==================== block 1
### src/rtl/seq_ctrl.sv
// seq_ctrl: table-driven instruction sequencer for the CPU control path.
// Emits one micro-state code per cycle, stepping through a fixed per-opcode
// micro-step table. Includes memory wait states, halt/resume, a sticky
// illegal-opcode flag and a step-overflow watchdog.
// Optional interrupt entry sequence: define SEQ_CTRL_IRQ_EN to enable it.
module seq_ctrl #(
    parameter int OPCODE_W  = 8,
    parameter int STATE_W   = 8,
    parameter int STEP_W    = 4,
    parameter int MAX_STEPS = 8
) (
    input  logic                clk,
    input  logic                reset,
    input  logic [OPCODE_W-1:0] opcode,
    input  logic                mem_ready,
    input  logic                resume,
    input  logic                irq_req,
    output logic [STATE_W-1:0]  state,
    output logic [STEP_W-1:0]   step,
    output logic                inst_done,
    output logic                halted,
    output logic                illegal,
    output logic                overrun,
    output logic                irq_ack
);

    // Micro-state codes; exported zero-extended to STATE_W.
    typedef enum logic [4:0] {
        ST_NEXT       = 5'd0,
        ST_FETCH_PC   = 5'd1,
        ST_FETCH_INST = 5'd2,
        ST_HALT       = 5'd3,
        ST_MOVE_REG   = 5'd4,
        ST_SET_REG    = 5'd5,
        ST_LOAD_ADDR  = 5'd6,
        ST_SET_MEM    = 5'd7,
        ST_ALU_EXEC   = 5'd8,
        ST_ALU_OUT    = 5'd9,
        ST_FETCH_SP   = 5'd10,
        ST_STACK_REG  = 5'd11,
        ST_INC_SP     = 5'd12,
        ST_JUMP       = 5'd13,
        ST_STORE_PC   = 5'd14,
        ST_TMP_JUMP   = 5'd15,
        ST_RET        = 5'd16,
        ST_MOUT_STORE = 5'd17,
        ST_ROUT_STORE = 5'd18,
        ST_SET_MAR    = 5'd19
    } st_t;

    // Opcode map, zero-extended to OPCODE_W.
    localparam logic [OPCODE_W-1:0] OP_NOP  = OPCODE_W'(8'h00);
    localparam logic [OPCODE_W-1:0] OP_HLT  = OPCODE_W'(8'h01);
    localparam logic [OPCODE_W-1:0] OP_MOV  = OPCODE_W'(8'h02);
    localparam logic [OPCODE_W-1:0] OP_LDI  = OPCODE_W'(8'h03);
    localparam logic [OPCODE_W-1:0] OP_LDX  = OPCODE_W'(8'h04);
    localparam logic [OPCODE_W-1:0] OP_STX  = OPCODE_W'(8'h05);
    localparam logic [OPCODE_W-1:0] OP_CMP  = OPCODE_W'(8'h06);
    localparam logic [OPCODE_W-1:0] OP_ALU  = OPCODE_W'(8'h07);
    localparam logic [OPCODE_W-1:0] OP_PUSH = OPCODE_W'(8'h08);
    localparam logic [OPCODE_W-1:0] OP_POP  = OPCODE_W'(8'h09);
    localparam logic [OPCODE_W-1:0] OP_JMP  = OPCODE_W'(8'h0A);
    localparam logic [OPCODE_W-1:0] OP_CALL = OPCODE_W'(8'h0B);
    localparam logic [OPCODE_W-1:0] OP_RET  = OPCODE_W'(8'h0C);
    localparam logic [OPCODE_W-1:0] OP_MOUT = OPCODE_W'(8'h0D);
    localparam logic [OPCODE_W-1:0] OP_ROUT = OPCODE_W'(8'h0E);
    localparam logic [OPCODE_W-1:0] OP_LDA  = OPCODE_W'(8'h0F);
    localparam logic [OPCODE_W-1:0] OP_STA  = OPCODE_W'(8'h10);

    // Step indices used by the micro-step table.
    localparam logic [STEP_W-1:0] S0 = STEP_W'(0);
    localparam logic [STEP_W-1:0] S1 = STEP_W'(1);
    localparam logic [STEP_W-1:0] S2 = STEP_W'(2);
    localparam logic [STEP_W-1:0] S3 = STEP_W'(3);
    localparam logic [STEP_W-1:0] S4 = STEP_W'(4);
    localparam logic [STEP_W-1:0] S5 = STEP_W'(5);
    localparam logic [STEP_W-1:0] S6 = STEP_W'(6);
    // One extra bit so a limit equal to 2^STEP_W does not alias to zero.
    localparam logic [STEP_W:0]   WD_LIMIT = (STEP_W+1)'(MAX_STEPS);

    // Memory-access states that stall while mem_ready is low.
    function automatic logic is_wait(input st_t st);
        case (st)
            ST_FETCH_INST, ST_LOAD_ADDR, ST_SET_MEM, ST_MOUT_STORE: is_wait = 1'b1;
            default:                                               is_wait = 1'b0;
        endcase
    endfunction

    // True for every opcode present in the micro-step table.
    function automatic logic op_known(input logic [OPCODE_W-1:0] op);
        case (op)
            OP_NOP, OP_HLT, OP_MOV, OP_LDI, OP_LDX, OP_STX, OP_CMP, OP_ALU, OP_PUSH,
            OP_POP, OP_JMP, OP_CALL, OP_RET, OP_MOUT, OP_ROUT, OP_LDA, OP_STA: op_known = 1'b1;
            default: op_known = 1'b0;
        endcase
    endfunction

    // Micro-step table: state entered when leaving table index idx.
    // Index 2 onward is the opcode-specific body; past its end the entry is NEXT.
    function automatic st_t seq_entry(input logic [OPCODE_W-1:0] op, input logic [STEP_W-1:0] idx);
        st_t e;
        if (idx == S0) begin
            e = ST_FETCH_PC;
        end else if (idx == S1) begin
            e = ST_FETCH_INST;
        end else begin
            case (op)
                OP_HLT:  case (idx) S2: e = ST_HALT;       default: e = ST_NEXT; endcase
                OP_MOV:  case (idx) S2: e = ST_MOVE_REG;   default: e = ST_NEXT; endcase
                OP_LDI:  case (idx) S2: e = ST_FETCH_PC;   S3: e = ST_SET_REG;   default: e = ST_NEXT; endcase
                OP_LDX:  case (idx) S2: e = ST_FETCH_PC;   S3: e = ST_LOAD_ADDR; S4: e = ST_SET_REG;    default: e = ST_NEXT; endcase
                OP_STX:  case (idx) S2: e = ST_FETCH_PC;   S3: e = ST_LOAD_ADDR; S4: e = ST_SET_MEM;    default: e = ST_NEXT; endcase
                OP_CMP:  case (idx) S2: e = ST_ALU_EXEC;   default: e = ST_NEXT; endcase
                OP_ALU:  case (idx) S2: e = ST_ALU_EXEC;   S3: e = ST_ALU_OUT;   default: e = ST_NEXT; endcase
                OP_PUSH: case (idx) S2: e = ST_FETCH_SP;   S3: e = ST_STACK_REG; default: e = ST_NEXT; endcase
                OP_POP:  case (idx) S2: e = ST_INC_SP;     S3: e = ST_FETCH_SP;  S4: e = ST_SET_REG;    default: e = ST_NEXT; endcase
                OP_JMP:  case (idx) S2: e = ST_FETCH_PC;   S3: e = ST_JUMP;      default: e = ST_NEXT; endcase
                OP_CALL: case (idx) S2: e = ST_FETCH_PC;   S3: e = ST_SET_REG;   S4: e = ST_FETCH_PC;
                                    S5: e = ST_STORE_PC;   S6: e = ST_TMP_JUMP;  default: e = ST_NEXT; endcase
                OP_RET:  case (idx) S2: e = ST_INC_SP;     S3: e = ST_FETCH_SP;  S4: e = ST_RET;        default: e = ST_NEXT; endcase
                OP_MOUT: case (idx) S2: e = ST_FETCH_PC;   S3: e = ST_LOAD_ADDR; S4: e = ST_MOUT_STORE; default: e = ST_NEXT; endcase
                OP_ROUT: case (idx) S2: e = ST_ROUT_STORE; default: e = ST_NEXT; endcase
                OP_LDA:  case (idx) S2: e = ST_SET_MAR;    S3: e = ST_SET_REG;   default: e = ST_NEXT; endcase
                OP_STA:  case (idx) S2: e = ST_SET_MAR;    S3: e = ST_SET_MEM;   default: e = ST_NEXT; endcase
                default: e = ST_NEXT;
            endcase
        end
        seq_entry = e;
    endfunction

    // Interrupt entry body: FETCH_SP (step 1), STORE_PC, TMP_JUMP, then NEXT.
    function automatic st_t irq_entry(input logic [STEP_W-1:0] idx);
        case (idx)
            S1:      irq_entry = ST_STORE_PC;
            S2:      irq_entry = ST_TMP_JUMP;
            default: irq_entry = ST_NEXT;
        endcase
    endfunction

    st_t                 state_r, state_nxt;
    logic [STEP_W-1:0]   step_r, step_nxt;
    logic [OPCODE_W-1:0] opcode_q_r, opcode_nxt;
    logic                inst_done_r, halted_r, illegal_r, overrun_r;
    logic                illegal_set_s, overrun_set_s, wd_hit_s;
    logic                irq_take_s, irq_seq_s, irq_enter_s, ret_done_s;

    assign wd_hit_s = ({1'b0, step_r} == WD_LIMIT) && (state_r != ST_NEXT) && (state_r != ST_HALT);

    // Next-state, step and flag-set decisions for the coming edge.
    always_comb begin
        state_nxt     = state_r;
        step_nxt      = step_r;
        opcode_nxt    = opcode_q_r;
        illegal_set_s = 1'b0;
        overrun_set_s = 1'b0;
        irq_enter_s   = 1'b0;
        ret_done_s    = 1'b0;
        if (wd_hit_s) begin
            state_nxt     = ST_NEXT;
            step_nxt      = S0;
            overrun_set_s = 1'b1;
        end else if (state_r == ST_HALT) begin
            // A takeable interrupt wakes the core just like resume.
            if (resume || irq_take_s) begin
                state_nxt = ST_NEXT;
                step_nxt  = S0;
            end else begin
                state_nxt = ST_HALT;
            end
        end else if (is_wait(state_r) && !mem_ready) begin
            state_nxt = state_r;
        end else if (state_r == ST_NEXT) begin
            step_nxt = S1;
            if (irq_take_s) begin
                state_nxt   = ST_FETCH_SP;
                irq_enter_s = 1'b1;
            end else begin
                state_nxt = ST_FETCH_PC;
            end
        end else if (irq_seq_s) begin
            state_nxt = irq_entry(step_r);
            step_nxt  = (state_nxt == ST_NEXT) ? S0 : step_r + S1;
        end else begin
            // Step 2 decodes the live opcode and captures it for later steps.
            if (step_r == S2) begin
                opcode_nxt    = opcode;
                illegal_set_s = !op_known(opcode);
                state_nxt     = seq_entry(opcode, step_r);
            end else begin
                state_nxt = seq_entry(opcode_q_r, step_r);
            end
            step_nxt   = (state_nxt == ST_NEXT) ? S0 : step_r + S1;
            ret_done_s = (state_r == ST_RET) && (state_nxt == ST_NEXT);
        end
    end

    // Sequencer state register and registered status outputs.
    always_ff @(posedge clk or negedge reset) begin
        if (!reset) begin
            state_r     <= ST_NEXT;
            step_r      <= S0;
            opcode_q_r  <= {OPCODE_W{1'b0}};
            inst_done_r <= 1'b0;
            halted_r    <= 1'b0;
            illegal_r   <= 1'b0;
            overrun_r   <= 1'b0;
        end else begin
            state_r     <= state_nxt;
            step_r      <= step_nxt;
            opcode_q_r  <= opcode_nxt;
            inst_done_r <= (state_nxt == ST_NEXT) && (state_r != ST_NEXT);
            halted_r    <= (state_nxt == ST_HALT);
            illegal_r   <= illegal_r | illegal_set_s;
            overrun_r   <= overrun_r | overrun_set_s;
        end
    end

`ifdef SEQ_CTRL_IRQ_EN
    logic irq_mask_r, irq_seq_r, irq_ack_r;

    assign irq_take_s = irq_req && !irq_mask_r;
    assign irq_seq_s  = irq_seq_r;
    assign irq_ack    = irq_ack_r;

    // Interrupt mask (no nesting until RET), entry-sequence flag and ack pulse.
    always_ff @(posedge clk or negedge reset) begin
        if (!reset) begin
            irq_mask_r <= 1'b0;
            irq_seq_r  <= 1'b0;
            irq_ack_r  <= 1'b0;
        end else begin
            irq_ack_r <= irq_enter_s;
            if (irq_enter_s) begin
                irq_mask_r <= 1'b1;
            end else if (ret_done_s) begin
                irq_mask_r <= 1'b0;
            end else begin
                irq_mask_r <= irq_mask_r;
            end
            if (irq_enter_s) begin
                irq_seq_r <= 1'b1;
            end else if (state_nxt == ST_NEXT) begin
                irq_seq_r <= 1'b0;
            end else begin
                irq_seq_r <= irq_seq_r;
            end
        end
    end
`else
    logic unused_irq_s;

    assign irq_take_s   = 1'b0;
    assign irq_seq_s    = 1'b0;
    assign irq_ack      = 1'b0;
    assign unused_irq_s = ^{irq_req, irq_enter_s, ret_done_s};
`endif

    assign state     = STATE_W'(state_r);
    assign step      = step_r;
    assign inst_done = inst_done_r;
    assign halted    = halted_r;
    assign illegal   = illegal_r;
    assign overrun   = overrun_r;

endmodule

### config.mk
export PLATFORM = sky130hd
export DESIGN_NAME = seq_ctrl
export DESIGN_NICKNAME = d
export VERILOG_FILES = /design/src/rtl/seq_ctrl.sv
export SDC_FILE = /design/constraint.sdc
export NUM_CORES = 1
export LEC_CHECK = 0
export CORE_MARGIN = 1.5
export CORE_UTILIZATION = 49
export CTS_BUF_LIST = sky130_fd_sc_hd__clkbuf_16
export CTS_CLUSTER_SIZE = 12
export DETAILED_ROUTE_END_ITERATION = 12
export PLACE_DENSITY = 0.83
export RECOVER_POWER = 25
export SLEW_MARGIN = 10
export SYNTH_ARGS = -nofsm -noshare
export SYNTH_HDL_FRONTEND = slang
export SYNTH_SLANG_ARGS = --single-unit
### constraint.sdc
create_clock -name clk -period 2.28 [get_ports clk]
set_input_delay 0.456 -clock clk [delete_from_list [all_inputs] [get_ports clk]]
set_output_delay 0.456 -clock clk [all_outputs]
set_load 0.03 [all_outputs]
**Block 1: where the registers sit**

(6 px per um)
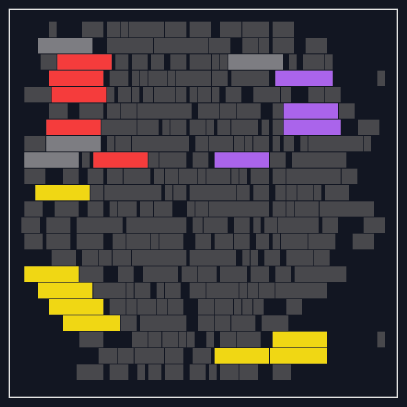
legend:
  yellow:
    name_in_the_netlist: opcode_q_r
    placed_flops: 8
  purple:
    name_in_the_netlist: step
    placed_flops: 4
    where: upper right
  red:
    name_in_the_netlist: state_r
    placed_flops: 5
    where: upper left
not coloured: 4
Storage cell area: 531 sq um
sequential power: 0.000763 W

**Block 1: power grid**

(6 px per um) Pins as bars on the die edge.
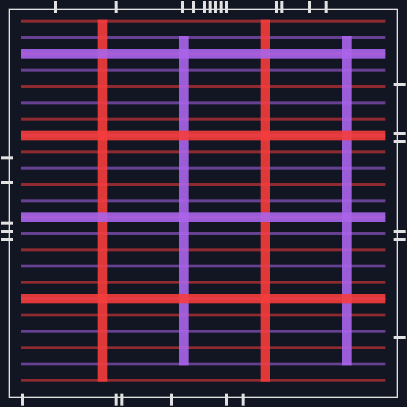
legend:
  red:
    net: VSS
  purple:
    net: VDD
signal pins: 30
met5 straps: 4
Floorplan Core Area: 0.00363 sq mm
die extent in x: 64.4 um
chip height: 64.4 um
worst vdd rail ir drop: 0.000807 V

==> results.yml <==
# synthesis and place-and-route metrics
drt:
  number_of_vias_per_cell_after_detailed_routing: 6.12
  dr.max_layer_used: "met4"
  detail_route.iter0.violations: 107
  totalWireLength_um: 5350
  detailedRoute.firstPassIterationCount: 5
cells_and_area:
  cell_class_ranked_first_by_area: "logic gates"
  fill_cells: 246
  multi_input_comb_cells: 158
yosys:
  synth-main-ff-cell: "sky130_fd_sc_hd__dfrtp_1"
  edf_count: 0
pwr:
  power_switching_w: 0.00161
  clock_share_of_power_pct: 11.0
sta:
  worstMarginPinSlew_ns: 1.14
global_routing:
  number_of_antenna_violations_at_the_first_check_in_global_routing: 0
  grt_use_met1_pct: 34.3
  grt_util_all_layers_pct: 26.8
setup_path:
  crit_path_start_kind: "input pin"
outcome:
  run_status: "finished, final reports clean"
floorplan:
  row_count: 22
-- power by group through the flow --
stage | Sequential, W | Clock (W) | Combinational, W
global placement | 0.000733 | 0 | 0.00175
floorplan | 0.000819 | 0 | 0.00117
CTS | 0.000737 | 0.000379 | 0.00218
detailed placement | 0.000739 | 0 | 0.00180
global route | 0.000790 | 0.000407 | 0.00248
finish | 0.000763 | 0.000384 | 0.00233
-- worst reg2reg max path, delay by kind of cell (launching register included) --
kind / cells / cell delay (ns)
buf+inv: 1 / 0.16
fa+ha+maj: 1 / 0.19
compound gates: 3 / 0.39
simple gates: 3 / 0.99
flops: 1 / 0.45

==================== block 2
**Block 2: where the registers sit**

(4 px per um)
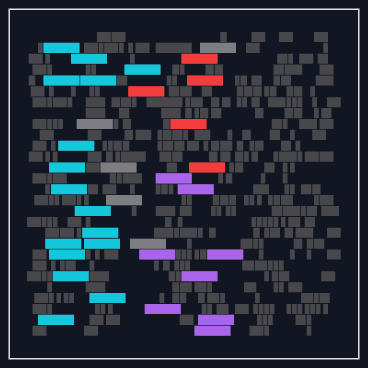
**Block 2: the metal 2 layer**

(4 px per um)
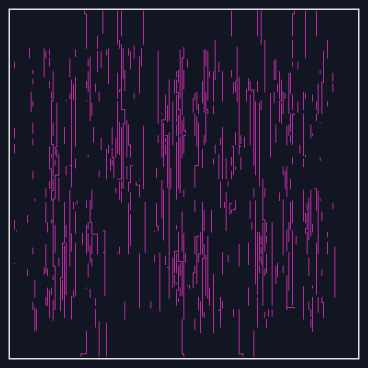
File: config.mk
export PLATFORM = sky130hd
export DESIGN_NAME = fifo_pkt_reader
export DESIGN_NICKNAME = d
export VERILOG_FILES = /design/src/rtl/fifo_pkt_pkg.sv /design/src/rtl/fifo_pkt_reader.sv
export SDC_FILE = /design/constraint.sdc
export NUM_CORES = 1
export LEC_CHECK = 0
export ABC_AREA = 1
export CELL_PAD_IN_SITES_DETAIL_PLACEMENT = 0
export CELL_PAD_IN_SITES_GLOBAL_PLACEMENT = 1
export CORE_MARGIN = 4
export CORE_UTILIZATION = 34
export CTS_CLUSTER_SIZE = 16
export DETAILED_ROUTE_END_ITERATION = 8
export PLACE_DENSITY_LB_ADDON = 0.1
export SLEW_MARGIN = 20
export SYNTH_ARGS = -nofsm -noshare
export SYNTH_HDL_FRONTEND = slang
export SYNTH_SLANG_ARGS = --single-unit
File: constraint.sdc
create_clock -name clk_i -period 3.5 [get_ports clk_i]
set_input_delay 0.525 -clock clk_i [delete_from_list [all_inputs] [get_ports clk_i]]
set_output_delay 0.525 -clock clk_i [all_outputs]
set_load 0.02 [all_outputs]
File: src/rtl/fifo_pkt_pkg.sv
// Shared types and default widths for the show-ahead FIFO and its packet reader.
package fifo_pkt_pkg;

  localparam int DWIDTH_DEF = 16;
  localparam int AWIDTH_DEF = 4;
  localparam int TWIDTH_DEF = 8;

  typedef enum logic {
    IDLE = 1'b0,
    SEND = 1'b1
  } state_e;

endpackage

File: src/rtl/fifo_pkt_reader.sv
// Drains a show-ahead FIFO into a registered valid/ready stream framed with sop/eop,
// starting full packets at a fill threshold and flushing short packets on an idle timeout.
module fifo_pkt_reader
  import fifo_pkt_pkg::*;
#(
  parameter int DWIDTH = DWIDTH_DEF,
  parameter int AWIDTH = AWIDTH_DEF,
  parameter int TWIDTH = TWIDTH_DEF
) (
  input  logic              clk_i,
  input  logic              arstn_i,
  input  logic [DWIDTH-1:0] fifo_q_i,
  input  logic              fifo_empty_i,
  input  logic [AWIDTH:0]   fifo_usedw_i,
  output logic              fifo_rdreq_o,
  input  logic [AWIDTH:0]   pkt_len_i,
  input  logic [TWIDTH-1:0] timeout_i,
  output logic [DWIDTH-1:0] data_o,
  output logic              valid_o,
  output logic              sop_o,
  output logic              eop_o,
  input  logic              ready_i,
  output logic              busy_o
);

  localparam int LW = AWIDTH + 1;

  state_e            state_q, state_d;
  logic [LW-1:0]     words_left_q, words_left_d;
  logic              first_q, first_d;
  logic [TWIDTH-1:0] idle_cnt_q, idle_cnt_d;
  logic [DWIDTH-1:0] data_q;
  logic              valid_q, sop_q, eop_q;

  logic              slot_free;
  logic              full_hit;
  logic              timeout_hit;
  logic [LW-1:0]     eff_left;
  logic              eff_first;
  logic              rdreq;

  // The IDLE start decision feeds the read strobe in the same cycle, so a
  // following packet is fetched while the previous last word is still draining.
  always_comb begin
    // NOTE: every always_comb output gets a default first so no latch is inferred.
    eff_left    = '0;
    eff_first   = 1'b0;
    slot_free   = !valid_q || ready_i;
    full_hit    = (pkt_len_i != '0) && (fifo_usedw_i >= pkt_len_i);
    timeout_hit = (timeout_i != '0) && !fifo_empty_i &&
                  (idle_cnt_q == timeout_i - TWIDTH'(1));

    if (state_q == SEND) begin
      eff_left  = words_left_q;
      eff_first = first_q;
    end else if (full_hit) begin
      eff_left  = pkt_len_i;
      eff_first = 1'b1;
    end else if (timeout_hit) begin
      eff_left  = fifo_usedw_i;
      eff_first = 1'b1;
    end

    rdreq        = (eff_left != '0) && !fifo_empty_i && slot_free;
    words_left_d = eff_left - LW'(rdreq);
    first_d      = rdreq ? 1'b0 : eff_first;
    state_d      = (words_left_d != '0) ? SEND : IDLE;

    if (state_q == SEND || fifo_empty_i || eff_left != '0) begin
      idle_cnt_d = '0;
    end else if (idle_cnt_q != '1) begin
      idle_cnt_d = idle_cnt_q + TWIDTH'(1);
    end else begin
      idle_cnt_d = idle_cnt_q;
    end
  end

  always_ff @(posedge clk_i or negedge arstn_i) begin
    if (!arstn_i) begin
      state_q      <= IDLE;
      words_left_q <= '0;
      first_q      <= 1'b0;
      idle_cnt_q   <= '0;
      data_q       <= '0;
      valid_q      <= 1'b0;
      sop_q        <= 1'b0;
      eop_q        <= 1'b0;
    end else begin
      // NOTE: sequential state uses non-blocking assignments so every register
      // samples pre-edge values regardless of statement order.
      state_q      <= state_d;
      words_left_q <= words_left_d;
      first_q      <= first_d;
      idle_cnt_q   <= idle_cnt_d;
      if (rdreq) begin
        data_q  <= fifo_q_i;
        valid_q <= 1'b1;
        sop_q   <= eff_first;
        eop_q   <= (eff_left == LW'(1));
      end else if (valid_q && ready_i) begin
        valid_q <= 1'b0;
        sop_q   <= 1'b0;
        eop_q   <= 1'b0;
      end
    end
  end

  assign fifo_rdreq_o = rdreq;
  assign data_o       = data_q;
  assign valid_o      = valid_q;
  assign sop_o        = sop_q;
  assign eop_o        = eop_q;
  assign busy_o       = (state_q == SEND);

endmodule

==> results.yml <==
# synthesis and place-and-route metrics
pwr:
  p_comb_w: 0.00100
  p_clk_w: 0.000338
  vdd_ir_drop_max_v: 0.000395
clock_network:
  worst_skew_pair.late_latency_ns: 0.28
  cts_resized: 2
  cts_tree: "built"
  post_cts_hold_buffer_count: 0
yosys:
  synth.area.top_cells: "sky130_fd_sc_hd__dfrtp_1 40%, sky130_fd_sc_hd__nand2_1 18%, sky130_fd_sc_hd__inv_1 6.4%"
  netlist_instances: 289
  muxShareOfSynthArea_pct: 0
  synth-main-ff-cell: "sky130_fd_sc_hd__dfrtp_1"
  synth_sequential_area_ratio_pct: 40.1
  edf_count: 0
  synth_compound_gate_area_share_pct: 4.78
floorplan:
  core_region_area_sq_mm: 0.00599
  fp_util_pct: 35.4
  top_level_ports: 59
  fp.dieArea_sq_mm: 0.00757
setup_path:
  regToRegSetupSlack_ns: 0.87
  library_cell_contributing_the_largest_single_delay_on_the_critical_path: "sky130_fd_sc_hd__clkdlybuf4s50_1"
  critPathCaptureType: "output port"
  cp.buffers_inverters: 5
cells_and_area:
  stdcell_count: 458
  layout.non_clock_buffers: 90
  final_nets: 430
  cell_class_ranked_first_by_area: "logic gates"
  combGateArea_sq_mm: 0.00114
  num-clock-buffers: 8
  multi_input_comb_cells: 212
  final-clk-cell-share_pct: 3.49
sta:
  fin_hold_ws_ns: 0.210
  worstMarginPinSlew_ns: 0.527
  clock_skew_ns: 0.00505
drt:
  route.met2.wl_um: 2460
  number_of_vias_per_cell_after_detailed_routing: 4.47
  drc_errors: 0
outcome:
  run_status: "finished, final reports clean"
placed_design:
  placedCellCount: 450
## Picture notes: 'where the registers sit' of block 2
legend:
  red:
    name_in_the_netlist: words_left_q
    placed_flops: 5
    where: top centre
  cyan:
    name_in_the_netlist: data_o
    placed_flops: 16
  purple:
    name_in_the_netlist: idle_cnt_q
    placed_flops: 8
register fraction of the total cell area: 27.0%
Storage cell area: 851 sq um
sequential power: 0.000573 W
final core area utilization: 52.6%

## Picture notes: 'the metal 2 layer' of block 2
share of all routed wire: 47%
nets with wire on the layer: 328
wire length on this layer: 2460 um
main direction: vertical
longest straight run: 41.5 um
M2 GR Usage: 25.3%
via total after detailed routing: 2049
total wire length after detailed routing: 5280 um

## worst max-delay path by stage
stage	slack (ns)	end	depth (start not counted)	from
after floorplan	0.39	busy_o	21	timeout_i[0]
after global placement	-0.26	fifo_rdreq_o	16	pkt_len_i[4]
after detailed placement	-0.26	fifo_rdreq_o	16	pkt_len_i[4]
after CTS	0.02	fifo_rdreq_o	16	pkt_len_i[4]
after global routing	-0.03	busy_o	22	pkt_len_i[1]
final	0.22	fifo_rdreq_o	19	timeout_i[0]

==================== block 3
**Block 3: placement density heat map**

(4 px per um) The die is cut into 8 by 8 equal tiles; black is low, pale yellow is high, 0 to 100% covered.
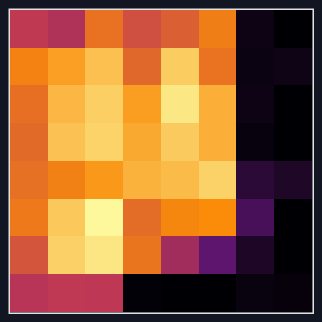
## src/rtl/i2c_pkg.sv

```systemverilog
// Shared types and constants for the I2C transaction arbiter.
// The state encoding doubles as the 4-bit debug code shown on the display.
package i2c_pkg;

    localparam int I2C_ADDR_W = 7;
    localparam int I2C_DATA_W = 8;
    localparam int STATE_W    = 4;

    typedef enum logic [STATE_W-1:0] {
        ST_IDLE    = 4'd0,
        ST_ISSUE   = 4'd1,
        ST_WAIT    = 4'd2,
        ST_RESPOND = 4'd3
    } arb_state_t;

    // Next requester index in round-robin order, wrapping at n.
    function automatic int rr_next(input int idx, input int n);
        return (idx + 1 >= n) ? 0 : idx + 1;
    endfunction

endpackage

```

## src/rtl/i2c_txn_arbiter_if.sv

```systemverilog
// Bundle of requester-side and engine-side signals around the arbiter.
// The master modport is the arbiter's view; slave is the clients plus engine.
// N_REQ must match the N_REQ of the arbiter the bundle is connected to.
interface i2c_txn_arbiter_if #(
    parameter int N_REQ = 2
);
    import i2c_pkg::*;

    // Requester side
    logic [N_REQ-1:0]            req_valid;
    logic [I2C_ADDR_W*N_REQ-1:0] req_addr;
    logic [N_REQ-1:0]            req_rw;
    logic [I2C_DATA_W*N_REQ-1:0] req_wdata;
    logic [N_REQ-1:0]            req_ready;
    logic [N_REQ-1:0]            rsp_valid;
    logic [I2C_DATA_W-1:0]       rsp_data;
    logic                        rsp_err;

    // Engine side
    logic                        m_start;
    logic [I2C_ADDR_W-1:0]       m_addr;
    logic                        m_rw;
    logic [I2C_DATA_W-1:0]       m_wdata;
    logic                        m_done;
    logic [I2C_DATA_W-1:0]       m_rdata;
    logic                        m_nack;

    // Debug display
    logic [STATE_W-1:0]          state_info;

    modport master (
        input  req_valid, req_addr, req_rw, req_wdata,
        input  m_done, m_rdata, m_nack,
        output req_ready, rsp_valid, rsp_data, rsp_err,
        output m_start, m_addr, m_rw, m_wdata,
        output state_info
    );

    modport slave (
        output req_valid, req_addr, req_rw, req_wdata,
        output m_done, m_rdata, m_nack,
        input  req_ready, rsp_valid, rsp_data, rsp_err,
        input  m_start, m_addr, m_rw, m_wdata,
        input  state_info
    );

endinterface

```

## src/rtl/rr_pick.sv

```systemverilog
// Combinational round-robin picker: scans the request vector starting one
// past the last owner, wrapping, and reports the first requester found.
module rr_pick
    import i2c_pkg::*;
#(
    parameter int N_REQ = 2,
    parameter int IDX_W = $clog2(N_REQ)
) (
    input  logic [N_REQ-1:0] req,
    input  logic [IDX_W-1:0] last,
    output logic [IDX_W-1:0] winner,
    output logic             any
);

    // Walk N_REQ candidates from last+1; first asserted request wins.
    always_comb begin
        int cand;
        // NOTE: every comb output gets a default first, so no path leaves it unassigned (no latch).
        winner = '0;
        any    = 1'b0;
        cand   = int'(last);
        for (int i = 0; i < N_REQ; i++) begin
            cand = rr_next(cand, N_REQ);
            if (!any && req[IDX_W'(cand)]) begin
                winner = IDX_W'(cand);
                any    = 1'b1;
            end
        end
    end

endmodule

```

## src/rtl/i2c_txn_arbiter.sv

```systemverilog
// Shares one byte-level I2C engine between N_REQ requesters. One transaction
// is latched, issued with a single start pulse, and completed by engine done
// or by timeout; the result goes back to the owning requester only.
module i2c_txn_arbiter
    import i2c_pkg::*;
#(
    parameter int N_REQ   = 2,
    parameter int TIMEOUT = 1024
) (
    input  logic                 clk,
    input  logic                 reset,
    i2c_txn_arbiter_if.master    bus
);

    localparam int               IDX_W       = $clog2(N_REQ);
    localparam int               CNT_W       = $clog2(TIMEOUT);
    localparam logic [CNT_W-1:0] CNT_LAST    = CNT_W'(TIMEOUT - 1);
    // Starting with the highest index as last owner makes requester 0 win first.
    localparam logic [IDX_W-1:0] OWNER_RESET = IDX_W'(N_REQ - 1);

    arb_state_t            state_q;
    arb_state_t            state_d;

    logic [IDX_W-1:0]      win;
    logic                  any_valid;
    logic [IDX_W-1:0]      owner_q;
    logic [IDX_W-1:0]      last_owner_q;

    logic [I2C_ADDR_W-1:0] sel_addr;
    logic                  sel_rw;
    logic [I2C_DATA_W-1:0] sel_wdata;

    logic [I2C_ADDR_W-1:0] addr_q;
    logic                  rw_q;
    logic [I2C_DATA_W-1:0] wdata_q;
    logic [I2C_DATA_W-1:0] rdata_q;
    logic                  err_q;
    logic [CNT_W-1:0]      cnt_q;
    logic                  expired;

    logic [N_REQ-1:0]      ready_d;
    logic [N_REQ-1:0]      rsp_valid_d;
    logic                  start_d;

    rr_pick #(
        .N_REQ (N_REQ),
        .IDX_W (IDX_W)
    ) u_pick (
        .req    (bus.req_valid),
        .last   (last_owner_q),
        .winner (win),
        .any    (any_valid)
    );

    assign expired = (cnt_q == CNT_LAST);

    // Extract the winning requester's fields from the packed request buses.
    always_comb begin
        sel_addr  = '0;
        sel_rw    = 1'b0;
        sel_wdata = '0;
        for (int i = 0; i < N_REQ; i++) begin
            if (win == IDX_W'(i)) begin
                sel_addr  = bus.req_addr[i*I2C_ADDR_W +: I2C_ADDR_W];
                sel_rw    = bus.req_rw[i];
                sel_wdata = bus.req_wdata[i*I2C_DATA_W +: I2C_DATA_W];
            end
        end
    end

    // State register; reset aborts any transaction in flight.
    always_ff @(posedge clk or negedge reset) begin
        // NOTE: non-blocking (<=) for every flop so all registers sample pre-edge values.
        if (!reset) begin
            state_q <= ST_IDLE;
        end else begin
            state_q <= state_d;
        end
    end

    // Next-state: IDLE -> ISSUE -> WAIT -> RESPOND -> IDLE.
    always_comb begin
        state_d = state_q;
        case (state_q)
            ST_IDLE:    if (any_valid) state_d = ST_ISSUE;
            ST_ISSUE:   state_d = ST_WAIT;
            ST_WAIT:    if (bus.m_done || expired) state_d = ST_RESPOND;
            ST_RESPOND: state_d = ST_IDLE;
            default:    state_d = ST_IDLE;
        endcase
    end

    // Transaction datapath: latch request, run timeout counter, capture result.
    always_ff @(posedge clk or negedge reset) begin
        if (!reset) begin
            owner_q      <= '0;
            last_owner_q <= OWNER_RESET;
            addr_q       <= '0;
            rw_q         <= 1'b0;
            wdata_q      <= '0;
            rdata_q      <= '0;
            err_q        <= 1'b0;
            cnt_q        <= '0;
        end else begin
            case (state_q)
                ST_IDLE: begin
                    if (any_valid) begin
                        owner_q <= win;
                        addr_q  <= sel_addr;
                        rw_q    <= sel_rw;
                        wdata_q <= sel_wdata;
                    end
                end
                ST_ISSUE: begin
                    cnt_q <= '0;
                end
                ST_WAIT: begin
                    // Done takes priority over a timeout expiring in the same cycle.
                    if (bus.m_done) begin
                        rdata_q <= bus.m_rdata;
                        err_q   <= bus.m_nack;
                    end else if (expired) begin
                        rdata_q <= '0;
                        err_q   <= 1'b1;
                    end else begin
                        // Only reached below CNT_LAST, so the counter can never wrap.
                        cnt_q <= cnt_q + 1'b1;
                    end
                end
                ST_RESPOND: begin
                    last_owner_q <= owner_q;
                end
                default: ;
            endcase
        end
    end

    // Output decode: pulses depend only on registered state and owner.
    always_comb begin
        ready_d     = '0;
        rsp_valid_d = '0;
        start_d     = 1'b0;
        case (state_q)
            ST_ISSUE: begin
                ready_d[owner_q] = 1'b1;
                start_d          = 1'b1;
            end
            ST_RESPOND: begin
                rsp_valid_d[owner_q] = 1'b1;
            end
            default: ;
        endcase
    end

    assign bus.req_ready  = ready_d;
    assign bus.rsp_valid  = rsp_valid_d;
    assign bus.rsp_data   = rdata_q;
    assign bus.rsp_err    = err_q;
    assign bus.m_start    = start_d;
    assign bus.m_addr     = addr_q;
    assign bus.m_rw       = rw_q;
    assign bus.m_wdata    = wdata_q;
    assign bus.state_info = state_q;

endmodule

```

## src/flat_wrapper.sv

```systemverilog
// flat-port wrapper written by rule: the top's interface ports become plain ports
module i2c_txn_arbiter_flat import i2c_pkg::*;
#(
    parameter int N_REQ   = 2,
    parameter int TIMEOUT = 1024
)
  (clk, reset, bus_req_valid, bus_req_addr, bus_req_rw, bus_req_wdata, bus_m_done, bus_m_rdata, bus_m_nack, bus_req_ready, bus_rsp_valid, bus_rsp_data, bus_rsp_err, bus_m_start, bus_m_addr, bus_m_rw, bus_m_wdata, bus_state_info);
  i2c_txn_arbiter_if #(.N_REQ(N_REQ)) bus_i ();
  input  logic clk;
  input  logic reset;
  input wire logic [$bits(bus_i.req_valid)-1:0] bus_req_valid;
  input wire logic [$bits(bus_i.req_addr)-1:0] bus_req_addr;
  input wire logic [$bits(bus_i.req_rw)-1:0] bus_req_rw;
  input wire logic [$bits(bus_i.req_wdata)-1:0] bus_req_wdata;
  input wire logic [$bits(bus_i.m_done)-1:0] bus_m_done;
  input wire logic [$bits(bus_i.m_rdata)-1:0] bus_m_rdata;
  input wire logic [$bits(bus_i.m_nack)-1:0] bus_m_nack;
  output wire logic [$bits(bus_i.req_ready)-1:0] bus_req_ready;
  output wire logic [$bits(bus_i.rsp_valid)-1:0] bus_rsp_valid;
  output wire logic [$bits(bus_i.rsp_data)-1:0] bus_rsp_data;
  output wire logic [$bits(bus_i.rsp_err)-1:0] bus_rsp_err;
  output wire logic [$bits(bus_i.m_start)-1:0] bus_m_start;
  output wire logic [$bits(bus_i.m_addr)-1:0] bus_m_addr;
  output wire logic [$bits(bus_i.m_rw)-1:0] bus_m_rw;
  output wire logic [$bits(bus_i.m_wdata)-1:0] bus_m_wdata;
  output wire logic [$bits(bus_i.state_info)-1:0] bus_state_info;
  assign bus_i.req_valid = bus_req_valid;
  assign bus_i.req_addr = bus_req_addr;
  assign bus_i.req_rw = bus_req_rw;
  assign bus_i.req_wdata = bus_req_wdata;
  assign bus_i.m_done = bus_m_done;
  assign bus_i.m_rdata = bus_m_rdata;
  assign bus_i.m_nack = bus_m_nack;
  assign bus_req_ready = bus_i.req_ready;
  assign bus_rsp_valid = bus_i.rsp_valid;
  assign bus_rsp_data = bus_i.rsp_data;
  assign bus_rsp_err = bus_i.rsp_err;
  assign bus_m_start = bus_i.m_start;
  assign bus_m_addr = bus_i.m_addr;
  assign bus_m_rw = bus_i.m_rw;
  assign bus_m_wdata = bus_i.m_wdata;
  assign bus_state_info = bus_i.state_info;
  i2c_txn_arbiter #(.N_REQ(N_REQ), .TIMEOUT(TIMEOUT)) u_core (.clk(clk), .reset(reset), .bus(bus_i));
endmodule
```

## config.mk

```make
export PLATFORM = sky130hd
export DESIGN_NAME = i2c_txn_arbiter_flat
export DESIGN_NICKNAME = d
export VERILOG_FILES = /design/src/rtl/i2c_pkg.sv /design/src/rtl/i2c_txn_arbiter_if.sv /design/src/rtl/rr_pick.sv /design/src/rtl/i2c_txn_arbiter.sv /design/src/flat_wrapper.sv
export SDC_FILE = /design/constraint.sdc
export NUM_CORES = 1
export LEC_CHECK = 0
export CORE_MARGIN = 2
export CORE_UTILIZATION = 39
export CTS_CLUSTER_DIAMETER = 100
export DETAILED_ROUTE_END_ITERATION = 10
export PLACE_DENSITY = 0.88
export RECOVER_POWER = 100
export SYNTH_ARGS = -nofsm -noshare
export SYNTH_HDL_FRONTEND = slang
export SYNTH_HIERARCHICAL = 1
export SYNTH_SLANG_ARGS = --single-unit
```

## constraint.sdc

```tcl
create_clock -name clk -period 1.7 [get_ports clk]
set_input_delay 0.34 -clock clk [delete_from_list [all_inputs] [get_ports clk]]
set_output_delay 0.34 -clock clk [all_outputs]
set_load 0.02 [all_outputs]
```

==> results.yml <==
# synthesis and place-and-route metrics
drt:
  detailedRoute.firstPassIterationCount: 4
  route.met2.wl_um: 2600
  totalWireLength_um: 5170
  routedWlPerCell_um: 14.5
  via_count: 1849
  dr.max_layer_used: "met4"
placed_design:
  placedCellCount: 346
  post-dp-hpwl_um: 3840
  dpl-instance-area_sq_mm: 0.00296
clock_network:
  post_cts_buffers: 0
  depth_of_the_cts_h_tree: 2
  cts_resized: 23
  worst_skew_pair.late_latency_ns: 0.29
cells_and_area:
  comb_area_share_pct: 31.7
  flow.area_growth_from_synthesis_pct: 53.8
  final-clk-cell-share_pct: 3.09
  most-common-layout-cells: "66 x sky130_fd_sc_hd__clkdlybuf4s50_1, 38 x sky130_fd_sc_hd__dfrtp_1, 22 x sky130_fd_sc_hd__a21oi_1"
min_path:
  worst_hold_path_type: "in2async"
pwr:
  power_w: 0.00490
  p_comb_w: 0.00269
  sequentialPower_w: 0.00156
  p_clk_w: 0.000649
  clock_share_of_power_pct: 13.2
yosys:
  netlist_logic_family_top: "AND-OR/OR-AND gates"
  syn_area_sq_mm: 0.00200
  synth_sequential_area_ratio_pct: 48.8
  xor_share_pct: 0.438
  synth.area.top_cells: "sky130_fd_sc_hd__dfrtp_1 48%, sky130_fd_sc_hd__mux2i_1 9.5%, sky130_fd_sc_hd__a21oi_1 5.8%"
  synth-main-ff-cell: "sky130_fd_sc_hd__dfrtp_1"
  synthMostInstantiatedCell: "sky130_fd_sc_hd__dfrtp_1"
  synth.yosys.chip_area_sq_mm: 0.00200
  fa_ha_maj_cells_area_fraction_pct: 3.13
  synth_compound_gate_area_share_pct: 17.1
setup_path:
  crit_path_start_kind: "flop"
  regToRegSetupSlack_ns: 0.03
  critPathCaptureType: "flop"
  timing.rr.start: "u_core/cnt_q[1]"
  slowest_delay_ns: 0.42
global_routing:
  vias_in_the_first_global_route: 1802
  grt.busiest_layer: "met2"
  global_route.usage.met3_pct: 7.80
  m2_gr_usage_pct: 31.8
sta:
  crit_path_setup_slack_layout_ns: 0.0310
  worstMarginPinSlew_ns: 0.958
  max_freq_mhz: 599
floorplan:
  well_tap_count: 70
outcome:
  run_status: "finished, final reports clean"
Notes on 'placement density heat map' of block 3 above:
densest ninth of the die: centre
nearly empty tiles: 14%
tiles over 75% full: 33%
mean over tiles: 52%
fullest tile: 99%
Floorplan Core Area: 0.00504 sq mm
final core area utilization: 61.0%
fp_density: 39.7%

sequential cells by signal (all words and copies together), names as in the netlist:
signal                 count
u_core/bus.state_info      2
u_core/bus.m_addr          7
u_core/last_owner_q        1
u_core/bus.rsp_err         1
u_core/bus.m_wdata         8
u_core/owner_q             1
u_core/bus.rsp_data        8
u_core/cnt_q              10
u_core/bus.m_rw            1
worst max-delay path, delay by kind of cell (launching register included):
kind	cells	cell delay (ns)
AOI/OAI and AO/OA	3	0.65
DFF	1	0.40
buffers and inverters	1	0.18
adders and majority gates	1	0.17
and+or+nand+nor	1	0.15

==================== block 4
File: config.mk
export PLATFORM = sky130hd
export DESIGN_NAME = piece_randomizer_flat
export DESIGN_NICKNAME = d
export VERILOG_FILES = /design/src/rtl/tetris_pkg.sv /design/src/rtl/piece_randomizer_if.sv /design/src/rtl/piece_randomizer_queue.sv /design/src/rtl/piece_randomizer.sv /design/src/flat_wrapper.sv
export SDC_FILE = /design/constraint.sdc
export NUM_CORES = 1
export LEC_CHECK = 0
export ABC_CLOCK_PERIOD_IN_PS = 3100
export CAP_MARGIN = 10
export CORE_ASPECT_RATIO = 1.4
export CORE_MARGIN = 4
export CORE_UTILIZATION = 55
export DETAILED_ROUTE_END_ITERATION = 16
export GPL_TIMING_DRIVEN = 0
export PLACE_DENSITY_LB_ADDON = 0.08
export RECOVER_POWER = 100
export SYNTH_ARGS = -nofsm -noshare
export SYNTH_HDL_FRONTEND = slang
export SYNTH_SLANG_ARGS = --single-unit
File: constraint.sdc
create_clock -name clk -period 3.1 [get_ports clk]
set_input_delay 0.62 -clock clk [delete_from_list [all_inputs] [get_ports clk]]
set_output_delay 0.62 -clock clk [all_outputs]
set_load 0.005 [all_outputs]
File: src/rtl/tetris_pkg.sv
// Shared piece encoding, bag mask type and small helpers for the piece randomizer.
package tetris_pkg;

    typedef enum logic [2:0] {
        I = 3'd0,
        O = 3'd1,
        T = 3'd2,
        S = 3'd3,
        Z = 3'd4,
        J = 3'd5,
        L = 3'd6
    } piece_t;

    localparam int NUM_PIECES = 7;

    typedef logic [NUM_PIECES-1:0] bag_t;

    localparam bag_t BAG_FULL = '1;

    function automatic bag_t piece_onehot(input logic [2:0] p);
        bag_t m;
        m = '0;
        for (int i = 0; i < NUM_PIECES; i++) begin
            if (p == i[2:0]) begin
                m[i] = 1'b1;
            end
        end
        return m;
    endfunction

    // Lowest-index piece not yet dealt in the current bag.
    function automatic piece_t lowest_free(input bag_t bag);
        piece_t p;
        p = I;
        for (int i = NUM_PIECES - 1; i >= 0; i--) begin
            if (!bag[i]) begin
                p = piece_t'(i[2:0]);
            end
        end
        return p;
    endfunction

endpackage

File: src/rtl/piece_randomizer_if.sv
// Consumer-side handshake of the piece randomizer: head/preview pieces and pop.
interface piece_randomizer_if;
    import tetris_pkg::*;

    logic   pop;
    logic   piece_valid;
    piece_t piece;
    logic   preview_valid;
    piece_t preview;

    // master: the randomizer producing pieces; slave: the game FSM consuming them
    modport master (
        input  pop,
        output piece_valid,
        output piece,
        output preview_valid,
        output preview
    );

    modport slave (
        output pop,
        input  piece_valid,
        input  piece,
        input  preview_valid,
        input  preview
    );

endinterface

File: src/rtl/piece_randomizer_queue.sv
// Small shift-style FIFO of pieces; slot 0 is the head, unused slots are kept at zero.
module piece_queue
    import tetris_pkg::*;
#(
    parameter int DEPTH = 2
) (
    input  logic                         clk,
    input  logic                         nreset,
    input  logic                         push,
    input  logic                         pop,
    input  piece_t                       din,
    output logic [$clog2(DEPTH+1)-1:0]   count,
    output piece_t                       head,
    output piece_t                       next
);

    localparam int CW = $clog2(DEPTH + 1);
    localparam logic [CW-1:0] DEPTH_C = CW'(DEPTH);

    logic [CW-1:0] cnt_q, cnt_d;
    piece_t        ent_q [DEPTH];
    piece_t        ent_d [DEPTH];
    logic          pop_ok;
    logic          push_ok;
    int            wr_idx;

    assign pop_ok  = pop && (cnt_q != '0);
    assign push_ok = push && ((cnt_q != DEPTH_C) || pop_ok);
    assign wr_idx  = pop_ok ? (int'(cnt_q) - 1) : int'(cnt_q);

    always_comb begin
        ent_d = ent_q;
        cnt_d = cnt_q;
        if (pop_ok) begin
            for (int i = 0; i < DEPTH - 1; i++) begin
                ent_d[i] = ent_q[i+1];
            end
            ent_d[DEPTH-1] = I;
        end
        if (push_ok) begin
            for (int i = 0; i < DEPTH; i++) begin
                if (i == wr_idx) begin
                    ent_d[i] = din;
                end
            end
        end
        case ({push_ok, pop_ok})
            2'b10:   cnt_d = cnt_q + CW'(1);
            2'b01:   cnt_d = cnt_q - CW'(1);
            default: cnt_d = cnt_q;
        endcase
    end

    always_ff @(posedge clk or negedge nreset) begin
        if (!nreset) begin
            cnt_q <= '0;
            for (int i = 0; i < DEPTH; i++) begin
                ent_q[i] <= I;
            end
        end else begin
            cnt_q <= cnt_d;
            ent_q <= ent_d;
        end
    end

    assign count = cnt_q;
    assign head  = ent_q[0];
    assign next  = ent_q[1];

endmodule

File: src/rtl/piece_randomizer.sv
// Turns the serial LFSR bit stream into a 7-bag-fair tetromino sequence with a short preview queue.
module piece_randomizer
    import tetris_pkg::*;
#(
    parameter int QUEUE_DEPTH = 2,
    parameter int MAX_REJECTS = 8
) (
    input  logic              clk,
    input  logic              nreset,
    input  logic              rand_bit,
    piece_randomizer_if.master q_if
);

    localparam int CW = $clog2(QUEUE_DEPTH + 1);
    localparam logic [CW-1:0] DEPTH_C = CW'(QUEUE_DEPTH);
    localparam int RW = (MAX_REJECTS > 1) ? $clog2(MAX_REJECTS) : 1;
    localparam logic [RW-1:0] REJ_LAST = RW'(MAX_REJECTS - 1);

    logic [1:0]    cnt_q, cnt_d;
    logic [1:0]    sr_q, sr_d;
    bag_t          bag_q, bag_d;
    logic [RW-1:0] rej_q, rej_d;

    logic [2:0]    cand;
    logic          cand_cycle;
    logic          pop_eff;
    logic          room;
    logic          rejected;
    logic [7:0]    bag_ext;
    logic          push;
    piece_t        push_piece;
    bag_t          bag_next;

    logic [CW-1:0] q_count;
    piece_t        q_head;
    piece_t        q_next;

    assign cand       = {sr_q, rand_bit};
    assign cand_cycle = (cnt_q == 2'd2);
    assign pop_eff    = q_if.pop && q_if.piece_valid;
    assign room       = (q_count != DEPTH_C) || pop_eff;
    // Bit 7 stands in for the unused code 7 so one lookup covers both reject causes.
    assign bag_ext    = {1'b1, bag_q};
    assign rejected   = bag_ext[cand];

    always_comb begin
        cnt_d      = cand_cycle ? 2'd0 : (cnt_q + 2'd1);
        sr_d       = {sr_q[0], rand_bit};
        bag_d      = bag_q;
        rej_d      = rej_q;
        push       = 1'b0;
        push_piece = I;
        bag_next   = '0;
        if (cand_cycle && room) begin
            if (!rejected) begin
                push       = 1'b1;
                push_piece = piece_t'(cand);
            end else if (rej_q == REJ_LAST) begin
                push       = 1'b1;
                push_piece = lowest_free(bag_q);
            end
            if (push) begin
                bag_next = bag_q | piece_onehot(push_piece);
                bag_d    = (bag_next == BAG_FULL) ? '0 : bag_next;
                rej_d    = '0;
            end else begin
                rej_d = rej_q + RW'(1);
            end
        end
    end

    always_ff @(posedge clk or negedge nreset) begin
        if (!nreset) begin
            cnt_q <= 2'd0;
            sr_q  <= 2'd0;
            bag_q <= '0;
            rej_q <= '0;
        end else begin
            cnt_q <= cnt_d;
            sr_q  <= sr_d;
            bag_q <= bag_d;
            rej_q <= rej_d;
        end
    end

    piece_queue #(
        .DEPTH (QUEUE_DEPTH)
    ) u_queue (
        .clk    (clk),
        .nreset (nreset),
        .push   (push),
        .pop    (pop_eff),
        .din    (push_piece),
        .count  (q_count),
        .head   (q_head),
        .next   (q_next)
    );

    assign q_if.piece_valid   = (q_count != '0);
    assign q_if.preview_valid = (q_count > CW'(1));
    assign q_if.piece         = q_head;
    assign q_if.preview       = q_next;

endmodule

File: src/flat_wrapper.sv
// flat-port wrapper written by rule: the top's interface ports become plain ports
module piece_randomizer_flat import tetris_pkg::*;
#(
    parameter int QUEUE_DEPTH = 2,
    parameter int MAX_REJECTS = 8
)
  (clk, nreset, rand_bit, q_if_pop, q_if_piece_valid, q_if_piece, q_if_preview_valid, q_if_preview);
  piece_randomizer_if q_if_i ();
  input  logic clk;
  input  logic nreset;
  input  logic rand_bit;
  input wire logic [$bits(q_if_i.pop)-1:0] q_if_pop;
  output wire logic [$bits(q_if_i.piece_valid)-1:0] q_if_piece_valid;
  output wire logic [$bits(q_if_i.piece)-1:0] q_if_piece;
  output wire logic [$bits(q_if_i.preview_valid)-1:0] q_if_preview_valid;
  output wire logic [$bits(q_if_i.preview)-1:0] q_if_preview;
  assign q_if_i.pop = q_if_pop;
  assign q_if_piece_valid = q_if_i.piece_valid;
  assign q_if_piece = q_if_i.piece;
  assign q_if_preview_valid = q_if_i.preview_valid;
  assign q_if_preview = q_if_i.preview;
  piece_randomizer #(.QUEUE_DEPTH(QUEUE_DEPTH), .MAX_REJECTS(MAX_REJECTS)) u_core (.clk(clk), .nreset(nreset), .rand_bit(rand_bit), .q_if(q_if_i));
endmodule
**Block 4: placement density heat map**

(6 px per um) The die is cut into 5 by 7 equal tiles; black is low, pale yellow is high, 0 to 100% covered.
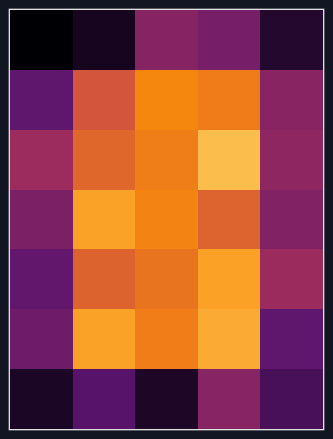
nearly empty tiles: 2.9%
mean over tiles: 46%
emptiest ninth of the die: upper left
fullest tile: 86%
fp_density: 57.4%
final core area utilization: 65.2%
Floorplan Core Area: 0.00262 sq mm

==> results.yml <==
# synthesis and place-and-route metrics
setup_path:
  worst-path-max-fanout: 9
  library_cell_contributing_the_largest_single_delay_on_the_critical_path: "sky130_fd_sc_hd__dlygate4sd3_1"
  worstPathArrival_ns: 3.04
  worst-setup-path-type: "in2reg"
  critPathCaptureType: "flop"
  critPathTopFamily: "buffers and inverters"
  worstPathCellList: "dlygate4sd3_1 -> clkbuf_1 -> or2_1 -> a2bb2oi_1 -> a21oi_2 -> nor2_1 -> inv_1 -> nor2_1 -> mux2i_1"
clock_network:
  cts.clk_slew.worst_paths_ns: 0.12
  max-clock-path-buffers: 2
  depth_of_the_cts_h_tree: 1
  cts_tree: "built"
  post_cts_hold_buffer_count: 0
  clock_sinks: 22
yosys:
  netlist_instances: 166
  synth_compound_gate_area_share_pct: 21.7
  synth_area_leader_cell: "sky130_fd_sc_hd__dfrtp_1"
  synthMostInstantiatedCell: "sky130_fd_sc_hd__dfrtp_1"
  synth.yosys.chip_area_sq_mm: 0.00150
  synth-main-ff-cell: "sky130_fd_sc_hd__dfrtp_1"
  syn_nets: 177
  ys_cells: 166
  netlist_top_cells_count: "22 x sky130_fd_sc_hd__dfrtp_1, 21 x sky130_fd_sc_hd__nand2_1, 11 x sky130_fd_sc_hd__a21oi_1, 11 x sky130_fd_sc_hd__mux2i_1, 10 x sky130_fd_sc_hd__inv_1"
  synth.ff_latch_count: 22
  edf_count: 0
  synth.area.top_cells: "sky130_fd_sc_hd__dfrtp_1 37%, sky130_fd_sc_hd__mux2i_1 7.3%, sky130_fd_sc_hd__ha_1 5.8%"
  xor_share_pct: 1.17
  synth-warning-count: 0
pwr:
  clock_share_of_power_pct: 17.3
  power_per_cell_area_mw_per_mm2: 744
  switching_share_pct: 40.9
  vdd_ir_drop_max_v: 0.000531
  seq_power_share_pct: 36.0
cells_and_area:
  fill_cells: 218
  most-common-layout-cells: "22 x sky130_fd_sc_hd__dfrtp_1, 21 x sky130_fd_sc_hd__nand2_1, 11 x sky130_fd_sc_hd__mux2i_1, 11 x sky130_fd_sc_hd__a21oi_1"
  num-nonclk-inverters: 10
  final_nets: 193
  largest_reg_flops: 7
  layout.cells.most_common: "sky130_fd_sc_hd__dfrtp_1"
  multi_input_comb_cells: 127
  drive_gt1_share_pct: 10.5
  layout.non_clock_buffers: 18
  layout.buffer.nonclock.area_share_pct: 8.96
  flow.area_growth_from_synthesis_pct: 13.5
  post-route-cell-area_sq_mm: 0.00170
  num-clock-buffers: 3
outcome:
  run_status: "finished, final reports clean"
floorplan:
  top_level_ports: 12
  row_count: 22
  die-width_um: 52.2
  floorplan.die.height_um: 69.8
drt:
  dr.max_layer_used: "met4"
  via_count: 1331
  drc_errors: 0
  number_of_vias_per_cell_after_detailed_routing: 6.13
sta:
  timing.final.hold_violations: 0
  worstMarginPinSlew_ns: 1.01
  finalCriticalPeriod_ns: 2.81
  clock_skew_ns: 0.000508
  fin_hold_ws_ns: 0.438
  setup_viol: 0
job:
  warning_count: 29
global_routing:
  grt_use_met1_pct: 22.8
  number_of_antenna_violations_at_the_first_check_in_global_routing: 0
  m2_gr_usage_pct: 38.9
  largest_net_degree_at_the_start_of_global_routing: 23
  grt_util_all_layers_pct: 21.1
placed_design:
  preCtsSetupSlack_ns: 0.0777
  portBuffers: 11
min_path:
  worst_hold_path_type: "reg2reg"
-- final timing paths --
check,to,startpoint,slack (ns),depth (start not counted)
min,u_core.cnt_q[0],u_core.cnt_q[0],0.44,1
min in group asynchronous,u_core.u_queue.head[0],nreset,0.91,1
min reg2reg,u_core.cnt_q[0],u_core.cnt_q[0],0.44,1
max in group asynchronous,u_core.bag_q[3],nreset,1.58,1
max,u_core.u_queue.next[0],rand_bit,0.29,9
max reg2reg,u_core.bag_q[3],u_core.u_queue.count[0],0.59,9

==================== block 5
**Block 5: placement density heat map**

(1 px per um) The die is cut into 35 by 35 equal tiles; black is low, pale yellow is high, 0 to 100% covered.
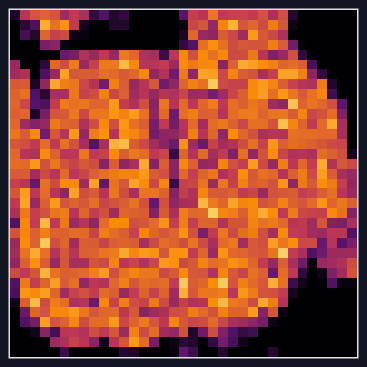
**Block 5: clock nets**

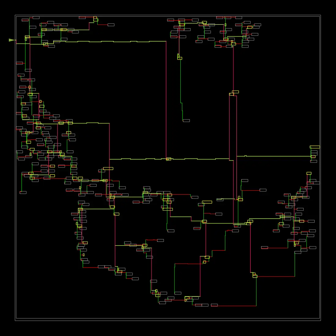
## config.mk

```make
export PLATFORM = sky130hd
export DESIGN_NAME = out_feature_writer
export DESIGN_NICKNAME = d
export VERILOG_FILES = /design/src/rtl/out_feature_writer_pkg.sv /design/src/rtl/ofw_pos_counter.sv /design/src/rtl/out_feature_writer.sv
export SDC_FILE = /design/constraint.sdc
export NUM_CORES = 2
export LEC_CHECK = 0
export CAP_MARGIN = 20
export CORE_UTILIZATION = 45
export CTS_BUF_LIST = sky130_fd_sc_hd__clkbuf_8
export DETAILED_ROUTE_END_ITERATION = 6
export PLACE_DENSITY_LB_ADDON = 0.25
export SLEW_MARGIN = 10
export SYNTH_ARGS = -nofsm -noshare
export SYNTH_HDL_FRONTEND = slang
export SYNTH_HIERARCHICAL = 1
export SYNTH_SLANG_ARGS = --single-unit
```

## constraint.sdc

```tcl
create_clock -name clk -period 17.04 [get_ports clk]
set_clock_uncertainty 0.05 [all_clocks]
set_input_delay 2.556 -clock clk [delete_from_list [all_inputs] [get_ports clk]]
set_output_delay 2.556 -clock clk [all_outputs]
set_load 0.02 [all_outputs]
```

## src/rtl/out_feature_writer_pkg.sv

```systemverilog
// out_feature_writer_pkg: shared widths, FSM states and layout codes for the output-feature writer
package out_feature_writer_pkg;
  localparam int DEF_DATA_W = 64;
  localparam int DEF_ADDR_W = 32;
  localparam int DEF_CNT_W = 16;
  typedef enum logic [1:0] {IDLE, RUN, DRAIN, DONE} state_t;
  typedef enum logic {LAYOUT_HWC = 1'b0, LAYOUT_CHW = 1'b1} layout_t;
endpackage

```

## src/rtl/ofw_pos_counter.sv

```systemverilog
// ofw_pos_counter: grp/col/row wrap counters with grp->col->row carry and last-beat flag
module ofw_pos_counter
  import out_feature_writer_pkg::*;
#(
  parameter int CNT_W = DEF_CNT_W
) (
  input  logic             clk,
  input  logic             reset,
  input  logic             clr,
  input  logic             step,
  input  logic [CNT_W-1:0] grp_last,
  input  logic [CNT_W-1:0] pos_last,
  output logic [CNT_W-1:0] grp,
  output logic [CNT_W-1:0] col,
  output logic [CNT_W-1:0] row,
  output logic             last
);
  logic grp_end, col_end, row_end;
  assign grp_end = grp == grp_last;
  assign col_end = col == pos_last;
  assign row_end = row == pos_last;
  assign last = grp_end && col_end && row_end;
  always_ff @(posedge clk) begin
    if (reset || clr) begin
      grp <= '0;
      col <= '0;
      row <= '0;
    end else if (step) begin
      grp <= grp_end ? '0 : grp + 1'b1;
      if (grp_end) col <= col_end ? '0 : col + 1'b1;
      if (grp_end && col_end) row <= row_end ? '0 : row + 1'b1;
    end
  end
endmodule

```

## src/rtl/out_feature_writer.sv

```systemverilog
// out_feature_writer: stream sink that writes 64-bit beats to an output-feature RAM and pulses mLast per frame
module out_feature_writer
  import out_feature_writer_pkg::*;
#(
  parameter int DATA_W = DEF_DATA_W,
  parameter int ADDR_W = DEF_ADDR_W,
  parameter int CNT_W = DEF_CNT_W
) (
  input  logic              clk,
  input  logic              reset,
  input  logic              start,
  input  logic [ADDR_W-1:0] Base_Addr,
  input  logic [CNT_W-1:0]  OutFeature_Size,
  input  logic [CNT_W-1:0]  OutFeature_Channel_Count_Times,
  input  logic              Layout,
  input  logic              sData_valid,
  output logic              sData_ready,
  input  logic [DATA_W-1:0] sData_payload,
  output logic              mem_wr_en,
  input  logic              mem_wr_ready,
  output logic [ADDR_W-1:0] mem_wr_addr,
  output logic [DATA_W-1:0] mem_wr_data,
  output logic              busy,
  output logic              mLast
);
  state_t state, state_nx;
  layout_t layout_r;
  logic [ADDR_W-1:0] base_r, sq_r, addr_nx, grp_a, col_a, row_a, size_a, cnt_a;
  logic [CNT_W-1:0] size_r, cnt_r, grp_last, pos_last, grp, col, row;
  logic last_beat, accept, wr_hs, start_ok, zero_cfg;
  assign zero_cfg = OutFeature_Size == '0 || OutFeature_Channel_Count_Times == '0;
  assign start_ok = state == IDLE && start;
  assign wr_hs = mem_wr_en && mem_wr_ready;
  assign sData_ready = state == RUN && (!mem_wr_en || mem_wr_ready);
  assign accept = sData_valid && sData_ready;
  assign busy = state == RUN || state == DRAIN;
  assign mLast = state == DONE;
  assign grp_last = cnt_r - 1'b1;
  assign pos_last = size_r - 1'b1;
  assign grp_a = ADDR_W'(grp);
  assign col_a = ADDR_W'(col);
  assign row_a = ADDR_W'(row);
  assign size_a = ADDR_W'(size_r);
  assign cnt_a = ADDR_W'(cnt_r);
  assign addr_nx = layout_r == LAYOUT_CHW ? base_r + grp_a * sq_r + row_a * size_a + col_a
                                          : base_r + (row_a * size_a + col_a) * cnt_a + grp_a;
  ofw_pos_counter #(.CNT_W(CNT_W)) u_pos (
    .clk(clk),
    .reset(reset),
    .clr(start_ok),
    .step(accept),
    .grp_last(grp_last),
    .pos_last(pos_last),
    .grp(grp),
    .col(col),
    .row(row),
    .last(last_beat)
  );
  always_comb begin
    state_nx = state;
    state_nx = state == IDLE ? (start ? (zero_cfg ? DONE : RUN) : IDLE)
             : state == RUN ? (accept && last_beat ? DRAIN : RUN)
             : state == DRAIN ? (wr_hs ? DONE : DRAIN)
             : IDLE;
  end
  always_ff @(posedge clk) begin
    if (reset) begin
      state <= IDLE;
      layout_r <= LAYOUT_HWC;
      base_r <= '0;
      sq_r <= '0;
      size_r <= '0;
      cnt_r <= '0;
      mem_wr_en <= 1'b0;
      mem_wr_addr <= '0;
      mem_wr_data <= '0;
    end else begin
      state <= state_nx;
      if (start_ok) begin
        layout_r <= layout_t'(Layout);
        base_r <= Base_Addr;
        size_r <= OutFeature_Size;
        cnt_r <= OutFeature_Channel_Count_Times;
        sq_r <= ADDR_W'(OutFeature_Size) * ADDR_W'(OutFeature_Size);
      end
      if (accept) begin
        mem_wr_en <= 1'b1;
        mem_wr_addr <= addr_nx;
        mem_wr_data <= sData_payload;
      end else if (wr_hs) begin
        mem_wr_en <= 1'b0;
      end
    end
  end
endmodule

```

==> results.yml <==
# synthesis and place-and-route metrics
drt:
  via_count: 41593
  routedWlPerCell_um: 19.6
yosys:
  netlist_logic_family_top: "adder cells"
  edf_count: 0
  synthDominantCellAreaShare_pct: 40.2
  netlist_top_cells_count: "1380 x sky130_fd_sc_hd__inv_1, 1075 x sky130_fd_sc_hd__fa_1, 1014 x sky130_fd_sc_hd__nand2_1"
  synth_compound_gate_area_share_pct: 6.68
  synth.yosys.chip_area_sq_mm: 0.0536
pwr:
  p_leak_nw: 26.9
  power_per_cell_area_mw_per_mm2: 59.0
  power_w: 0.00346
  sequentialPower_w: 0.000690
sta:
  setup_viol: 0
setup_path:
  regToRegSetupSlack_ns: 2.66
job:
  warning_count: 40
floorplan:
  well_tap_count: 1536
outcome:
  run_status: "finished, final reports clean"
global_routing:
  grt_first_pass_wirelength_um: 248000
  vias_in_the_first_global_route: 43706
cells_and_area:
  final-clk-cell-share_pct: 1.90
  final_nets: 7984
  fill_cells: 11307
placed_design:
  dpl-instance-area_sq_mm: 0.0574
Notes on 'placement density heat map' of block 5 above:
nearly empty tiles: 15%
mean over tiles: 47%
emptiest ninth of the die: lower right
fullest tile: 90%
tiles over 75% full: 7.3%
fp_density: 45.4%
Floorplan Core Area: 0.118 sq mm
final core area utilization: 49.6%

Notes on 'clock nets' of block 5 above:
count of sequential standard cells: 242
count of clock-net buffers in the final layout: 60
clk sinks: 242
worst-skew pair later-pin latency: 0.76 ns

[worst max path at each step]
stage                        startpoint               to  slack (ns)  cells after the start
after global placement    u_pos/row[10]  mem_wr_addr[31]        2.86                     44
after CTS                 u_pos/row[10]  mem_wr_addr[31]        2.46                     44
final                     u_pos/row[10]  mem_wr_addr[31]        2.66                     44
after global routing      u_pos/row[10]  mem_wr_addr[31]        1.98                     44
after floorplan               size_r[2]  mem_wr_addr[31]        4.00                     49
after detailed placement  u_pos/row[10]  mem_wr_addr[31]        2.52                     44

==================== block 6
**Block 6: the metal 2 layer**

(2 px per um)
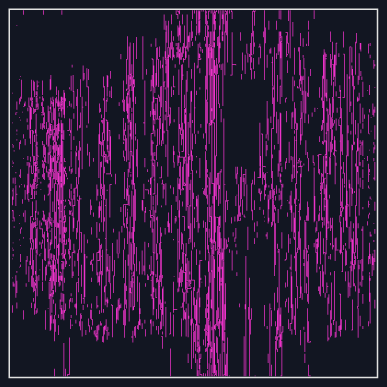
[src/rtl/fetch_prefetch_queue.sv]
// Instruction-fetch front end: issues word fetches, tags each request with its PC,
// buffers returned words in a small FIFO and hands one instruction per cycle to IF/ID.
// Redirects flush the queue and drop any responses still in flight for the old path.
module fetch_prefetch_queue #(
  parameter int          DEPTH           = 4,
  parameter int          MAX_OUTSTANDING = 2,
  parameter logic [31:0] RESET_PC        = 32'h0040_0000
) (
  input  logic        clk,
  input  logic        reset,
  input  logic        redirect,
  input  logic [31:0] redirect_pc,
  output logic        imem_req,
  output logic [31:0] imem_addr,
  input  logic        imem_rvalid,
  input  logic [31:0] imem_rdata,
  output logic        out_valid,
  input  logic        out_ready,
  output logic [31:0] out_instr,
  output logic [31:0] out_pc,
  output logic [31:0] out_pc_plus_4,
  output logic [2:0]  DEBUG_count
);

  localparam int PW = (DEPTH > 1) ? $clog2(DEPTH) : 1;
  localparam int CW = $clog2(DEPTH + 1);
  localparam int OW = 2;  // holds 0..3 in-flight requests
  localparam int TW = (MAX_OUTSTANDING > 1) ? $clog2(MAX_OUTSTANDING) : 1;

  typedef struct packed {
    logic [31:0] instr;
    logic [31:0] pc;
  } entry_t;

  entry_t        q_mem [DEPTH];
  logic [PW-1:0] wr_ptr, rd_ptr;
  logic [CW-1:0] count;

  // outstanding counts every unanswered request, including those destined to be dropped
  logic [OW-1:0] outstanding, discard;
  logic [31:0]   fetch_pc;

  logic [31:0]   tag_mem [MAX_OUTSTANDING];
  logic [TW-1:0] tag_wr, tag_rd;

  logic          issue, push, pop, full;
  logic [31:0]   redirect_aligned;
  entry_t        head;

  function automatic logic [TW-1:0] tag_next(input logic [TW-1:0] p);
    return (p == TW'(MAX_OUTSTANDING - 1)) ? '0 : p + TW'(1);
  endfunction

  assign redirect_aligned = redirect_pc & ~32'h3;

  // Credit check: a slot is reserved for every request in flight, so a response never finds the queue full.
  assign issue = !reset && !redirect
               && ((int'(count) + int'(outstanding)) < DEPTH)
               && (int'(outstanding) < MAX_OUTSTANDING);
  assign push  = imem_rvalid && (discard == '0) && !redirect;
  assign pop   = out_valid && out_ready;
  assign full  = (count == CW'(DEPTH));

  assign imem_req    = issue;
  assign imem_addr   = fetch_pc;
  assign out_valid   = (count != '0);
  assign DEBUG_count = 3'(count);

  // Head fields read straight from storage; zeroed while empty so idle outputs are deterministic.
  assign head          = q_mem[rd_ptr];
  assign out_instr     = out_valid ? head.instr : '0;
  assign out_pc        = out_valid ? head.pc : '0;
  assign out_pc_plus_4 = out_valid ? head.pc + 32'd4 : '0;

  // Fetch PC and the in-order PC tag pointers; tags pop on every response, dropped or not.
  always_ff @(posedge clk or posedge reset) begin
    if (reset) begin
      fetch_pc <= RESET_PC;
      tag_wr   <= '0;
      tag_rd   <= '0;
    end else begin
      if (redirect)   fetch_pc <= redirect_aligned;
      else if (issue) fetch_pc <= fetch_pc + 32'd4;
      if (issue)       tag_wr <= tag_next(tag_wr);
      if (imem_rvalid) tag_rd <= tag_next(tag_rd);
    end
  end

  // Tag storage: PC of each issued request, consumed in response order.
  always_ff @(posedge clk) begin
    if (issue) tag_mem[tag_wr] <= fetch_pc;
  end

  // In-flight request count and the number of stale responses still to be dropped.
  always_ff @(posedge clk or posedge reset) begin
    if (reset) begin
      outstanding <= '0;
      discard     <= '0;
    end else begin
      if (issue && !imem_rvalid)      outstanding <= outstanding + OW'(1);
      else if (!issue && imem_rvalid) outstanding <= outstanding - OW'(1);
      // On redirect everything still in flight after this cycle belongs to the old path.
      if (redirect)                            discard <= outstanding - OW'(imem_rvalid);
      else if (imem_rvalid && discard != '0)   discard <= discard - OW'(1);
    end
  end

  // Queue pointers and occupancy; a redirect empties the queue at the edge.
  always_ff @(posedge clk or posedge reset) begin
    if (reset) begin
      wr_ptr <= '0;
      rd_ptr <= '0;
      count  <= '0;
    end else if (redirect) begin
      wr_ptr <= '0;
      rd_ptr <= '0;
      count  <= '0;
    end else begin
      if (push) wr_ptr <= wr_ptr + PW'(1);
      if (pop)  rd_ptr <= rd_ptr + PW'(1);
      if (push && !pop)      count <= count + CW'(1);
      else if (!push && pop) count <= count - CW'(1);
    end
  end

  // Queue storage write.
  always_ff @(posedge clk) begin
    if (push) q_mem[wr_ptr] <= '{instr: imem_rdata, pc: tag_mem[tag_rd]};
  end

  a_no_push_full: assert property (@(posedge clk) disable iff (reset) !(push && full));

endmodule

[config.mk]
export PLATFORM = sky130hd
export DESIGN_NAME = fetch_prefetch_queue
export DESIGN_NICKNAME = d
export VERILOG_FILES = /design/src/rtl/fetch_prefetch_queue.sv
export SDC_FILE = /design/constraint.sdc
export NUM_CORES = 1
export LEC_CHECK = 0
export CAP_MARGIN = 20
export CORE_UTILIZATION = 45
export DETAILED_ROUTE_END_ITERATION = 16
export PLACE_DENSITY = 0.77
export SLEW_MARGIN = 20
export SYNTH_ARGS = -nofsm -noshare
export SYNTH_HDL_FRONTEND = slang
export SYNTH_SLANG_ARGS = --single-unit
[constraint.sdc]
create_clock -name clk -period 6.8 [get_ports clk]
set_input_delay 1.02 -clock clk [delete_from_list [all_inputs] [get_ports clk]]
set_output_delay 1.02 -clock clk [all_outputs]
set_load 0.01 [all_outputs]
==> results.yml <==
# synthesis and place-and-route metrics
drt:
  dr.max_layer_used: "met4"
  totalWireLength_um: 29400
  detail_route.iter0.violations: 544
yosys:
  synth_compound_gate_area_share_pct: 3.36
  syn_area_sq_mm: 0.0148
  post_synth_num_cell_types: 49
  synth.area.top_cells: "sky130_fd_sc_hd__edfxtp_1 62%, sky130_fd_sc_hd__mux4_2 8.2%, sky130_fd_sc_hd__dfrtp_1 7.1%"
  synth.yosys.chip_area_sq_mm: 0.0148
  synthDominantCellAreaShare_pct: 62.5
pwr:
  power_report.internal_total_w: 0.00485
  clock_share_of_power_pct: 26.5
  p_comb_w: 0.00227
  p_leak_nw: 6.04
  p_clk_w: 0.00182
  switching_share_pct: 29.5
  vdd_ir_drop_max_v: 0.000227
  power_switching_w: 0.00203
cells_and_area:
  final-clk-cell-share_pct: 6.02
  layout.non_clock_buffers: 203
  most-common-layout-cells: "308 x sky130_fd_sc_hd__edfxtp_1, 193 x sky130_fd_sc_hd__clkdlybuf4s50_1, 72 x sky130_fd_sc_hd__and2_1"
  layout.buffer.nonclock.area_share_pct: 11.0
  count_of_sequential_standard_cells: 351
  multi_input_comb_cells: 489
  final_nets: 1178
  diodes: 0
  layout.cells.most_common: "sky130_fd_sc_hd__edfxtp_1"
  fill_cells: 2514
  stdcell_count: 1565
clock_network:
  clock_sinks: 351
  cts_inserted_buffers: 36
  max-clock-path-buffers: 3
sta:
  accumulated_negative_setup_slack_ns: 0
  slew_headroom_pct: 33.5
  fin_hold_ws_ns: 0.509
floorplan:
  fp.dieArea_sq_mm: 0.0336
  floorplan.die.height_um: 183
setup_path:
  timing.rr.start: "DEBUG_count[1]"
  crit_path_end: "out_pc_plus_4[31]"
  slowest_delay_ns: 0.89
global_routing:
  grt_use_met1_pct: 25.0
  global_route.usage.met3_pct: 2.78
  grt_first_pass_wirelength_um: 46200
placed_design:
  dpl-instance-area_sq_mm: 0.0172
  portBuffers: 193
outcome:
  run_status: "finished, final reports clean"
Notes on 'the metal 2 layer' of block 6 above:
nets with wire on the layer: 1010
longest straight run: 70.9 um
wire length on this layer: 14100 um
share of all routed wire: 48%
M2 GR Usage: 29.5%
via total after detailed routing: 8329

==> state kept, by name, summed over array words and instances, names as in the netlist <==
signal	flops
q_mem	248
tag_mem	60
imem_addr	30
DEBUG_count	3
discard	2
outstanding	2
rd_ptr	2
wr_ptr	2
tag_rd	1
tag_wr	1
==> how the worst min path moves through the flow <==
stage                start     end  slack [ns]  depth (start not counted)
global route        tag_wr  tag_wr        0.54                          1
CTS                 tag_wr  tag_wr        0.51                          1
global placement    tag_wr  tag_wr        0.49                          1
detailed placement  tag_wr  tag_wr        0.51                          1
floorplan           tag_wr  tag_wr        0.46                          1
finish              tag_wr  tag_wr        0.51                          1

==================== block 7
## src/rtl/mac_pkg.sv

```systemverilog
// Shared types and helpers for the MAC neuron engine: FSM states, default
// widths and a signed saturation helper.
package mac_pkg;

  typedef enum logic [2:0] {IDLE, RUN, DRAIN, ROUND, OUT} state_t;

  localparam int DEF_DATA_W    = 18;
  localparam int DEF_WEIGHT_W  = 18;
  localparam int DEF_NUM_IN    = 64;
  localparam int DEF_ACC_W     = 48;
  localparam int DEF_OUT_W     = 18;
  localparam int DEF_FRAC_BITS = 8;

  // Working width for the rounding path; ACC_W must leave two bits of headroom.
  localparam int WIDE_W = 64;

  typedef struct packed {
    logic [WIDE_W-1:0] val;
    logic              clip;
  } sat_t;

  // Clamp v into the signed out_w range; clip reports whether clamping happened.
  function automatic sat_t sat_signed(input logic signed [WIDE_W-1:0] v, input int out_w);
    logic signed [WIDE_W-1:0] hi, lo;
    sat_t res;
    hi = (64'sd1 <<< (out_w - 1)) - 64'sd1;
    lo = -hi - 64'sd1;
    res.val  = v;
    res.clip = 1'b0;
    if (v > hi) begin
      res.val  = hi;
      res.clip = 1'b1;
    end else if (v < lo) begin
      res.val  = lo;
      res.clip = 1'b1;
    end
    return res;
  endfunction

endpackage

```

## src/rtl/mac_weight_ram.sv

```systemverilog
// Single-port weight RAM, synchronous read, read-first on write.
module mac_weight_ram #(
  parameter int DEPTH  = 64,
  parameter int WIDTH  = 18,
  parameter int ADDR_W = 6
) (
  input  logic              clk,
  input  logic              we,
  input  logic [ADDR_W-1:0] addr,
  input  logic [WIDTH-1:0]  wdata,
  output logic [WIDTH-1:0]  rdata
);

  // Sized to the full address space so any addr is a legal index; only DEPTH entries are used.
  logic [WIDTH-1:0] mem [2**ADDR_W];

  always_ff @(posedge clk) begin
    if (we) mem[addr] <= wdata;
    rdata <= mem[addr];
  end

endmodule

```

## src/rtl/mac_neuron_engine.sv

```systemverilog
// Streaming neuron MAC: sum(x[i]*w[i]) + bias, rounded, shifted and saturated.
// Define MAC_RELU_EN to clamp negative results to zero.
module mac_neuron_engine
  import mac_pkg::*;
#(
  parameter int DATA_W    = DEF_DATA_W,
  parameter int WEIGHT_W  = DEF_WEIGHT_W,
  parameter int NUM_IN    = DEF_NUM_IN,
  parameter int ACC_W     = DEF_ACC_W,
  parameter int OUT_W     = DEF_OUT_W,
  parameter int FRAC_BITS = DEF_FRAC_BITS,
  localparam int ADDR_W   = (NUM_IN > 1) ? $clog2(NUM_IN) : 1
) (
  input  logic                clk,
  input  logic                rst,
  input  logic                w_we,
  input  logic [ADDR_W-1:0]   w_addr,
  input  logic [WEIGHT_W-1:0] w_data,
  input  logic                b_we,
  input  logic [ACC_W-1:0]    b_data,
  input  logic                in_valid,
  output logic                in_ready,
  input  logic [DATA_W-1:0]   in_data,
  output logic                out_valid,
  input  logic                out_ready,
  output logic [OUT_W-1:0]    out_data,
  output logic                busy,
  output logic                sat
);

  localparam int PROD_W = DATA_W + WEIGHT_W;
  localparam logic [ADDR_W-1:0] LAST = ADDR_W'(NUM_IN - 1);
  localparam logic signed [WIDE_W-1:0] RND = (64'sd1 <<< FRAC_BITS) >>> 1;

  if (ACC_W < PROD_W + $clog2(NUM_IN) || ACC_W > WIDE_W - 2) begin : g_acc_w_check
    $error("mac_neuron_engine: ACC_W out of range for DATA_W/WEIGHT_W/NUM_IN");
  end

  state_t                    state, state_nx;
  logic [ADDR_W-1:0]         cnt, cnt_nx;
  logic                      wr_q;
  logic signed [PROD_W-1:0]  prod;
  logic                      prod_vld;
  logic signed [ACC_W-1:0]   acc, bias;
  logic [WEIGHT_W-1:0]       w_q;
  logic                      idle, accept, done;
  logic                      ram_we;
  logic [ADDR_W-1:0]         ram_addr;
  logic signed [WIDE_W-1:0]  s, r;
  sat_t                      sr;
  logic [OUT_W-1:0]          res_data;
  logic                      res_sat;
  logic                      unused_hi;

  assign idle   = (state == IDLE);
  assign busy   = !idle;
  // The cycle after a weight write the RAM re-reads w[0], so hold off beats until it lands.
  assign in_ready = rst && ((state == RUN) || (idle && !w_we && !b_we && !wr_q));
  assign accept = in_valid && in_ready;
  assign done   = out_valid && out_ready;

  assign ram_we   = w_we && idle;
  assign ram_addr = ram_we ? w_addr : cnt_nx;

  mac_weight_ram #(
    .DEPTH (NUM_IN),
    .WIDTH (WEIGHT_W),
    .ADDR_W(ADDR_W)
  ) u_ram (
    .clk  (clk),
    .we   (ram_we),
    .addr (ram_addr),
    .wdata(w_data),
    .rdata(w_q)
  );

  always_comb begin
    state_nx = state;
    cnt_nx   = cnt;
    case (state)
      IDLE, RUN: begin
        if (accept) begin
          if (cnt == LAST) begin
            state_nx = DRAIN;
            cnt_nx   = '0;
          end else begin
            state_nx = RUN;
            cnt_nx   = cnt + ADDR_W'(1);
          end
        end
      end
      DRAIN:   state_nx = ROUND;
      ROUND:   state_nx = OUT;
      OUT: begin
        if (done) begin
          state_nx = IDLE;
          cnt_nx   = '0;
        end
      end
      default: state_nx = IDLE;
    endcase
  end

  always_comb begin
    s  = WIDE_W'(acc) + WIDE_W'(bias) + RND;
    r  = s >>> FRAC_BITS;
    sr = sat_signed(r, OUT_W);
    res_data = sr.val[OUT_W-1:0];
    res_sat  = sr.clip;
`ifdef MAC_RELU_EN
    if (r < 0) begin
      res_data = '0;
      res_sat  = 1'b0;
    end
`endif
  end

  assign unused_hi = ^sr.val[WIDE_W-1:OUT_W];

  always_ff @(posedge clk or negedge rst) begin
    if (!rst) begin
      state     <= IDLE;
      cnt       <= '0;
      wr_q      <= 1'b0;
      prod      <= '0;
      prod_vld  <= 1'b0;
      acc       <= '0;
      bias      <= '0;
      out_valid <= 1'b0;
      out_data  <= '0;
      sat       <= 1'b0;
    end else begin
      state    <= state_nx;
      cnt      <= cnt_nx;
      wr_q     <= w_we;
      prod_vld <= accept;
      if (accept) prod <= $signed(in_data) * $signed(w_q);
      if (done) acc <= '0;
      else if (prod_vld) acc <= acc + ACC_W'(prod);
      if (b_we && idle) bias <= $signed(b_data);
      if (state == ROUND) begin
        out_data <= res_data;
        sat      <= res_sat;
      end
      // out_valid rises one cycle into OUT, after out_data has been registered in ROUND.
      out_valid <= (state == OUT) && !done;
    end
  end

endmodule

```

## config.mk

```make
export PLATFORM = sky130hd
export DESIGN_NAME = mac_neuron_engine
export DESIGN_NICKNAME = d
export VERILOG_FILES = /design/src/rtl/mac_pkg.sv /design/src/rtl/mac_weight_ram.sv /design/src/rtl/mac_neuron_engine.sv
export SDC_FILE = /design/constraint.sdc
export NUM_CORES = 2
export LEC_CHECK = 0
export CORE_UTILIZATION = 30
export CTS_BUF_LIST = sky130_fd_sc_hd__clkbuf_2 sky130_fd_sc_hd__clkbuf_4 sky130_fd_sc_hd__clkbuf_8
export CTS_CLUSTER_SIZE = 10
export DETAILED_ROUTE_END_ITERATION = 10
export GPL_ROUTABILITY_DRIVEN = 0
export PLACE_DENSITY_LB_ADDON = 0.08
export SYNTH_ARGS = -nofsm -noshare
export SYNTH_HDL_FRONTEND = slang
export SYNTH_SLANG_ARGS = --single-unit
```

## constraint.sdc

```tcl
create_clock -name clk -period 13 [get_ports clk]
set_clock_uncertainty 0.15 [all_clocks]
set_input_delay 1.3 -clock clk [delete_from_list [all_inputs] [get_ports clk]]
set_output_delay 1.3 -clock clk [all_outputs]
set_load 0.005 [all_outputs]
```

**Block 7: clock nets**

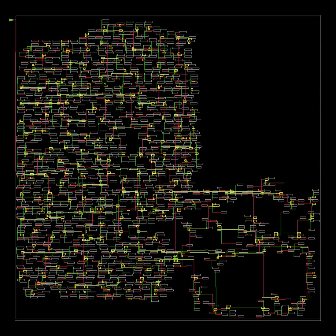
count of sequential standard cells: 1333
total clock buffers created by CTS: 236
worst-skew pair later-pin latency: 1.00 ns

**Block 7: the metal 2 layer**

(1 px per um)
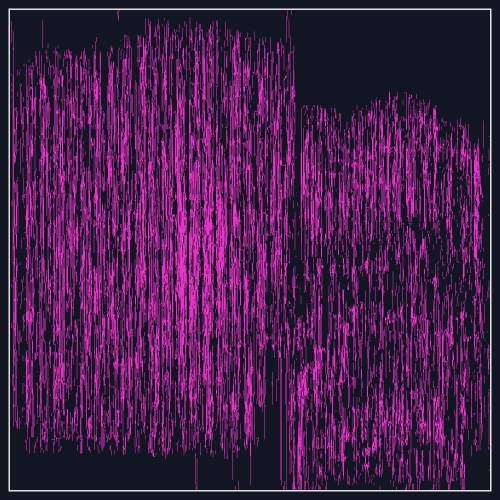
longest straight run: 219 um
wire length on this layer: 122 mm
main direction: vertical
M2 GR Usage: 36.6%
via total after detailed routing: 45994

==> results.yml <==
# synthesis and place-and-route metrics
sta:
  max_freq_mhz: 125
  slew_headroom_pct: 10.2
  final_max_slew_viol_count: 0
  finalCriticalPeriod_ns: 8.00
  crit_path_setup_slack_layout_ns: 5.00
yosys:
  syn_area_sq_mm: 0.0686
  edf_count: 1152
  syn_nets: 6076
  post_synth_num_cell_types: 102
  ys_cells: 5415
  synth-main-ff-cell: "sky130_fd_sc_hd__edfxtp_1"
  xor_share_pct: 1.10
  ys_sh_simple_pct: 9.09
  synth.area.top_cells: "sky130_fd_sc_hd__edfxtp_1 50%, sky130_fd_sc_hd__fa_1 9.6%, sky130_fd_sc_hd__dfrtp_1 5.9%"
  netlist_instances: 5415
  synth.yosys.chip_area_sq_mm: 0.0686
  synth-warning-count: 0
outcome:
  run_status: "finished, final reports clean"
setup_path:
  rr_worst_depth: 23
  regToRegSetupSlack_ns: 5.48
  crit-reg2reg-capture: "prod[34]"
  critPathTopFamily: "adder cells"
  cp.depth: 25
  timing.critical_path.mode_cell: "sky130_fd_sc_hd__inv_1"
placed_design:
  preCtsSetupSlack_ns: 4.00
  post-dp-hpwl_um: 155000
clock_network:
  post_cts_buffers: 0
  max-clock-path-buffers: 3
  clock_sinks: 1333
floorplan:
  top_level_ports: 118
  row_count: 175
  fp_util_pct: 30.2
drt:
  detailedRoute.firstPassIterationCount: 6
  routedWlPerCell_um: 27.8
  met3RoutedLength_um: 11200
min_path:
  hold-path-cell-count: 2
cells_and_area:
  layout.cells.most_common: "sky130_fd_sc_hd__edfxtp_1"
  flow.area_growth_from_synthesis_pct: 15.1
**Block 7: power grid**

Pins as bars on the die edge.
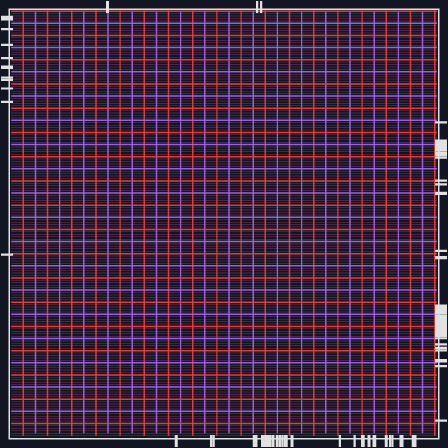
legend:
  red:
    net: VSS
  purple:
    net: VDD
met1 rails: 176
rows: 175
signal pins: 118
die extent in x: 480 um
Floorplan Core Area: 0.227 sq mm
chip height: 480 um

[sequential cells by signal, indices dropped and copies added (netlist names), 3 cells and up]
name / cells
u_ram.rdata: 18
acc: 48
state: 3
bias: 48
cnt: 6
prod: 36
out_data: 18
u_ram.mem: 1152
[layout make-up]
cell class | count | area, sq um
clock inverters | 94 | 707
repair buffers | 288 | 2470
flip-flops and latches | 1333 | 39000
well taps | 3009 | 3760
clock buffers | 344 | 4150
inverters | 406 | 1520
multi-input cells | 3396 | 27200
diodes | 10 | 25.0
fillers | 22451 | 148000

==================== block 8
**Block 8: where the registers sit**

(3 px per um)
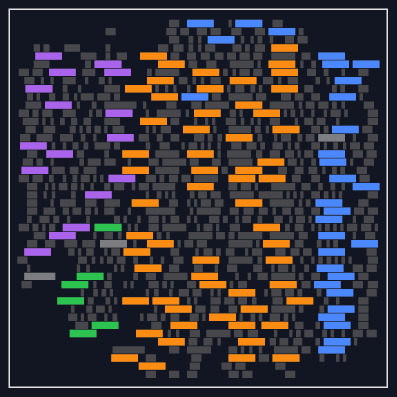
**Block 8: power grid**

(3 px per um) Pins as bars on the die edge.
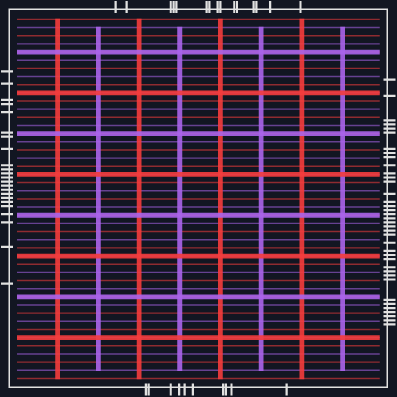
## src/rtl/descr_para_mon_if.sv

```systemverilog
// Handshake/data bundle for the x^58+x^39+1 parallel descrambler.
// master drives the line side, slave is the descrambler.
interface descr_para_mon_if #(
  parameter int DATA_W = 30,
  parameter int CNT_W  = 16
);
  logic [DATA_W-1:0] DataIn;
  logic              DataInValid;
  logic              Resync;
  logic              Bypass;
  logic              REV;
  logic              CheckEn;
  logic              ErrClr;
  logic [DATA_W-1:0] DataOut;
  logic              DataOutValid;
  logic              Locked;
  logic [CNT_W-1:0]  ErrCnt;

  modport master (
    output DataIn, DataInValid, Resync,
    output Bypass, REV, CheckEn, ErrClr,
    input  DataOut, DataOutValid, Locked, ErrCnt
  );

  modport slave (
    input  DataIn, DataInValid, Resync,
    input  Bypass, REV, CheckEn, ErrClr,
    output DataOut, DataOutValid, Locked, ErrCnt
  );
endinterface

```

## src/rtl/descr_para_mon.sv

```systemverilog
// Self-synchronising x^58+x^39+1 descrambler for parallel words,
// with warm-up suppression, bypass/invert and an idle-error monitor.
module descr_para_mon #(
  parameter int DATA_W = 30,
  parameter int CNT_W  = 16
) (
  input  logic            CLK,
  input  logic            RSTn,
  descr_para_mon_if.slave bus
);
  localparam int HW       = 58;
  localparam int EW       = DATA_W + HW;
  localparam int WARMUP_N = (HW + DATA_W - 1) / DATA_W;

  typedef enum logic {
    WARMUP,
    RUN
  } state_e;

  logic              rst_sync_q;
  logic              rst_n;
  state_e            state_q, state_d;
  logic [5:0]        cnt_q, cnt_d;
  logic [HW-1:0]     hist_q, hist_d;
  logic [DATA_W-1:0] dout_q, dout_d;
  logic              dov_q, dov_d;
  logic [CNT_W-1:0]  err_q, err_d;

  logic [EW-1:0]     ext;
  logic [DATA_W-1:0] desc;
  logic [HW-1:0]     hist_nx;
  logic              acc;
  logic              hit;

  always_ff @(posedge CLK or negedge RSTn) begin
    if (!RSTn) rst_sync_q <= 1'b0;
    else       rst_sync_q <= 1'b1;
  end

  assign rst_n = rst_sync_q;

  // ext is the time-ordered stream: history oldest-first, then the word.
  always_comb begin
    ext = '0;
    for (int k = 0; k < HW; k++)
      ext[HW-1-k] = hist_q[k];
    for (int i = 0; i < DATA_W; i++)
      ext[HW+i] = bus.DataIn[i];
  end

  always_comb begin
    desc = '0;
    for (int i = 0; i < DATA_W; i++)
      desc[i] = ext[HW+i] ^ ext[19+i] ^ ext[i];
  end

  always_comb begin
    hist_nx = '0;
    for (int k = 0; k < HW; k++)
      hist_nx[k] = ext[EW-1-k];
  end

  assign acc = bus.DataInValid & ~bus.Resync;
  assign hit = acc & bus.CheckEn & ~bus.Bypass
             & (state_q == RUN) & (|desc);

  always_comb begin
    state_d = state_q;
    cnt_d   = cnt_q;
    hist_d  = hist_q;
    dout_d  = dout_q;
    dov_d   = 1'b0;
    unique case (1'b1)
      bus.Resync: begin
        state_d = WARMUP;
        cnt_d   = '0;
        hist_d  = '0;
      end
      acc: begin
        hist_d = hist_nx;
        dout_d = (bus.Bypass ? bus.DataIn : desc)
               ^ {DATA_W{bus.REV}};
        if (state_q == RUN) begin
          dov_d = 1'b1;
        end else begin
          cnt_d = cnt_q + 6'd1;
          if (cnt_d == 6'(WARMUP_N))
            state_d = RUN;
        end
      end
      default: ;
    endcase
  end

  always_comb begin
    err_d = err_q;
    if (bus.ErrClr)
      err_d = '0;
    else if (hit && (err_q != {CNT_W{1'b1}}))
      err_d = err_q + 1'b1;
  end

  always_ff @(posedge CLK or negedge rst_n) begin
    if (!rst_n) begin
      state_q <= WARMUP;
      cnt_q   <= '0;
      hist_q  <= '0;
      dout_q  <= '0;
      dov_q   <= 1'b0;
      err_q   <= '0;
    end else begin
      state_q <= state_d;
      cnt_q   <= cnt_d;
      hist_q  <= hist_d;
      dout_q  <= dout_d;
      dov_q   <= dov_d;
      err_q   <= err_d;
    end
  end

  assign bus.DataOut      = dout_q;
  assign bus.DataOutValid = dov_q;
  assign bus.Locked       = (state_q == RUN);
  assign bus.ErrCnt       = err_q;
endmodule
```

## src/flat_wrapper.sv

```systemverilog
// flat-port wrapper written by rule: the top's interface ports become plain ports
module descr_para_mon_flat 
#(
  parameter int DATA_W = 30,
  parameter int CNT_W  = 16
)
  (CLK, RSTn, bus_DataIn, bus_DataInValid, bus_Resync, bus_Bypass, bus_REV, bus_CheckEn, bus_ErrClr, bus_DataOut, bus_DataOutValid, bus_Locked, bus_ErrCnt);
  descr_para_mon_if #(.DATA_W(DATA_W), .CNT_W(CNT_W)) bus_i ();
  input  logic CLK;
  input  logic RSTn;
  input wire logic [$bits(bus_i.DataIn)-1:0] bus_DataIn;
  input wire logic [$bits(bus_i.DataInValid)-1:0] bus_DataInValid;
  input wire logic [$bits(bus_i.Resync)-1:0] bus_Resync;
  input wire logic [$bits(bus_i.Bypass)-1:0] bus_Bypass;
  input wire logic [$bits(bus_i.REV)-1:0] bus_REV;
  input wire logic [$bits(bus_i.CheckEn)-1:0] bus_CheckEn;
  input wire logic [$bits(bus_i.ErrClr)-1:0] bus_ErrClr;
  output wire logic [$bits(bus_i.DataOut)-1:0] bus_DataOut;
  output wire logic [$bits(bus_i.DataOutValid)-1:0] bus_DataOutValid;
  output wire logic [$bits(bus_i.Locked)-1:0] bus_Locked;
  output wire logic [$bits(bus_i.ErrCnt)-1:0] bus_ErrCnt;
  assign bus_i.DataIn = bus_DataIn;
  assign bus_i.DataInValid = bus_DataInValid;
  assign bus_i.Resync = bus_Resync;
  assign bus_i.Bypass = bus_Bypass;
  assign bus_i.REV = bus_REV;
  assign bus_i.CheckEn = bus_CheckEn;
  assign bus_i.ErrClr = bus_ErrClr;
  assign bus_DataOut = bus_i.DataOut;
  assign bus_DataOutValid = bus_i.DataOutValid;
  assign bus_Locked = bus_i.Locked;
  assign bus_ErrCnt = bus_i.ErrCnt;
  descr_para_mon #(.DATA_W(DATA_W), .CNT_W(CNT_W)) u_core (.CLK(CLK), .RSTn(RSTn), .bus(bus_i));
endmodule
```

## config.mk

```make
export PLATFORM = sky130hd
export DESIGN_NAME = descr_para_mon_flat
export DESIGN_NICKNAME = d
export VERILOG_FILES = /design/src/rtl/descr_para_mon_if.sv /design/src/rtl/descr_para_mon.sv /design/src/flat_wrapper.sv
export SDC_FILE = /design/constraint.sdc
export NUM_CORES = 1
export LEC_CHECK = 0
export CELL_PAD_IN_SITES_DETAIL_PLACEMENT = 1
export CELL_PAD_IN_SITES_GLOBAL_PLACEMENT = 1
export CORE_MARGIN = 2
export CORE_UTILIZATION = 45
export CTS_BUF_LIST = sky130_fd_sc_hd__clkbuf_2
export CTS_CLUSTER_SIZE = 24
export DETAILED_ROUTE_END_ITERATION = 7
export GPL_TIMING_DRIVEN = 0
export PLACE_DENSITY = 0.89
export SYNTH_ARGS = -nofsm -noshare
export SYNTH_HDL_FRONTEND = slang
export SYNTH_SLANG_ARGS = --single-unit
```

## constraint.sdc

```tcl
create_clock -name CLK -period 4.9 [get_ports CLK]
set_input_delay 0.49 -clock CLK [delete_from_list [all_inputs] [get_ports CLK]]
set_output_delay 0.49 -clock CLK [all_outputs]
set_load 0.02 [all_outputs]
```

==> results.yml <==
# synthesis and place-and-route metrics
outcome:
  run_status: "finished, final reports clean"
drt:
  routedWlPerCell_um: 20.4
clock_network:
  worst_skew_pair.late_latency_ns: 0.72
  cts_tree: "built"
global_routing:
  largest_net_degree_at_the_start_of_global_routing: 61
cells_and_area:
  layout.cells.most_common: "sky130_fd_sc_hd__nor2_1"
  largest_register: "u_core.hist_q"
  multi_input_comb_cells: 455
  fill_cells: 1595
pwr:
  vdd_ir_drop_max_v: 0.000110
  pwr-share-comb_pct: 24.3
yosys:
  netlist_logic_family_top: "XOR/XNOR gates"
  synthMostInstantiatedCell: "sky130_fd_sc_hd__nor2_1"
  synth-warning-count: 0
  synth_area_leader_cell: "sky130_fd_sc_hd__dfrtp_1"
  netlist_instances: 621
setup_path:
  crit-reg2reg-capture: "u_core.bus.ErrCnt[0]"
  timing.critical_path.required_ns: 5.51
placed_design:
  dpl-instance-area_sq_mm: 0.00774
  placedCellCount: 889
sta:
  finalCriticalPeriod_ns: 2.48
  grt_setup_unrepaired: "false"
  final_max_slew_viol_count: 0
job:
  maxCapViolations: 0
  warning_count: 27
## Picture notes: 'where the registers sit' of block 8
legend:
  orange:
    name_in_the_netlist: u_core.hist_q
    placed_flops: 58
  blue:
    name_in_the_netlist: u_core.bus.DataOut
    placed_flops: 30
  purple:
    name_in_the_netlist: u_core.bus.ErrCnt
    placed_flops: 16
  green:
    name_in_the_netlist: u_core.cnt_q
    placed_flops: 6
    where: lower left
final core area utilization: 54.9%
register fraction of the total cell area: 35.6%

## Picture notes: 'power grid' of block 8
legend:
  red:
    net: VSS
  purple:
    net: VDD
signal pins: 86
rows: 44
Floorplan Core Area: 0.0145 sq mm
die extent in x: 126 um

==> critical path, stage by stage, from the launching register on <==
cell and delay, ns:
sky130_fd_sc_hd__dfrtp_1 0.49, sky130_fd_sc_hd__xnor3_1 0.45, sky130_fd_sc_hd__nand4_1 0.21, sky130_fd_sc_hd__nor4_4 0.56
sky130_fd_sc_hd__buf_6 0.24, sky130_fd_sc_hd__a21oi_2 0.10, sky130_fd_sc_hd__mux2_4 0.33
==> metal layers <==
metal,track usage [%],vias up,part of all wire (%)
met2,43.5,152,51
met5,0,-,0
met3,5.65,35,4.7
li1,-,2271,-
met4,9.35,0,2.9
met1,30.0,2482,41

==================== block 9
`config.mk`:
```
export PLATFORM = sky130hd
export DESIGN_NAME = multi_range_finder
export DESIGN_NICKNAME = d
export VERILOG_FILES = /design/src/rtl/multi_range_finder.sv
export SDC_FILE = /design/constraint.sdc
export NUM_CORES = 1
export LEC_CHECK = 0
export CORE_MARGIN = 5
export CORE_UTILIZATION = 45
export CTS_CLUSTER_SIZE = 16
export DETAILED_ROUTE_END_ITERATION = 8
export GPL_ROUTABILITY_DRIVEN = 0
export MAX_ROUTING_LAYER = met4
export PLACE_DENSITY = 0.7
export REMOVE_ABC_BUFFERS = 1
export SETUP_SLACK_MARGIN = 0.1
export SKIP_CTS_REPAIR_TIMING = 1
export SLEW_MARGIN = 20
export SYNTH_ARGS = -nofsm -noshare
export SYNTH_HDL_FRONTEND = slang
export SYNTH_SLANG_ARGS = --single-unit
```
`constraint.sdc`:
```
create_clock -name clock -period 9.6 [get_ports clock]
set_input_delay 0.96 -clock clock [delete_from_list [all_inputs] [get_ports clock]]
set_output_delay 0.96 -clock clock [all_outputs]
set_load 0.01 [all_outputs]
```
`src/rtl/multi_range_finder.sv`:
```
// -----------------------------------------------------------------------------
// multi_range_finder
//   Tracks min, max, range and a saturating sample count for CHANNELS
//   independent, tagged sample streams that share one input bus. Each channel
//   runs its own IDLE/RUN/ERROR state machine, driven by a go/finish/clear
//   command bus. A registered result record pulses one cycle after a finish.
//
//   Optional build macro: RANGE_FINDER_SIGNED_EN
//     defined   -> samples are two's complement, compares are signed
//     undefined -> samples are unsigned (default)
//
// Ports
//   clock       in   rising-edge clock
//   reset       in   synchronous, active-high reset
//   data_in     in   sample value
//   data_valid  in   sample present this cycle
//   data_chan   in   channel tag of the sample
//   cmd         in   00 none, 01 go, 10 finish, 11 clear
//   cmd_chan    in   channel addressed by cmd
//   res_valid   out  one-cycle pulse, result record valid
//   res_chan    out  channel of the result
//   res_min     out  minimum of the run
//   res_max     out  maximum of the run
//   res_range   out  res_max - res_min (unsigned WIDTH bits)
//   res_count   out  samples in the run (saturated)
//   busy        out  bit c set while channel c is in RUN
//   error       out  bit c set while channel c is in ERROR
// -----------------------------------------------------------------------------
module multi_range_finder #(
  parameter int WIDTH     = 16,
  parameter int CHANNELS  = 4,
  parameter int CNT_WIDTH = 16,
  localparam int CHW      = (CHANNELS > 1) ? $clog2(CHANNELS) : 1
) (
  input  logic                 clock,
  input  logic                 reset,
  input  logic [WIDTH-1:0]     data_in,
  input  logic                 data_valid,
  input  logic [CHW-1:0]       data_chan,
  input  logic [1:0]           cmd,
  input  logic [CHW-1:0]       cmd_chan,
  output logic                 res_valid,
  output logic [CHW-1:0]       res_chan,
  output logic [WIDTH-1:0]     res_min,
  output logic [WIDTH-1:0]     res_max,
  output logic [WIDTH-1:0]     res_range,
  output logic [CNT_WIDTH-1:0] res_count,
  output logic [CHANNELS-1:0]  busy,
  output logic [CHANNELS-1:0]  error
);

  typedef enum logic [1:0] {S_IDLE = 2'd0, S_RUN = 2'd1, S_ERROR = 2'd2} state_e;

  localparam logic [1:0] CMD_GO     = 2'b01;
  localparam logic [1:0] CMD_FINISH = 2'b10;
  localparam logic [1:0] CMD_CLEAR  = 2'b11;

  localparam logic [CNT_WIDTH-1:0] CNT_MAX  = {CNT_WIDTH{1'b1}};
  localparam logic [CNT_WIDTH-1:0] CNT_ONE  = {{(CNT_WIDTH-1){1'b0}}, 1'b1};
  localparam logic [CNT_WIDTH-1:0] CNT_ZERO = {CNT_WIDTH{1'b0}};
  localparam logic [WIDTH-1:0]     VAL_ZERO = {WIDTH{1'b0}};

  // Empty-run seeds: the first real sample must win both compares.
`ifdef RANGE_FINDER_SIGNED_EN
  localparam logic [WIDTH-1:0] EMPTY_MIN = {1'b0, {(WIDTH-1){1'b1}}};
  localparam logic [WIDTH-1:0] EMPTY_MAX = {1'b1, {(WIDTH-1){1'b0}}};
`else
  localparam logic [WIDTH-1:0] EMPTY_MIN = {WIDTH{1'b1}};
  localparam logic [WIDTH-1:0] EMPTY_MAX = {WIDTH{1'b0}};
`endif

  function automatic logic less_than(input logic [WIDTH-1:0] a, input logic [WIDTH-1:0] b);
`ifdef RANGE_FINDER_SIGNED_EN
    return $signed(a) < $signed(b);
`else
    return a < b;
`endif
  endfunction

  // Out-of-range channel tags (non power-of-two CHANNELS) are ignored.
  function automatic logic chan_ok(input logic [CHW-1:0] ch);
    return 32'(ch) < CHANNELS;
  endfunction

  state_e               state_q [CHANNELS];
  state_e               state_d [CHANNELS];
  logic [WIDTH-1:0]     min_q   [CHANNELS];
  logic [WIDTH-1:0]     min_d   [CHANNELS];
  logic [WIDTH-1:0]     max_q   [CHANNELS];
  logic [WIDTH-1:0]     max_d   [CHANNELS];
  logic [CNT_WIDTH-1:0] cnt_q   [CHANNELS];
  logic [CNT_WIDTH-1:0] cnt_d   [CHANNELS];

  logic                 res_valid_q, res_valid_d;
  logic [CHW-1:0]       res_chan_q,  res_chan_d;
  logic [WIDTH-1:0]     res_min_q,   res_min_d;
  logic [WIDTH-1:0]     res_max_q,   res_max_d;
  logic [WIDTH-1:0]     res_range_q, res_range_d;
  logic [CNT_WIDTH-1:0] res_count_q, res_count_d;
  logic [CHANNELS-1:0]  busy_q,      busy_d;
  logic [CHANNELS-1:0]  error_q,     error_d;

  // Per-channel next state, statistics update and result capture.
  always_comb begin
    logic                 smp;
    logic                 hit;
    logic [WIDTH-1:0]     n_min;
    logic [WIDTH-1:0]     n_max;
    logic [CNT_WIDTH-1:0] n_cnt;

    state_d     = state_q;
    min_d       = min_q;
    max_d       = max_q;
    cnt_d       = cnt_q;
    res_valid_d = 1'b0;
    res_chan_d  = res_chan_q;
    res_min_d   = res_min_q;
    res_max_d   = res_max_q;
    res_range_d = res_range_q;
    res_count_d = res_count_q;
    busy_d      = {CHANNELS{1'b0}};
    error_d     = {CHANNELS{1'b0}};
    smp         = 1'b0;
    hit         = 1'b0;
    n_min       = VAL_ZERO;
    n_max       = VAL_ZERO;
    n_cnt       = CNT_ZERO;

    for (int c = 0; c < CHANNELS; c++) begin
      smp = data_valid && chan_ok(data_chan) && (data_chan == CHW'(c));
      hit = chan_ok(cmd_chan) && (cmd_chan == CHW'(c));

      // Statistics including this cycle's sample; min and max are independent
      // so a single sample can move both.
      n_min = (smp && less_than(data_in, min_q[c])) ? data_in : min_q[c];
      n_max = (smp && less_than(max_q[c], data_in)) ? data_in : max_q[c];
      n_cnt = (smp && (cnt_q[c] != CNT_MAX)) ? (cnt_q[c] + CNT_ONE) : cnt_q[c];

      case (state_q[c])
        S_IDLE: begin
          if (hit && (cmd == CMD_GO)) begin
            state_d[c] = S_RUN;
            if (smp) begin
              min_d[c] = data_in;
              max_d[c] = data_in;
              cnt_d[c] = CNT_ONE;
            end else begin
              min_d[c] = EMPTY_MIN;
              max_d[c] = EMPTY_MAX;
              cnt_d[c] = CNT_ZERO;
            end
          end else if (hit && (cmd == CMD_FINISH)) begin
            state_d[c] = S_ERROR;
          end else begin
            state_d[c] = S_IDLE;
          end
        end
        S_RUN: begin
          if (hit && (cmd == CMD_GO)) begin
            state_d[c] = S_ERROR;
          end else if (hit && (cmd == CMD_FINISH)) begin
            state_d[c]  = S_IDLE;
            res_valid_d = 1'b1;
            res_chan_d  = CHW'(c);
            // An empty run reports all zeros rather than the seed values.
            if (n_cnt == CNT_ZERO) begin
              res_min_d   = VAL_ZERO;
              res_max_d   = VAL_ZERO;
              res_range_d = VAL_ZERO;
              res_count_d = CNT_ZERO;
            end else begin
              res_min_d   = n_min;
              res_max_d   = n_max;
              res_range_d = n_max - n_min;
              res_count_d = n_cnt;
            end
          end else if (hit && (cmd == CMD_CLEAR)) begin
            state_d[c] = S_IDLE;
          end else begin
            state_d[c] = S_RUN;
            min_d[c]   = n_min;
            max_d[c]   = n_max;
            cnt_d[c]   = n_cnt;
          end
        end
        S_ERROR: begin
          if (hit && (cmd == CMD_CLEAR)) begin
            state_d[c] = S_IDLE;
          end else begin
            state_d[c] = S_ERROR;
          end
        end
        default: begin
          state_d[c] = S_IDLE;
        end
      endcase

      busy_d[c]  = (state_d[c] == S_RUN);
      error_d[c] = (state_d[c] == S_ERROR);
    end
  end

  // State, statistics and output registers with synchronous reset.
  always_ff @(posedge clock) begin
    if (reset) begin
      for (int c = 0; c < CHANNELS; c++) begin
        state_q[c] <= S_IDLE;
        min_q[c]   <= VAL_ZERO;
        max_q[c]   <= VAL_ZERO;
        cnt_q[c]   <= CNT_ZERO;
      end
      res_valid_q <= 1'b0;
      res_chan_q  <= {CHW{1'b0}};
      res_min_q   <= VAL_ZERO;
      res_max_q   <= VAL_ZERO;
      res_range_q <= VAL_ZERO;
      res_count_q <= CNT_ZERO;
      busy_q      <= {CHANNELS{1'b0}};
      error_q     <= {CHANNELS{1'b0}};
    end else begin
      for (int c = 0; c < CHANNELS; c++) begin
        state_q[c] <= state_d[c];
        min_q[c]   <= min_d[c];
        max_q[c]   <= max_d[c];
        cnt_q[c]   <= cnt_d[c];
      end
      res_valid_q <= res_valid_d;
      res_chan_q  <= res_chan_d;
      res_min_q   <= res_min_d;
      res_max_q   <= res_max_d;
      res_range_q <= res_range_d;
      res_count_q <= res_count_d;
      busy_q      <= busy_d;
      error_q     <= error_d;
    end
  end

  assign res_valid = res_valid_q;
  assign res_chan  = res_chan_q;
  assign res_min   = res_min_q;
  assign res_max   = res_max_q;
  assign res_range = res_range_q;
  assign res_count = res_count_q;
  assign busy      = busy_q;
  assign error     = error_q;

endmodule
```
**Block 9: the metal 2 layer**

(1.5 px per um)
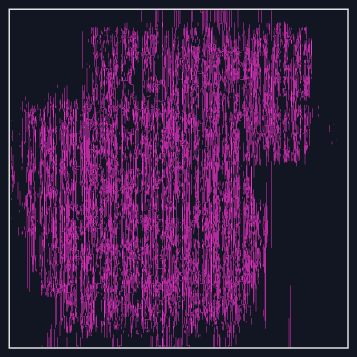
longest straight run: 83.6 um
wire length on this layer: 34.5 mm
via total after detailed routing: 22337
M2 GR Usage: 45.8%

==> results.yml <==
# synthesis and place-and-route metrics
yosys:
  synth.yosys.chip_area_sq_mm: 0.0208
  synth_area_leader_cell: "sky130_fd_sc_hd__dfxtp_1"
  netlist_logic_family_top: "AND-OR/OR-AND gates"
  netlist_instances: 2797
  ys_sh_simple_pct: 20.5
  fa_ha_maj_cells_area_fraction_pct: 11.5
  xor_share_pct: 5.73
sta:
  max_freq_mhz: 133
  accumulated_negative_setup_slack_ns: 0
  setup_viol: 0
  final_max_slew_viol_count: 0
  crit_path_setup_slack_layout_ns: 2.08
  fin_crit_sh_pct: 78.4
pwr:
  switching_share_pct: 32.1
  p_comb_w: 0.000756
  power_per_cell_area_mw_per_mm2: 143
  p_leak_nw: 9.10
  power_report.internal_total_w: 0.00228
  sequentialPower_w: 0.00120
global_routing:
  globalRoute.totalOverflow: 0
  number_of_antenna_violations_at_the_first_check_in_global_routing: 1
  vias_in_the_first_global_route: 20729
  largest_net_degree_at_the_start_of_global_routing: 85
outcome:
  run_status: "finished, final reports clean"
floorplan:
  row_count: 78
  fp.dieArea_sq_mm: 0.0506
clock_network:
  cts.clk_slew.worst_paths_ns: 0.06
  clock_tree.root_cell: "sky130_fd_sc_hd__clkbuf_16"
setup_path:
  cp.depth: 25
  timing.critical_path.mode_cell: "sky130_fd_sc_hd__a21o_1"
cells_and_area:
  final_core_area_utilization_pct: 51.4
  layout.cells.most_common: "sky130_fd_sc_hd__nor2_1"
  num-clock-buffers: 51
  multi_input_comb_cells: 2212
  layout.non_clock_buffers: 147
  most-common-layout-cells: "381 x sky130_fd_sc_hd__nor2_1, 275 x sky130_fd_sc_hd__dfxtp_1, 260 x sky130_fd_sc_hd__a21oi_1"
job:
  warning_count: 25
placed_design:
  placedCellCount: 3342
drt:
  totalWireLength_um: 83600
**Block 9: power grid**

(1.5 px per um) Pins as bars on the die edge.
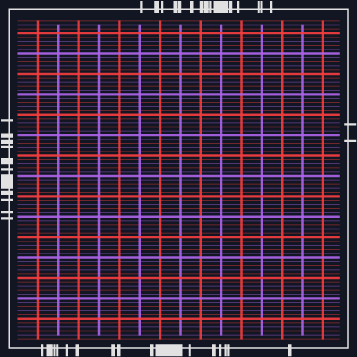
legend:
  purple:
    net: VDD
  red:
    net: VSS
met4 straps: 15
signal pins: 100
met5 straps: 15
met1 rails: 79
Floorplan Core Area: 0.0456 sq mm
worst vdd rail ir drop: 0.000129 V
die extent in x: 225 um
chip height: 225 um

## registers in the layout (all words and copies together), names as in the netlist
register,cells
min_q,64
busy,4
res_min,16
error,4
state_q,8
res_count,16
cnt_q,64
max_q,64
res_chan,2
res_valid,1
res_range,16
res_max,16
## metal layers
metal	global-route usage, %	up-vias	routed length, um
met5	-	-	0
met4	17.0	0	5250
met3	9.62	322	11500
met2	45.8	1509	34500
met1	41.5	10471	32300
li1	-	10035	-
## cells by family after synthesis
family | after synthesis
compound gates | 903
xor+xnor | 136
simple gates | 936
buf+inv | 310
mux | 49
flops | 275
fa+ha+maj | 188

==================== block 10
**Block 10: clock nets**

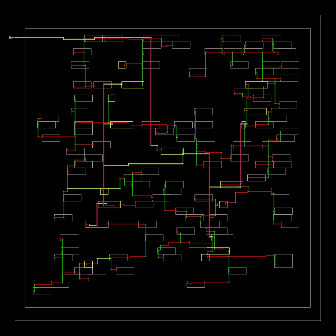
--- config.mk ---
export PLATFORM = sky130hd
export DESIGN_NAME = load_align_unit
export DESIGN_NICKNAME = d
export VERILOG_FILES = /design/src/rtl/load_pkg.sv /design/src/rtl/load_format.sv /design/src/rtl/load_align_unit.sv
export SDC_FILE = /design/constraint.sdc
export NUM_CORES = 1
export LEC_CHECK = 0
export ABC_AREA = 1
export CORE_MARGIN = 4
export CORE_UTILIZATION = 47
export CTS_CLUSTER_DIAMETER = 50
export DETAILED_ROUTE_END_ITERATION = 6
export PLACE_DENSITY = 0.78
export SETUP_SLACK_MARGIN = 0.3
export SLEW_MARGIN = 20
export SYNTH_ARGS = -nofsm -noshare
export SYNTH_HDL_FRONTEND = slang
export SYNTH_SLANG_ARGS = --single-unit
export TNS_END_PERCENT = 20
--- constraint.sdc ---
create_clock -name clk -period 2.9 [get_ports clk]
set_input_delay 0.87 -clock clk [delete_from_list [all_inputs] [get_ports clk]]
set_output_delay 0.87 -clock clk [all_outputs]
set_load 0.005 [all_outputs]
--- src/rtl/load_pkg.sv ---
// Shared load-unit definitions: funct3 encodings, FSM states and access-size decode.
package load_pkg;

  localparam logic [2:0] F3_LB  = 3'b000;
  localparam logic [2:0] F3_LH  = 3'b001;
  localparam logic [2:0] F3_LW  = 3'b010;
  localparam logic [2:0] F3_LD  = 3'b011;
  localparam logic [2:0] F3_LBU = 3'b100;
  localparam logic [2:0] F3_LHU = 3'b101;
  localparam logic [2:0] F3_LWU = 3'b110;

  typedef enum logic [1:0] {
    IDLE,
    RD0,
    RD1,
    RESP
  } state_e;

  // Access size in bytes; funct3[1:0] encodes log2(size).
  function automatic logic [3:0] f3_size(input logic [2:0] f3);
    case (f3[1:0])
      2'b00:   f3_size = 4'd1;
      2'b01:   f3_size = 4'd2;
      2'b10:   f3_size = 4'd4;
      default: f3_size = 4'd8;
    endcase
  endfunction

  function automatic logic f3_legal(input logic [2:0] f3, input logic is64);
    case (f3)
      F3_LB, F3_LH, F3_LW, F3_LBU, F3_LHU: f3_legal = 1'b1;
      F3_LD, F3_LWU:                       f3_legal = is64;
      default:                             f3_legal = 1'b0;
    endcase
  endfunction

endpackage

--- src/rtl/load_format.sv ---
// Combinational load formatter: picks the addressed bytes out of a two-word window
// and sign/zero-extends them according to funct3.
module load_format
  import load_pkg::*;
#(
  parameter int unsigned XLEN  = 32,
  parameter int unsigned OFF_W = $clog2(XLEN / 8)
) (
  input  logic [2*XLEN-1:0] data_i,
  input  logic [OFF_W-1:0]  offset_i,
  input  logic [2:0]        funct3_i,
  output logic [XLEN-1:0]   data_o
);

  logic [XLEN-1:0] shifted;

  assign shifted = XLEN'(data_i >> {offset_i, 3'b000});

  always_comb begin
    data_o = '0;
    case (funct3_i)
      F3_LB:   data_o = XLEN'($signed(shifted[7:0]));
      F3_LH:   data_o = XLEN'($signed(shifted[15:0]));
      F3_LW:   data_o = XLEN'($signed(shifted[31:0]));
      F3_LBU:  data_o = XLEN'(shifted[7:0]);
      F3_LHU:  data_o = XLEN'(shifted[15:0]);
      F3_LWU:  data_o = XLEN'(shifted[31:0]);
      F3_LD:   data_o = shifted;
      default: data_o = '0;
    endcase
  end

endmodule

--- src/rtl/load_align_unit.sv ---
// RISC-V load alignment unit: issues one or two aligned DMEM reads and formats the result.
// Build option: MISALIGNED_LOAD_EN lets misaligned loads complete (splitting across words).
module load_align_unit
  import load_pkg::*;
#(
  parameter int unsigned XLEN   = 32,
  parameter int unsigned ADDR_W = 32
) (
  input  logic              clk,
  input  logic              rst,
  input  logic              req_valid,
  output logic              req_ready,
  input  logic [ADDR_W-1:0] req_addr,
  input  logic [2:0]        req_funct3,
  output logic              mem_rd_en,
  output logic [ADDR_W-1:0] mem_addr,
  input  logic [XLEN-1:0]   mem_rdata,
  output logic              resp_valid,
  output logic [XLEN-1:0]   resp_data,
  output logic              resp_fault
);

  localparam int unsigned       BYTES    = XLEN / 8;
  localparam int unsigned       OFF_W    = $clog2(BYTES);
  localparam logic [ADDR_W-1:0] OFF_MASK = ADDR_W'(BYTES - 1);
  localparam logic              IS64     = (XLEN == 64);

  state_e            state_q, state_d;
  logic [ADDR_W-1:0] addr_q, addr_d;
  logic [2:0]        f3_q, f3_d;
  logic [XLEN-1:0]   held_q, held_d;
  logic [XLEN-1:0]   data_q, data_d;
  logic              fault_q, fault_d;

  logic              req_bad;
  logic              split;
  logic [ADDR_W-1:0] base_addr;
  logic [2*XLEN-1:0] fmt_in;
  logic [XLEN-1:0]   fmt_out;

`ifdef MISALIGNED_LOAD_EN
  assign req_bad = !f3_legal(req_funct3, IS64);
`else
  logic [3:0] req_size;
  logic       req_aligned;

  assign req_size    = f3_size(req_funct3);
  assign req_aligned = (req_addr[2:0] & 3'(req_size - 4'd1)) == 3'b000;
  assign req_bad     = !f3_legal(req_funct3, IS64) || !req_aligned;
`endif

  // An aligned access never crosses a word, so without the build option split stays low.
  assign split     = (5'(addr_q[OFF_W-1:0]) + 5'(f3_size(f3_q))) > 5'(BYTES);
  assign base_addr = addr_q & ~OFF_MASK;
  assign fmt_in    = (state_q == RD1) ? {mem_rdata, held_q} : {{XLEN{1'b0}}, mem_rdata};

  load_format #(
    .XLEN (XLEN),
    .OFF_W(OFF_W)
  ) u_format (
    .data_i  (fmt_in),
    .offset_i(addr_q[OFF_W-1:0]),
    .funct3_i(f3_q),
    .data_o  (fmt_out)
  );

  always_comb begin
    state_d   = state_q;
    addr_d    = addr_q;
    f3_d      = f3_q;
    held_d    = held_q;
    data_d    = data_q;
    fault_d   = fault_q;
    req_ready = 1'b0;
    mem_rd_en = 1'b0;
    mem_addr  = req_addr & ~OFF_MASK;
    case (state_q)
      IDLE: begin
        req_ready = 1'b1;
        if (req_valid) begin
          addr_d = req_addr;
          f3_d   = req_funct3;
          if (req_bad) begin
            data_d  = '0;
            fault_d = 1'b1;
            state_d = RESP;
          end else begin
            mem_rd_en = 1'b1;
            state_d   = RD0;
          end
        end
      end
      RD0: begin
        if (split) begin
          held_d    = mem_rdata;
          mem_rd_en = 1'b1;
          mem_addr  = base_addr + ADDR_W'(BYTES);
          state_d   = RD1;
        end else begin
          data_d  = fmt_out;
          fault_d = 1'b0;
          state_d = RESP;
        end
      end
      RD1: begin
        data_d  = fmt_out;
        fault_d = 1'b0;
        state_d = RESP;
      end
      RESP:    state_d = IDLE;
      default: state_d = IDLE;
    endcase
    if (rst) begin
      req_ready = 1'b0;
      mem_rd_en = 1'b0;
    end
  end

  always_ff @(posedge clk) begin
    if (rst) begin
      state_q <= IDLE;
      addr_q  <= '0;
      f3_q    <= '0;
      held_q  <= '0;
      data_q  <= '0;
      fault_q <= 1'b0;
    end else begin
      state_q <= state_d;
      addr_q  <= addr_d;
      f3_q    <= f3_d;
      held_q  <= held_d;
      data_q  <= data_d;
      fault_q <= fault_d;
    end
  end

  assign resp_valid = (state_q == RESP) && !rst;
  assign resp_data  = data_q;
  assign resp_fault = fault_q;

endmodule

==> results.yml <==
# synthesis and place-and-route metrics
sta:
  setup_viol: 31
  finalCriticalPeriod_ns: 3.35
  accumulated_negative_setup_slack_ns: -11.72
  crit_path_setup_slack_layout_ns: -0.450
  fin_hold_ws_ns: 0.465
  worstMarginPinSlew_ns: 0.525
clock_network:
  post_cts_hold_buffer_count: 0
  clock_sinks: 102
  clock_tree.root_cell: "sky130_fd_sc_hd__clkbuf_16"
  cts_tree: "built"
yosys:
  ys_async_sr_fraction_pct: 0
  netlist_instances: 1061
  post_synth_num_cell_types: 33
  synth.ff_latch_count: 102
  synth_sequential_area_ratio_pct: 31.6
  muxShareOfSynthArea_pct: 0
  synth_compound_gate_area_share_pct: 13.4
  syn-mean-instance-area_sq_um: 6.09
floorplan:
  fp_util_pct: 48.4
  fp.dieArea_sq_mm: 0.0157
  die-width_um: 125
  row_count: 42
cells_and_area:
  post-route-cell-area_sq_mm: 0.00893
  diodes: 0
min_path:
  min_to: "resp_data[8]"
setup_path:
  crit_path_end: "mem_addr[8]"
  slowest_delay_ns: 0.52
  timing.rr.start: "f3_q[1]"
  worstPathArrival_ns: 2.48
  cp.depth: 14
  timing.critical_path.mode_cell: "sky130_fd_sc_hd__nand2_2"
placed_design:
  preCtsSetupSlack_ns: -0.428
  portBuffers: 135
  globalplace.congestion: 0.938
global_routing:
  grt_use_met1_pct: 35.8
  grt.busiest_layer: "met2"
  m2_gr_usage_pct: 42.2
  vias_in_the_first_global_route: 6952
outcome:
  failed_checks: "setup timing"
  run_status: "finished with violations"
drt:
  route.met2.wl_um: 10200
  number_of_vias_per_cell_after_detailed_routing: 5.56
  met1Wirelength_um: 9500
  met3RoutedLength_um: 1880
pwr:
  largest_power_group: "combinational logic"
  power_per_cell_area_mw_per_mm2: 823
  p_leak_nw: 3.69
  power_w: 0.00735
  sequentialPower_w: 0.00207
  switching_share_pct: 45.2
About 'clock nets' of block 10:
count of clock-net buffers in the final layout: 10
count of sequential standard cells: 102
total clock buffers created by CTS: 9
power attributed to the clock group: 0.00118 W

[cell type report]
class | instances | area, sq um
well taps | 176 | 220
flip-flops and latches | 102 | 2050
clock buffers | 10 | 229
repair inverters | 3 | 26.3
clock inverters | 6 | 51.3
multi-input cells | 841 | 4170
repair buffers | 206 | 1990
inverters | 48 | 188
fillers | 1205 | 4420
[cells by family (layout without fill, tap and decap cells)]
logic type               count (synthesis)  after routing
XOR/XNOR                                17             17
other                                    1              2
buffers and inverters                  119            273
adder cells (fa/ha/maj)                  8              8
flip-flops                             102            102
AND-OR/OR-AND                          171            171
AND/OR/NAND/NOR                        643            643

==================== block 11
**Block 11: power grid**

(3 px per um) Pins as bars on the die edge.
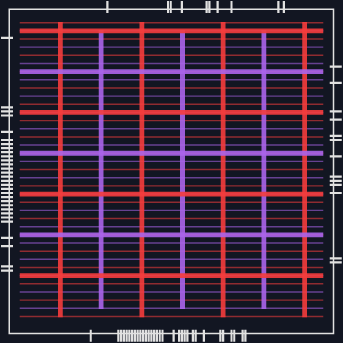
**Block 11: clock nets**

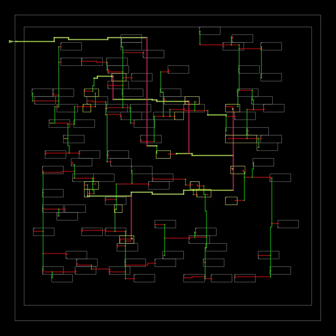
## src/rtl/mul_seq_pkg.sv

```systemverilog
// Shared constants and state encoding for the sequential shift-add multiplier.
package mul_seq_pkg;

    localparam int unsigned QW_DEFAULT = 17;
    localparam int unsigned DW_DEFAULT = 13;
    localparam int unsigned RW_DEFAULT = 16;
    localparam int unsigned PW_DEFAULT = 32;

    typedef enum logic [1:0] {
        IDLE = 2'd0,
        RUN  = 2'd1,
        DONE = 2'd2
    } state_e;

endpackage

```

## src/rtl/mul_seq.sv

```systemverilog
// Sequential shift-add multiplier: dividend = quotient * divisor + remainder.
// One multiplier bit is consumed per RUN cycle; the result is held in DONE
// until the consumer accepts it.
// Optional macro MUL_SEQ_EARLY_EXIT_EN: leave RUN as soon as the remaining
// multiplier bits are all zero instead of always running DW cycles.
module mul_seq
    import mul_seq_pkg::*;
#(
    parameter int unsigned QW = QW_DEFAULT,
    parameter int unsigned DW = DW_DEFAULT,
    parameter int unsigned RW = RW_DEFAULT,
    parameter int unsigned PW = PW_DEFAULT
) (
    input  logic          clk,
    input  logic          rst,
    input  logic          in_valid,
    output logic          in_ready,
    input  logic [QW-1:0] quotient,
    input  logic [DW-1:0] divisor,
    input  logic [RW-1:0] remainder,
    output logic          out_valid,
    input  logic          out_ready,
    output logic [PW-1:0] dividend,
    output logic          busy
);

    localparam int unsigned CW     = $clog2(DW + 1);
    localparam int unsigned PW_MIN = ((QW + DW > RW) ? (QW + DW) : RW) + 1;

    // Result width must hold the full product plus addend without overflow.
    if (PW < PW_MIN) begin : g_pw_check
        $error("mul_seq: PW too small for QW/DW/RW");
    end

    state_e        state_q;
    logic          in_ready_q;
    logic          out_valid_q;
    logic          busy_q;
    logic [PW-1:0] acc_q,    acc_d;
    logic [PW-1:0] mcand_q,  mcand_d;
    logic [DW-1:0] mplier_q, mplier_d;
    logic [CW-1:0] cnt_q,    cnt_d;
    logic          last_d;

    // One shift-add step plus the decision whether this step is the last one.
    always_comb begin
        acc_d    = mplier_q[0] ? (acc_q + mcand_q) : acc_q;
        mcand_d  = mcand_q << 1;
        mplier_d = mplier_q >> 1;
        cnt_d    = cnt_q + CW'(1);
`ifdef MUL_SEQ_EARLY_EXIT_EN
        last_d   = (mplier_d == '0);
`else
        last_d   = (cnt_q == CW'(DW - 1));
`endif
    end

    // Control FSM and datapath registers; reset wins over every handshake.
    always_ff @(posedge clk) begin
        if (rst) begin
            state_q     <= IDLE;
            in_ready_q  <= 1'b1;
            out_valid_q <= 1'b0;
            busy_q      <= 1'b0;
            acc_q       <= '0;
            mcand_q     <= '0;
            mplier_q    <= '0;
            cnt_q       <= '0;
        end else begin
            case (state_q)
                IDLE: begin
                    if (in_valid && in_ready_q) begin
                        acc_q      <= PW'(remainder);
                        mcand_q    <= PW'(quotient);
                        mplier_q   <= divisor;
                        cnt_q      <= '0;
                        state_q    <= RUN;
                        in_ready_q <= 1'b0;
                        busy_q     <= 1'b1;
                    end
                end
                RUN: begin
                    acc_q    <= acc_d;
                    mcand_q  <= mcand_d;
                    mplier_q <= mplier_d;
                    cnt_q    <= cnt_d;
                    if (last_d) begin
                        state_q     <= DONE;
                        out_valid_q <= 1'b1;
                    end
                end
                DONE: begin
                    if (out_ready) begin
                        state_q     <= IDLE;
                        out_valid_q <= 1'b0;
                        busy_q      <= 1'b0;
                        in_ready_q  <= 1'b1;
                    end
                end
                default: begin
                    state_q     <= IDLE;
                    out_valid_q <= 1'b0;
                    busy_q      <= 1'b0;
                    in_ready_q  <= 1'b1;
                end
            endcase
        end
    end

    assign in_ready  = in_ready_q;
    assign out_valid = out_valid_q;
    assign busy      = busy_q;
    // Result is masked to zero whenever it is not being offered.
    assign dividend  = out_valid_q ? acc_q : '0;

endmodule

```

## config.mk

```make
export PLATFORM = sky130hd
export DESIGN_NAME = mul_seq
export DESIGN_NICKNAME = d
export VERILOG_FILES = /design/src/rtl/mul_seq_pkg.sv /design/src/rtl/mul_seq.sv
export SDC_FILE = /design/constraint.sdc
export NUM_CORES = 1
export LEC_CHECK = 0
export CORE_MARGIN = 3
export CORE_UTILIZATION = 50
export DETAILED_ROUTE_END_ITERATION = 16
export HOLD_SLACK_MARGIN = 0.02
export PLACE_DENSITY = 0.86
export SLEW_MARGIN = 20
export SYNTH_ARGS = -nofsm -noshare
export SYNTH_HDL_FRONTEND = slang
export SYNTH_SLANG_ARGS = --single-unit
```

## constraint.sdc

```tcl
create_clock -name clk -period 3.3 [get_ports clk]
set_input_delay 0.66 -clock clk [delete_from_list [all_inputs] [get_ports clk]]
set_output_delay 0.66 -clock clk [all_outputs]
set_load 0.02 [all_outputs]
```

==> results.yml <==
# synthesis and place-and-route metrics
setup_path:
  slowest_delay_ns: 0.51
  crit_path_start_kind: "flop"
  timing.critical_path.mode_cell: "sky130_fd_sc_hd__o21ai_2"
  worst-path-max-fanout: 4
  crit_path_end: "acc_q[22]"
  timing.critical_path.required_ns: 3.61
  critPathCaptureType: "flop"
  worst-setup-path-type: "reg2reg"
yosys:
  synth.area.top_cells: "sky130_fd_sc_hd__dfxtp_1 33%, sky130_fd_sc_hd__nand2_1 8.4%, sky130_fd_sc_hd__ha_1 8.0%"
  synth-warning-count: 0
  ys_cells: 675
  netlist_top_cells_count: "116 x sky130_fd_sc_hd__nand2_1, 95 x sky130_fd_sc_hd__nor2_1, 86 x sky130_fd_sc_hd__dfxtp_1"
  xor_share_pct: 4.75
  edf_count: 0
  netlist_instances: 675
  post_synth_num_cell_types: 48
global_routing:
  grt_first_pass_wirelength_um: 23000
  grt_util_all_layers_pct: 24.1
  globalRoute.totalOverflow: 0
  global_route.usage.met3_pct: 5.34
  vias_in_the_first_global_route: 5030
outcome:
  run_status: "finished, final reports clean"
floorplan:
  fp.dieArea_sq_mm: 0.0116
  fp_util_pct: 52.1
clock_network:
  post_cts_buffers: 0
  cts.clk_slew.worst_paths_ns: 0.09
cells_and_area:
  flow.area_growth_from_synthesis_pct: 21.7
  final-seq-area_sq_mm: 0.00172
  final_nets: 822
  layout.cells.most_common: "sky130_fd_sc_hd__nand2_1"
  fill_cells: 870
sta:
  max_freq_mhz: 333
  slew_headroom_pct: 35.3
  final_max_slew_viol_count: 0
  fin_crit_sh_pct: 91.0
  grt_setup_unrepaired: "false"
drt:
  met1Wirelength_um: 5820
  detailedRoute.firstPassIterationCount: 6
  dr.max_layer_used: "met4"
placed_design:
  preCtsSetupSlack_ns: 0.355
  portBuffers: 84
job:
  maxCapViolations: 0
pwr:
  sequentialPower_w: 0.00117
  largest_power_group: "registers"
min_path:
  hold-path-cell-count: 1
Notes on 'power grid' of block 11 above:
legend:
  purple:
    net: VDD
  red:
    net: VSS
signal pins: 85
met4 straps: 7
met1 rails: 37
chip height: 108 um
die extent in x: 108 um
worst vdd rail ir drop: 0.000272 V
Floorplan Core Area: 0.00991 sq mm

Notes on 'clock nets' of block 11 above:
count of sequential standard cells: 86
power attributed to the clock group: 0.000782 W
count of clock-net buffers in the final layout: 9
worst-skew pair later-pin latency: 0.37 ns

[area by class of cell]
type	count	share of cell area, %
Inverter	8	0.478
Sequential cell	86	27.4
Tap cell	133	2.65
Clock inverter	7	1.26
Multi-Input combinational cell	542	52.1
Clock buffer	9	1.97
Timing Repair Buffer	91	14.1
[state kept, by name, indices dropped and copies added (netlist names)]
register,count
state_q,2
busy,1
in_ready,1
out_valid,1
mplier_q,13
mcand_q,32
acc_q,32
cnt_q,4

==================== block 12
### src/rtl/gerencia_turno_pkg.sv
// Shared game constants for the turn manager and the board FSM:
// state encodings, turn-count saturation value and counter helpers.
package gerencia_turno_pkg;

    typedef enum logic [1:0] {
        INICIAL = 2'b00,
        ESPERA  = 2'b01,
        TROCA   = 2'b10,
        FIM     = 2'b11
    } estado_t;

    localparam int MAX_JOGADAS_PADRAO = 9;
    localparam int NUM_JOGADAS_W      = 4;

    // Increment that sticks at the limit instead of wrapping.
    function automatic logic [NUM_JOGADAS_W-1:0] incr_sat(
        input logic [NUM_JOGADAS_W-1:0] valor,
        input logic [NUM_JOGADAS_W-1:0] limite
    );
        return (valor >= limite) ? valor : valor + 1'b1;
    endfunction

endpackage

### src/rtl/gerencia_turno_if.sv
// Handshake bundle between the board logic (master) and the turn manager (slave).
interface gerencia_turno_if;
    import gerencia_turno_pkg::*;

    logic                     iniciar;
    logic                     jogada;
    logic                     jogada_valida;
    logic                     fim_jogo;
    logic                     jogador;
    logic                     vez_ativa;
    logic                     timeout;
    logic [NUM_JOGADAS_W-1:0] num_jogadas;
    logic [1:0]               db_estado;

    modport master (
        output iniciar, jogada, jogada_valida, fim_jogo,
        input  jogador, vez_ativa, timeout, num_jogadas, db_estado
    );

    modport slave (
        input  iniciar, jogada, jogada_valida, fim_jogo,
        output jogador, vez_ativa, timeout, num_jogadas, db_estado
    );

endinterface

### src/rtl/gerencia_turno_contador_m.sv
// Modulo-N counter with synchronous clear and enable; o_fim flags the
// terminal value MODULO-1, after which the count wraps to zero.
module contador_m #(
    parameter int MODULO = 8,
    parameter int W      = (MODULO > 1) ? $clog2(MODULO) : 1
) (
    input  logic clock,
    input  logic reset,
    input  logic i_clr,
    input  logic i_en,
    output logic o_fim
);

    logic [W-1:0] r_valor;
    logic         w_fim;

    assign w_fim = (r_valor == W'(MODULO - 1));
    assign o_fim = w_fim;

    always_ff @(posedge clock) begin
        if (reset || i_clr) begin
            r_valor <= '0;
        end else if (i_en) begin
            r_valor <= w_fim ? '0 : r_valor + 1'b1;
        end
    end

endmodule

### src/rtl/gerencia_turno.sv
// Turn manager: alternates players, forces a pass when the turn timer
// expires, counts completed turns and freezes on end of game.
module gerencia_turno
    import gerencia_turno_pkg::*;
#(
    parameter int LIMITE_TEMPO = 5000,
    parameter int MAX_JOGADAS  = MAX_JOGADAS_PADRAO
) (
    input  logic              clock,
    input  logic              reset,
    gerencia_turno_if.slave   bus
);

    localparam int TW = (LIMITE_TEMPO > 1) ? $clog2(LIMITE_TEMPO) : 1;
    localparam logic [NUM_JOGADAS_W-1:0] LIM_N = NUM_JOGADAS_W'(MAX_JOGADAS);

    estado_t                  r_estado;
    estado_t                  w_estado_next;
    logic                     r_jogador;
    logic                     w_jogador_next;
    logic [NUM_JOGADAS_W-1:0] r_num;
    logic [NUM_JOGADAS_W-1:0] w_num_next;
    logic                     w_timeout;
    logic                     w_expira;
    logic                     w_tmr_clr;
    logic                     w_tmr_en;

    // The timer only runs while waiting for a move and is zero everywhere else.
    assign w_tmr_en  = (r_estado == ESPERA);
    assign w_tmr_clr = (w_estado_next != ESPERA);

    contador_m #(
        .MODULO (LIMITE_TEMPO),
        .W      (TW)
    ) u_timer (
        .clock  (clock),
        .reset  (reset),
        .i_clr  (w_tmr_clr),
        .i_en   (w_tmr_en),
        .o_fim  (w_expira)
    );

    always_ff @(posedge clock) begin
        if (reset) begin
            r_estado  <= INICIAL;
            r_jogador <= 1'b0;
            r_num     <= '0;
        end else begin
            r_estado  <= w_estado_next;
            r_jogador <= w_jogador_next;
            r_num     <= w_num_next;
        end
    end

    always_comb begin
        w_estado_next  = r_estado;
        w_jogador_next = r_jogador;
        w_num_next     = r_num;
        w_timeout      = 1'b0;
        unique case (r_estado)
            INICIAL: begin
                w_jogador_next = 1'b0;
                w_num_next     = '0;
                if (bus.iniciar) begin
                    w_estado_next = ESPERA;
                end
            end
            ESPERA: begin
                // End of game outranks a move, which outranks expiry.
                if (bus.fim_jogo) begin
                    w_estado_next = FIM;
                end else if (bus.jogada && bus.jogada_valida) begin
                    w_estado_next = TROCA;
                end else if (w_expira) begin
                    w_timeout     = 1'b1;
                    w_estado_next = TROCA;
                end
            end
            TROCA: begin
                if (bus.fim_jogo) begin
                    w_estado_next = FIM;
                end else begin
                    w_jogador_next = ~r_jogador;
                    w_num_next     = incr_sat(r_num, LIM_N);
                    w_estado_next  = ESPERA;
                end
            end
            FIM: begin
                if (bus.iniciar) begin
                    w_estado_next  = INICIAL;
                    w_jogador_next = 1'b0;
                    w_num_next     = '0;
                end
            end
            default: begin
                w_estado_next = INICIAL;
            end
        endcase
    end

    assign bus.jogador     = r_jogador;
    assign bus.vez_ativa   = (r_estado == ESPERA);
    assign bus.timeout     = w_timeout;
    assign bus.num_jogadas = r_num;
    assign bus.db_estado   = r_estado;

endmodule

### src/flat_wrapper.sv
// flat-port wrapper written by rule: the top's interface ports become plain ports
module gerencia_turno_flat import gerencia_turno_pkg::*;
#(
    parameter int LIMITE_TEMPO = 5000,
    parameter int MAX_JOGADAS  = MAX_JOGADAS_PADRAO
)
  (clock, reset, bus_iniciar, bus_jogada, bus_jogada_valida, bus_fim_jogo, bus_jogador, bus_vez_ativa, bus_timeout, bus_num_jogadas, bus_db_estado);
  gerencia_turno_if bus_i ();
  input  logic clock;
  input  logic reset;
  input wire logic [$bits(bus_i.iniciar)-1:0] bus_iniciar;
  input wire logic [$bits(bus_i.jogada)-1:0] bus_jogada;
  input wire logic [$bits(bus_i.jogada_valida)-1:0] bus_jogada_valida;
  input wire logic [$bits(bus_i.fim_jogo)-1:0] bus_fim_jogo;
  output wire logic [$bits(bus_i.jogador)-1:0] bus_jogador;
  output wire logic [$bits(bus_i.vez_ativa)-1:0] bus_vez_ativa;
  output wire logic [$bits(bus_i.timeout)-1:0] bus_timeout;
  output wire logic [$bits(bus_i.num_jogadas)-1:0] bus_num_jogadas;
  output wire logic [$bits(bus_i.db_estado)-1:0] bus_db_estado;
  assign bus_i.iniciar = bus_iniciar;
  assign bus_i.jogada = bus_jogada;
  assign bus_i.jogada_valida = bus_jogada_valida;
  assign bus_i.fim_jogo = bus_fim_jogo;
  assign bus_jogador = bus_i.jogador;
  assign bus_vez_ativa = bus_i.vez_ativa;
  assign bus_timeout = bus_i.timeout;
  assign bus_num_jogadas = bus_i.num_jogadas;
  assign bus_db_estado = bus_i.db_estado;
  gerencia_turno #(.LIMITE_TEMPO(LIMITE_TEMPO), .MAX_JOGADAS(MAX_JOGADAS)) u_core (.clock(clock), .reset(reset), .bus(bus_i));
endmodule
### config.mk
export PLATFORM = sky130hd
export DESIGN_NAME = gerencia_turno_flat
export DESIGN_NICKNAME = d
export VERILOG_FILES = /design/src/rtl/gerencia_turno_pkg.sv /design/src/rtl/gerencia_turno_if.sv /design/src/rtl/gerencia_turno_contador_m.sv /design/src/rtl/gerencia_turno.sv /design/src/flat_wrapper.sv
export SDC_FILE = /design/constraint.sdc
export NUM_CORES = 1
export LEC_CHECK = 0
export CORE_MARGIN = 10
export CORE_UTILIZATION = 34
export DETAILED_ROUTE_END_ITERATION = 12
export PLACE_DENSITY = 0.59
export REMOVE_ABC_BUFFERS = 1
export SLEW_MARGIN = 40
export SYNTH_ARGS = -nofsm -noshare
export SYNTH_HDL_FRONTEND = slang
export SYNTH_SLANG_ARGS = --single-unit
### constraint.sdc
create_clock -name clock -period 1.6 [get_ports clock]
set_input_delay 0.24 -clock clock [delete_from_list [all_inputs] [get_ports clock]]
set_output_delay 0.24 -clock clock [all_outputs]
set_load 0.02 [all_outputs]
**Block 12: placement density heat map**

(4 px per um) The die is cut into 8 by 8 equal tiles; black is low, pale yellow is high, 0 to 100% covered.
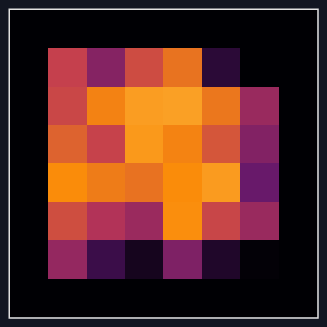
tiles over 75% full: 7.8%
nearly empty tiles: 47%
mean over tiles: 28%
fullest tile: 79%
fp_density: 35.7%
final core area utilization: 55.6%

**Block 12: power grid**

(4 px per um) Pins as bars on the die edge.
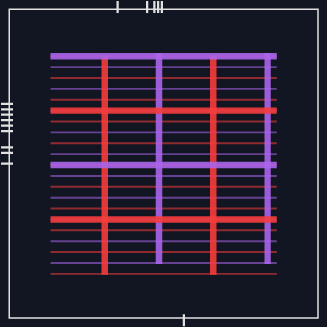
legend:
  purple:
    net: VDD
  red:
    net: VSS
met4 straps: 4
signal pins: 15
rows: 20
met5 straps: 4
met1 rails: 21
die extent in x: 76.8 um
worst vdd rail ir drop: 0.000496 V
Floorplan Core Area: 0.00308 sq mm

==> results.yml <==
# synthesis and place-and-route metrics
yosys:
  synthMostInstantiatedCell: "sky130_fd_sc_hd__dfxtp_1"
  muxShareOfSynthArea_pct: 1.82
outcome:
  failed_checks: "setup timing"
  run_status: "finished with violations"
drt:
  via_count: 1071
sta:
  slew_headroom_pct: 73.5
  finalCriticalPeriod_ns: 1.83
  crit_path_setup_slack_layout_ns: -0.226
  setup_viol: 10
pwr:
  switching_share_pct: 26.7
  power_w: 0.00121
global_routing:
  grt_util_all_layers_pct: 10.1
setup_path:
  crit-reg2reg-capture: "u_core.bus.num_jogadas[0]"
  critPathCaptureType: "flop"
  regToRegSetupSlack_ns: -0.23
clock_network:
  post_cts_hold_buffer_count: 0
[area by class of cell]
| type | count | area (sq um) | share of cell area [%] |
|---|---|---|---|
| repair buffers | 51 | 418 | 24.4 |
| flip-flops and latches | 20 | 413 | 24.1 |
| clock inverters | 1 | 30.0 | 1.76 |
| well taps | 44 | 55.1 | 3.22 |
| inverters | 5 | 23.8 | 1.39 |
| multi-input cells | 89 | 748 | 43.7 |
| clock buffers | 3 | 22.5 | 1.32 |
[registers in the layout (all words and copies together) (netlist names)]
register	cells
u_core.bus.db_estado	2
u_core.bus.jogador	1
u_core.bus.num_jogadas	4
u_core.u_timer.r_valor	13

==================== block 13
**Block 13: where the registers sit**

(3 px per um)
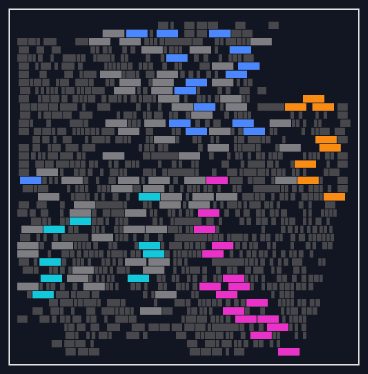
**Block 13: power grid**

(3 px per um) Pins as bars on the die edge.
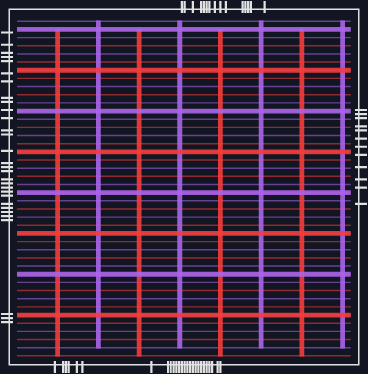
**Block 13: clock nets**

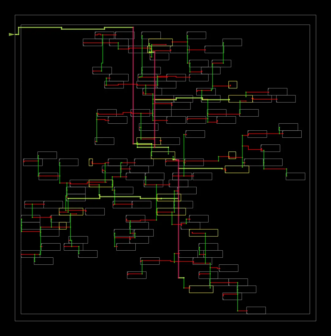
**src/rtl/noncoh_normalizer.sv**
```systemverilog
// noncoh_normalizer: converts wide non-coherent magnitudes into an 8-bit
// mantissa plus a 4-bit block exponent, and tags each sample with its
// code/frequency position for the downstream peak sorter.
// Two register stages: stage 1 finds the leading one and latches the
// position; stage 2 applies the running block exponent.
// Optional build macro: NONCOH_ROUND_EN selects round-half-up with
// saturation to 255 instead of plain truncation.
module noncoh_normalizer #(
    parameter int ACC_WIDTH = 16
) (
    input  logic                 clk,
    input  logic                 rst,
    input  logic                 clear,
    input  logic [14:0]          code_len,
    input  logic [8:0]           freq_count,
    input  logic [ACC_WIDTH-1:0] acc_data,
    input  logic                 acc_valid,
    output logic [7:0]           input_amp,
    output logic [3:0]           input_exp,
    output logic [14:0]          code_pos,
    output logic [8:0]           freq_pos,
    output logic                 peak_valid,
    output logic                 round_done,
    output logic                 overflow
);

    // Position counters and round state
    logic [14:0] code_cnt_q;
    logic [8:0]  freq_cnt_q;
    logic        done_q;
    logic        overflow_q;

    // Stage 1
    logic                 s1_vld_q;
    logic [ACC_WIDTH-1:0] s1_data_q;
    logic [14:0]          s1_code_q;
    logic [8:0]           s1_freq_q;
    logic [3:0]           s1_need_q;
    logic                 s1_last_q;

    // Stage 2 / outputs
    logic [3:0]  block_exp_q;
    logic [7:0]  amp_q;
    logic [3:0]  exp_q;
    logic [14:0] code_pos_q;
    logic [8:0]  freq_pos_q;
    logic        peak_valid_q;
    logic        round_done_q;

    logic [4:0]  msb;
    logic [3:0]  need_exp;
    logic [14:0] len_eff;
    logic [8:0]  fcnt_eff;
    logic        code_end;
    logic        freq_end;
    logic        accept;

    logic [3:0]         new_exp;
    logic [ACC_WIDTH:0] rnd_inc;
    logic [ACC_WIDTH:0] shifted;
    logic [7:0]         amp_d;

    // Leading-one detect and the exponent this sample alone would need
    always_comb begin
        msb = 5'd0;
        for (int i = 0; i < ACC_WIDTH; i++) begin
            if (acc_data[i]) msb = 5'(i);
        end
        need_exp = (msb > 5'd7) ? 4'(msb - 5'd7) : 4'd0;
    end

    // Zero lengths behave as one; >= keeps counters bounded if lengths shrink
    always_comb begin
        len_eff  = (code_len == 15'd0) ? 15'd1 : code_len;
        fcnt_eff = (freq_count == 9'd0) ? 9'd1 : freq_count;
        code_end = (code_cnt_q >= len_eff - 15'd1);
        freq_end = (freq_cnt_q >= fcnt_eff - 9'd1);
        accept   = acc_valid && !done_q;
    end

    // Stage 1 capture, position counters, done/overflow state
    always_ff @(posedge clk) begin
        if (rst || clear) begin
            code_cnt_q <= '0;
            freq_cnt_q <= '0;
            done_q     <= 1'b0;
            overflow_q <= 1'b0;
            s1_vld_q   <= 1'b0;
            s1_data_q  <= '0;
            s1_code_q  <= '0;
            s1_freq_q  <= '0;
            s1_need_q  <= '0;
            s1_last_q  <= 1'b0;
        end else begin
            s1_vld_q <= accept;
            if (acc_valid && done_q) overflow_q <= 1'b1;
            if (accept) begin
                s1_data_q <= acc_data;
                s1_code_q <= code_cnt_q;
                s1_freq_q <= freq_cnt_q;
                s1_need_q <= need_exp;
                s1_last_q <= code_end && freq_end;
                if (code_end) begin
                    code_cnt_q <= '0;
                    if (freq_end) begin
                        freq_cnt_q <= '0;
                        done_q     <= 1'b1;
                    end else begin
                        freq_cnt_q <= freq_cnt_q + 9'd1;
                    end
                end else begin
                    code_cnt_q <= code_cnt_q + 15'd1;
                end
            end
        end
    end

    // Block exponent never decreases; mantissa scaled by the updated exponent
    always_comb begin
        new_exp = (s1_need_q > block_exp_q) ? s1_need_q : block_exp_q;
        rnd_inc = '0;
`ifdef NONCOH_ROUND_EN
        if (new_exp != 4'd0) rnd_inc = (ACC_WIDTH+1)'(1) << (new_exp - 4'd1);
`endif
        shifted = ({1'b0, s1_data_q} + rnd_inc) >> new_exp;
        // Truncation always fits in 8 bits; only rounding can carry past 255
        amp_d   = (|shifted[ACC_WIDTH:8]) ? 8'hFF : shifted[7:0];
    end

    // Stage 2 output register; data fields hold while idle
    always_ff @(posedge clk) begin
        if (rst || clear) begin
            block_exp_q  <= '0;
            amp_q        <= '0;
            exp_q        <= '0;
            code_pos_q   <= '0;
            freq_pos_q   <= '0;
            peak_valid_q <= 1'b0;
            round_done_q <= 1'b0;
        end else begin
            peak_valid_q <= s1_vld_q;
            round_done_q <= s1_vld_q && s1_last_q;
            if (s1_vld_q) begin
                block_exp_q <= new_exp;
                amp_q       <= amp_d;
                exp_q       <= new_exp;
                code_pos_q  <= s1_code_q;
                freq_pos_q  <= s1_freq_q;
            end
        end
    end

    assign input_amp  = amp_q;
    assign input_exp  = exp_q;
    assign code_pos   = code_pos_q;
    assign freq_pos   = freq_pos_q;
    assign peak_valid = peak_valid_q;
    assign round_done = round_done_q;
    assign overflow   = overflow_q;

endmodule

```
**config.mk**
```make
export PLATFORM = sky130hd
export DESIGN_NAME = noncoh_normalizer
export DESIGN_NICKNAME = d
export VERILOG_FILES = /design/src/rtl/noncoh_normalizer.sv
export SDC_FILE = /design/constraint.sdc
export NUM_CORES = 1
export LEC_CHECK = 0
export ABC_AREA = 1
export CAP_MARGIN = 20
export CORE_AREA = 2 2 114 116
export CTS_CLUSTER_DIAMETER = 60
export DETAILED_ROUTE_END_ITERATION = 12
export DIE_AREA = 0 0 116 118
export PLACE_DENSITY_LB_ADDON = 0.25
export SETUP_SLACK_MARGIN = 0.05
export SYNTH_ARGS = -nofsm -noshare
export SYNTH_HDL_FRONTEND = slang
export SYNTH_SLANG_ARGS = --single-unit
export TNS_END_PERCENT = 50
```
**constraint.sdc**
```tcl
create_clock -name clk -period 4.9 [get_ports clk]
set_clock_uncertainty 0.2 [all_clocks]
set_input_delay 0.98 -clock clk [delete_from_list [all_inputs] [get_ports clk]]
set_output_delay 0.98 -clock clk [all_outputs]
set_load 0.005 [all_outputs]
```
==> results.yml <==
# synthesis and place-and-route metrics
yosys:
  netlist_logic_family_top: "simple AND/OR/NAND/NOR gates"
  synth-warning-count: 0
  synth.yosys.chip_area_sq_mm: 0.00610
  syn_area_sq_mm: 0.00610
  synth_compound_gate_area_share_pct: 13.2
  synth-main-ff-cell: "sky130_fd_sc_hd__dfxtp_1"
  synth.area.top_cells: "sky130_fd_sc_hd__dfxtp_1 36%, sky130_fd_sc_hd__nand2_1 13%, sky130_fd_sc_hd__a21oi_1 7.3%"
  ys_sh_simple_pct: 31.0
  synthDominantCellAreaShare_pct: 36.1
clock_network:
  clock_tree.root_cell: "sky130_fd_sc_hd__clkbuf_16"
  cts.clk_slew.worst_paths_ns: 0.07
  cts_tree: "built"
  max-clock-path-buffers: 2
job:
  warning_count: 26
placed_design:
  placedCellCount: 1126
cells_and_area:
  diodes: 0
  multi_input_comb_cells: 650
  layout.cells.most_common: "sky130_fd_sc_hd__nand2_1"
  largest_reg_flops: 16
setup_path:
  crit-reg2reg-capture: "input_amp[5]"
  slowest_delay_ns: 0.48
  regToRegSetupSlack_ns: 2.05
  worst-setup-path-type: "in2reg"
floorplan:
  row_count: 41
  well_tap_count: 172
  top_level_ports: 83
pwr:
  p_leak_nw: 3.05
sta:
  grt_setup_unrepaired: "false"
  max_freq_mhz: 223
min_path:
  timing.hold.worst.start: "s1_freq_q[8]"
drt:
  routedWlPerCell_um: 12.1
  number_of_vias_per_cell_after_detailed_routing: 5.01
outcome:
  run_status: "finished, final reports clean"
global_routing:
  vias_in_the_first_global_route: 5359
Notes on 'where the registers sit' of block 13 above:
legend:
  orange:
    name_in_the_netlist: input_amp
    placed_flops: 8
  cyan:
    name_in_the_netlist: s1_freq_q
    placed_flops: 9
  magenta:
    name_in_the_netlist: s1_data_q
    placed_flops: 16
  blue:
    name_in_the_netlist: code_pos
    placed_flops: 15
    where: top centre
sequential power: 0.000919 W
Storage cell area: 0.00220 sq mm
final core area utilization: 59.9%
register fraction of the total cell area: 29.6%

Notes on 'power grid' of block 13 above:
legend:
  red:
    net: VSS
  purple:
    net: VDD
met4 straps: 8
rows: 41
met5 straps: 8
worst vdd rail ir drop: 0.000226 V
Floorplan Core Area: 0.0124 sq mm
die extent in x: 116 um
chip height: 118 um

Notes on 'clock nets' of block 13 above:
count of clock-net buffers in the final layout: 11
total clock buffers created by CTS: 9
worst-skew pair later-pin latency: 0.35 ns

[critical path, delay by kind of cell]
kind | cells | cell delay [ns]
simple gates | 17 | 2.08
xor+xnor | 1 | 0.15
fa+ha+maj | 2 | 0.50
buf+inv | 2 | 0.57
compound gates | 2 | 0.26
[power by group]
group	internal, W	switching [W]	total [W]
combinational	0.000124	0.000200	0.000324
sequential	0.000910	0.00000941	0.000919
clock	0.000449	0.000325	0.000774
total	0.00148	0.000534	0.00202
[per-layer routing]
layer  global-route usage, %  part of all wire [%]
met5                       0                     0
met2                    35.5                    46
met4                    7.37                   2.3
met3                    3.76                   3.6
met1                    27.8                    48

==================== block 14
`config.mk`:
```
export PLATFORM = sky130hd
export DESIGN_NAME = food_spawner
export DESIGN_NICKNAME = d
export VERILOG_FILES = /design/src/rtl/food_spawner.sv
export SDC_FILE = /design/constraint.sdc
export NUM_CORES = 1
export LEC_CHECK = 0
export ABC_AREA = 1
export CORE_MARGIN = 10
export CORE_UTILIZATION = 57
export DETAILED_ROUTE_END_ITERATION = 16
export HOLD_SLACK_MARGIN = 0.15
export PLACE_DENSITY = 0.9
export SYNTH_ARGS = -nofsm -noshare
export SYNTH_HDL_FRONTEND = slang
export SYNTH_SLANG_ARGS = --single-unit
```
`constraint.sdc`:
```
create_clock -name clk -period 3.9 [get_ports clk]
set_input_delay 0.78 -clock clk [delete_from_list [all_inputs] [get_ports clk]]
set_output_delay 0.78 -clock clk [all_outputs]
set_load 0.05 [all_outputs]
```
`src/rtl/food_spawner.sv`:
```
// -----------------------------------------------------------------------------
// food_spawner
//
// Purpose: turns the free-running LFSR value into a legal food cell. On each
// spawn request a candidate cell is sampled and the snake-body store is asked
// whether it is occupied. After MAX_TRIES occupied random samples the search
// falls back to a linear scan from the last random candidate. If every cell
// is occupied the block reports fail.
//
// Ports:
//   clk, rst_n          clock (rising edge), asynchronous active-low reset
//   spawn_req           request a new food cell (sampled only when idle)
//   rand_num            LFSR value, changes every cycle
//   occ_query_valid     one-cycle occupancy query pulse
//   occ_query_x/y       queried cell
//   occ_resp_valid/hit  responder strobe and "cell occupied" flag
//   food_x/y            committed food cell
//   food_valid          food_x/y hold a committed free cell
//   busy                spawn in progress
//   fail                grid full, no free cell found
//
// state | meaning
// IDLE  | waiting for spawn_req, outputs held
// QUERY | occupancy query pulse for the current candidate
// WAIT  | waiting for the responder's answer (no timeout)
// -----------------------------------------------------------------------------
module food_spawner #(
    parameter int unsigned X_BITS    = 5,
    parameter int unsigned Y_BITS    = 4,
    parameter int unsigned MAX_TRIES = 8,
    parameter int unsigned INIT_POS  = 132
) (
    input  logic                     clk,
    input  logic                     rst_n,
    input  logic                     spawn_req,
    input  logic [X_BITS+Y_BITS-1:0] rand_num,
    output logic                     occ_query_valid,
    output logic [X_BITS-1:0]        occ_query_x,
    output logic [Y_BITS-1:0]        occ_query_y,
    input  logic                     occ_resp_valid,
    input  logic                     occ_resp_hit,
    output logic [X_BITS-1:0]        food_x,
    output logic [Y_BITS-1:0]        food_y,
    output logic                     food_valid,
    output logic                     busy,
    output logic                     fail
);

    localparam int unsigned CW = X_BITS + Y_BITS;

    localparam logic [1:0] IDLE  = 2'd0;
    localparam logic [1:0] QUERY = 2'd1;
    localparam logic [1:0] WAIT  = 2'd2;

    localparam logic [CW-1:0] INIT_C    = CW'(INIT_POS);
    localparam logic [7:0]    TRIES_MAX = 8'(MAX_TRIES);
    // Last scan step: every cell other than the last random candidate checked.
    localparam logic [CW-1:0] SCAN_LAST = {CW{1'b1}};

    logic [1:0]        r_state;
    logic [CW-1:0]     r_cand;
    logic [7:0]        r_tries;
    logic              r_scan;
    logic [CW-1:0]     r_scan_cnt;
    logic [X_BITS-1:0] r_food_x;
    logic [Y_BITS-1:0] r_food_y;
    logic              r_food_valid;
    logic              r_busy;
    logic              r_fail;

    always_ff @(posedge clk or negedge rst_n) begin
        if (!rst_n) begin
            r_state      <= IDLE;
            r_cand       <= '0;
            r_tries      <= '0;
            r_scan       <= 1'b0;
            r_scan_cnt   <= '0;
            r_food_x     <= INIT_C[X_BITS-1:0];
            r_food_y     <= INIT_C[CW-1:X_BITS];
            r_food_valid <= 1'b1;
            r_busy       <= 1'b0;
            r_fail       <= 1'b0;
        end else begin
            case (r_state)
                IDLE: begin
                    if (spawn_req) begin
                        r_cand       <= rand_num;
                        r_tries      <= 8'd1;
                        r_scan       <= 1'b0;
                        r_scan_cnt   <= '0;
                        r_busy       <= 1'b1;
                        r_food_valid <= 1'b0;
                        r_fail       <= 1'b0;
                        r_state      <= QUERY;
                    end
                end
                QUERY: begin
                    r_state <= WAIT;
                end
                WAIT: begin
                    if (occ_resp_valid) begin
                        if (!occ_resp_hit) begin
                            r_food_x     <= r_cand[X_BITS-1:0];
                            r_food_y     <= r_cand[CW-1:X_BITS];
                            r_food_valid <= 1'b1;
                            r_busy       <= 1'b0;
                            r_state      <= IDLE;
                        end else if (!r_scan) begin
                            if (r_tries < TRIES_MAX) begin
                                // rand_num has stepped since the last sample
                                r_cand  <= rand_num;
                                r_tries <= r_tries + 8'd1;
                            end else begin
                                r_scan     <= 1'b1;
                                r_cand     <= r_cand + 1'b1;
                                r_scan_cnt <= {{(CW-1){1'b0}}, 1'b1};
                            end
                            r_state <= QUERY;
                        end else if (r_scan_cnt == SCAN_LAST) begin
                            r_fail  <= 1'b1;
                            r_busy  <= 1'b0;
                            r_state <= IDLE;
                        end else begin
                            r_cand     <= r_cand + 1'b1;
                            r_scan_cnt <= r_scan_cnt + 1'b1;
                            r_state    <= QUERY;
                        end
                    end
                end
                default: begin
                    r_state <= IDLE;
                end
            endcase
        end
    end

    assign occ_query_valid = (r_state == QUERY);
    assign occ_query_x     = r_cand[X_BITS-1:0];
    assign occ_query_y     = r_cand[CW-1:X_BITS];
    assign food_x          = r_food_x;
    assign food_y          = r_food_y;
    assign food_valid      = r_food_valid;
    assign busy            = r_busy;
    assign fail            = r_fail;

endmodule

```
**Block 14: power grid**

(4 px per um) Pins as bars on the die edge.
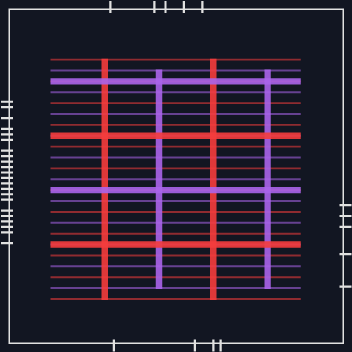
legend:
  purple:
    net: VDD
  red:
    net: VSS
signal pins: 36
met1 rails: 23
met4 straps: 4
chip height: 83.1 um
die extent in x: 83.1 um
worst vdd rail ir drop: 0.000625 V

## cell families after synthesis
group | synth area share, %
and+or+nand+nor | 31.1
adders and majority gates | 2.75
AOI/OAI and AO/OA | 7.93
buffers and inverters | 8.98
xor gates and xnor gates | 1.93
muxes | 1.98
DFF | 45.3
## path summary, 6_finish.rpt
check	to	slack, ns	cells after the start
worst max-delay path	occ_query_valid	1.33	3
worst min-delay path	food_valid	0.47	2
worst max register to register	r_scan_cnt[6]	1.44	11
worst min register to register	food_valid	0.47	2
max in group asynchronous	food_y[0]	2.75	1
min in group asynchronous	r_state[1]	0.59	1
==> results.yml <==
# synthesis and place-and-route metrics
outcome:
  run_status: "finished, final reports clean"
cells_and_area:
  cell_class_ranked_first_by_area: "logic gates"
  diodes: 0
  stdcell_count: 377
  num-nonclk-inverters: 42
  fill_cells: 298
  layout.non_clock_buffers: 35
  final_nets: 347
  drive_gt1_share_pct: 11.2
yosys:
  synth.ff_latch_count: 41
  synth_area_leader_cell: "sky130_fd_sc_hd__dfrtp_1"
  synthDominantCellAreaShare_pct: 41.9
  synth-warning-count: 0
  synth_sequential_area_ratio_pct: 45.3
  syn_area_sq_mm: 0.00227
sta:
  max_freq_mhz: 389
  final_max_slew_viol_count: 0
  accumulated_negative_setup_slack_ns: 0
  grt_setup_unrepaired: "false"
  finalCriticalPeriod_ns: 2.57
  slew_headroom_pct: 40.9
  worstMarginPinSlew_ns: 0.887
pwr:
  p_clk_w: 0.000352
  power_switching_w: 0.00120
  pwr-share-comb_pct: 54.0
setup_path:
  critPathCaptureType: "output port"
  crit_path_start_kind: "flop"
  worstPathArrival_ns: 1.79
  cp.buffers_inverters: 2
clock_network:
  post_cts_buffers: 0
min_path:
  worst_hold_path_type: "reg2reg"
  timing.hold.worst.start: "food_valid"
drt:
  routedWlPerCell_um: 14.6
global_routing:
  grt.busiest_layer: "met2"
  vias_in_the_first_global_route: 2151
  grt_first_pass_wirelength_um: 9690
floorplan:
  top_level_ports: 36

==================== block 15
**Block 15: clock nets**

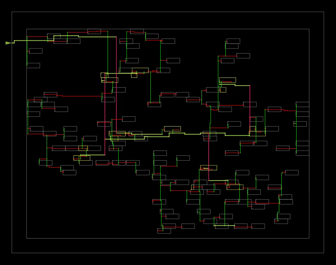
--- src/rtl/period_gen_if.sv ---
// period_gen_if: configuration handshake bundle offered to period_gen
interface period_gen_if #(
   parameter int P_W = 16,
   parameter int N_W = 8
);
   logic           cfg_valid;
   logic           cfg_ready;
   logic [P_W-1:0] cfg_period;
   logic [P_W-1:0] cfg_high;
   logic [N_W-1:0] cfg_count;
   modport master (output cfg_valid, cfg_period, cfg_high, cfg_count, input cfg_ready);
   modport slave  (input cfg_valid, cfg_period, cfg_high, cfg_count, output cfg_ready);
endinterface

--- src/rtl/period_gen.sv ---
// period_gen: programmable pulse generator with bursts and boundary-aligned reconfig; PERIOD_GEN_STROBE_EN adds period_stb
module period_gen #(
   parameter int P_W = 16,
   parameter int N_W = 8
) (
   input  logic           clk,
   input  logic           rst,
   period_gen_if.slave    cfg,
   input  logic           start,
   input  logic           stop,
   output logic           test_out,
   output logic           busy,
   output logic           done,
   output logic [N_W-1:0] pulse_cnt
`ifdef PERIOD_GEN_STROBE_EN
   ,
   output logic           period_stb
`endif
);
   typedef enum logic [1:0] {IDLE, RUN, STOPPING} state_t;
   state_t         state_q, state_d;
   logic [P_W-1:0] ph_q, ph_d, act_p_q, act_p_d, act_h_q, act_h_d;
   logic [P_W-1:0] pend_p_q, pend_p_d, pend_h_q, pend_h_d, clamp_p, clamp_h;
   logic [N_W-1:0] cnt_q, cnt_d, act_n_q, act_n_d, pend_n_q, pend_n_d, cnt_inc;
   logic           pend_full_q, pend_full_d, out_q, out_d, done_q, done_d;
   logic           acc, running, bnd, fin, ending, launch;
`ifdef PERIOD_GEN_STROBE_EN
   logic           stb_q, stb_d;
`endif
   assign cfg.cfg_ready = ~pend_full_q;
   assign test_out      = out_q;
   assign busy          = (state_q != IDLE);
   assign done          = done_q;
   assign pulse_cnt     = cnt_q;
`ifdef PERIOD_GEN_STROBE_EN
   assign period_stb    = stb_q;
`endif
   // clamp offered config, advance phase and counters, stage config at boundaries, precompute registered outputs
   always_comb begin
      acc         = cfg.cfg_valid && cfg.cfg_ready;
      clamp_p     = (cfg.cfg_period < P_W'(2)) ? P_W'(2) : cfg.cfg_period;
      clamp_h     = (cfg.cfg_high == '0) ? P_W'(1) : (cfg.cfg_high >= clamp_p) ? clamp_p - P_W'(1) : cfg.cfg_high;
      running     = (state_q != IDLE);
      launch      = !running && start && !stop;
      bnd         = running && (ph_q == act_p_q - P_W'(1));
      cnt_inc     = cnt_q + N_W'(1);
      fin         = (act_n_q != '0) && (cnt_inc == act_n_q);
      ending      = bnd && (fin || stop || state_q == STOPPING);
      ph_d        = (running && !bnd) ? ph_q + P_W'(1) : '0;
      cnt_d       = launch ? '0 : bnd ? cnt_inc : cnt_q;
      state_d     = launch ? RUN : ending ? IDLE : (state_q == RUN && stop) ? STOPPING : state_q;
      act_p_d     = act_p_q;
      act_h_d     = act_h_q;
      act_n_d     = act_n_q;
      pend_p_d    = pend_p_q;
      pend_h_d    = pend_h_q;
      pend_n_d    = pend_n_q;
      pend_full_d = pend_full_q;
      if (pend_full_q && (bnd || !running)) begin
         act_p_d     = pend_p_q;
         act_h_d     = pend_h_q;
         act_n_d     = pend_n_q;
         pend_full_d = 1'b0;
      end
      if (acc && !running) begin
         act_p_d = clamp_p;
         act_h_d = clamp_h;
         act_n_d = cfg.cfg_count;
      end
      if (acc && running) begin
         pend_p_d    = clamp_p;
         pend_h_d    = clamp_h;
         pend_n_d    = cfg.cfg_count;
         pend_full_d = 1'b1;
      end
      out_d  = (state_d != IDLE) && (ph_d < act_h_d);
      done_d = (state_d != IDLE) && (ph_d == act_p_d - P_W'(1)) && (act_n_d != '0) && (N_W'(cnt_d + N_W'(1)) == act_n_d);
`ifdef PERIOD_GEN_STROBE_EN
      stb_d  = out_d && !out_q;
`endif
   end
   // state, phase, config slots and registered outputs
   always_ff @(posedge clk) begin
      if (rst) begin
         state_q     <= IDLE;
         ph_q        <= '0;
         cnt_q       <= '0;
         act_p_q     <= P_W'(2);
         act_h_q     <= P_W'(1);
         act_n_q     <= '0;
         pend_p_q    <= '0;
         pend_h_q    <= '0;
         pend_n_q    <= '0;
         pend_full_q <= 1'b0;
         out_q       <= 1'b0;
         done_q      <= 1'b0;
`ifdef PERIOD_GEN_STROBE_EN
         stb_q       <= 1'b0;
`endif
      end else begin
         state_q     <= state_d;
         ph_q        <= ph_d;
         cnt_q       <= cnt_d;
         act_p_q     <= act_p_d;
         act_h_q     <= act_h_d;
         act_n_q     <= act_n_d;
         pend_p_q    <= pend_p_d;
         pend_h_q    <= pend_h_d;
         pend_n_q    <= pend_n_d;
         pend_full_q <= pend_full_d;
         out_q       <= out_d;
         done_q      <= done_d;
`ifdef PERIOD_GEN_STROBE_EN
         stb_q       <= stb_d;
`endif
      end
   end
endmodule

--- src/flat_wrapper.sv ---
// flat-port wrapper written by rule: the top's interface ports become plain ports
module period_gen_flat 
#(
   parameter int P_W = 16,
   parameter int N_W = 8
)
  (clk, rst, start, stop, test_out, busy, done, pulse_cnt, cfg_cfg_valid, cfg_cfg_period, cfg_cfg_high, cfg_cfg_count, cfg_cfg_ready);
  period_gen_if #(.P_W(P_W), .N_W(N_W)) cfg_i ();
  input  logic clk;
  input  logic rst;
  input  logic start;
  input  logic stop;
  output logic test_out;
  output logic busy;
  output logic done;
  output logic [N_W-1:0] pulse_cnt;
  input wire logic [$bits(cfg_i.cfg_valid)-1:0] cfg_cfg_valid;
  input wire logic [$bits(cfg_i.cfg_period)-1:0] cfg_cfg_period;
  input wire logic [$bits(cfg_i.cfg_high)-1:0] cfg_cfg_high;
  input wire logic [$bits(cfg_i.cfg_count)-1:0] cfg_cfg_count;
  output wire logic [$bits(cfg_i.cfg_ready)-1:0] cfg_cfg_ready;
  assign cfg_i.cfg_valid = cfg_cfg_valid;
  assign cfg_i.cfg_period = cfg_cfg_period;
  assign cfg_i.cfg_high = cfg_cfg_high;
  assign cfg_i.cfg_count = cfg_cfg_count;
  assign cfg_cfg_ready = cfg_i.cfg_ready;
  period_gen #(.P_W(P_W), .N_W(N_W)) u_core (.clk(clk), .rst(rst), .cfg(cfg_i), .start(start), .stop(stop), .test_out(test_out), .busy(busy), .done(done), .pulse_cnt(pulse_cnt));
endmodule
--- config.mk ---
export PLATFORM = sky130hd
export DESIGN_NAME = period_gen_flat
export DESIGN_NICKNAME = d
export VERILOG_FILES = /design/src/rtl/period_gen_if.sv /design/src/rtl/period_gen.sv /design/src/flat_wrapper.sv
export SDC_FILE = /design/constraint.sdc
export NUM_CORES = 1
export LEC_CHECK = 0
export CORE_ASPECT_RATIO = 0.75
export CORE_MARGIN = 8
export CORE_UTILIZATION = 44
export DETAILED_ROUTE_END_ITERATION = 7
export GPL_TIMING_DRIVEN = 0
export PLACE_DENSITY = 0.61
export SYNTH_ARGS = -nofsm -noshare
export SYNTH_HDL_FRONTEND = slang
export SYNTH_SLANG_ARGS = --single-unit
--- constraint.sdc ---
create_clock -name clk -period 17.69 [get_ports clk]
set_input_delay 3.538 -clock clk [delete_from_list [all_inputs] [get_ports clk]]
set_output_delay 3.538 -clock clk [all_outputs]
set_load 0.005 [all_outputs]
==> results.yml <==
# synthesis and place-and-route metrics
placed_design:
  globalplace.congestion: 0.962
  portBuffers: 53
pwr:
  power_w: 0.000688
  seq_power_share_pct: 39.0
  power_switching_w: 0.000250
  p_leak_nw: 3.43
  p_clk_w: 0.000210
  pwr-share-comb_pct: 30.6
  clock_share_of_power_pct: 30.5
  largest_power_group: "registers"
drt:
  drc_errors: 0
  antenna_violating_nets_left: 0
  detailedRoute.firstPassIterationCount: 6
  route.met2.wl_um: 12000
cells_and_area:
  seq_area_share_pct: 23.2
  layout.buffer.nonclock.area_share_pct: 8.61
  num-nonclk-inverters: 36
  layout.cells.most_common: "sky130_fd_sc_hd__nand2_1"
  stdcell_count: 1405
  most-common-layout-cells: "163 x sky130_fd_sc_hd__nand2_1, 109 x sky130_fd_sc_hd__dfxtp_1, 107 x sky130_fd_sc_hd__nor2_1"
  multi_input_comb_cells: 878
  cell_class_ranked_first_by_area: "logic gates"
  num-clock-buffers: 11
  fill_cells: 1854
  diodes: 0
job:
  warning_count: 26
sta:
  worstMarginPinSlew_ns: 0.878
  grt_setup_unrepaired: "false"
  fin_crit_sh_pct: 61.6
  fin_hold_ws_ns: 0.457
  slew_headroom_pct: 39.9
min_path:
  min_to: "u_core.pend_h_q[12]"
global_routing:
  global_route.usage.met3_pct: 5.47
  grt_use_met1_pct: 37.7
  vias_in_the_first_global_route: 7433
  grt_first_pass_wirelength_um: 45500
floorplan:
  floorplan.die.height_um: 135
  row_count: 43
  well_tap_count: 247
  die-width_um: 174
  top_level_ports: 57
yosys:
  netlist_top_cells_count: "163 x sky130_fd_sc_hd__nand2_1, 109 x sky130_fd_sc_hd__dfxtp_1, 107 x sky130_fd_sc_hd__nor2_1"
  ys_sh_simple_pct: 28.0
  xor_share_pct: 8.11
setup_path:
  timing.critical_path.required_ns: 17.96
  rr_worst_depth: 25
  crit_start: "cfg_cfg_period[5]"
  worstPathArrival_ns: 11.17
  timing.critical_path.mode_cell: "sky130_fd_sc_hd__a21o_1"
  library_cell_contributing_the_largest_single_delay_on_the_critical_path: "sky130_fd_sc_hd__a211oi_1"
  cp.depth: 30
clock_network:
  post_cts_hold_buffer_count: 0
  cts.clk_slew.worst_paths_ns: 0.08
  max-clock-path-buffers: 2
  clock_tree.root_cell: "sky130_fd_sc_hd__clkbuf_16"
  cts_tree: "built"
outcome:
  run_status: "finished, final reports clean"
Notes on 'clock nets' of block 15 above:
worst-skew pair later-pin latency: 0.37 ns
count of sequential standard cells: 109
total clock buffers created by CTS: 9
setup clock skew after layout: 0.0134 ns

sequential cells by signal, indices dropped and copies added, names as in the netlist, 2 cells and up:
| signal | cells |
|---|---|
| u_core.act_h_q | 16 |
| u_core.act_p_q | 16 |
| u_core.pend_h_q | 16 |
| u_core.pend_p_q | 16 |
| u_core.ph_q | 16 |
| u_core.act_n_q | 8 |
| u_core.pend_n_q | 8 |
| u_core.pulse_cnt | 8 |
| u_core.state_q | 2 |
worst min-delay path, stage by stage, from the launching register on:
cell and delay (ns):
sky130_fd_sc_hd__dfxtp_1 0.31, sky130_fd_sc_hd__nand2_1 0.05, sky130_fd_sc_hd__a21oi_1 0.05

==================== block 16
**Block 16: where the registers sit**

(1 px per um)
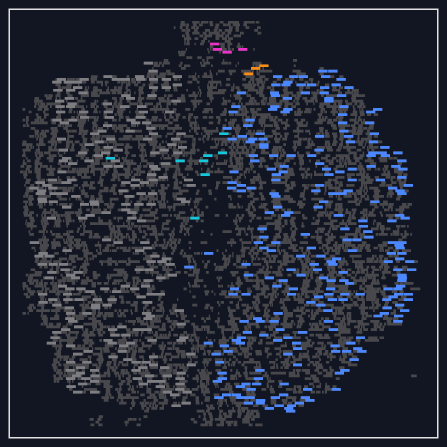
--- config.mk ---
export PLATFORM = sky130hd
export DESIGN_NAME = overflow_range_store
export DESIGN_NICKNAME = d
export VERILOG_FILES = /design/src/rtl/overflow_range_store.sv
export SDC_FILE = /design/constraint.sdc
export NUM_CORES = 2
export LEC_CHECK = 0
export CAP_MARGIN = 20
export CORE_MARGIN = 10
export CORE_UTILIZATION = 30
export DETAILED_ROUTE_END_ITERATION = 7
export GPL_TIMING_DRIVEN = 0
export HOLD_SLACK_MARGIN = 0.03
export PLACE_DENSITY_LB_ADDON = 0.3
export SETUP_SLACK_MARGIN = 0.05
export SYNTH_ARGS = -nofsm -noshare
export SYNTH_HDL_FRONTEND = slang
export SYNTH_SLANG_ARGS = --single-unit
--- constraint.sdc ---
create_clock -name clk_i -period 6.8 [get_ports clk_i]
set_clock_uncertainty 0.05 [all_clocks]
set_input_delay 1.36 -clock clk_i [delete_from_list [all_inputs] [get_ports clk_i]]
set_output_delay 1.36 -clock clk_i [all_outputs]
set_load 0.01 [all_outputs]
--- src/rtl/overflow_range_store.sv ---
// Small ring of recorded overflow ranges with zero-latency lookups.
// Lookups flag whether an address, or a load run, touches a recorded range.
module overflow_range_store #(
    parameter int DEPTH = 8
) (
    input  logic                       clk_i,
    input  logic                       rst_ni,
    input  logic                       rst_us,
    input  logic                       en_write_i,
    input  logic [31:0]                addr_first_i,
    input  logic [31:0]                addr_last_i,
    input  logic [31:0]                find_addr_i,
    output logic                       addr_in_range_o,
    input  logic [31:0]                base_addr_i,
    output logic                       read_overflow_o,
    output logic [31:0]                read_o,
    output logic [31:0]                read2_o,
    output logic [$clog2(DEPTH):0]     count_o,
    output logic                       full_o
);

    localparam int AW = $clog2(DEPTH);
    localparam int CW = AW + 1;
    localparam logic [CW-1:0] FULL_CNT = CW'(DEPTH);

    logic [31:0]      first_q [DEPTH];
    logic [31:0]      first_d [DEPTH];
    logic [31:0]      last_q  [DEPTH];
    logic [31:0]      last_d  [DEPTH];
    logic [DEPTH-1:0] valid_q, valid_d;
    logic [AW-1:0]    wp_q, wp_d;
    logic [CW-1:0]    count_q, count_d;

    logic [AW-1:0]    newest_idx;
    logic             ordered;
    logic             dup;
    logic             write_ok;
    logic [DEPTH-1:0] hit_vec;
    logic [DEPTH-1:0] ovf_vec;

    // wp wraps naturally because DEPTH is a power of two
    assign newest_idx = wp_q - AW'(1);
    assign ordered    = (addr_first_i <= addr_last_i);
    assign dup        = (count_q != '0) && valid_q[newest_idx]
                        && (first_q[newest_idx] == addr_first_i)
                        && (last_q[newest_idx] == addr_last_i);
    assign write_ok   = en_write_i && ordered && !dup;

    always_comb begin
        first_d = first_q;
        last_d  = last_q;
        valid_d = valid_q;
        wp_d    = wp_q;
        count_d = count_q;
        if (rst_us) begin
            // Soft clear leaves stored addresses in place; only bookkeeping resets
            valid_d = '0;
            wp_d    = '0;
            count_d = '0;
        end else if (write_ok) begin
            first_d[wp_q] = addr_first_i;
            last_d[wp_q]  = addr_last_i;
            valid_d[wp_q] = 1'b1;
            wp_d          = wp_q + AW'(1);
            if (count_q != FULL_CNT) begin
                count_d = count_q + CW'(1);
            end
        end
    end

    always_ff @(posedge clk_i or negedge rst_ni) begin
        if (!rst_ni) begin
            first_q <= '{default: '0};
            last_q  <= '{default: '0};
            valid_q <= '0;
            wp_q    <= '0;
            count_q <= '0;
        end else begin
            first_q <= first_d;
            last_q  <= last_d;
            valid_q <= valid_d;
            wp_q    <= wp_d;
            count_q <= count_d;
        end
    end

    for (genvar gi = 0; gi < DEPTH; gi++) begin : g_entry
        assign hit_vec[gi] = valid_q[gi]
                             && (first_q[gi] <= find_addr_i)
                             && (find_addr_i <= last_q[gi]);
        // Run began inside this range and the current access has walked past its end
        assign ovf_vec[gi] = valid_q[gi]
                             && (first_q[gi] <= base_addr_i)
                             && (base_addr_i <= last_q[gi])
                             && (find_addr_i > last_q[gi]);
    end

    assign addr_in_range_o = |hit_vec;
    assign read_overflow_o = |ovf_vec;
    assign read_o          = (count_q == '0) ? 32'h0 : first_q[newest_idx];
    assign read2_o         = (count_q == '0) ? 32'h0 : last_q[newest_idx];
    assign count_o         = count_q;
    assign full_o          = (count_q == FULL_CNT);

endmodule

==> results.yml <==
# synthesis and place-and-route metrics
outcome:
  run_status: "finished with violations"
  failed_checks: "setup timing"
placed_design:
  placedCellCount: 7300
  portBuffers: 202
drt:
  routedWlPerCell_um: 38.7
  antenna_violating_nets_left: 0
  drc_errors: 0
  totalWireLength_um: 294000
pwr:
  power_switching_w: 0.00580
  power_report.internal_total_w: 0.00805
yosys:
  ys_sh_simple_pct: 10.1
  synthDominantCellAreaShare_pct: 26.7
  synth.yosys.chip_area_sq_mm: 0.0497
  syn_area_sq_mm: 0.0497
job:
  warning_count: 36
sta:
  crit_path_setup_slack_layout_ns: -0.0824
  setup_viol: 2
  final_max_slew_viol_count: 0
  worstMarginPinSlew_ns: 1.24
cells_and_area:
  layout.non_clock_buffers: 557
  final_nets: 6539
  layout.cells.most_common: "sky130_fd_sc_hd__ha_1"
  diodes: 9
  count_of_sequential_standard_cells: 527
  most-common-layout-cells: "1060 x sky130_fd_sc_hd__ha_1, 527 x sky130_fd_sc_hd__dfrtp_1, 312 x sky130_fd_sc_hd__inv_1"
  num-clock-buffers: 102
global_routing:
  globalRoute.totalOverflow: 0
setup_path:
  critPathTopFamily: "buffers and inverters"
  slowest_delay_ns: 0.55
  cp.buffers_inverters: 3
  timing.rr.start: "wp_q[0]"
min_path:
  min_to: "last_q[39]"
Notes on 'where the registers sit' of block 16 above:
legend:
  cyan:
    name_in_the_netlist: valid_q
    placed_flops: 8
  orange:
    name_in_the_netlist: wp_q
    placed_flops: 3
  magenta:
    name_in_the_netlist: count_o
    placed_flops: 4
    where: top centre
  blue:
    name_in_the_netlist: first_q
    placed_flops: 256
Storage cell area: 0.0132 sq mm
register fraction of the total cell area: 22.0%
final core area utilization: 36.4%

==> cell families (layout without fill, tap and decap cells) <==
logic type,Yosys count,count (layout)
other cells,0,9
simple gates,980,980
compound gates,1021,1021
fa+ha+maj,1060,1060
xor+xnor,52,52
flops,527,527
mux,687,687
buf+inv,548,1075
==> layer usage <==
metal / GRT usage [%] / vias up / wire length, um
met2: 46.8 / 2473 / 124000
met1: 36.6 / 23357 / 109000
met5: 0 / - / 155
met4: 28.1 / 22 / 32700
met3: 9.41 / 951 / 27500
li1: - / 19413 / -

==================== block 17
**Block 17: placement density heat map**

(3 px per um) The die is cut into 12 by 12 equal tiles; black is low, pale yellow is high, 0 to 100% covered.
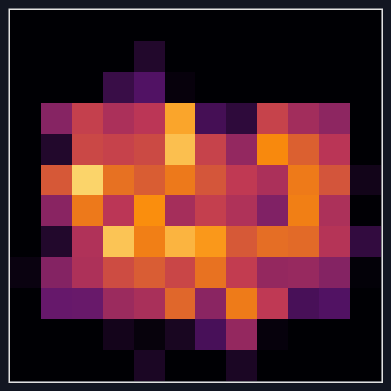
<file path="config.mk">
export PLATFORM = sky130hd
export DESIGN_NAME = kernel_scheduler
export DESIGN_NICKNAME = d
export VERILOG_FILES = /design/src/rtl/gpu_sched_pkg.sv /design/src/rtl/launch_fifo.sv /design/src/rtl/kernel_scheduler.sv
export SDC_FILE = /design/constraint.sdc
export NUM_CORES = 1
export LEC_CHECK = 0
export CORE_MARGIN = 8
export CORE_UTILIZATION = 29
export DETAILED_ROUTE_END_ITERATION = 6
export HOLD_SLACK_MARGIN = 0.03
export SYNTH_ARGS = -nofsm -noshare
export SYNTH_HDL_FRONTEND = slang
export SYNTH_SLANG_ARGS = --single-unit
export TNS_END_PERCENT = 10
</file>
<file path="constraint.sdc">
create_clock -name clk -period 7.2 [get_ports clk]
set_clock_uncertainty 0.1 [all_clocks]
set_input_delay 0.72 -clock clk [delete_from_list [all_inputs] [get_ports clk]]
set_output_delay 0.72 -clock clk [all_outputs]
set_load 0.02 [all_outputs]
</file>
<file path="src/rtl/gpu_sched_pkg.sv">
// Shared types and parameter defaults for the kernel launch scheduler.
// The state enum is shared so a future status/debug port can reuse the same encoding.
package gpu_sched_pkg;

    localparam int DEFAULT_QUEUE_DEPTH = 4;
    localparam int DEFAULT_ID_BITS     = 4;
    localparam int THREAD_COUNT_BITS   = 8;

    typedef enum logic [1:0] {
        ST_IDLE   = 2'd0,
        ST_CLEAR  = 2'd1,
        ST_RUN    = 2'd2,
        ST_RETIRE = 2'd3
    } sched_state_t;

endpackage

</file>
<file path="src/rtl/launch_fifo.sv">
// Synchronous show-ahead FIFO for pending kernel launches.
// Full, empty and count are registered so downstream ready never depends on this cycle's pop.
module launch_fifo #(
    parameter int DEPTH = 4,
    parameter int WIDTH = 12
) (
    input  logic                     clk,
    input  logic                     reset,
    input  logic                     i_push,
    input  logic [WIDTH-1:0]         i_din,
    input  logic                     i_pop,
    output logic [WIDTH-1:0]         o_dout,
    output logic                     o_full,
    output logic                     o_empty,
    output logic [$clog2(DEPTH):0]   o_count
);

    localparam int PW = $clog2(DEPTH);
    localparam int CW = PW + 1;

    logic [WIDTH-1:0] r_mem [DEPTH];
    logic [PW-1:0]    r_wr_ptr;
    logic [PW-1:0]    r_rd_ptr;
    logic [CW-1:0]    r_count;
    logic             r_full;
    logic             r_empty;

    logic             w_push;
    logic             w_pop;
    logic [CW-1:0]    w_count_next;

    assign w_push = i_push && !r_full;
    assign w_pop  = i_pop && !r_empty;

    always_comb begin
        w_count_next = r_count + CW'(w_push) - CW'(w_pop);
    end

    // Storage carries no reset; only the pointers and flags define validity.
    always_ff @(posedge clk) begin
        if (w_push) begin
            r_mem[r_wr_ptr] <= i_din;
        end
    end

    always_ff @(posedge clk) begin
        if (reset) begin
            r_wr_ptr <= '0;
            r_rd_ptr <= '0;
            r_count  <= '0;
            r_full   <= 1'b0;
            r_empty  <= 1'b1;
        end else begin
            if (w_push) begin
                r_wr_ptr <= r_wr_ptr + PW'(1);
            end
            if (w_pop) begin
                r_rd_ptr <= r_rd_ptr + PW'(1);
            end
            r_count <= w_count_next;
            r_full  <= (w_count_next == CW'(DEPTH));
            r_empty <= (w_count_next == '0);
        end
    end

    assign o_dout  = r_mem[r_rd_ptr];
    assign o_full  = r_full;
    assign o_empty = r_empty;
    assign o_count = r_count;

endmodule

</file>
<file path="src/rtl/kernel_scheduler.sv">
// Kernel scheduler: queues launch requests and sequences each kernel through
// a fresh dispatch reset, a run phase and a one-cycle retire pulse.
module kernel_scheduler
    import gpu_sched_pkg::*;
#(
    parameter int QUEUE_DEPTH = DEFAULT_QUEUE_DEPTH,
    parameter int ID_BITS     = DEFAULT_ID_BITS
) (
    input  logic                         clk,
    input  logic                         reset,
    input  logic                         launch_valid,
    output logic                         launch_ready,
    input  logic [7:0]                   launch_thread_count,
    input  logic [ID_BITS-1:0]           launch_kernel_id,
    input  logic                         abort,
    output logic                         dispatch_reset,
    output logic                         dispatch_start,
    output logic [7:0]                   dispatch_thread_count,
    input  logic                         dispatch_done,
    output logic                         complete_valid,
    output logic [ID_BITS-1:0]           complete_kernel_id,
    output logic                         complete_aborted,
    output logic [$clog2(QUEUE_DEPTH):0] queue_count,
    output logic                         busy,
    output logic [7:0]                   kernels_completed
);

    localparam int CW = $clog2(QUEUE_DEPTH) + 1;
    localparam int EW = THREAD_COUNT_BITS + ID_BITS;

    sched_state_t     r_state;
    logic             r_dispatch_reset;
    logic             r_dispatch_start;
    logic [7:0]       r_thread_count;
    logic [ID_BITS-1:0] r_kernel_id;
    logic             r_complete_valid;
    logic             r_aborted;
    logic [7:0]       r_kernels_completed;

    logic [EW-1:0]    w_fifo_din;
    logic [EW-1:0]    w_head;
    logic [7:0]       w_head_tc;
    logic [ID_BITS-1:0] w_head_id;
    logic             w_full;
    logic             w_empty;
    logic [CW-1:0]    w_count;
    logic             w_push;
    logic             w_pop;

    assign w_fifo_din = {launch_thread_count, launch_kernel_id};
    assign w_head_tc  = w_head[EW-1:ID_BITS];
    assign w_head_id  = w_head[ID_BITS-1:0];
    assign w_push     = launch_valid && !w_full;
    assign w_pop      = (r_state == ST_IDLE) && !w_empty;

    launch_fifo #(
        .DEPTH (QUEUE_DEPTH),
        .WIDTH (EW)
    ) u_launch_fifo (
        .clk     (clk),
        .reset   (reset),
        .i_push  (w_push),
        .i_din   (w_fifo_din),
        .i_pop   (w_pop),
        .o_dout  (w_head),
        .o_full  (w_full),
        .o_empty (w_empty),
        .o_count (w_count)
    );

    always_ff @(posedge clk) begin
        if (reset) begin
            r_state             <= ST_IDLE;
            r_dispatch_reset    <= 1'b1;
            r_dispatch_start    <= 1'b0;
            r_thread_count      <= '0;
            r_kernel_id         <= '0;
            r_complete_valid    <= 1'b0;
            r_aborted           <= 1'b0;
            r_kernels_completed <= '0;
        end else begin
            r_complete_valid <= 1'b0;
            r_dispatch_reset <= 1'b0;
            case (r_state)
                ST_IDLE: begin
                    if (w_pop) begin
                        r_thread_count <= w_head_tc;
                        r_kernel_id    <= w_head_id;
                        // An empty kernel never touches the dispatch unit.
                        if (w_head_tc == 8'd0) begin
                            r_aborted        <= 1'b1;
                            r_complete_valid <= 1'b1;
                            r_state          <= ST_RETIRE;
                        end else begin
                            r_dispatch_reset <= 1'b1;
                            r_state          <= ST_CLEAR;
                        end
                    end
                end
                ST_CLEAR: begin
                    r_dispatch_start <= 1'b1;
                    r_state          <= ST_RUN;
                end
                ST_RUN: begin
                    // Completion takes priority over a coincident abort.
                    if (dispatch_done) begin
                        r_dispatch_start <= 1'b0;
                        r_aborted        <= 1'b0;
                        r_complete_valid <= 1'b1;
                        r_state          <= ST_RETIRE;
                    end else if (abort) begin
                        r_dispatch_start <= 1'b0;
                        r_dispatch_reset <= 1'b1;
                        r_aborted        <= 1'b1;
                        r_complete_valid <= 1'b1;
                        r_state          <= ST_RETIRE;
                    end
                end
                ST_RETIRE: begin
                    if (!r_aborted) begin
                        r_kernels_completed <= r_kernels_completed + 8'd1;
                    end
                    r_state <= ST_IDLE;
                end
                default: begin
                    r_state <= ST_IDLE;
                end
            endcase
        end
    end

    assign launch_ready          = !w_full;
    assign queue_count           = w_count;
    assign busy                  = (r_state != ST_IDLE) || (w_count != '0);
    assign dispatch_reset        = r_dispatch_reset;
    assign dispatch_start        = r_dispatch_start;
    assign dispatch_thread_count = r_thread_count;
    assign complete_valid        = r_complete_valid;
    assign complete_kernel_id    = r_kernel_id;
    assign complete_aborted      = r_aborted;
    assign kernels_completed     = r_kernels_completed;

endmodule

</file>
==> results.yml <==
# synthesis and place-and-route metrics
yosys:
  fa_ha_maj_cells_area_fraction_pct: 4.68
  synth.area.top_cells: "sky130_fd_sc_hd__edfxtp_1 43%, sky130_fd_sc_hd__dfxtp_1 22%, sky130_fd_sc_hd__mux4_1 6.2%"
  ys_sh_simple_pct: 10.4
  synthDominantCellAreaShare_pct: 42.7
  netlist_instances: 247
  syn_nets: 276
  syn_area_sq_mm: 0.00337
drt:
  route.met2.wl_um: 3230
  detailedRoute.firstPassIterationCount: 4
  detail_route.iter0.violations: 126
  dr.max_layer_used: "met4"
global_routing:
  grt_util_all_layers_pct: 9.12
  m2_gr_usage_pct: 15.0
  grt.busiest_layer: "met2"
  number_of_antenna_violations_at_the_first_check_in_global_routing: 0
  grt_first_pass_wirelength_um: 10500
setup_path:
  crit_path_end: "u_launch_fifo.o_full"
  crit_path_start_kind: "flop"
  timing.rr.start: "r_state[1]"
  timing.critical_path.required_ns: 7.33
  regToRegSetupSlack_ns: 3.76
  worstPathArrival_ns: 3.56
  critPathCaptureType: "flop"
  worst-setup-path-type: "reg2reg"
pwr:
  p_leak_nw: 1.47
  switching_share_pct: 33.1
  clock_share_of_power_pct: 26.5
  pwr-share-comb_pct: 31.8
  power_per_cell_area_mw_per_mm2: 374
  sequentialPower_w: 0.000657
sta:
  max_freq_mhz: 291
  fin_crit_sh_pct: 47.7
  crit_path_setup_slack_layout_ns: 3.76
  finalCriticalPeriod_ns: 3.44
  final_max_slew_viol_count: 0
floorplan:
  top_level_ports: 46
min_path:
  min_to: "complete_kernel_id[1]"
outcome:
  run_status: "finished, final reports clean"
placed_design:
  globalplace.congestion: 0.764
  dpl-instance-area_sq_mm: 0.00395
cells_and_area:
  largest_register: "u_launch_fifo.r_mem"
  drive_gt1_share_pct: 7.05
  post-route-cell-area_sq_mm: 0.00422
clock_network:
  cts_tree: "built"
About 'placement density heat map' of block 17:
fullest tile: 91%
nearly empty tiles: 43%
tiles over 75% full: 4.9%
mean over tiles: 26%
densest ninth of the die: centre
final core area utilization: 37.1%
Floorplan Core Area: 0.0114 sq mm

[cell type report]
cell class / count / area [sq um]
Multi-Input combinational cell: 141 / 1090
Fill cell: 1118 / 7150
Timing Repair Buffer: 46 / 458
Sequential cell: 85 / 2180
Inverter: 11 / 41.3
Clock buffer: 10 / 229
Clock inverter: 5 / 36.3
Tap cell: 143 / 179
[critical path: cells and delay by family, from the launching register on]
kind	cells	cell delay [ns]
fa+ha+maj	4	1.18
buf+inv	4	0.69
simple gates	3	0.66
flops	1	0.38
xor+xnor	2	0.30

==================== block 18
===== src/rtl/vga_pkg.sv =====
// vga_pkg: shared definitions for the VGA timing and pattern blocks.
// Holds the 640x480@60 default timing, the pattern mode encoding and the
// width used for the pixel and line counters.
package vga_pkg;

  // Width of the pixel and line counters. It also bounds the totals (2047).
  localparam int CNT_W   = 11;
  localparam int CNT_MAX = (1 << CNT_W) - 1;

  // Default 640x480 timing, in pixel clocks and lines.
  localparam int DEF_H_VIS  = 640;
  localparam int DEF_H_FP   = 16;
  localparam int DEF_H_SYNC = 96;
  localparam int DEF_H_BP   = 48;
  localparam int DEF_V_VIS  = 480;
  localparam int DEF_V_FP   = 10;
  localparam int DEF_V_SYNC = 2;
  localparam int DEF_V_BP   = 33;

  typedef enum logic [1:0] {
    VGA_MODE_BARS  = 2'd0,
    VGA_MODE_CHECK = 2'd1,
    VGA_MODE_GRAD  = 2'd2,
    VGA_MODE_BLACK = 2'd3
  } vga_mode_e;

endpackage


===== src/rtl/vga_axis_counter.sv =====
// vga_axis_counter: one timing axis (horizontal or vertical).
// It is a wrapping counter with a terminal-count pulse. The valid and sync
// flags are decoded combinationally from the count, and the caller registers them.
module vga_axis_counter
  import vga_pkg::*;
#(
  parameter int VIS      = DEF_H_VIS,
  parameter int FP       = DEF_H_FP,
  parameter int SYNC     = DEF_H_SYNC,
  parameter int BP       = DEF_H_BP,
  parameter bit SYNC_POL = 1'b0
) (
  input  logic             clk,
  input  logic             RSTn,
  input  logic             en,
  output logic [CNT_W-1:0] cnt,
  output logic             tc,
  output logic             valid,
  output logic             sync
);

  localparam int TOT = VIS + FP + SYNC + BP;
  localparam logic [CNT_W-1:0] LAST    = CNT_W'(TOT - 1);
  localparam logic [CNT_W-1:0] VIS_END = CNT_W'(VIS);
  localparam logic [CNT_W-1:0] SYNC_LO = CNT_W'(VIS + FP);
  localparam logic [CNT_W-1:0] SYNC_HI = CNT_W'(VIS + FP + SYNC);

  // Advance when enabled and wrap to zero after the last position.
  // NOTE: sequential state uses non-blocking (<=) so all flops update together.
  always_ff @(posedge clk or negedge RSTn) begin
    if (!RSTn)   cnt <= '0;
    else if (en) cnt <= tc ? '0 : cnt + CNT_W'(1);
  end

  assign tc    = en && (cnt == LAST);
  assign valid = (cnt < VIS_END);
  assign sync  = ((cnt >= SYNC_LO) && (cnt < SYNC_HI)) ? SYNC_POL : ~SYNC_POL;

endmodule


===== src/rtl/vga_pattern_gen.sv =====
// vga_pattern_gen: parametrised VGA timing and test-pattern generator.
// Every output is registered one stage behind the internal counters. As a
// result, hcnt/vcnt always name the pixel that the sync, valid and colour
// outputs describe.
// Optional feature, macro VGA_PATTERN_SCROLL_EN: the checkerboard and
// gradient patterns scroll horizontally by one pixel per frame.
module vga_pattern_gen
  import vga_pkg::*;
#(
  parameter int H_VIS    = DEF_H_VIS,
  parameter int H_FP     = DEF_H_FP,
  parameter int H_SYNC   = DEF_H_SYNC,
  parameter int H_BP     = DEF_H_BP,
  parameter int V_VIS    = DEF_V_VIS,
  parameter int V_FP     = DEF_V_FP,
  parameter int V_SYNC   = DEF_V_SYNC,
  parameter int V_BP     = DEF_V_BP,
  parameter int SYNC_POL = 0,
  parameter int CW       = 4,
  parameter int CHK_LOG2 = 4
) (
  input  logic             clk,
  input  logic             RSTn,
  input  logic [1:0]       mode,
  output logic             hsync,
  output logic             vsync,
  output logic             hvalid,
  output logic             vvalid,
  output logic [CW-1:0]    r,
  output logic [CW-1:0]    g,
  output logic [CW-1:0]    b,
  output logic [CNT_W-1:0] hcnt,
  output logic [CNT_W-1:0] vcnt,
  output logic             frame_start
);

  localparam int H_TOT = H_VIS + H_FP + H_SYNC + H_BP;
  localparam int V_TOT = V_VIS + V_FP + V_SYNC + V_BP;
  localparam int BAR_W = H_VIS / 8;
  localparam bit POL   = (SYNC_POL != 0);

  // Reject configurations the counters or the pattern logic cannot represent.
  if (H_TOT > CNT_MAX || V_TOT > CNT_MAX) begin : g_bad_total
    $error("vga_pattern_gen: H_TOT and V_TOT must not exceed 2047");
  end
  if (H_VIS % 8 != 0) begin : g_bad_hvis
    $error("vga_pattern_gen: H_VIS must be a multiple of 8");
  end
  if (CW < 1 || CW > 8) begin : g_bad_cw
    $error("vga_pattern_gen: CW must be in 1..8");
  end
  if (CHK_LOG2 < 0 || CHK_LOG2 > CNT_W - 1) begin : g_bad_chk
    $error("vga_pattern_gen: CHK_LOG2 must be in 0..10");
  end

  logic [CNT_W-1:0] h_cnt, v_cnt, pat_x;
  logic             h_tc, v_tc, h_valid, v_valid, h_sync, v_sync;
  logic             origin;
  vga_mode_e        mode_q, mode_eff;
  logic [2:0]       bar;
  logic [3*CW-1:0]  pix_rgb;

  vga_axis_counter #(
    .VIS(H_VIS), .FP(H_FP), .SYNC(H_SYNC), .BP(H_BP), .SYNC_POL(POL)
  ) u_h (
    .clk(clk), .RSTn(RSTn), .en(1'b1),
    .cnt(h_cnt), .tc(h_tc), .valid(h_valid), .sync(h_sync)
  );

  vga_axis_counter #(
    .VIS(V_VIS), .FP(V_FP), .SYNC(V_SYNC), .BP(V_BP), .SYNC_POL(POL)
  ) u_v (
    .clk(clk), .RSTn(RSTn), .en(h_tc),
    .cnt(v_cnt), .tc(v_tc), .valid(v_valid), .sync(v_sync)
  );

  // Flag the cycle in which the internal counters sit at (0,0). The flag is
  // set out of reset and again whenever the frame wraps.
  always_ff @(posedge clk or negedge RSTn) begin
    if (!RSTn) origin <= 1'b1;
    else       origin <= v_tc;
  end

  // Latch the pattern selection only at the frame origin.
  always_ff @(posedge clk or negedge RSTn) begin
    if (!RSTn)       mode_q <= VGA_MODE_BARS;
    else if (origin) mode_q <= vga_mode_e'(mode);
  end

  // At the origin the newly sampled mode already applies to pixel (0,0).
  assign mode_eff = origin ? vga_mode_e'(mode) : mode_q;

`ifdef VGA_PATTERN_SCROLL_EN
  logic [CNT_W-1:0] frame_cnt;

  // Count frames. The count advances as the counters wrap back to (0,0), so
  // frame N after reset is drawn with an offset of N.
  always_ff @(posedge clk or negedge RSTn) begin
    if (!RSTn)     frame_cnt <= '0;
    else if (v_tc) frame_cnt <= frame_cnt + CNT_W'(1);
  end

  assign pat_x = h_cnt + frame_cnt;
`else
  assign pat_x = h_cnt;
`endif

  // Colour-bar index from a comparator chain on the unscrolled x position.
  // NOTE: give every always_comb output a default first, so no latch is inferred.
  always_comb begin
    bar = 3'd0;
    for (int i = 1; i < 8; i++) begin
      if (h_cnt >= CNT_W'(i * BAR_W)) bar = 3'(i);
    end
  end

  function automatic logic [3*CW-1:0] pattern_rgb(
    input vga_mode_e        m,
    input logic [CNT_W-1:0] px,
    input logic [CNT_W-1:0] py,
    input logic [2:0]       k
  );
    logic [CW-1:0] cr, cg, cb;
    cr = '0;
    cg = '0;
    cb = '0;
    case (m)
      VGA_MODE_BARS: begin
        cr = {CW{k[2]}};
        cg = {CW{k[1]}};
        cb = {CW{k[0]}};
      end
      VGA_MODE_CHECK: begin
        cr = {CW{px[CHK_LOG2] ^ py[CHK_LOG2]}};
        cg = cr;
        cb = cr;
      end
      VGA_MODE_GRAD: begin
        cr = px[9 -: CW];
        cg = py[9 -: CW];
      end
      default: ;
    endcase
    return {cr, cg, cb};
  endfunction

  assign pix_rgb = pattern_rgb(mode_eff, pat_x, v_cnt, bar);

  // Register all outputs from the same counter state so that they stay aligned.
  always_ff @(posedge clk or negedge RSTn) begin
    if (!RSTn) begin
      hcnt        <= '0;
      vcnt        <= '0;
      hsync       <= ~POL;
      vsync       <= ~POL;
      hvalid      <= 1'b0;
      vvalid      <= 1'b0;
      frame_start <= 1'b0;
      {r, g, b}   <= '0;
    end else begin
      hcnt        <= h_cnt;
      vcnt        <= v_cnt;
      hsync       <= h_sync;
      vsync       <= v_sync;
      hvalid      <= h_valid;
      vvalid      <= v_valid;
      frame_start <= origin;
      {r, g, b}   <= (h_valid && v_valid) ? pix_rgb : '0;
    end
  end

endmodule


===== config.mk =====
export PLATFORM = sky130hd
export DESIGN_NAME = vga_pattern_gen
export DESIGN_NICKNAME = d
export VERILOG_FILES = /design/src/rtl/vga_pkg.sv /design/src/rtl/vga_axis_counter.sv /design/src/rtl/vga_pattern_gen.sv
export SDC_FILE = /design/constraint.sdc
export NUM_CORES = 1
export LEC_CHECK = 0
export ABC_AREA = 1
export CORE_ASPECT_RATIO = 1.4
export CORE_UTILIZATION = 50
export CTS_BUF_LIST = sky130_fd_sc_hd__clkbuf_8
export DETAILED_ROUTE_END_ITERATION = 16
export PLACE_DENSITY = 0.86
export SETUP_SLACK_MARGIN = 0.02
export SYNTH_ARGS = -nofsm -noshare
export SYNTH_HDL_FRONTEND = slang
export SYNTH_HIERARCHICAL = 1
export SYNTH_SLANG_ARGS = --single-unit

===== constraint.sdc =====
create_clock -name clk -period 1.93 [get_ports clk]
set_input_delay 0.386 -clock clk [delete_from_list [all_inputs] [get_ports clk]]
set_output_delay 0.386 -clock clk [all_outputs]
set_load 0.02 [all_outputs]

**Block 18: the metal 2 layer**

(4 px per um)
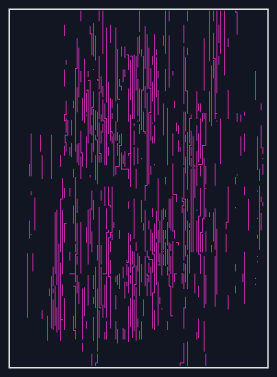
nets with wire on the layer: 283
main direction: vertical
share of all routed wire: 52%
via total after detailed routing: 2078
total wire length after detailed routing: 5170 um
M2 GR Usage: 34.2%

==> results.yml <==
# synthesis and place-and-route metrics
outcome:
  run_status: "finished, final reports clean"
cells_and_area:
  post-route-cell-area_sq_mm: 0.00349
  drive_gt1_share_pct: 17.9
pwr:
  switching_share_pct: 32.4
  sequentialPower_w: 0.00159
  p_leak_nw: 1.79
floorplan:
  core_region_area_sq_mm: 0.00520
  fp_util_pct: 52.3
clock_network:
  cts.clk_slew.worst_paths_ns: 0.06
  cts_inserted_buffers: 9
sta:
  fin_crit_sh_pct: 94.6
  fin_hold_ws_ns: 0.0551
  grt_setup_unrepaired: "false"
  clock_skew_ns: 0.0102
yosys:
  synth.yosys.chip_area_sq_mm: 0.00272
  synth_sequential_area_ratio_pct: 56.3
  ys_cells: 293
  synth_compound_gate_area_share_pct: 5.52
setup_path:
  critPathCaptureType: "output port"
  critPathTopFamily: "buffers and inverters"
  crit_path_end: "hsync"
  worst-setup-path-type: "reg2out"
global_routing:
  number_of_antenna_violations_at_the_first_check_in_global_routing: 0
[area by class of cell]
cell class,count,area (sq um),area share (%)
Inverter,45,169,4.83
Timing Repair Buffer,52,503,14.4
Clock inverter,6,53.8,1.54
Clock buffer,10,138,3.94
Multi-Input combinational cell,189,1020,29.1
Sequential cell,61,1530,43.8
Tap cell,66,82.6,2.36
[repair_timing]
action	4_1_cts	5_1_grt
hold buffers	0	0
buffers inserted	0	2
endpoints found under the setup margin	0	10
resized	0	1
[layer usage]
metal / global-route usage, % / vias up
li1: - / 1044
met1: 24.6 / 968
met2: 34.2 / 53
met3: 4.59 / 13
met4: 10.9 / 0
met5: 0 / -

==================== block 19
### src/rtl/spi_adc_responder_pkg.sv
// Shared definitions for the SPI ADC responder: FSM state encoding,
// default geometry of the transmitted frame and the minimum SCLK
// half-period that the oversampling front end can follow.
package spi_adc_pkg;

  typedef enum logic [1:0] {
    ST_IDLE  = 2'd0,
    ST_SHIFT = 2'd1,
    ST_DONE  = 2'd2
  } state_t;

  localparam int DEF_DATA_W     = 8;
  localparam int DEF_LEAD_ZEROS = 3;
  localparam int DEF_FRAME_LEN  = 16;

  // Minimum SCLK half-period in clk cycles: 3 cycles of strobe latency
  // plus one cycle of setup ahead of the master's sampling edge.
  localparam int SPI_MIN_HALF = 4;

  // Number of clk edges after reset before the synchronizer outputs
  // reflect the real pins rather than their reset level.
  localparam logic [1:0] SYNC_SETTLE = 2'd3;

endpackage

### src/rtl/spi_adc_responder_sync_edge.sv
// Two-flop synchronizer followed by a one-flop edge detector for an
// asynchronous SPI control pin. Rise/fall strobes are one clk wide and
// appear two edges after the pin changes, so any register updated from
// them changes on the third edge.
module spi_sync_edge
  import spi_adc_pkg::*;
#(
  parameter logic RST_VAL = 1'b1
) (
  input  logic clk,
  input  logic rst,
  input  logic i_async,
  output logic o_lvl,
  output logic o_rise,
  output logic o_fall
);

  logic r_meta;
  logic r_sync;
  logic r_prev;

  // Synchronize the pin and keep one cycle of history for edge detection.
  always_ff @(posedge clk) begin
    // NOTE: sequential state uses non-blocking assignments so every flop
    // samples the pre-edge value of its neighbour, forming a real pipeline.
    if (rst) begin
      r_meta <= RST_VAL;
      r_sync <= RST_VAL;
      r_prev <= RST_VAL;
    end else begin
      r_meta <= i_async;
      r_sync <= r_meta;
      r_prev <= r_sync;
    end
  end

  assign o_lvl  = r_sync;
  assign o_rise = r_sync & ~r_prev;
  assign o_fall = ~r_sync & r_prev;

endmodule

### src/rtl/spi_adc_responder.sv
// SPI ADC responder: oversamples the master's sclk/cs_n in the clk domain
// and shifts out {leading zeros, held sample MSB-first, trailing zeros}.
// Optional feature macro SPI_ADC_RESPONDER_PARITY_EN: when defined, the
// first trailing bit carries the XOR of the transmitted sample.
module spi_adc_responder
  import spi_adc_pkg::*;
#(
  parameter int DATA_W     = DEF_DATA_W,
  parameter int LEAD_ZEROS = DEF_LEAD_ZEROS,
  parameter int FRAME_LEN  = DEF_FRAME_LEN
) (
  input  logic              clk,
  input  logic              rst,
  input  logic              sclk,
  input  logic              cs_n,
  output logic              sdata,
  output logic              sdata_oe,
  input  logic [DATA_W-1:0] sample,
  input  logic              sample_valid,
  output logic              busy,
  output logic              frame_done,
  output logic              frame_abort,
  output logic              overrun
);

  // Bit position of the sample LSB inside the shift register.
  localparam int TRAIL_W = FRAME_LEN - LEAD_ZEROS - DATA_W;
  localparam int CNT_W   = $clog2(FRAME_LEN + 1);

  logic w_cs_lvl, w_cs_rise, w_cs_fall;
  logic w_sclk_lvl, w_sclk_rise, w_sclk_fall;
  logic w_unused_sclk;

  logic [DATA_W-1:0]    r_hold;
  logic [FRAME_LEN-1:0] w_frame;
  logic [FRAME_LEN-1:0] r_shift;
  logic [CNT_W-1:0]     r_cnt;
  state_t               r_state;
  logic [1:0]           r_settle;
  logic                 r_armed;
  logic                 r_sdata, r_sdata_oe, r_busy;
  logic                 r_frame_done, r_frame_abort, r_overrun;

  spi_sync_edge #(.RST_VAL(1'b1)) u_sync_cs (
    .clk    (clk),
    .rst    (rst),
    .i_async(cs_n),
    .o_lvl  (w_cs_lvl),
    .o_rise (w_cs_rise),
    .o_fall (w_cs_fall)
  );

  spi_sync_edge #(.RST_VAL(1'b1)) u_sync_sclk (
    .clk    (clk),
    .rst    (rst),
    .i_async(sclk),
    .o_lvl  (w_sclk_lvl),
    .o_rise (w_sclk_rise),
    .o_fall (w_sclk_fall)
  );

  // Only the falling strobe of sclk drives the shifter.
  assign w_unused_sclk = w_sclk_lvl ^ w_sclk_rise;

  // Holding register: new samples are always accepted, in any state.
  always_ff @(posedge clk) begin
    if (rst) r_hold <= '0;
    else if (sample_valid) r_hold <= sample;
  end

  // Frame image loaded into the shift register at cs_n fall.
  always_comb begin
    // NOTE: give every combinational output a default first so no path
    // leaves it unassigned, which would otherwise infer a latch.
    w_frame = '0;
    w_frame[TRAIL_W +: DATA_W] = r_hold;
`ifdef SPI_ADC_RESPONDER_PARITY_EN
    w_frame[TRAIL_W-1] = ^r_hold;
`endif
  end

  // Arm frame start only once the synchronizers carry real pin values and
  // cs_n has been seen high, so a reset taken mid-frame cannot turn the
  // synchronizer's reset level into a false cs_n fall.
  always_ff @(posedge clk) begin
    if (rst) begin
      r_settle <= '0;
      r_armed  <= 1'b0;
    end else begin
      if (r_settle != SYNC_SETTLE) r_settle <= r_settle + 2'd1;
      if (r_settle == SYNC_SETTLE && w_cs_lvl) r_armed <= 1'b1;
    end
  end

  // Frame FSM with registered outputs; cs_n rise has priority over sclk.
  always_ff @(posedge clk) begin
    if (rst) begin
      r_state       <= ST_IDLE;
      r_shift       <= '0;
      r_cnt         <= '0;
      r_sdata       <= 1'b0;
      r_sdata_oe    <= 1'b0;
      r_busy        <= 1'b0;
      r_frame_done  <= 1'b0;
      r_frame_abort <= 1'b0;
      r_overrun     <= 1'b0;
    end else begin
      r_frame_done  <= 1'b0;
      r_frame_abort <= 1'b0;
      if (w_cs_rise) begin
        r_frame_done  <= (r_state == ST_DONE);
        r_frame_abort <= (r_state == ST_SHIFT);
        r_state       <= ST_IDLE;
        r_busy        <= 1'b0;
        r_sdata_oe    <= 1'b0;
        r_sdata       <= 1'b0;
      end else begin
        case (r_state)
          ST_IDLE: begin
            if (w_cs_fall && r_armed) begin
              r_shift    <= w_frame;
              r_sdata    <= w_frame[FRAME_LEN-1];
              r_cnt      <= '0;
              r_overrun  <= 1'b0;
              r_sdata_oe <= 1'b1;
              r_busy     <= 1'b1;
              r_state    <= ST_SHIFT;
            end
          end
          ST_SHIFT: begin
            if (w_sclk_fall) begin
              r_shift <= r_shift << 1;
              r_cnt   <= r_cnt + 1'b1;
              if (r_cnt == CNT_W'(FRAME_LEN - 1)) begin
                r_sdata <= 1'b0;
                r_state <= ST_DONE;
              end else begin
                r_sdata <= r_shift[FRAME_LEN-2];
              end
            end
          end
          ST_DONE: begin
            if (w_sclk_fall) r_overrun <= 1'b1;
          end
          default: begin
            r_state <= ST_IDLE;
            r_busy  <= 1'b0;
          end
        endcase
      end
    end
  end

  assign sdata       = r_sdata;
  assign sdata_oe    = r_sdata_oe;
  assign busy        = r_busy;
  assign frame_done  = r_frame_done;
  assign frame_abort = r_frame_abort;
  assign overrun     = r_overrun;

endmodule

### config.mk
export PLATFORM = sky130hd
export DESIGN_NAME = spi_adc_responder
export DESIGN_NICKNAME = d
export VERILOG_FILES = /design/src/rtl/spi_adc_responder_pkg.sv /design/src/rtl/spi_adc_responder_sync_edge.sv /design/src/rtl/spi_adc_responder.sv
export SDC_FILE = /design/constraint.sdc
export NUM_CORES = 1
export LEC_CHECK = 0
export ABC_AREA = 1
export CORE_MARGIN = 8
export CORE_UTILIZATION = 59
export CTS_BUF_LIST = sky130_fd_sc_hd__clkbuf_8 sky130_fd_sc_hd__clkbuf_16
export CTS_CLUSTER_SIZE = 12
export DETAILED_ROUTE_END_ITERATION = 7
export MAX_ROUTING_LAYER = met4
export PLACE_DENSITY = 0.83
export SLEW_MARGIN = 20
export SYNTH_ARGS = -nofsm -noshare
export SYNTH_HDL_FRONTEND = slang
export SYNTH_SLANG_ARGS = --single-unit
### constraint.sdc
create_clock -name clk -period 3.3 [get_ports clk]
set_input_delay 0.495 -clock clk [delete_from_list [all_inputs] [get_ports clk]]
set_output_delay 0.495 -clock clk [all_outputs]
set_load 0.02 [all_outputs]
**Block 19: clock nets**

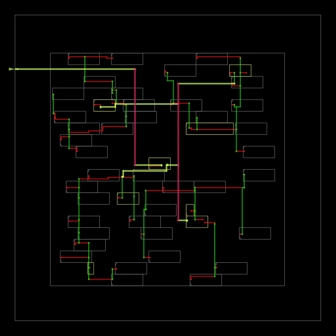
total clock buffers created by CTS: 5
worst-skew pair later-pin latency: 0.29 ns
clk sinks: 40
count of clock-net buffers in the final layout: 5

**Block 19: where the registers sit**

(4 px per um)
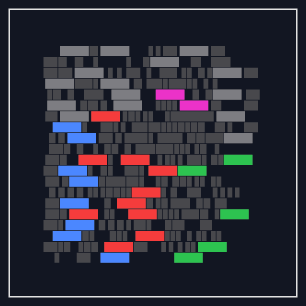
legend:
  magenta:
    name_in_the_netlist: r_state
    placed_flops: 2
  green:
    name_in_the_netlist: r_cnt
    placed_flops: 5
  blue:
    name_in_the_netlist: r_hold
    placed_flops: 8
  red:
    name_in_the_netlist: r_shift
    placed_flops: 10
not coloured: 15
Storage cell area: 801 sq um
final core area utilization: 69.9%
register fraction of the total cell area: 38.5%
sequential power: 0.000576 W

**Block 19: placement density heat map**

(4 px per um) The die is cut into 7 by 7 equal tiles; black is low, pale yellow is high, 0 to 100% covered.
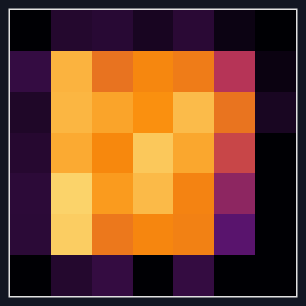
fullest tile: 91%
tiles over 75% full: 25%
nearly empty tiles: 18%
Floorplan Core Area: 0.00298 sq mm
fp_density: 61.0%

==> results.yml <==
# synthesis and place-and-route metrics
clock_network:
  clock_tree.root_cell: "sky130_fd_sc_hd__clkbuf_8"
  depth_of_the_cts_h_tree: 2
  post_cts_hold_buffer_count: 0
  max-clock-path-buffers: 2
  cts_resized: 0
setup_path:
  crit_start: "r_state[1]"
  timing.critical_path.mode_cell: "sky130_fd_sc_hd__nor2_1"
  library_cell_contributing_the_largest_single_delay_on_the_critical_path: "sky130_fd_sc_hd__ha_1"
  timing.critical_path.required_ns: 3.49
  crit-reg2reg-capture: "r_state[0]"
  cp.depth: 9
  worstPathArrival_ns: 2.23
  worst-setup-path-type: "reg2reg"
  crit_path_end: "r_state[0]"
cells_and_area:
  combGateArea_sq_um: 831
  layout.cells.most_common: "sky130_fd_sc_hd__nand2_1"
  comb_area_share_pct: 39.9
  diodes: 0
  layout.non_clock_buffers: 19
  drive_gt1_share_pct: 12.9
  layout.buffer.nonclock.area_share_pct: 9.02
sta:
  max_freq_mhz: 488
  grt_setup_unrepaired: "false"
  worstMarginPinSlew_ns: 0.794
  accumulated_negative_setup_slack_ns: 0
  timing.final.hold_violations: 0
  slew_headroom_pct: 47.1
  clock_skew_ns: 0.00282
  crit_path_setup_slack_layout_ns: 1.25
  final_max_slew_viol_count: 0
pwr:
  largest_power_group: "combinational logic"
  switching_share_pct: 41.0
  seq_power_share_pct: 34.5
yosys:
  muxShareOfSynthArea_pct: 0
  fa_ha_maj_cells_area_fraction_pct: 4.14
  synth.ff_latch_count: 40
  netlist_logic_family_top: "simple AND/OR/NAND/NOR gates"
  syn-mean-instance-area_sq_um: 7.89
  synth-warning-count: 0
  ys_cells: 230
  edf_count: 0
  synthDominantCellAreaShare_pct: 44.1
  synth.yosys.chip_area_sq_mm: 0.00182
  synth_area_leader_cell: "sky130_fd_sc_hd__dfxtp_1"
  syn_nets: 249
  synth_sequential_area_ratio_pct: 44.1
  syn_area_sq_mm: 0.00182
  synth-main-ff-cell: "sky130_fd_sc_hd__dfxtp_1"
min_path:
  min_to: "u_sync_sclk.o_lvl"
  hold-path-cell-count: 1
  worst_hold_path_type: "reg2reg"
global_routing:
  vias_in_the_first_global_route: 1339
  grt_util_all_layers_pct: 14.2
  globalRoute.totalOverflow: 0
  largest_net_degree_at_the_start_of_global_routing: 23
outcome:
  run_status: "finished, final reports clean"
placed_design:
  post-dp-hpwl_um: 2130
  placedCellCount: 273
  portBuffers: 18
  globalplace.congestion: 0.838
floorplan:
  die-width_um: 71.5
  row_count: 20
  floorplan.die.height_um: 71.5
  well_tap_count: 33
job:
  warning_count: 28
drt:
  drc_errors: 0
  routedWlPerCell_um: 11.3
  totalWireLength_um: 3180
  via_count: 1443
  detail_route.iter0.violations: 114
==> sequential cells by signal (all words and copies together) (netlist names), 2 cells and up <==
| register | count |
|---|---|
| r_hold | 8 |
| r_settle | 2 |
| r_cnt | 5 |
| r_shift | 10 |
| r_state | 2 |
==> routing by layer <==
layer,vias to the layer above,GRT usage (%),part of all wire (%)
met5,-,-,0
met4,0,6.58,1.7
met3,6,5.30,5.8
met2,31,20.7,45
met1,635,16.9,48
li1,771,-,-

==================== block 20
**Block 20: power grid**

(6 px per um) Pins as bars on the die edge.
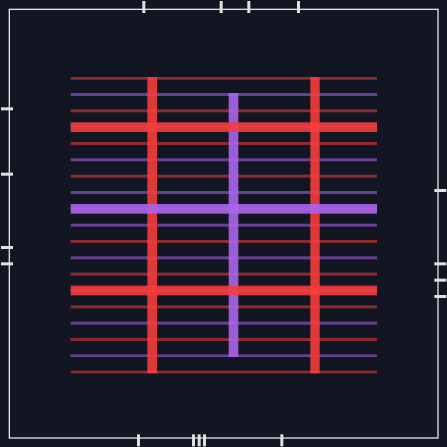
**Block 20: placement density heat map**

(6 px per um) The die is cut into 7 by 7 equal tiles; black is low, pale yellow is high, 0 to 100% covered.
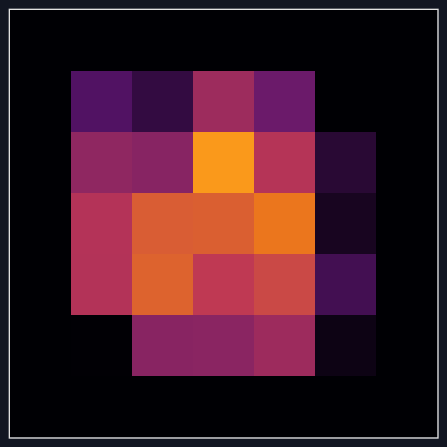
**Block 20: clock nets**

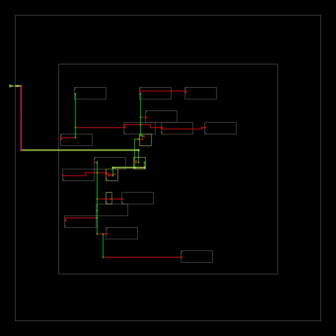
===== config.mk =====
export PLATFORM = sky130hd
export DESIGN_NAME = sar_search_4bit_flat
export DESIGN_NICKNAME = d
export VERILOG_FILES = /design/src/rtl/sar_pkg.sv /design/src/rtl/sar_search_4bit_if.sv /design/src/rtl/sar_search_4bit.sv /design/src/flat_wrapper.sv
export SDC_FILE = /design/constraint.sdc
export NUM_CORES = 1
export LEC_CHECK = 0
export CORE_MARGIN = 10
export CORE_UTILIZATION = 30
export CTS_CLUSTER_DIAMETER = 200
export DETAILED_ROUTE_END_ITERATION = 10
export PLACE_DENSITY = 0.48
export SYNTH_ARGS = -nofsm -noshare
export SYNTH_HDL_FRONTEND = slang
export SYNTH_SLANG_ARGS = --single-unit

===== constraint.sdc =====
create_clock -name clk -period 2.4 [get_ports clk]
set_input_delay 0.36 -clock clk [delete_from_list [all_inputs] [get_ports clk]]
set_output_delay 0.36 -clock clk [all_outputs]
set_load 0.02 [all_outputs]

===== src/rtl/sar_pkg.sv =====
// Shared types and helpers for the successive-approximation search controller.
package sar_pkg;

    localparam int SAR_WIDTH_DEF = 4;

    typedef enum logic [1:0] {
        ST_IDLE   = 2'd0,
        ST_SEARCH = 2'd1,
        ST_DONE   = 2'd2
    } sar_state_e;

    // A consistent comparator asserts exactly one of its three flags.
    function automatic logic flags_one_hot(input logic gt, input logic eq, input logic lt);
        return (gt & ~eq & ~lt) | (~gt & eq & ~lt) | (~gt & ~eq & lt);
    endfunction

endpackage


===== src/rtl/sar_search_4bit_if.sv =====
// Comparator-side bus: the controller drives the trial value (comparator ain)
// and reads back the three magnitude flags.
interface sar_search_4bit_if
    import sar_pkg::*;
#(
    parameter int WIDTH = SAR_WIDTH_DEF
);
    logic [WIDTH-1:0] trial;
    logic             a_greater;
    logic             a_b_equal;
    logic             b_greater;

    modport master (
        output trial,
        input  a_greater,
        input  a_b_equal,
        input  b_greater
    );

    modport slave (
        input  trial,
        output a_greater,
        output a_b_equal,
        output b_greater
    );
endinterface


===== src/rtl/sar_search_4bit.sv =====
// Successive-approximation search controller. Finds an unknown value that is
// only observable through an external magnitude comparator.
// Optional build macro: SAR_EARLY_EXIT_EN (finish as soon as equality is seen).
//
// state  | meaning
// IDLE   | waiting for start
// SEARCH | one bit decided per cycle, MSB first
// DONE   | result/err valid, done pulses for one cycle
module sar_search_4bit
    import sar_pkg::*;
#(
    parameter int WIDTH = SAR_WIDTH_DEF
) (
    input  logic              clk,
    input  logic              rst,
    input  logic              start,
    sar_search_4bit_if.master cmp,
    output logic              busy,
    output logic              done,
    output logic [WIDTH-1:0]  result,
    output logic              err
);

    sar_state_e       state_q, state_d;
    logic [WIDTH-1:0] trial_q, trial_d;
    logic [WIDTH-1:0] mask_q, mask_d;
    logic [WIDTH-1:0] result_q, result_d;
    logic             err_q, err_d;
    logic [WIDTH-1:0] kept;

    // State and datapath registers with synchronous reset.
    always_ff @(posedge clk) begin
        if (rst) begin
            state_q  <= ST_IDLE;
            trial_q  <= '0;
            mask_q   <= '0;
            result_q <= '0;
            err_q    <= 1'b0;
        end else begin
            state_q  <= state_d;
            trial_q  <= trial_d;
            mask_q   <= mask_d;
            result_q <= result_d;
            err_q    <= err_d;
        end
    end

    // Next-state and next-datapath decode; mask_q marks the bit under test.
    always_comb begin
        state_d  = state_q;
        trial_d  = trial_q;
        mask_d   = mask_q;
        result_d = result_q;
        err_d    = err_q;
        kept     = trial_q;

        case (state_q)
            ST_IDLE: begin
                if (start) begin
                    state_d = ST_SEARCH;
                    mask_d  = {1'b1, {(WIDTH-1){1'b0}}};
                    trial_d = {1'b1, {(WIDTH-1){1'b0}}};
                    err_d   = 1'b0;
                end
            end

            ST_SEARCH: begin
                if (cmp.a_greater)
                    kept = trial_q & ~mask_q;

                if (!flags_one_hot(cmp.a_greater, cmp.a_b_equal, cmp.b_greater)) begin
                    err_d    = 1'b1;
                    result_d = trial_q;
                    state_d  = ST_DONE;
`ifdef SAR_EARLY_EXIT_EN
                end else if (cmp.a_b_equal) begin
                    result_d = trial_q;
                    state_d  = ST_DONE;
`endif
                end else if (mask_q[0]) begin
                    trial_d  = kept;
                    result_d = kept;
                    state_d  = ST_DONE;
                end else begin
                    trial_d = kept | (mask_q >> 1);
                    mask_d  = mask_q >> 1;
                end
            end

            ST_DONE: begin
                state_d = ST_IDLE;
            end

            default: begin
                state_d = ST_IDLE;
            end
        endcase
    end

    assign cmp.trial = trial_q;
    assign busy      = (state_q == ST_SEARCH);
    assign done      = (state_q == ST_DONE);
    assign result    = result_q;
    assign err       = err_q;

endmodule


===== src/flat_wrapper.sv =====
// flat-port wrapper written by rule: the top's interface ports become plain ports
module sar_search_4bit_flat import sar_pkg::*;
#(
    parameter int WIDTH = SAR_WIDTH_DEF
)
  (clk, rst, start, busy, done, result, err, cmp_trial, cmp_a_greater, cmp_a_b_equal, cmp_b_greater);
  sar_search_4bit_if #(.WIDTH(WIDTH)) cmp_i ();
  input  logic clk;
  input  logic rst;
  input  logic start;
  output logic busy;
  output logic done;
  output logic [WIDTH-1:0] result;
  output logic err;
  output wire logic [$bits(cmp_i.trial)-1:0] cmp_trial;
  input wire logic [$bits(cmp_i.a_greater)-1:0] cmp_a_greater;
  input wire logic [$bits(cmp_i.a_b_equal)-1:0] cmp_a_b_equal;
  input wire logic [$bits(cmp_i.b_greater)-1:0] cmp_b_greater;
  assign cmp_trial = cmp_i.trial;
  assign cmp_i.a_greater = cmp_a_greater;
  assign cmp_i.a_b_equal = cmp_a_b_equal;
  assign cmp_i.b_greater = cmp_b_greater;
  sar_search_4bit #(.WIDTH(WIDTH)) u_core (.clk(clk), .rst(rst), .start(start), .cmp(cmp_i), .busy(busy), .done(done), .result(result), .err(err));
endmodule

==> results.yml <==
# synthesis and place-and-route metrics
global_routing:
  grt_util_all_layers_pct: 7.55
  number_of_antenna_violations_at_the_first_check_in_global_routing: 0
  global_route.usage.met3_pct: 3.03
  grt_first_pass_wirelength_um: 3170
  m2_gr_usage_pct: 10.4
  globalRoute.totalOverflow: 0
  largest_net_degree_at_the_start_of_global_routing: 20
pwr:
  power_switching_w: 0.000147
  p_comb_w: 0.000113
  pwr-share-comb_pct: 21.8
job:
  warning_count: 26
  maxCapViolations: 0
cells_and_area:
  layout.non_clock_buffers: 18
  layout.cells.most_common: "sky130_fd_sc_hd__clkdlybuf4s50_1"
  layout.buffer.nonclock.area_share_pct: 17.7
  flow.area_growth_from_synthesis_pct: 25.6
  cell_class_ranked_first_by_area: "logic gates"
sta:
  final_max_slew_viol_count: 0
  finalCriticalPeriod_ns: 2.02
  worstMarginPinSlew_ns: 0.650
  slew_headroom_pct: 56.5
  accumulated_negative_setup_slack_ns: 0
  max_freq_mhz: 494
  clock_skew_ns: 0.00161
yosys:
  synth-main-ff-cell: "sky130_fd_sc_hd__dfxtp_1"
  syn_nets: 96
  muxShareOfSynthArea_pct: 1.27
  netlist_top_cells_count: "15 x sky130_fd_sc_hd__dfxtp_1, 10 x sky130_fd_sc_hd__nand2b_1, 7 x sky130_fd_sc_hd__a21oi_1, 7 x sky130_fd_sc_hd__nand2_1, 6 x sky130_fd_sc_hd__nand3_1"
  synth.ff_latch_count: 15
  synth-warning-count: 0
  synth_sequential_area_ratio_pct: 38.2
  ys_async_sr_fraction_pct: 0
  synth.yosys.chip_area_sq_um: 787
  fa_ha_maj_cells_area_fraction_pct: 0
  synth_area_leader_cell: "sky130_fd_sc_hd__dfxtp_1"
drt:
  via_count: 665
  route.met2.wl_um: 805
  dr.max_layer_used: "met4"
  drc_errors: 0
  totalWireLength_um: 1910
  detail_route.iter0.violations: 33
setup_path:
  crit_path_start_kind: "flop"
  crit_start: "u_core.state_q[1]"
  worstPathArrival_ns: 1.66
clock_network:
  depth_of_the_cts_h_tree: 1
  cts_resized: 0
  post_cts_hold_buffer_count: 0
min_path:
  worst_hold_path_type: "reg2reg"
  min_to: "u_core.result[0]"
  hold-path-cell-count: 2
outcome:
  run_status: "finished, final reports clean"
floorplan:
  well_tap_count: 30
Notes on 'power grid' of block 20 above:
legend:
  purple:
    net: VDD
  red:
    net: VSS
met1 rails: 19
rows: 18
met4 straps: 3
signal pins: 17
met5 straps: 3
die extent in x: 71.2 um
chip height: 71.2 um
worst vdd rail ir drop: 0.000368 V

Notes on 'placement density heat map' of block 20 above:
mean over tiles: 19%
emptiest ninth of the die: upper right
nearly empty tiles: 53%
fullest tile: 78%
final core area utilization: 39.5%
fp_density: 31.5%
Floorplan Core Area: 0.00250 sq mm

Notes on 'clock nets' of block 20 above:
power attributed to the clock group: 0.000141 W
count of clock-net buffers in the final layout: 4
count of sequential standard cells: 15
total clock buffers created by CTS: 3
clk sinks: 15

-- critical path: stages, from the launching register on --
cell	delay, ns
sky130_fd_sc_hd__dfxtp_1	0.38
sky130_fd_sc_hd__nand2b_1	0.22
sky130_fd_sc_hd__inv_1	0.16
sky130_fd_sc_hd__clkdlybuf4s50_1	0.63
-- per-stage QoR --
step / setup WS, ns / utilization (%) / instances
floorplan: 1.05 / - / 90
global placement: 0.257 / 38.5 / 133
detailed placement: 0.239 / 38.5 / 133
CTS: 0.362 / 39.5 / 137
global route: 0.282 / 39.5 / 137
finish: 0.375 / 39.5 / 137

==================== block 21
**Block 21: placement density heat map**

(6 px per um) The die is cut into 7 by 7 equal tiles; black is low, pale yellow is high, 0 to 100% covered.
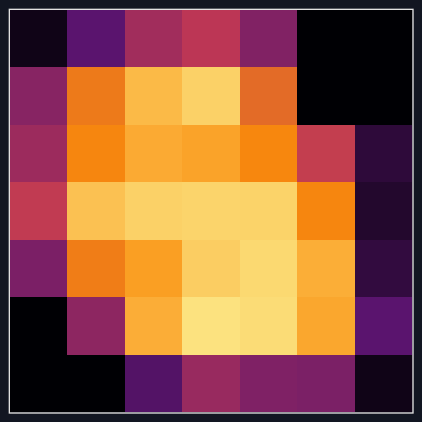
**Block 21: where the registers sit**

(6 px per um)
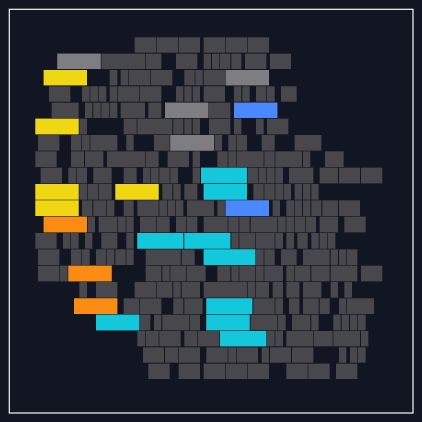
`src/rtl/cricket_pkg.sv`:
```
// Shared match-level definitions: state and winner encodings, delivery codes,
// and accessors for the packed {runs, wickets} score word.
package cricket_pkg;

  typedef enum logic [1:0] {
    ST_INN1 = 2'b00,
    ST_INN2 = 2'b01,
    ST_DONE = 2'b10
  } match_state_e;

  typedef enum logic [1:0] {
    WIN_NONE  = 2'b00,
    WIN_TEAM1 = 2'b01,
    WIN_TEAM2 = 2'b10,
    WIN_TIE   = 2'b11
  } winner_e;

  localparam logic [3:0] CODE_WIDE   = 4'd13;
  localparam logic [3:0] CODE_NOBALL = 4'd14;
  localparam logic [3:0] CODE_WICKET = 4'd15;

  localparam int unsigned RUNS_MSB = 11;
  localparam int unsigned RUNS_LSB = 4;
  localparam int unsigned WKTS_MSB = 3;
  localparam int unsigned WKTS_LSB = 0;

  function automatic logic [7:0] runs_of(input logic [11:0] data);
    return data[RUNS_MSB:RUNS_LSB];
  endfunction

  function automatic logic [3:0] wkts_of(input logic [11:0] data);
    return data[WKTS_MSB:WKTS_LSB];
  endfunction

  // A wicket still uses up a delivery; only wides and no-balls are extras.
  function automatic logic is_legal(input logic [3:0] code);
    return (code == CODE_WICKET) || ((code != CODE_WIDE) && (code != CODE_NOBALL));
  endfunction

endpackage

```
`src/rtl/innings_controller_ball_counter.sv`:
```
// Legal-delivery counter: balls within the over wrap at BALLS_PER_OVER and
// advance the completed-overs count; clear restarts the innings tally.
module ball_counter
  import cricket_pkg::*;
#(
  parameter int unsigned OVERS          = 20,
  parameter int unsigned BALLS_PER_OVER = 6
) (
  input  logic       clk_i,
  input  logic       rst_i,
  input  logic       clear_i,
  input  logic       legal_i,
  output logic [4:0] overs_o,
  output logic [2:0] balls_o,
  output logic       innings_balls_done_o
);

  logic [4:0] overs_q, overs_d;
  logic [2:0] balls_q, balls_d;

  always_comb begin
    overs_d = overs_q;
    balls_d = balls_q;
    if (clear_i) begin
      overs_d = '0;
      balls_d = '0;
    end else if (legal_i) begin
      if (balls_q == 3'(BALLS_PER_OVER - 1)) begin
        balls_d = '0;
        overs_d = overs_q + 5'd1;
      end else begin
        balls_d = balls_q + 3'd1;
      end
    end
  end

  always_ff @(posedge clk_i) begin
    if (rst_i) begin
      overs_q <= '0;
      balls_q <= '0;
    end else begin
      overs_q <= overs_d;
      balls_q <= balls_d;
    end
  end

  assign overs_o              = overs_q;
  assign balls_o              = balls_q;
  assign innings_balls_done_o = (overs_q == 5'(OVERS));

endmodule

```
`src/rtl/innings_controller.sv`:
```
// Match sequencer: counts legal deliveries, closes each innings on wickets or
// overs (or a successful chase), sets the target and resolves the winner.
module innings_controller
  import cricket_pkg::*;
#(
  parameter int unsigned OVERS          = 20,
  parameter int unsigned BALLS_PER_OVER = 6,
  parameter int unsigned MAX_WICKETS    = 10
) (
  input  logic        clk_fpga,
  input  logic        reset,
  input  logic        play,
  input  logic [3:0]  lfsr_out,
  input  logic [11:0] team1Data,
  input  logic [11:0] team2Data,
  output logic        teamSwitch,
  output logic        gameOver,
  output logic [4:0]  overs,
  output logic [2:0]  ballsInOver,
  output logic [8:0]  target,
  output logic [1:0]  winner,
  output logic [1:0]  matchState
);

  match_state_e state_q;
  winner_e      winner_q;
  logic         team_switch_q;
  logic         game_over_q;
  logic [8:0]   target_q;

  logic         balls_done;
  logic         close_inn1;
  logic         close_inn2;
  logic         chase_made;
  logic         count_ball;
  logic [8:0]   runs2_ext;
  winner_e      result;

  always_comb begin
    runs2_ext  = {1'b0, runs_of(team2Data)};
    chase_made = (runs2_ext >= target_q);
    close_inn1 = (state_q == ST_INN1) &&
                 ((wkts_of(team1Data) >= 4'(MAX_WICKETS)) || balls_done);
    close_inn2 = (state_q == ST_INN2) &&
                 (chase_made || (wkts_of(team2Data) >= 4'(MAX_WICKETS)) || balls_done);
    // A delivery landing on an innings-closing edge is dropped: the transition wins.
    count_ball = play && is_legal(lfsr_out) && (state_q != ST_DONE) &&
                 !close_inn1 && !close_inn2;
    if (chase_made)
      result = WIN_TEAM2;
    else if (runs2_ext == target_q - 9'd1)
      result = WIN_TIE;
    else
      result = WIN_TEAM1;
  end

  ball_counter #(
    .OVERS         (OVERS),
    .BALLS_PER_OVER(BALLS_PER_OVER)
  ) u_ball_counter (
    .clk_i               (clk_fpga),
    .rst_i               (reset),
    .clear_i             (close_inn1),
    .legal_i             (count_ball),
    .overs_o             (overs),
    .balls_o             (ballsInOver),
    .innings_balls_done_o(balls_done)
  );

  always_ff @(posedge clk_fpga) begin
    if (reset) begin
      state_q       <= ST_INN1;
      team_switch_q <= 1'b0;
      game_over_q   <= 1'b0;
      target_q      <= '0;
      winner_q      <= WIN_NONE;
    end else begin
      case (state_q)
        ST_INN1: begin
          if (close_inn1) begin
            state_q       <= ST_INN2;
            team_switch_q <= 1'b1;
            target_q      <= {1'b0, runs_of(team1Data)} + 9'd1;
          end
        end
        ST_INN2: begin
          if (close_inn2) begin
            state_q     <= ST_DONE;
            game_over_q <= 1'b1;
            winner_q    <= result;
          end
        end
        ST_DONE: ;
        default: state_q <= ST_INN1;
      endcase
    end
  end

  assign teamSwitch = team_switch_q;
  assign gameOver   = game_over_q;
  assign target     = target_q;
  assign winner     = winner_q;
  assign matchState = state_q;

endmodule

```
`config.mk`:
```
export PLATFORM = sky130hd
export DESIGN_NAME = innings_controller
export DESIGN_NICKNAME = d
export VERILOG_FILES = /design/src/rtl/cricket_pkg.sv /design/src/rtl/innings_controller_ball_counter.sv /design/src/rtl/innings_controller.sv
export SDC_FILE = /design/constraint.sdc
export NUM_CORES = 1
export LEC_CHECK = 0
export ABC_AREA = 1
export CAP_MARGIN = 10
export CORE_MARGIN = 4
export CORE_UTILIZATION = 46
export CTS_CLUSTER_SIZE = 30
export DETAILED_ROUTE_END_ITERATION = 12
export PLACE_DENSITY = 0.93
export SYNTH_ARGS = -nofsm -noshare
export SYNTH_HDL_FRONTEND = slang
export SYNTH_SLANG_ARGS = --single-unit
```
`constraint.sdc`:
```
create_clock -name clk_fpga -period 2 [get_ports clk_fpga]
set_input_delay 0.2 -clock clk_fpga [delete_from_list [all_inputs] [get_ports clk_fpga]]
set_output_delay 0.2 -clock clk_fpga [all_outputs]
set_load 0.05 [all_outputs]
```
==> results.yml <==
# synthesis and place-and-route metrics
outcome:
  run_status: "finished, final reports clean"
setup_path:
  crit_start: "target[6]"
  worstPathCellList: "inv_1 -> ha_1 -> nand2_1 -> nor2_1 -> nand3_1 -> nand4_2 -> nand2_4 -> buf_2 -> and2_2 -> nor2_1 -> nor2_1"
  worstPathArrival_ns: 2.17
  slowest_delay_ns: 0.38
  worst-setup-path-type: "reg2reg"
  library_cell_contributing_the_largest_single_delay_on_the_critical_path: "sky130_fd_sc_hd__dfxtp_2"
sta:
  timing.final.hold_violations: 0
cells_and_area:
  diodes: 0
  num-nonclk-inverters: 33
  multi_input_comb_cells: 165
  layout.non_clock_buffers: 60
  fill_cells: 277
yosys:
  netlist_logic_family_top: "simple AND/OR/NAND/NOR gates"
  synth-warning-count: 0
  synthDominantCellAreaShare_pct: 28.7
  fa_ha_maj_cells_area_fraction_pct: 9.37
  post_synth_num_cell_types: 36
  synth-main-ff-cell: "sky130_fd_sc_hd__dfxtp_1"
  synth_sequential_area_ratio_pct: 28.7
  xor_share_pct: 8.20
clock_network:
  cts_resized: 0
  post_cts_buffers: 0
  clock_sinks: 23
drt:
  routedWlPerCell_um: 12.7
  drc_errors: 0
floorplan:
  top_level_ports: 54
global_routing:
  m2_gr_usage_pct: 32.5
min_path:
  min_to: "winner[0]"
pwr:
  seq_power_share_pct: 40.4
  pwr-share-comb_pct: 42.8
  p_leak_nw: 0.977
About 'placement density heat map' of block 21:
tiles over 75% full: 33%
fullest tile: 94%
emptiest ninth of the die: upper right
mean over tiles: 49%
fp_density: 47.7%
Floorplan Core Area: 0.00336 sq mm
final core area utilization: 67.6%

About 'where the registers sit' of block 21:
legend:
  orange:
    name_in_the_netlist: u_ball_counter.balls_o
    placed_flops: 3
  yellow:
    name_in_the_netlist: u_ball_counter.overs_o
    placed_flops: 5
    where: middle left
  blue:
    name_in_the_netlist: winner
    placed_flops: 2
  cyan:
    name_in_the_netlist: target
    placed_flops: 9
Storage cell area: 470 sq um
register fraction of the total cell area: 20.7%
sequential power: 0.000508 W

-- metal layers --
metal | up-vias | routed length, um
met4 | 0 | 42
met2 | 32 | 2240
li1 | 849 | -
met5 | - | 0
met1 | 762 | 1790
met3 | 4 | 138
-- state kept, by name, indices dropped and copies added (netlist names) --
register	flops
target	9
winner	2
matchState	2
u_ball_counter.overs_o	5
u_ball_counter.balls_o	3
gameOver	1
teamSwitch	1
-- per-stage QoR --
stage          hold slack (ns)  instances
2_1_floorplan            0.269        222
3_3_place_gp             0.455        321
3_5_place_dp             0.463        321
4_1_cts                  0.481        325
5_1_grt                  0.495        331
6_report                 0.474        331

==================== block 22
**Block 22: clock nets**

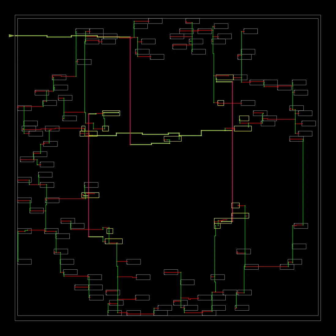
**Block 22: where the registers sit**

(2 px per um)
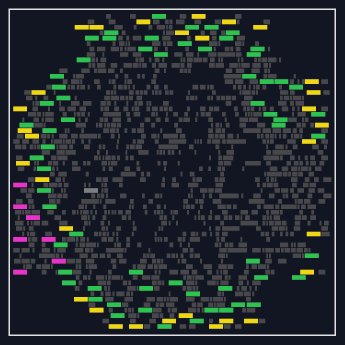
[src/rtl/reg_scoreboard.sv]
// Register scoreboard: per-register pending-write counters that gate issue on
// RAW hazards and counter saturation, and release registers as writers retire.
module reg_scoreboard #(
    parameter int NREG = 32,
    parameter int CNTW = 2
) (
    input  logic            clk,
    input  logic            rst,
    input  logic            issue_valid,
    input  logic [4:0]      issue_rs,
    input  logic            issue_rs_used,
    input  logic [4:0]      issue_rt,
    input  logic            issue_rt_used,
    input  logic            issue_we,
    input  logic [4:0]      issue_dest,
    input  logic            wb_valid,
    input  logic            wb_we,
    input  logic [4:0]      wb_dest,
    output logic            stall,
    output logic            issue_accept,
    output logic [NREG-1:0] busy_vec,
    output logic [6:0]      inflight,
    output logic            underflow
);

    localparam logic [CNTW-1:0] CZERO = {CNTW{1'b0}};
    localparam logic [CNTW-1:0] CONE  = {{(CNTW-1){1'b0}}, 1'b1};
    localparam logic [CNTW-1:0] CMAX  = {CNTW{1'b1}};

    logic [CNTW-1:0] count_r [NREG];
    logic [CNTW-1:0] count_nxt_s [NREG];
    logic [NREG-1:0] busy_vec_r;
    logic [NREG-1:0] busy_nxt_s;
    logic [6:0]      inflight_r;
    logic [6:0]      inflight_nxt_s;
    logic            underflow_r;

    logic            rs_hit_s;
    logic            rt_hit_s;
    logic            dest_full_s;
    logic            stall_s;
    logic            inc_s;
    logic            dec_s;
    logic [NREG-1:0] inc_oh_s;
    logic [NREG-1:0] dec_oh_s;
    logic            inc_eff_s;
    logic            dec_eff_s;
    logic            uf_hit_s;

    // Hazard detection from registered counts only; register 0 has no counter.
    always_comb begin
        rs_hit_s    = 1'b0;
        rt_hit_s    = 1'b0;
        dest_full_s = 1'b0;
        for (int r = 1; r < NREG; r++) begin
            rs_hit_s    = rs_hit_s    | ((issue_rs   == 5'(r)) && (count_r[r] != CZERO));
            rt_hit_s    = rt_hit_s    | ((issue_rt   == 5'(r)) && (count_r[r] != CZERO));
            dest_full_s = dest_full_s | ((issue_dest == 5'(r)) && (count_r[r] == CMAX));
        end
        stall_s = issue_valid & ((issue_rs_used & rs_hit_s) |
                                 (issue_rt_used & rt_hit_s) |
                                 (issue_we & dest_full_s));
    end

    assign stall        = stall_s;
    assign issue_accept = issue_valid & ~stall_s;
    assign inc_s        = issue_valid & ~stall_s & issue_we & (issue_dest != 5'd0);
    assign dec_s        = wb_valid & wb_we & (wb_dest != 5'd0);

    // Next counter values; an issue and a retire to the same register cancel.
    always_comb begin
        count_nxt_s[0] = CZERO;
        busy_nxt_s     = {NREG{1'b0}};
        inc_oh_s       = {NREG{1'b0}};
        dec_oh_s       = {NREG{1'b0}};
        inc_eff_s      = 1'b0;
        dec_eff_s      = 1'b0;
        uf_hit_s       = 1'b0;
        for (int r = 1; r < NREG; r++) begin
            inc_oh_s[r] = inc_s & (issue_dest == 5'(r));
            dec_oh_s[r] = dec_s & (wb_dest == 5'(r));
            if (inc_oh_s[r] && !dec_oh_s[r]) begin
                count_nxt_s[r] = count_r[r] + CONE;
                inc_eff_s      = 1'b1;
            end else if (dec_oh_s[r] && !inc_oh_s[r]) begin
                if (count_r[r] != CZERO) begin
                    count_nxt_s[r] = count_r[r] - CONE;
                    dec_eff_s      = 1'b1;
                end else begin
                    count_nxt_s[r] = count_r[r];
                    uf_hit_s       = 1'b1;
                end
            end else begin
                count_nxt_s[r] = count_r[r];
            end
            busy_nxt_s[r] = (count_nxt_s[r] != CZERO);
        end
        inflight_nxt_s = inflight_r + {6'd0, inc_eff_s} - {6'd0, dec_eff_s};
    end

    // State registers; reset wins over any same-cycle issue or retire.
    always_ff @(posedge clk) begin
        if (rst) begin
            for (int r = 0; r < NREG; r++) begin
                count_r[r] <= CZERO;
            end
            busy_vec_r  <= {NREG{1'b0}};
            inflight_r  <= 7'd0;
            underflow_r <= 1'b0;
        end else begin
            for (int r = 0; r < NREG; r++) begin
                count_r[r] <= count_nxt_s[r];
            end
            busy_vec_r  <= busy_nxt_s;
            inflight_r  <= inflight_nxt_s;
            underflow_r <= underflow_r | uf_hit_s;
        end
    end

    assign busy_vec  = busy_vec_r;
    assign inflight  = inflight_r;
    assign underflow = underflow_r;

endmodule

[config.mk]
export PLATFORM = sky130hd
export DESIGN_NAME = reg_scoreboard
export DESIGN_NICKNAME = d
export VERILOG_FILES = /design/src/rtl/reg_scoreboard.sv
export SDC_FILE = /design/constraint.sdc
export NUM_CORES = 1
export LEC_CHECK = 0
export CAP_MARGIN = 20
export CORE_UTILIZATION = 35
export DETAILED_ROUTE_END_ITERATION = 10
export GPL_TIMING_DRIVEN = 0
export RECOVER_POWER = 50
export SLEW_MARGIN = 10
export SYNTH_ARGS = -nofsm -noshare
export SYNTH_HDL_FRONTEND = slang
export SYNTH_SLANG_ARGS = --single-unit
[constraint.sdc]
create_clock -name clk -period 5.6 [get_ports clk]
set_input_delay 0.56 -clock clk [delete_from_list [all_inputs] [get_ports clk]]
set_output_delay 0.56 -clock clk [all_outputs]
set_load 0.02 [all_outputs]
==> results.yml <==
# synthesis and place-and-route metrics
min_path:
  hold-path-cell-count: 2
sta:
  max_freq_mhz: 182
  slew_headroom_pct: 16.3
  worstMarginPinSlew_ns: 1.22
  final_max_slew_viol_count: 0
setup_path:
  slowest_delay_ns: 0.57
  regToRegSetupSlack_ns: 0.22
  timing.rr.start: "count_r[0][6]"
  worstPathCellList: "buf_2 -> buf_2 -> mux2i_1 -> o21ai_0 -> o311ai_1 -> o211a_1 -> and3_1 -> buf_4 -> buf_4 -> a311oi_2 -> a2111oi_4 -> nand4_1 -> or4_4 -> ha_1 -> inv_1 -> ha_1 -> fa_2 -> a21o_1 -> a21oi_2 -> o21bai_1 -> a21oi_1 -> xnor2_1 -> nor2_1"
  timing.critical_path.required_ns: 5.85
cells_and_area:
  layout.non_clock_buffers: 129
  final-clk-cell-share_pct: 2.74
  num-nonclk-inverters: 108
  diodes: 0
  count_of_sequential_standard_cells: 101
  multi_input_comb_cells: 839
floorplan:
  die-width_um: 162
  top_level_ports: 70
  floorplan.die.height_um: 162
  row_count: 58
job:
  maxCapViolations: 0
pwr:
  vdd_ir_drop_max_v: 0.000200
global_routing:
  grt_util_all_layers_pct: 27.7
  number_of_antenna_violations_at_the_first_check_in_global_routing: 0
  globalRoute.totalOverflow: 0
  m2_gr_usage_pct: 42.4
  vias_in_the_first_global_route: 8700
yosys:
  synth.area.top_cells: "sky130_fd_sc_hd__dfxtp_1 22%, sky130_fd_sc_hd__ha_1 18%, sky130_fd_sc_hd__inv_1 4.5%"
  fa_ha_maj_cells_area_fraction_pct: 18.4
  netlist_top_cells_count: "131 x sky130_fd_sc_hd__ha_1, 108 x sky130_fd_sc_hd__inv_1, 101 x sky130_fd_sc_hd__dfxtp_1"
  ys_cells: 1109
  synth-main-ff-cell: "sky130_fd_sc_hd__dfxtp_1"
placed_design:
  preCtsSetupSlack_ns: -0.800
  placedCellCount: 1500
  portBuffers: 61
outcome:
  run_status: "finished, final reports clean"
clock_network:
  post_cts_buffers: 2
  cts_tree: "built"
drt:
  via_count: 9160
## Picture notes: 'clock nets' of block 22
worst-skew pair later-pin latency: 0.37 ns
count of clock-net buffers in the final layout: 10
total clock buffers created by CTS: 9

## Picture notes: 'where the registers sit' of block 22
legend:
  green:
    name_in_the_netlist: count_r
    placed_flops: 62
    where: spread over the die
  yellow:
    name_in_the_netlist: busy_vec
    placed_flops: 31
    where: spread over the die
  magenta:
    name_in_the_netlist: inflight
    placed_flops: 7
not coloured: 1
sequential power: 0.000748 W
final core area utilization: 42.1%
register fraction of the total cell area: 19.1%
Storage cell area: 0.00202 sq mm

[power breakdown]
part	switching, W	internal, W
clock network	0.000328	0.000324
logic	0.000255	0.000151
registers	0.0000122	0.000736
total	0.000595	0.00121
[registers in the layout, indices dropped and copies added, names as in the netlist]
register and cells:
busy_vec 31, count_r 62, inflight 7, underflow 1
[tightest hold or removal path: stages (launching register included)]
cell and delay [ns]:
sky130_fd_sc_hd__dfxtp_1 0.34, sky130_fd_sc_hd__nand2_1 0.08, sky130_fd_sc_hd__a21oi_1 0.06

==================== block 23
**Block 23: power grid**

(6 px per um) Pins as bars on the die edge.
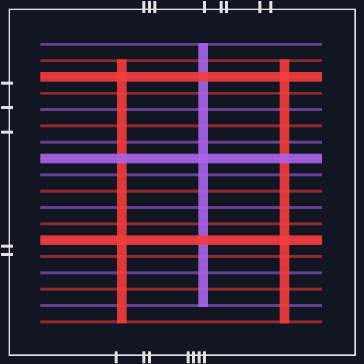
`config.mk`:
```
export PLATFORM = sky130hd
export DESIGN_NAME = piso_tx_ctrl
export DESIGN_NICKNAME = d
export VERILOG_FILES = /design/src/rtl/piso_tx_ctrl.sv
export SDC_FILE = /design/constraint.sdc
export NUM_CORES = 1
export LEC_CHECK = 0
export CAP_MARGIN = 20
export CORE_MARGIN = 5
export CORE_UTILIZATION = 45
export DETAILED_ROUTE_END_ITERATION = 10
export PLACE_DENSITY = 0.72
export SYNTH_ARGS = -nofsm -noshare
export SYNTH_HDL_FRONTEND = slang
export SYNTH_SLANG_ARGS = --single-unit
export TNS_END_PERCENT = 50
```
`constraint.sdc`:
```
create_clock -name clk -period 1.3 [get_ports clk]
set_input_delay 0.13 -clock clk [delete_from_list [all_inputs] [get_ports clk]]
set_output_delay 0.13 -clock clk [all_outputs]
set_load 0.03 [all_outputs]
```
`src/rtl/piso_tx_ctrl.sv`:
```
// rtl/piso_tx_ctrl.sv - parallel-in serial-out transmit controller, MSB first
// Define PISO_PARITY_EN to append an even-parity bit to every frame.
module piso_tx_ctrl #(
  parameter int WIDTH = 4,
  parameter int GAP   = 1
) (
  input  logic             clk,
  input  logic             rst,
  input  logic [WIDTH-1:0] din,
  input  logic             din_valid,
  output logic             din_ready,
  output logic             sout,
  output logic             sout_valid,
  output logic             frame_done,
  output logic             busy,
  output logic [7:0]       frame_cnt
);
  localparam int CW = $clog2(WIDTH);
  localparam logic [CW-1:0] CNT_LAST = CW'(WIDTH - 1);
  localparam logic [3:0]    GAP_LAST = (GAP > 0) ? 4'(GAP - 1) : 4'd0;

`ifdef PISO_PARITY_EN
  typedef enum logic [1:0] {S_IDLE, S_SHIFT, S_PAR, S_GAP} state_t;
`else
  typedef enum logic [1:0] {S_IDLE, S_SHIFT, S_GAP} state_t;
`endif

  state_t           r_state, w_state_nxt;
  logic [WIDTH-1:0] r_shift, w_shift_nxt;
  logic [CW-1:0]    r_cnt, w_cnt_nxt;
  logic [3:0]       r_gap, w_gap_nxt;
  logic [7:0]       r_frame_cnt;
  logic             w_end;
  logic             w_xfer;
`ifdef PISO_PARITY_EN
  logic             r_par;
`endif

  always_ff @(posedge clk or posedge rst) begin
    if (rst) begin
      r_state     <= S_IDLE;
      r_shift     <= '0;
      r_cnt       <= '0;
      r_gap       <= '0;
      r_frame_cnt <= '0;
`ifdef PISO_PARITY_EN
      r_par       <= 1'b0;
`endif
    end else begin
      r_state <= w_state_nxt;
      r_shift <= w_shift_nxt;
      r_cnt   <= w_cnt_nxt;
      r_gap   <= w_gap_nxt;
      if (w_end)
        r_frame_cnt <= r_frame_cnt + 8'd1;
`ifdef PISO_PARITY_EN
      if (w_xfer)
        r_par <= ^din;
`endif
    end
  end

  always_comb begin
    w_state_nxt = r_state;
    w_shift_nxt = r_shift;
    w_cnt_nxt   = r_cnt;
    w_gap_nxt   = r_gap;
    w_end       = 1'b0;
    sout        = 1'b0;
    sout_valid  = 1'b0;
    din_ready   = 1'b0;
    case (r_state)
      S_IDLE: din_ready = 1'b1;
      S_SHIFT: begin
        sout       = r_shift[WIDTH-1];
        sout_valid = 1'b1;
        if (r_cnt == '0) begin
`ifdef PISO_PARITY_EN
          w_state_nxt = S_PAR;
`else
          w_end = 1'b1;
`endif
        end else begin
          w_shift_nxt = {r_shift[WIDTH-2:0], 1'b0};
          w_cnt_nxt   = r_cnt - 1'b1;
        end
      end
`ifdef PISO_PARITY_EN
      S_PAR: begin
        sout       = r_par;
        sout_valid = 1'b1;
        w_end      = 1'b1;
      end
`endif
      S_GAP: begin
        if (r_gap == 4'd0)
          w_state_nxt = S_IDLE;
        else
          w_gap_nxt = r_gap - 4'd1;
      end
      default: w_state_nxt = S_IDLE;
    endcase

    // With no gap the last-bit cycle doubles as an accept slot for the next word.
    if (w_end) begin
      if (GAP > 0) begin
        w_state_nxt = S_GAP;
        w_gap_nxt   = GAP_LAST;
      end else begin
        w_state_nxt = S_IDLE;
        din_ready   = 1'b1;
      end
    end

    w_xfer = din_valid && din_ready;
    if (w_xfer) begin
      w_state_nxt = S_SHIFT;
      w_shift_nxt = din;
      w_cnt_nxt   = CNT_LAST;
    end
  end

  assign frame_done = w_end;
  assign busy       = (r_state != S_IDLE);
  assign frame_cnt  = r_frame_cnt;

endmodule
```
==> results.yml <==
# synthesis and place-and-route metrics
outcome:
  failed_checks: "setup timing"
  run_status: "finished with violations"
global_routing:
  vias_in_the_first_global_route: 857
  grt_first_pass_wirelength_um: 3740
  globalRoute.totalOverflow: 0
  grt.busiest_layer: "met2"
  grt_use_met1_pct: 17.6
cells_and_area:
  layout.buffer.nonclock.area_share_pct: 25.7
  post-route-cell-area_sq_mm: 0.00159
pwr:
  seq_power_share_pct: 29.3
  power_per_cell_area_mw_per_mm2: 1990
  power_switching_w: 0.00128
  sequentialPower_w: 0.000924
  clock_share_of_power_pct: 11.5
sta:
  grt_setup_unrepaired: "true"
  setup_viol: 18
  crit_path_setup_slack_layout_ns: -0.118
  timing.final.hold_violations: 0
placed_design:
  globalplace.congestion: 0.795
  dpl-instance-area_sq_mm: 0.00137
  preCtsSetupSlack_ns: -0.0809
drt:
  totalWireLength_um: 2360
  met3RoutedLength_um: 35
floorplan:
  fp.dieArea_sq_mm: 0.00329
yosys:
  synth.ff_latch_count: 20
  netlist_instances: 102
  muxShareOfSynthArea_pct: 0.990
clock_network:
  max-clock-path-buffers: 2
  depth_of_the_cts_h_tree: 1
## Picture notes: 'power grid' of block 23
legend:
  purple:
    net: VDD
  red:
    net: VSS
rows: 17
signal pins: 20
met4 straps: 3
Floorplan Core Area: 0.00217 sq mm
die extent in x: 57.4 um
chip height: 57.4 um
worst vdd rail ir drop: 0.00164 V

==> worst paths after layout <==
check                              from      endpoint  slack, ns  cells after the start
setup / recovery               r_gap[0]      r_gap[2]      -0.12                      5
hold / removal                      rst      r_cnt[0]       0.14                      3
setup reg to reg               r_gap[0]      r_gap[2]      -0.12                      5
hold reg to reg            frame_cnt[7]  frame_cnt[7]       0.48                      1
max in group asynchronous           rst    r_state[1]       0.94                      3
min in group clk                 din[0]    r_shift[0]       0.35                      3
==> sequential cells by signal (all words and copies together), names as in the netlist <==
signal     count
r_shift        4
r_cnt          2
r_state        2
frame_cnt      8
r_gap          4

==================== block 24
File: src/rtl/mac_st_sequencer_pkg.sv
// Shared encodings, state type and width helpers for the Sum-Together MAC job sequencer.
package mac_st_pkg;

   // MAC operating modes as seen on config_aw
   localparam logic [1:0] CFG_8X8 = 2'b00;
   localparam logic [1:0] CFG_4X4 = 2'b01;
   localparam logic [1:0] CFG_2X2 = 2'b11;

   typedef enum logic [2:0] {
      IDLE,
      CLEAR,
      STREAM,
      DRAIN,
      HOLD
   } state_t;

   // Width of the MAC z output: 16-bit products plus accumulator headroom
   function automatic int unsigned z_width(input int unsigned headroom);
      return 16 + headroom;
   endfunction

   // The MAC has no meaning for 2'b10; fold it onto the 2x2 mode
   function automatic logic [1:0] legal_cfg(input logic [1:0] cfg);
      logic [1:0] res;
      unique case (cfg)
         CFG_8X8: res = CFG_8X8;
         CFG_4X4: res = CFG_4X4;
         default: res = CFG_2X2;
      endcase
      return res;
   endfunction

endpackage

File: src/rtl/mac_st_sequencer_if.sv
// Job, operand, MAC and result signals between the sequencer and its environment.
interface mac_st_sequencer_if
   import mac_st_pkg::*;
#(
   parameter int unsigned HEADROOM = 4,
   parameter int unsigned LEN_W    = 8
);

   localparam int unsigned ZW = z_width(HEADROOM);

   // job request
   logic             start;
   logic [1:0]       cfg_aw;
   logic [LEN_W-1:0] len;
   logic             busy;

   // operand stream
   logic             op_valid;
   logic [7:0]       op_a;
   logic [7:0]       op_w;
   logic             op_ready;

   // MAC side
   logic [7:0]       mac_a;
   logic [7:0]       mac_w;
   logic             mac_accu_rst;
   logic [1:0]       mac_config_aw;
   logic [ZW-1:0]    mac_z;

   // result
   logic             res_valid;
   logic [ZW-1:0]    res_data;
   logic             res_ready;

   // sequencer side
   modport master (
      input  start, cfg_aw, len, op_valid, op_a, op_w, mac_z, res_ready,
      output busy, op_ready, mac_a, mac_w, mac_accu_rst, mac_config_aw, res_valid, res_data
   );

   // job source, operand source, MAC and result consumer side
   modport slave (
      output start, cfg_aw, len, op_valid, op_a, op_w, mac_z, res_ready,
      input  busy, op_ready, mac_a, mac_w, mac_accu_rst, mac_config_aw, res_valid, res_data
   );

endinterface

File: src/rtl/mac_st_sequencer.sv
// Runs one dot-product job on the Sum-Together MAC: clear, stream operands, drain, return z.
module mac_st_sequencer
   import mac_st_pkg::*;
#(
   parameter int unsigned HEADROOM = 4,
   parameter int unsigned LEN_W    = 8,
   parameter int unsigned MAC_LAT  = 2
) (
   input logic                clk,
   input logic                rst,
   mac_st_sequencer_if.master bus
);

   localparam int unsigned ZW = z_width(HEADROOM);
   localparam int unsigned DW = (MAC_LAT > 1) ? $clog2(MAC_LAT) : 1;

   state_t           state_q, state_d;
   logic [1:0]       cfg_q, cfg_d;
   logic [LEN_W-1:0] len_q, len_d;
   logic [LEN_W-1:0] beat_q, beat_d;
   logic [DW-1:0]    drain_q, drain_d;
   logic [ZW-1:0]    res_q, res_d;

   logic             beat_acc;
   logic             last_beat;
   logic             last_drain;

   assign beat_acc   = (state_q == STREAM) && bus.op_valid;
   // one extra bit so len = all-ones completes without the compare wrapping
   assign last_beat  = (({1'b0, beat_q} + (LEN_W+1)'(1)) == {1'b0, len_q});
   assign last_drain = (drain_q == DW'(MAC_LAT - 1));

   // state and datapath registers, synchronous reset
   always_ff @(posedge clk) begin
      if (rst) begin
         state_q <= IDLE;
         cfg_q   <= CFG_8X8;
         len_q   <= '0;
         beat_q  <= '0;
         drain_q <= '0;
         res_q   <= '0;
      end else begin
         state_q <= state_d;
         cfg_q   <= cfg_d;
         len_q   <= len_d;
         beat_q  <= beat_d;
         drain_q <= drain_d;
         res_q   <= res_d;
      end
   end

   // next-state, job latching, beat/drain counting and z capture
   always_comb begin
      state_d = state_q;
      cfg_d   = cfg_q;
      len_d   = len_q;
      beat_d  = beat_q;
      drain_d = drain_q;
      res_d   = res_q;
      unique case (state_q)
         IDLE: begin
            if (bus.start) begin
               cfg_d   = legal_cfg(bus.cfg_aw);
               len_d   = bus.len;
               beat_d  = '0;
               state_d = CLEAR;
            end
         end
         CLEAR: begin
            drain_d = '0;
            state_d = (len_q != '0) ? STREAM : DRAIN;
         end
         STREAM: begin
            if (beat_acc) begin
               beat_d = beat_q + LEN_W'(1);
               if (last_beat) begin
                  state_d = DRAIN;
               end
            end
         end
         DRAIN: begin
            if (last_drain) begin
               res_d   = bus.mac_z;
               drain_d = '0;
               state_d = HOLD;
            end else begin
               drain_d = drain_q + DW'(1);
            end
         end
         HOLD: begin
            if (bus.res_ready) begin
               state_d = IDLE;
            end
         end
         default: state_d = IDLE;
      endcase
   end

   // output decode; operands pass straight through so stall bubbles feed zero products
   always_comb begin
      bus.busy          = (state_q != IDLE);
      bus.op_ready      = (state_q == STREAM);
      bus.mac_a         = beat_acc ? bus.op_a : 8'h00;
      bus.mac_w         = beat_acc ? bus.op_w : 8'h00;
      bus.mac_accu_rst  = (state_q == CLEAR);
      bus.mac_config_aw = cfg_q;
      bus.res_valid     = (state_q == HOLD);
      bus.res_data      = res_q;
   end

endmodule

File: src/flat_wrapper.sv
// flat-port wrapper written by rule: the top's interface ports become plain ports
module mac_st_sequencer_flat import mac_st_pkg::*;
#(
   parameter int unsigned HEADROOM = 4,
   parameter int unsigned LEN_W    = 8,
   parameter int unsigned MAC_LAT  = 2
)
  (clk, rst, bus_start, bus_cfg_aw, bus_len, bus_op_valid, bus_op_a, bus_op_w, bus_mac_z, bus_res_ready, bus_busy, bus_op_ready, bus_mac_a, bus_mac_w, bus_mac_accu_rst, bus_mac_config_aw, bus_res_valid, bus_res_data);
  mac_st_sequencer_if #(.HEADROOM(HEADROOM), .LEN_W(LEN_W)) bus_i ();
  input logic clk;
  input logic rst;
  input wire logic [$bits(bus_i.start)-1:0] bus_start;
  input wire logic [$bits(bus_i.cfg_aw)-1:0] bus_cfg_aw;
  input wire logic [$bits(bus_i.len)-1:0] bus_len;
  input wire logic [$bits(bus_i.op_valid)-1:0] bus_op_valid;
  input wire logic [$bits(bus_i.op_a)-1:0] bus_op_a;
  input wire logic [$bits(bus_i.op_w)-1:0] bus_op_w;
  input wire logic [$bits(bus_i.mac_z)-1:0] bus_mac_z;
  input wire logic [$bits(bus_i.res_ready)-1:0] bus_res_ready;
  output wire logic [$bits(bus_i.busy)-1:0] bus_busy;
  output wire logic [$bits(bus_i.op_ready)-1:0] bus_op_ready;
  output wire logic [$bits(bus_i.mac_a)-1:0] bus_mac_a;
  output wire logic [$bits(bus_i.mac_w)-1:0] bus_mac_w;
  output wire logic [$bits(bus_i.mac_accu_rst)-1:0] bus_mac_accu_rst;
  output wire logic [$bits(bus_i.mac_config_aw)-1:0] bus_mac_config_aw;
  output wire logic [$bits(bus_i.res_valid)-1:0] bus_res_valid;
  output wire logic [$bits(bus_i.res_data)-1:0] bus_res_data;
  assign bus_i.start = bus_start;
  assign bus_i.cfg_aw = bus_cfg_aw;
  assign bus_i.len = bus_len;
  assign bus_i.op_valid = bus_op_valid;
  assign bus_i.op_a = bus_op_a;
  assign bus_i.op_w = bus_op_w;
  assign bus_i.mac_z = bus_mac_z;
  assign bus_i.res_ready = bus_res_ready;
  assign bus_busy = bus_i.busy;
  assign bus_op_ready = bus_i.op_ready;
  assign bus_mac_a = bus_i.mac_a;
  assign bus_mac_w = bus_i.mac_w;
  assign bus_mac_accu_rst = bus_i.mac_accu_rst;
  assign bus_mac_config_aw = bus_i.mac_config_aw;
  assign bus_res_valid = bus_i.res_valid;
  assign bus_res_data = bus_i.res_data;
  mac_st_sequencer #(.HEADROOM(HEADROOM), .LEN_W(LEN_W), .MAC_LAT(MAC_LAT)) u_core (.clk(clk), .rst(rst), .bus(bus_i));
endmodule
File: config.mk
export PLATFORM = sky130hd
export DESIGN_NAME = mac_st_sequencer_flat
export DESIGN_NICKNAME = d
export VERILOG_FILES = /design/src/rtl/mac_st_sequencer_pkg.sv /design/src/rtl/mac_st_sequencer_if.sv /design/src/rtl/mac_st_sequencer.sv /design/src/flat_wrapper.sv
export SDC_FILE = /design/constraint.sdc
export NUM_CORES = 1
export LEC_CHECK = 0
export CAP_MARGIN = 20
export CORE_MARGIN = 1
export CORE_UTILIZATION = 51
export DETAILED_ROUTE_END_ITERATION = 8
export DONT_BUFFER_PORTS = 1
export GPL_TIMING_DRIVEN = 0
export PLACE_DENSITY = 0.81
export SLEW_MARGIN = 20
export SYNTH_ARGS = -nofsm -noshare
export SYNTH_HDL_FRONTEND = slang
export SYNTH_SLANG_ARGS = --single-unit
File: constraint.sdc
create_clock -name clk -period 1.8 [get_ports clk]
set_input_delay 0.36 -clock clk [delete_from_list [all_inputs] [get_ports clk]]
set_output_delay 0.36 -clock clk [all_outputs]
set_load 0.005 [all_outputs]
==> results.yml <==
# synthesis and place-and-route metrics
outcome:
  run_status: "finished, final reports clean"
drt:
  route.met2.wl_um: 2530
  number_of_vias_per_cell_after_detailed_routing: 5.68
cells_and_area:
  cell_class_ranked_first_by_area: "logic gates"
  combGateArea_sq_mm: 0.00110
  fill_cells: 345
floorplan:
  floorplan.die.height_um: 65.2
  fp.dieArea_sq_mm: 0.00425
  row_count: 22
sta:
  worstMarginPinSlew_ns: 0.517
  timing.final.hold_violations: 0
  max_freq_mhz: 579
  setup_viol: 0
setup_path:
  critPathTopFamily: "simple AND/OR/NAND/NOR gates"
  slowest_delay_ns: 0.38
yosys:
  edf_count: 0
  syn_nets: 320
  synth.ff_latch_count: 42
  syn_area_sq_mm: 0.00204
  ys_sh_simple_pct: 31.3
pwr:
  switching_share_pct: 29.7
  power_report.internal_total_w: 0.00140
clock_network:
  worst_skew_pair.late_latency_ns: 0.29
  cts_resized: 9
global_routing:
  grt_first_pass_wirelength_um: 7620
placed_design:
  globalplace.congestion: 0.892
==> cells in the mapped netlist (all sizes together), types with 2 or more instances <==
cell,number
nor3,3
xor2,2
o211ai,2
o21ai,9
nor4b,2
nand2b,3
a21oi,39
inv,3
mux2i,3
xnor2,6
nand3b,3
dfxtp,42
nand2,67
or3,3
and2,6
buf,8
nor4,2
nand4,2
nor2,17
nand3,3
clkbuf,12
and3,17
**Block 24: clock nets**

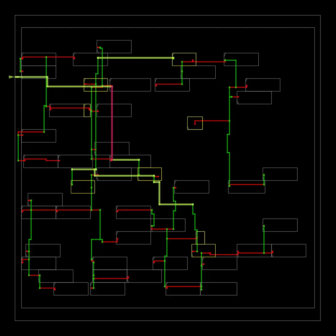
setup clock skew after layout: 0.00266 ns
clk sinks: 42
count of clock-net buffers in the final layout: 6
power attributed to the clock group: 0.000596 W
total clock buffers created by CTS: 5

**Block 24: placement density heat map**

(6 px per um) The die is cut into 7 by 7 equal tiles; black is low, pale yellow is high, 0 to 100% covered.
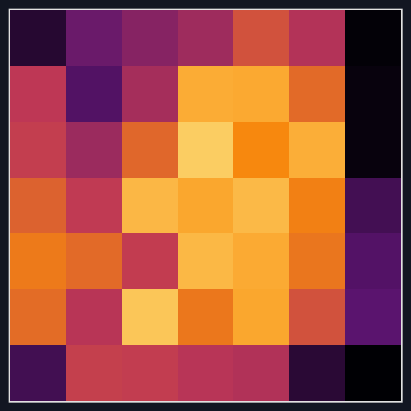
fullest tile: 89%
mean over tiles: 52%
densest ninth of the die: centre
nearly empty tiles: 4.1%
tiles over 75% full: 22%
Floorplan Core Area: 0.00374 sq mm
final core area utilization: 60.4%
fp_density: 54.4%



==> notes/layouts.md <==
Pictures saved along the way, in no particular order.

The metal 2 layer.
picture 1
(6 px per um)
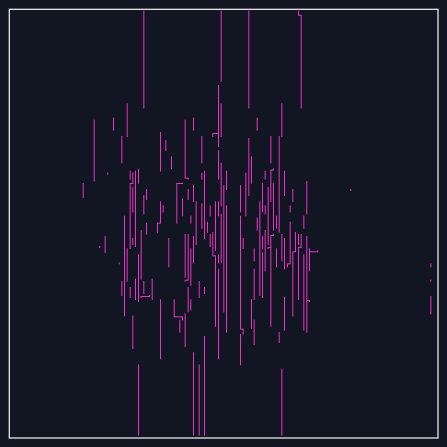
picture 2
(2 px per um)
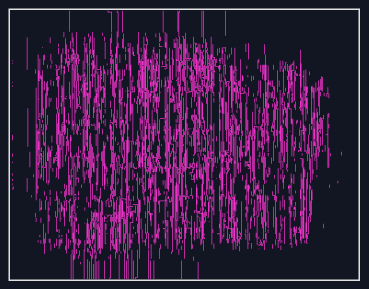
picture 3
(2 px per um)
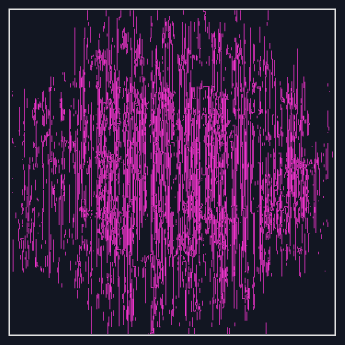
picture 4
(3 px per um)
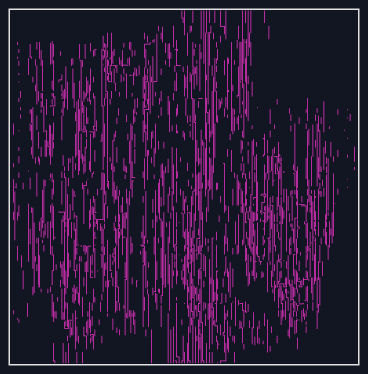
picture 5
(3 px per um)
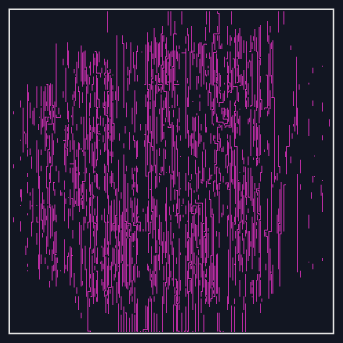
picture 6
(6 px per um)
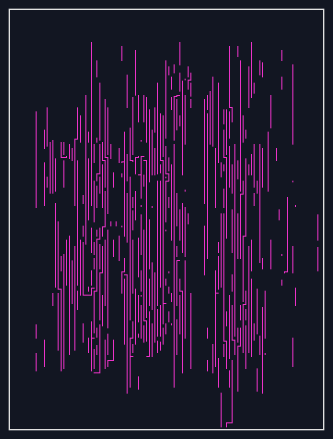
The one with the smallest die is picture 6.
Picture 3 comes from block 22.
Picture 6 comes from block 4.
Picture 4 comes from block 13.
Picture 5 comes from block 11.
Picture 2 comes from block 15.
Picture 1 comes from block 20.

Key to picture 1:
wire length on this layer: 806 um
main direction: vertical
nets with wire on the layer: 93
longest straight run: 21.1 um


==> layout pictures side by side <==
Placement density heat map.
(a)
(2 px per um) The die is cut into 16 by 16 equal tiles; black is low, pale yellow is high, 0 to 100% covered.
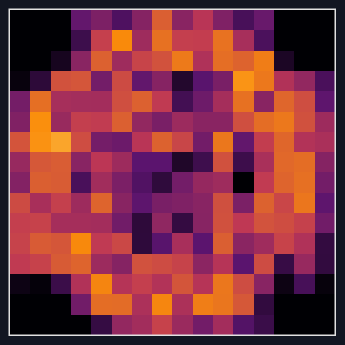
(b)
(3 px per um) The die is cut into 12 by 12 equal tiles; black is low, pale yellow is high, 0 to 100% covered.
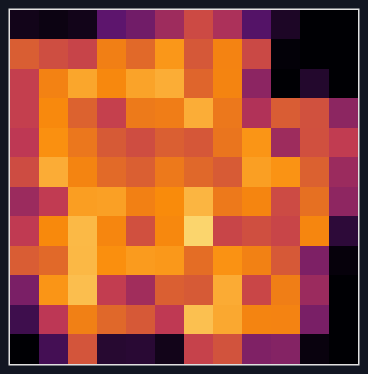
(c)
(2 px per um) The die is cut into 18 by 18 equal tiles; black is low, pale yellow is high, 0 to 100% covered.
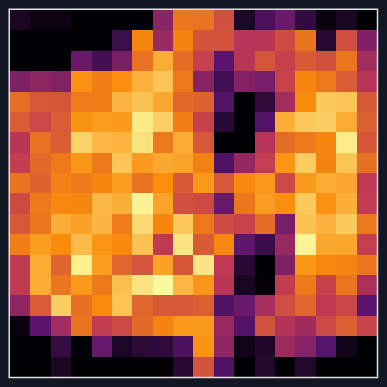
(d)
(4 px per um) The die is cut into 6 by 9 equal tiles; black is low, pale yellow is high, 0 to 100% covered.
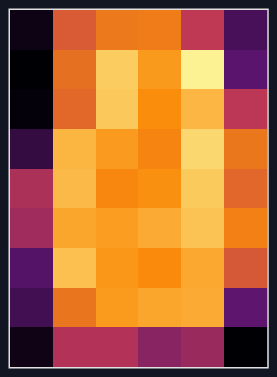
(e)
(6 px per um) The die is cut into 6 by 6 equal tiles; black is low, pale yellow is high, 0 to 100% covered.
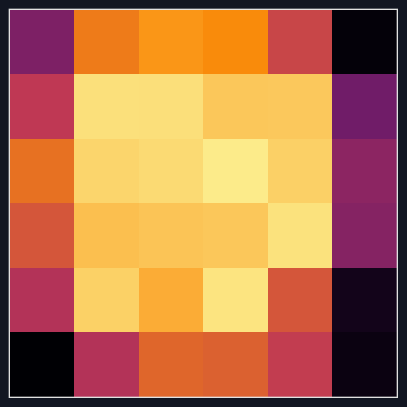
(f)
(3 px per um) The die is cut into 11 by 11 equal tiles; black is low, pale yellow is high, 0 to 100% covered.
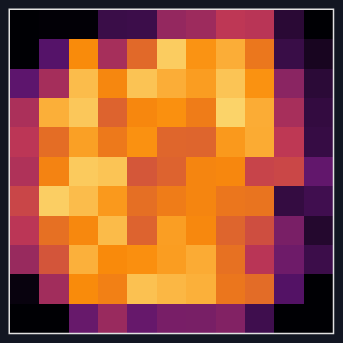
Of these, smallest die: (e)
(d) comes from block 18.
(c) comes from block 6.
(b) comes from block 13.
(a) comes from block 22.
(f) comes from block 11.
(e) comes from block 1.

Key to (d):
fullest tile: 97%
nearly empty tiles: 5.6%
mean over tiles: 59%

Power is estimated from default activity; no workload was simulated.
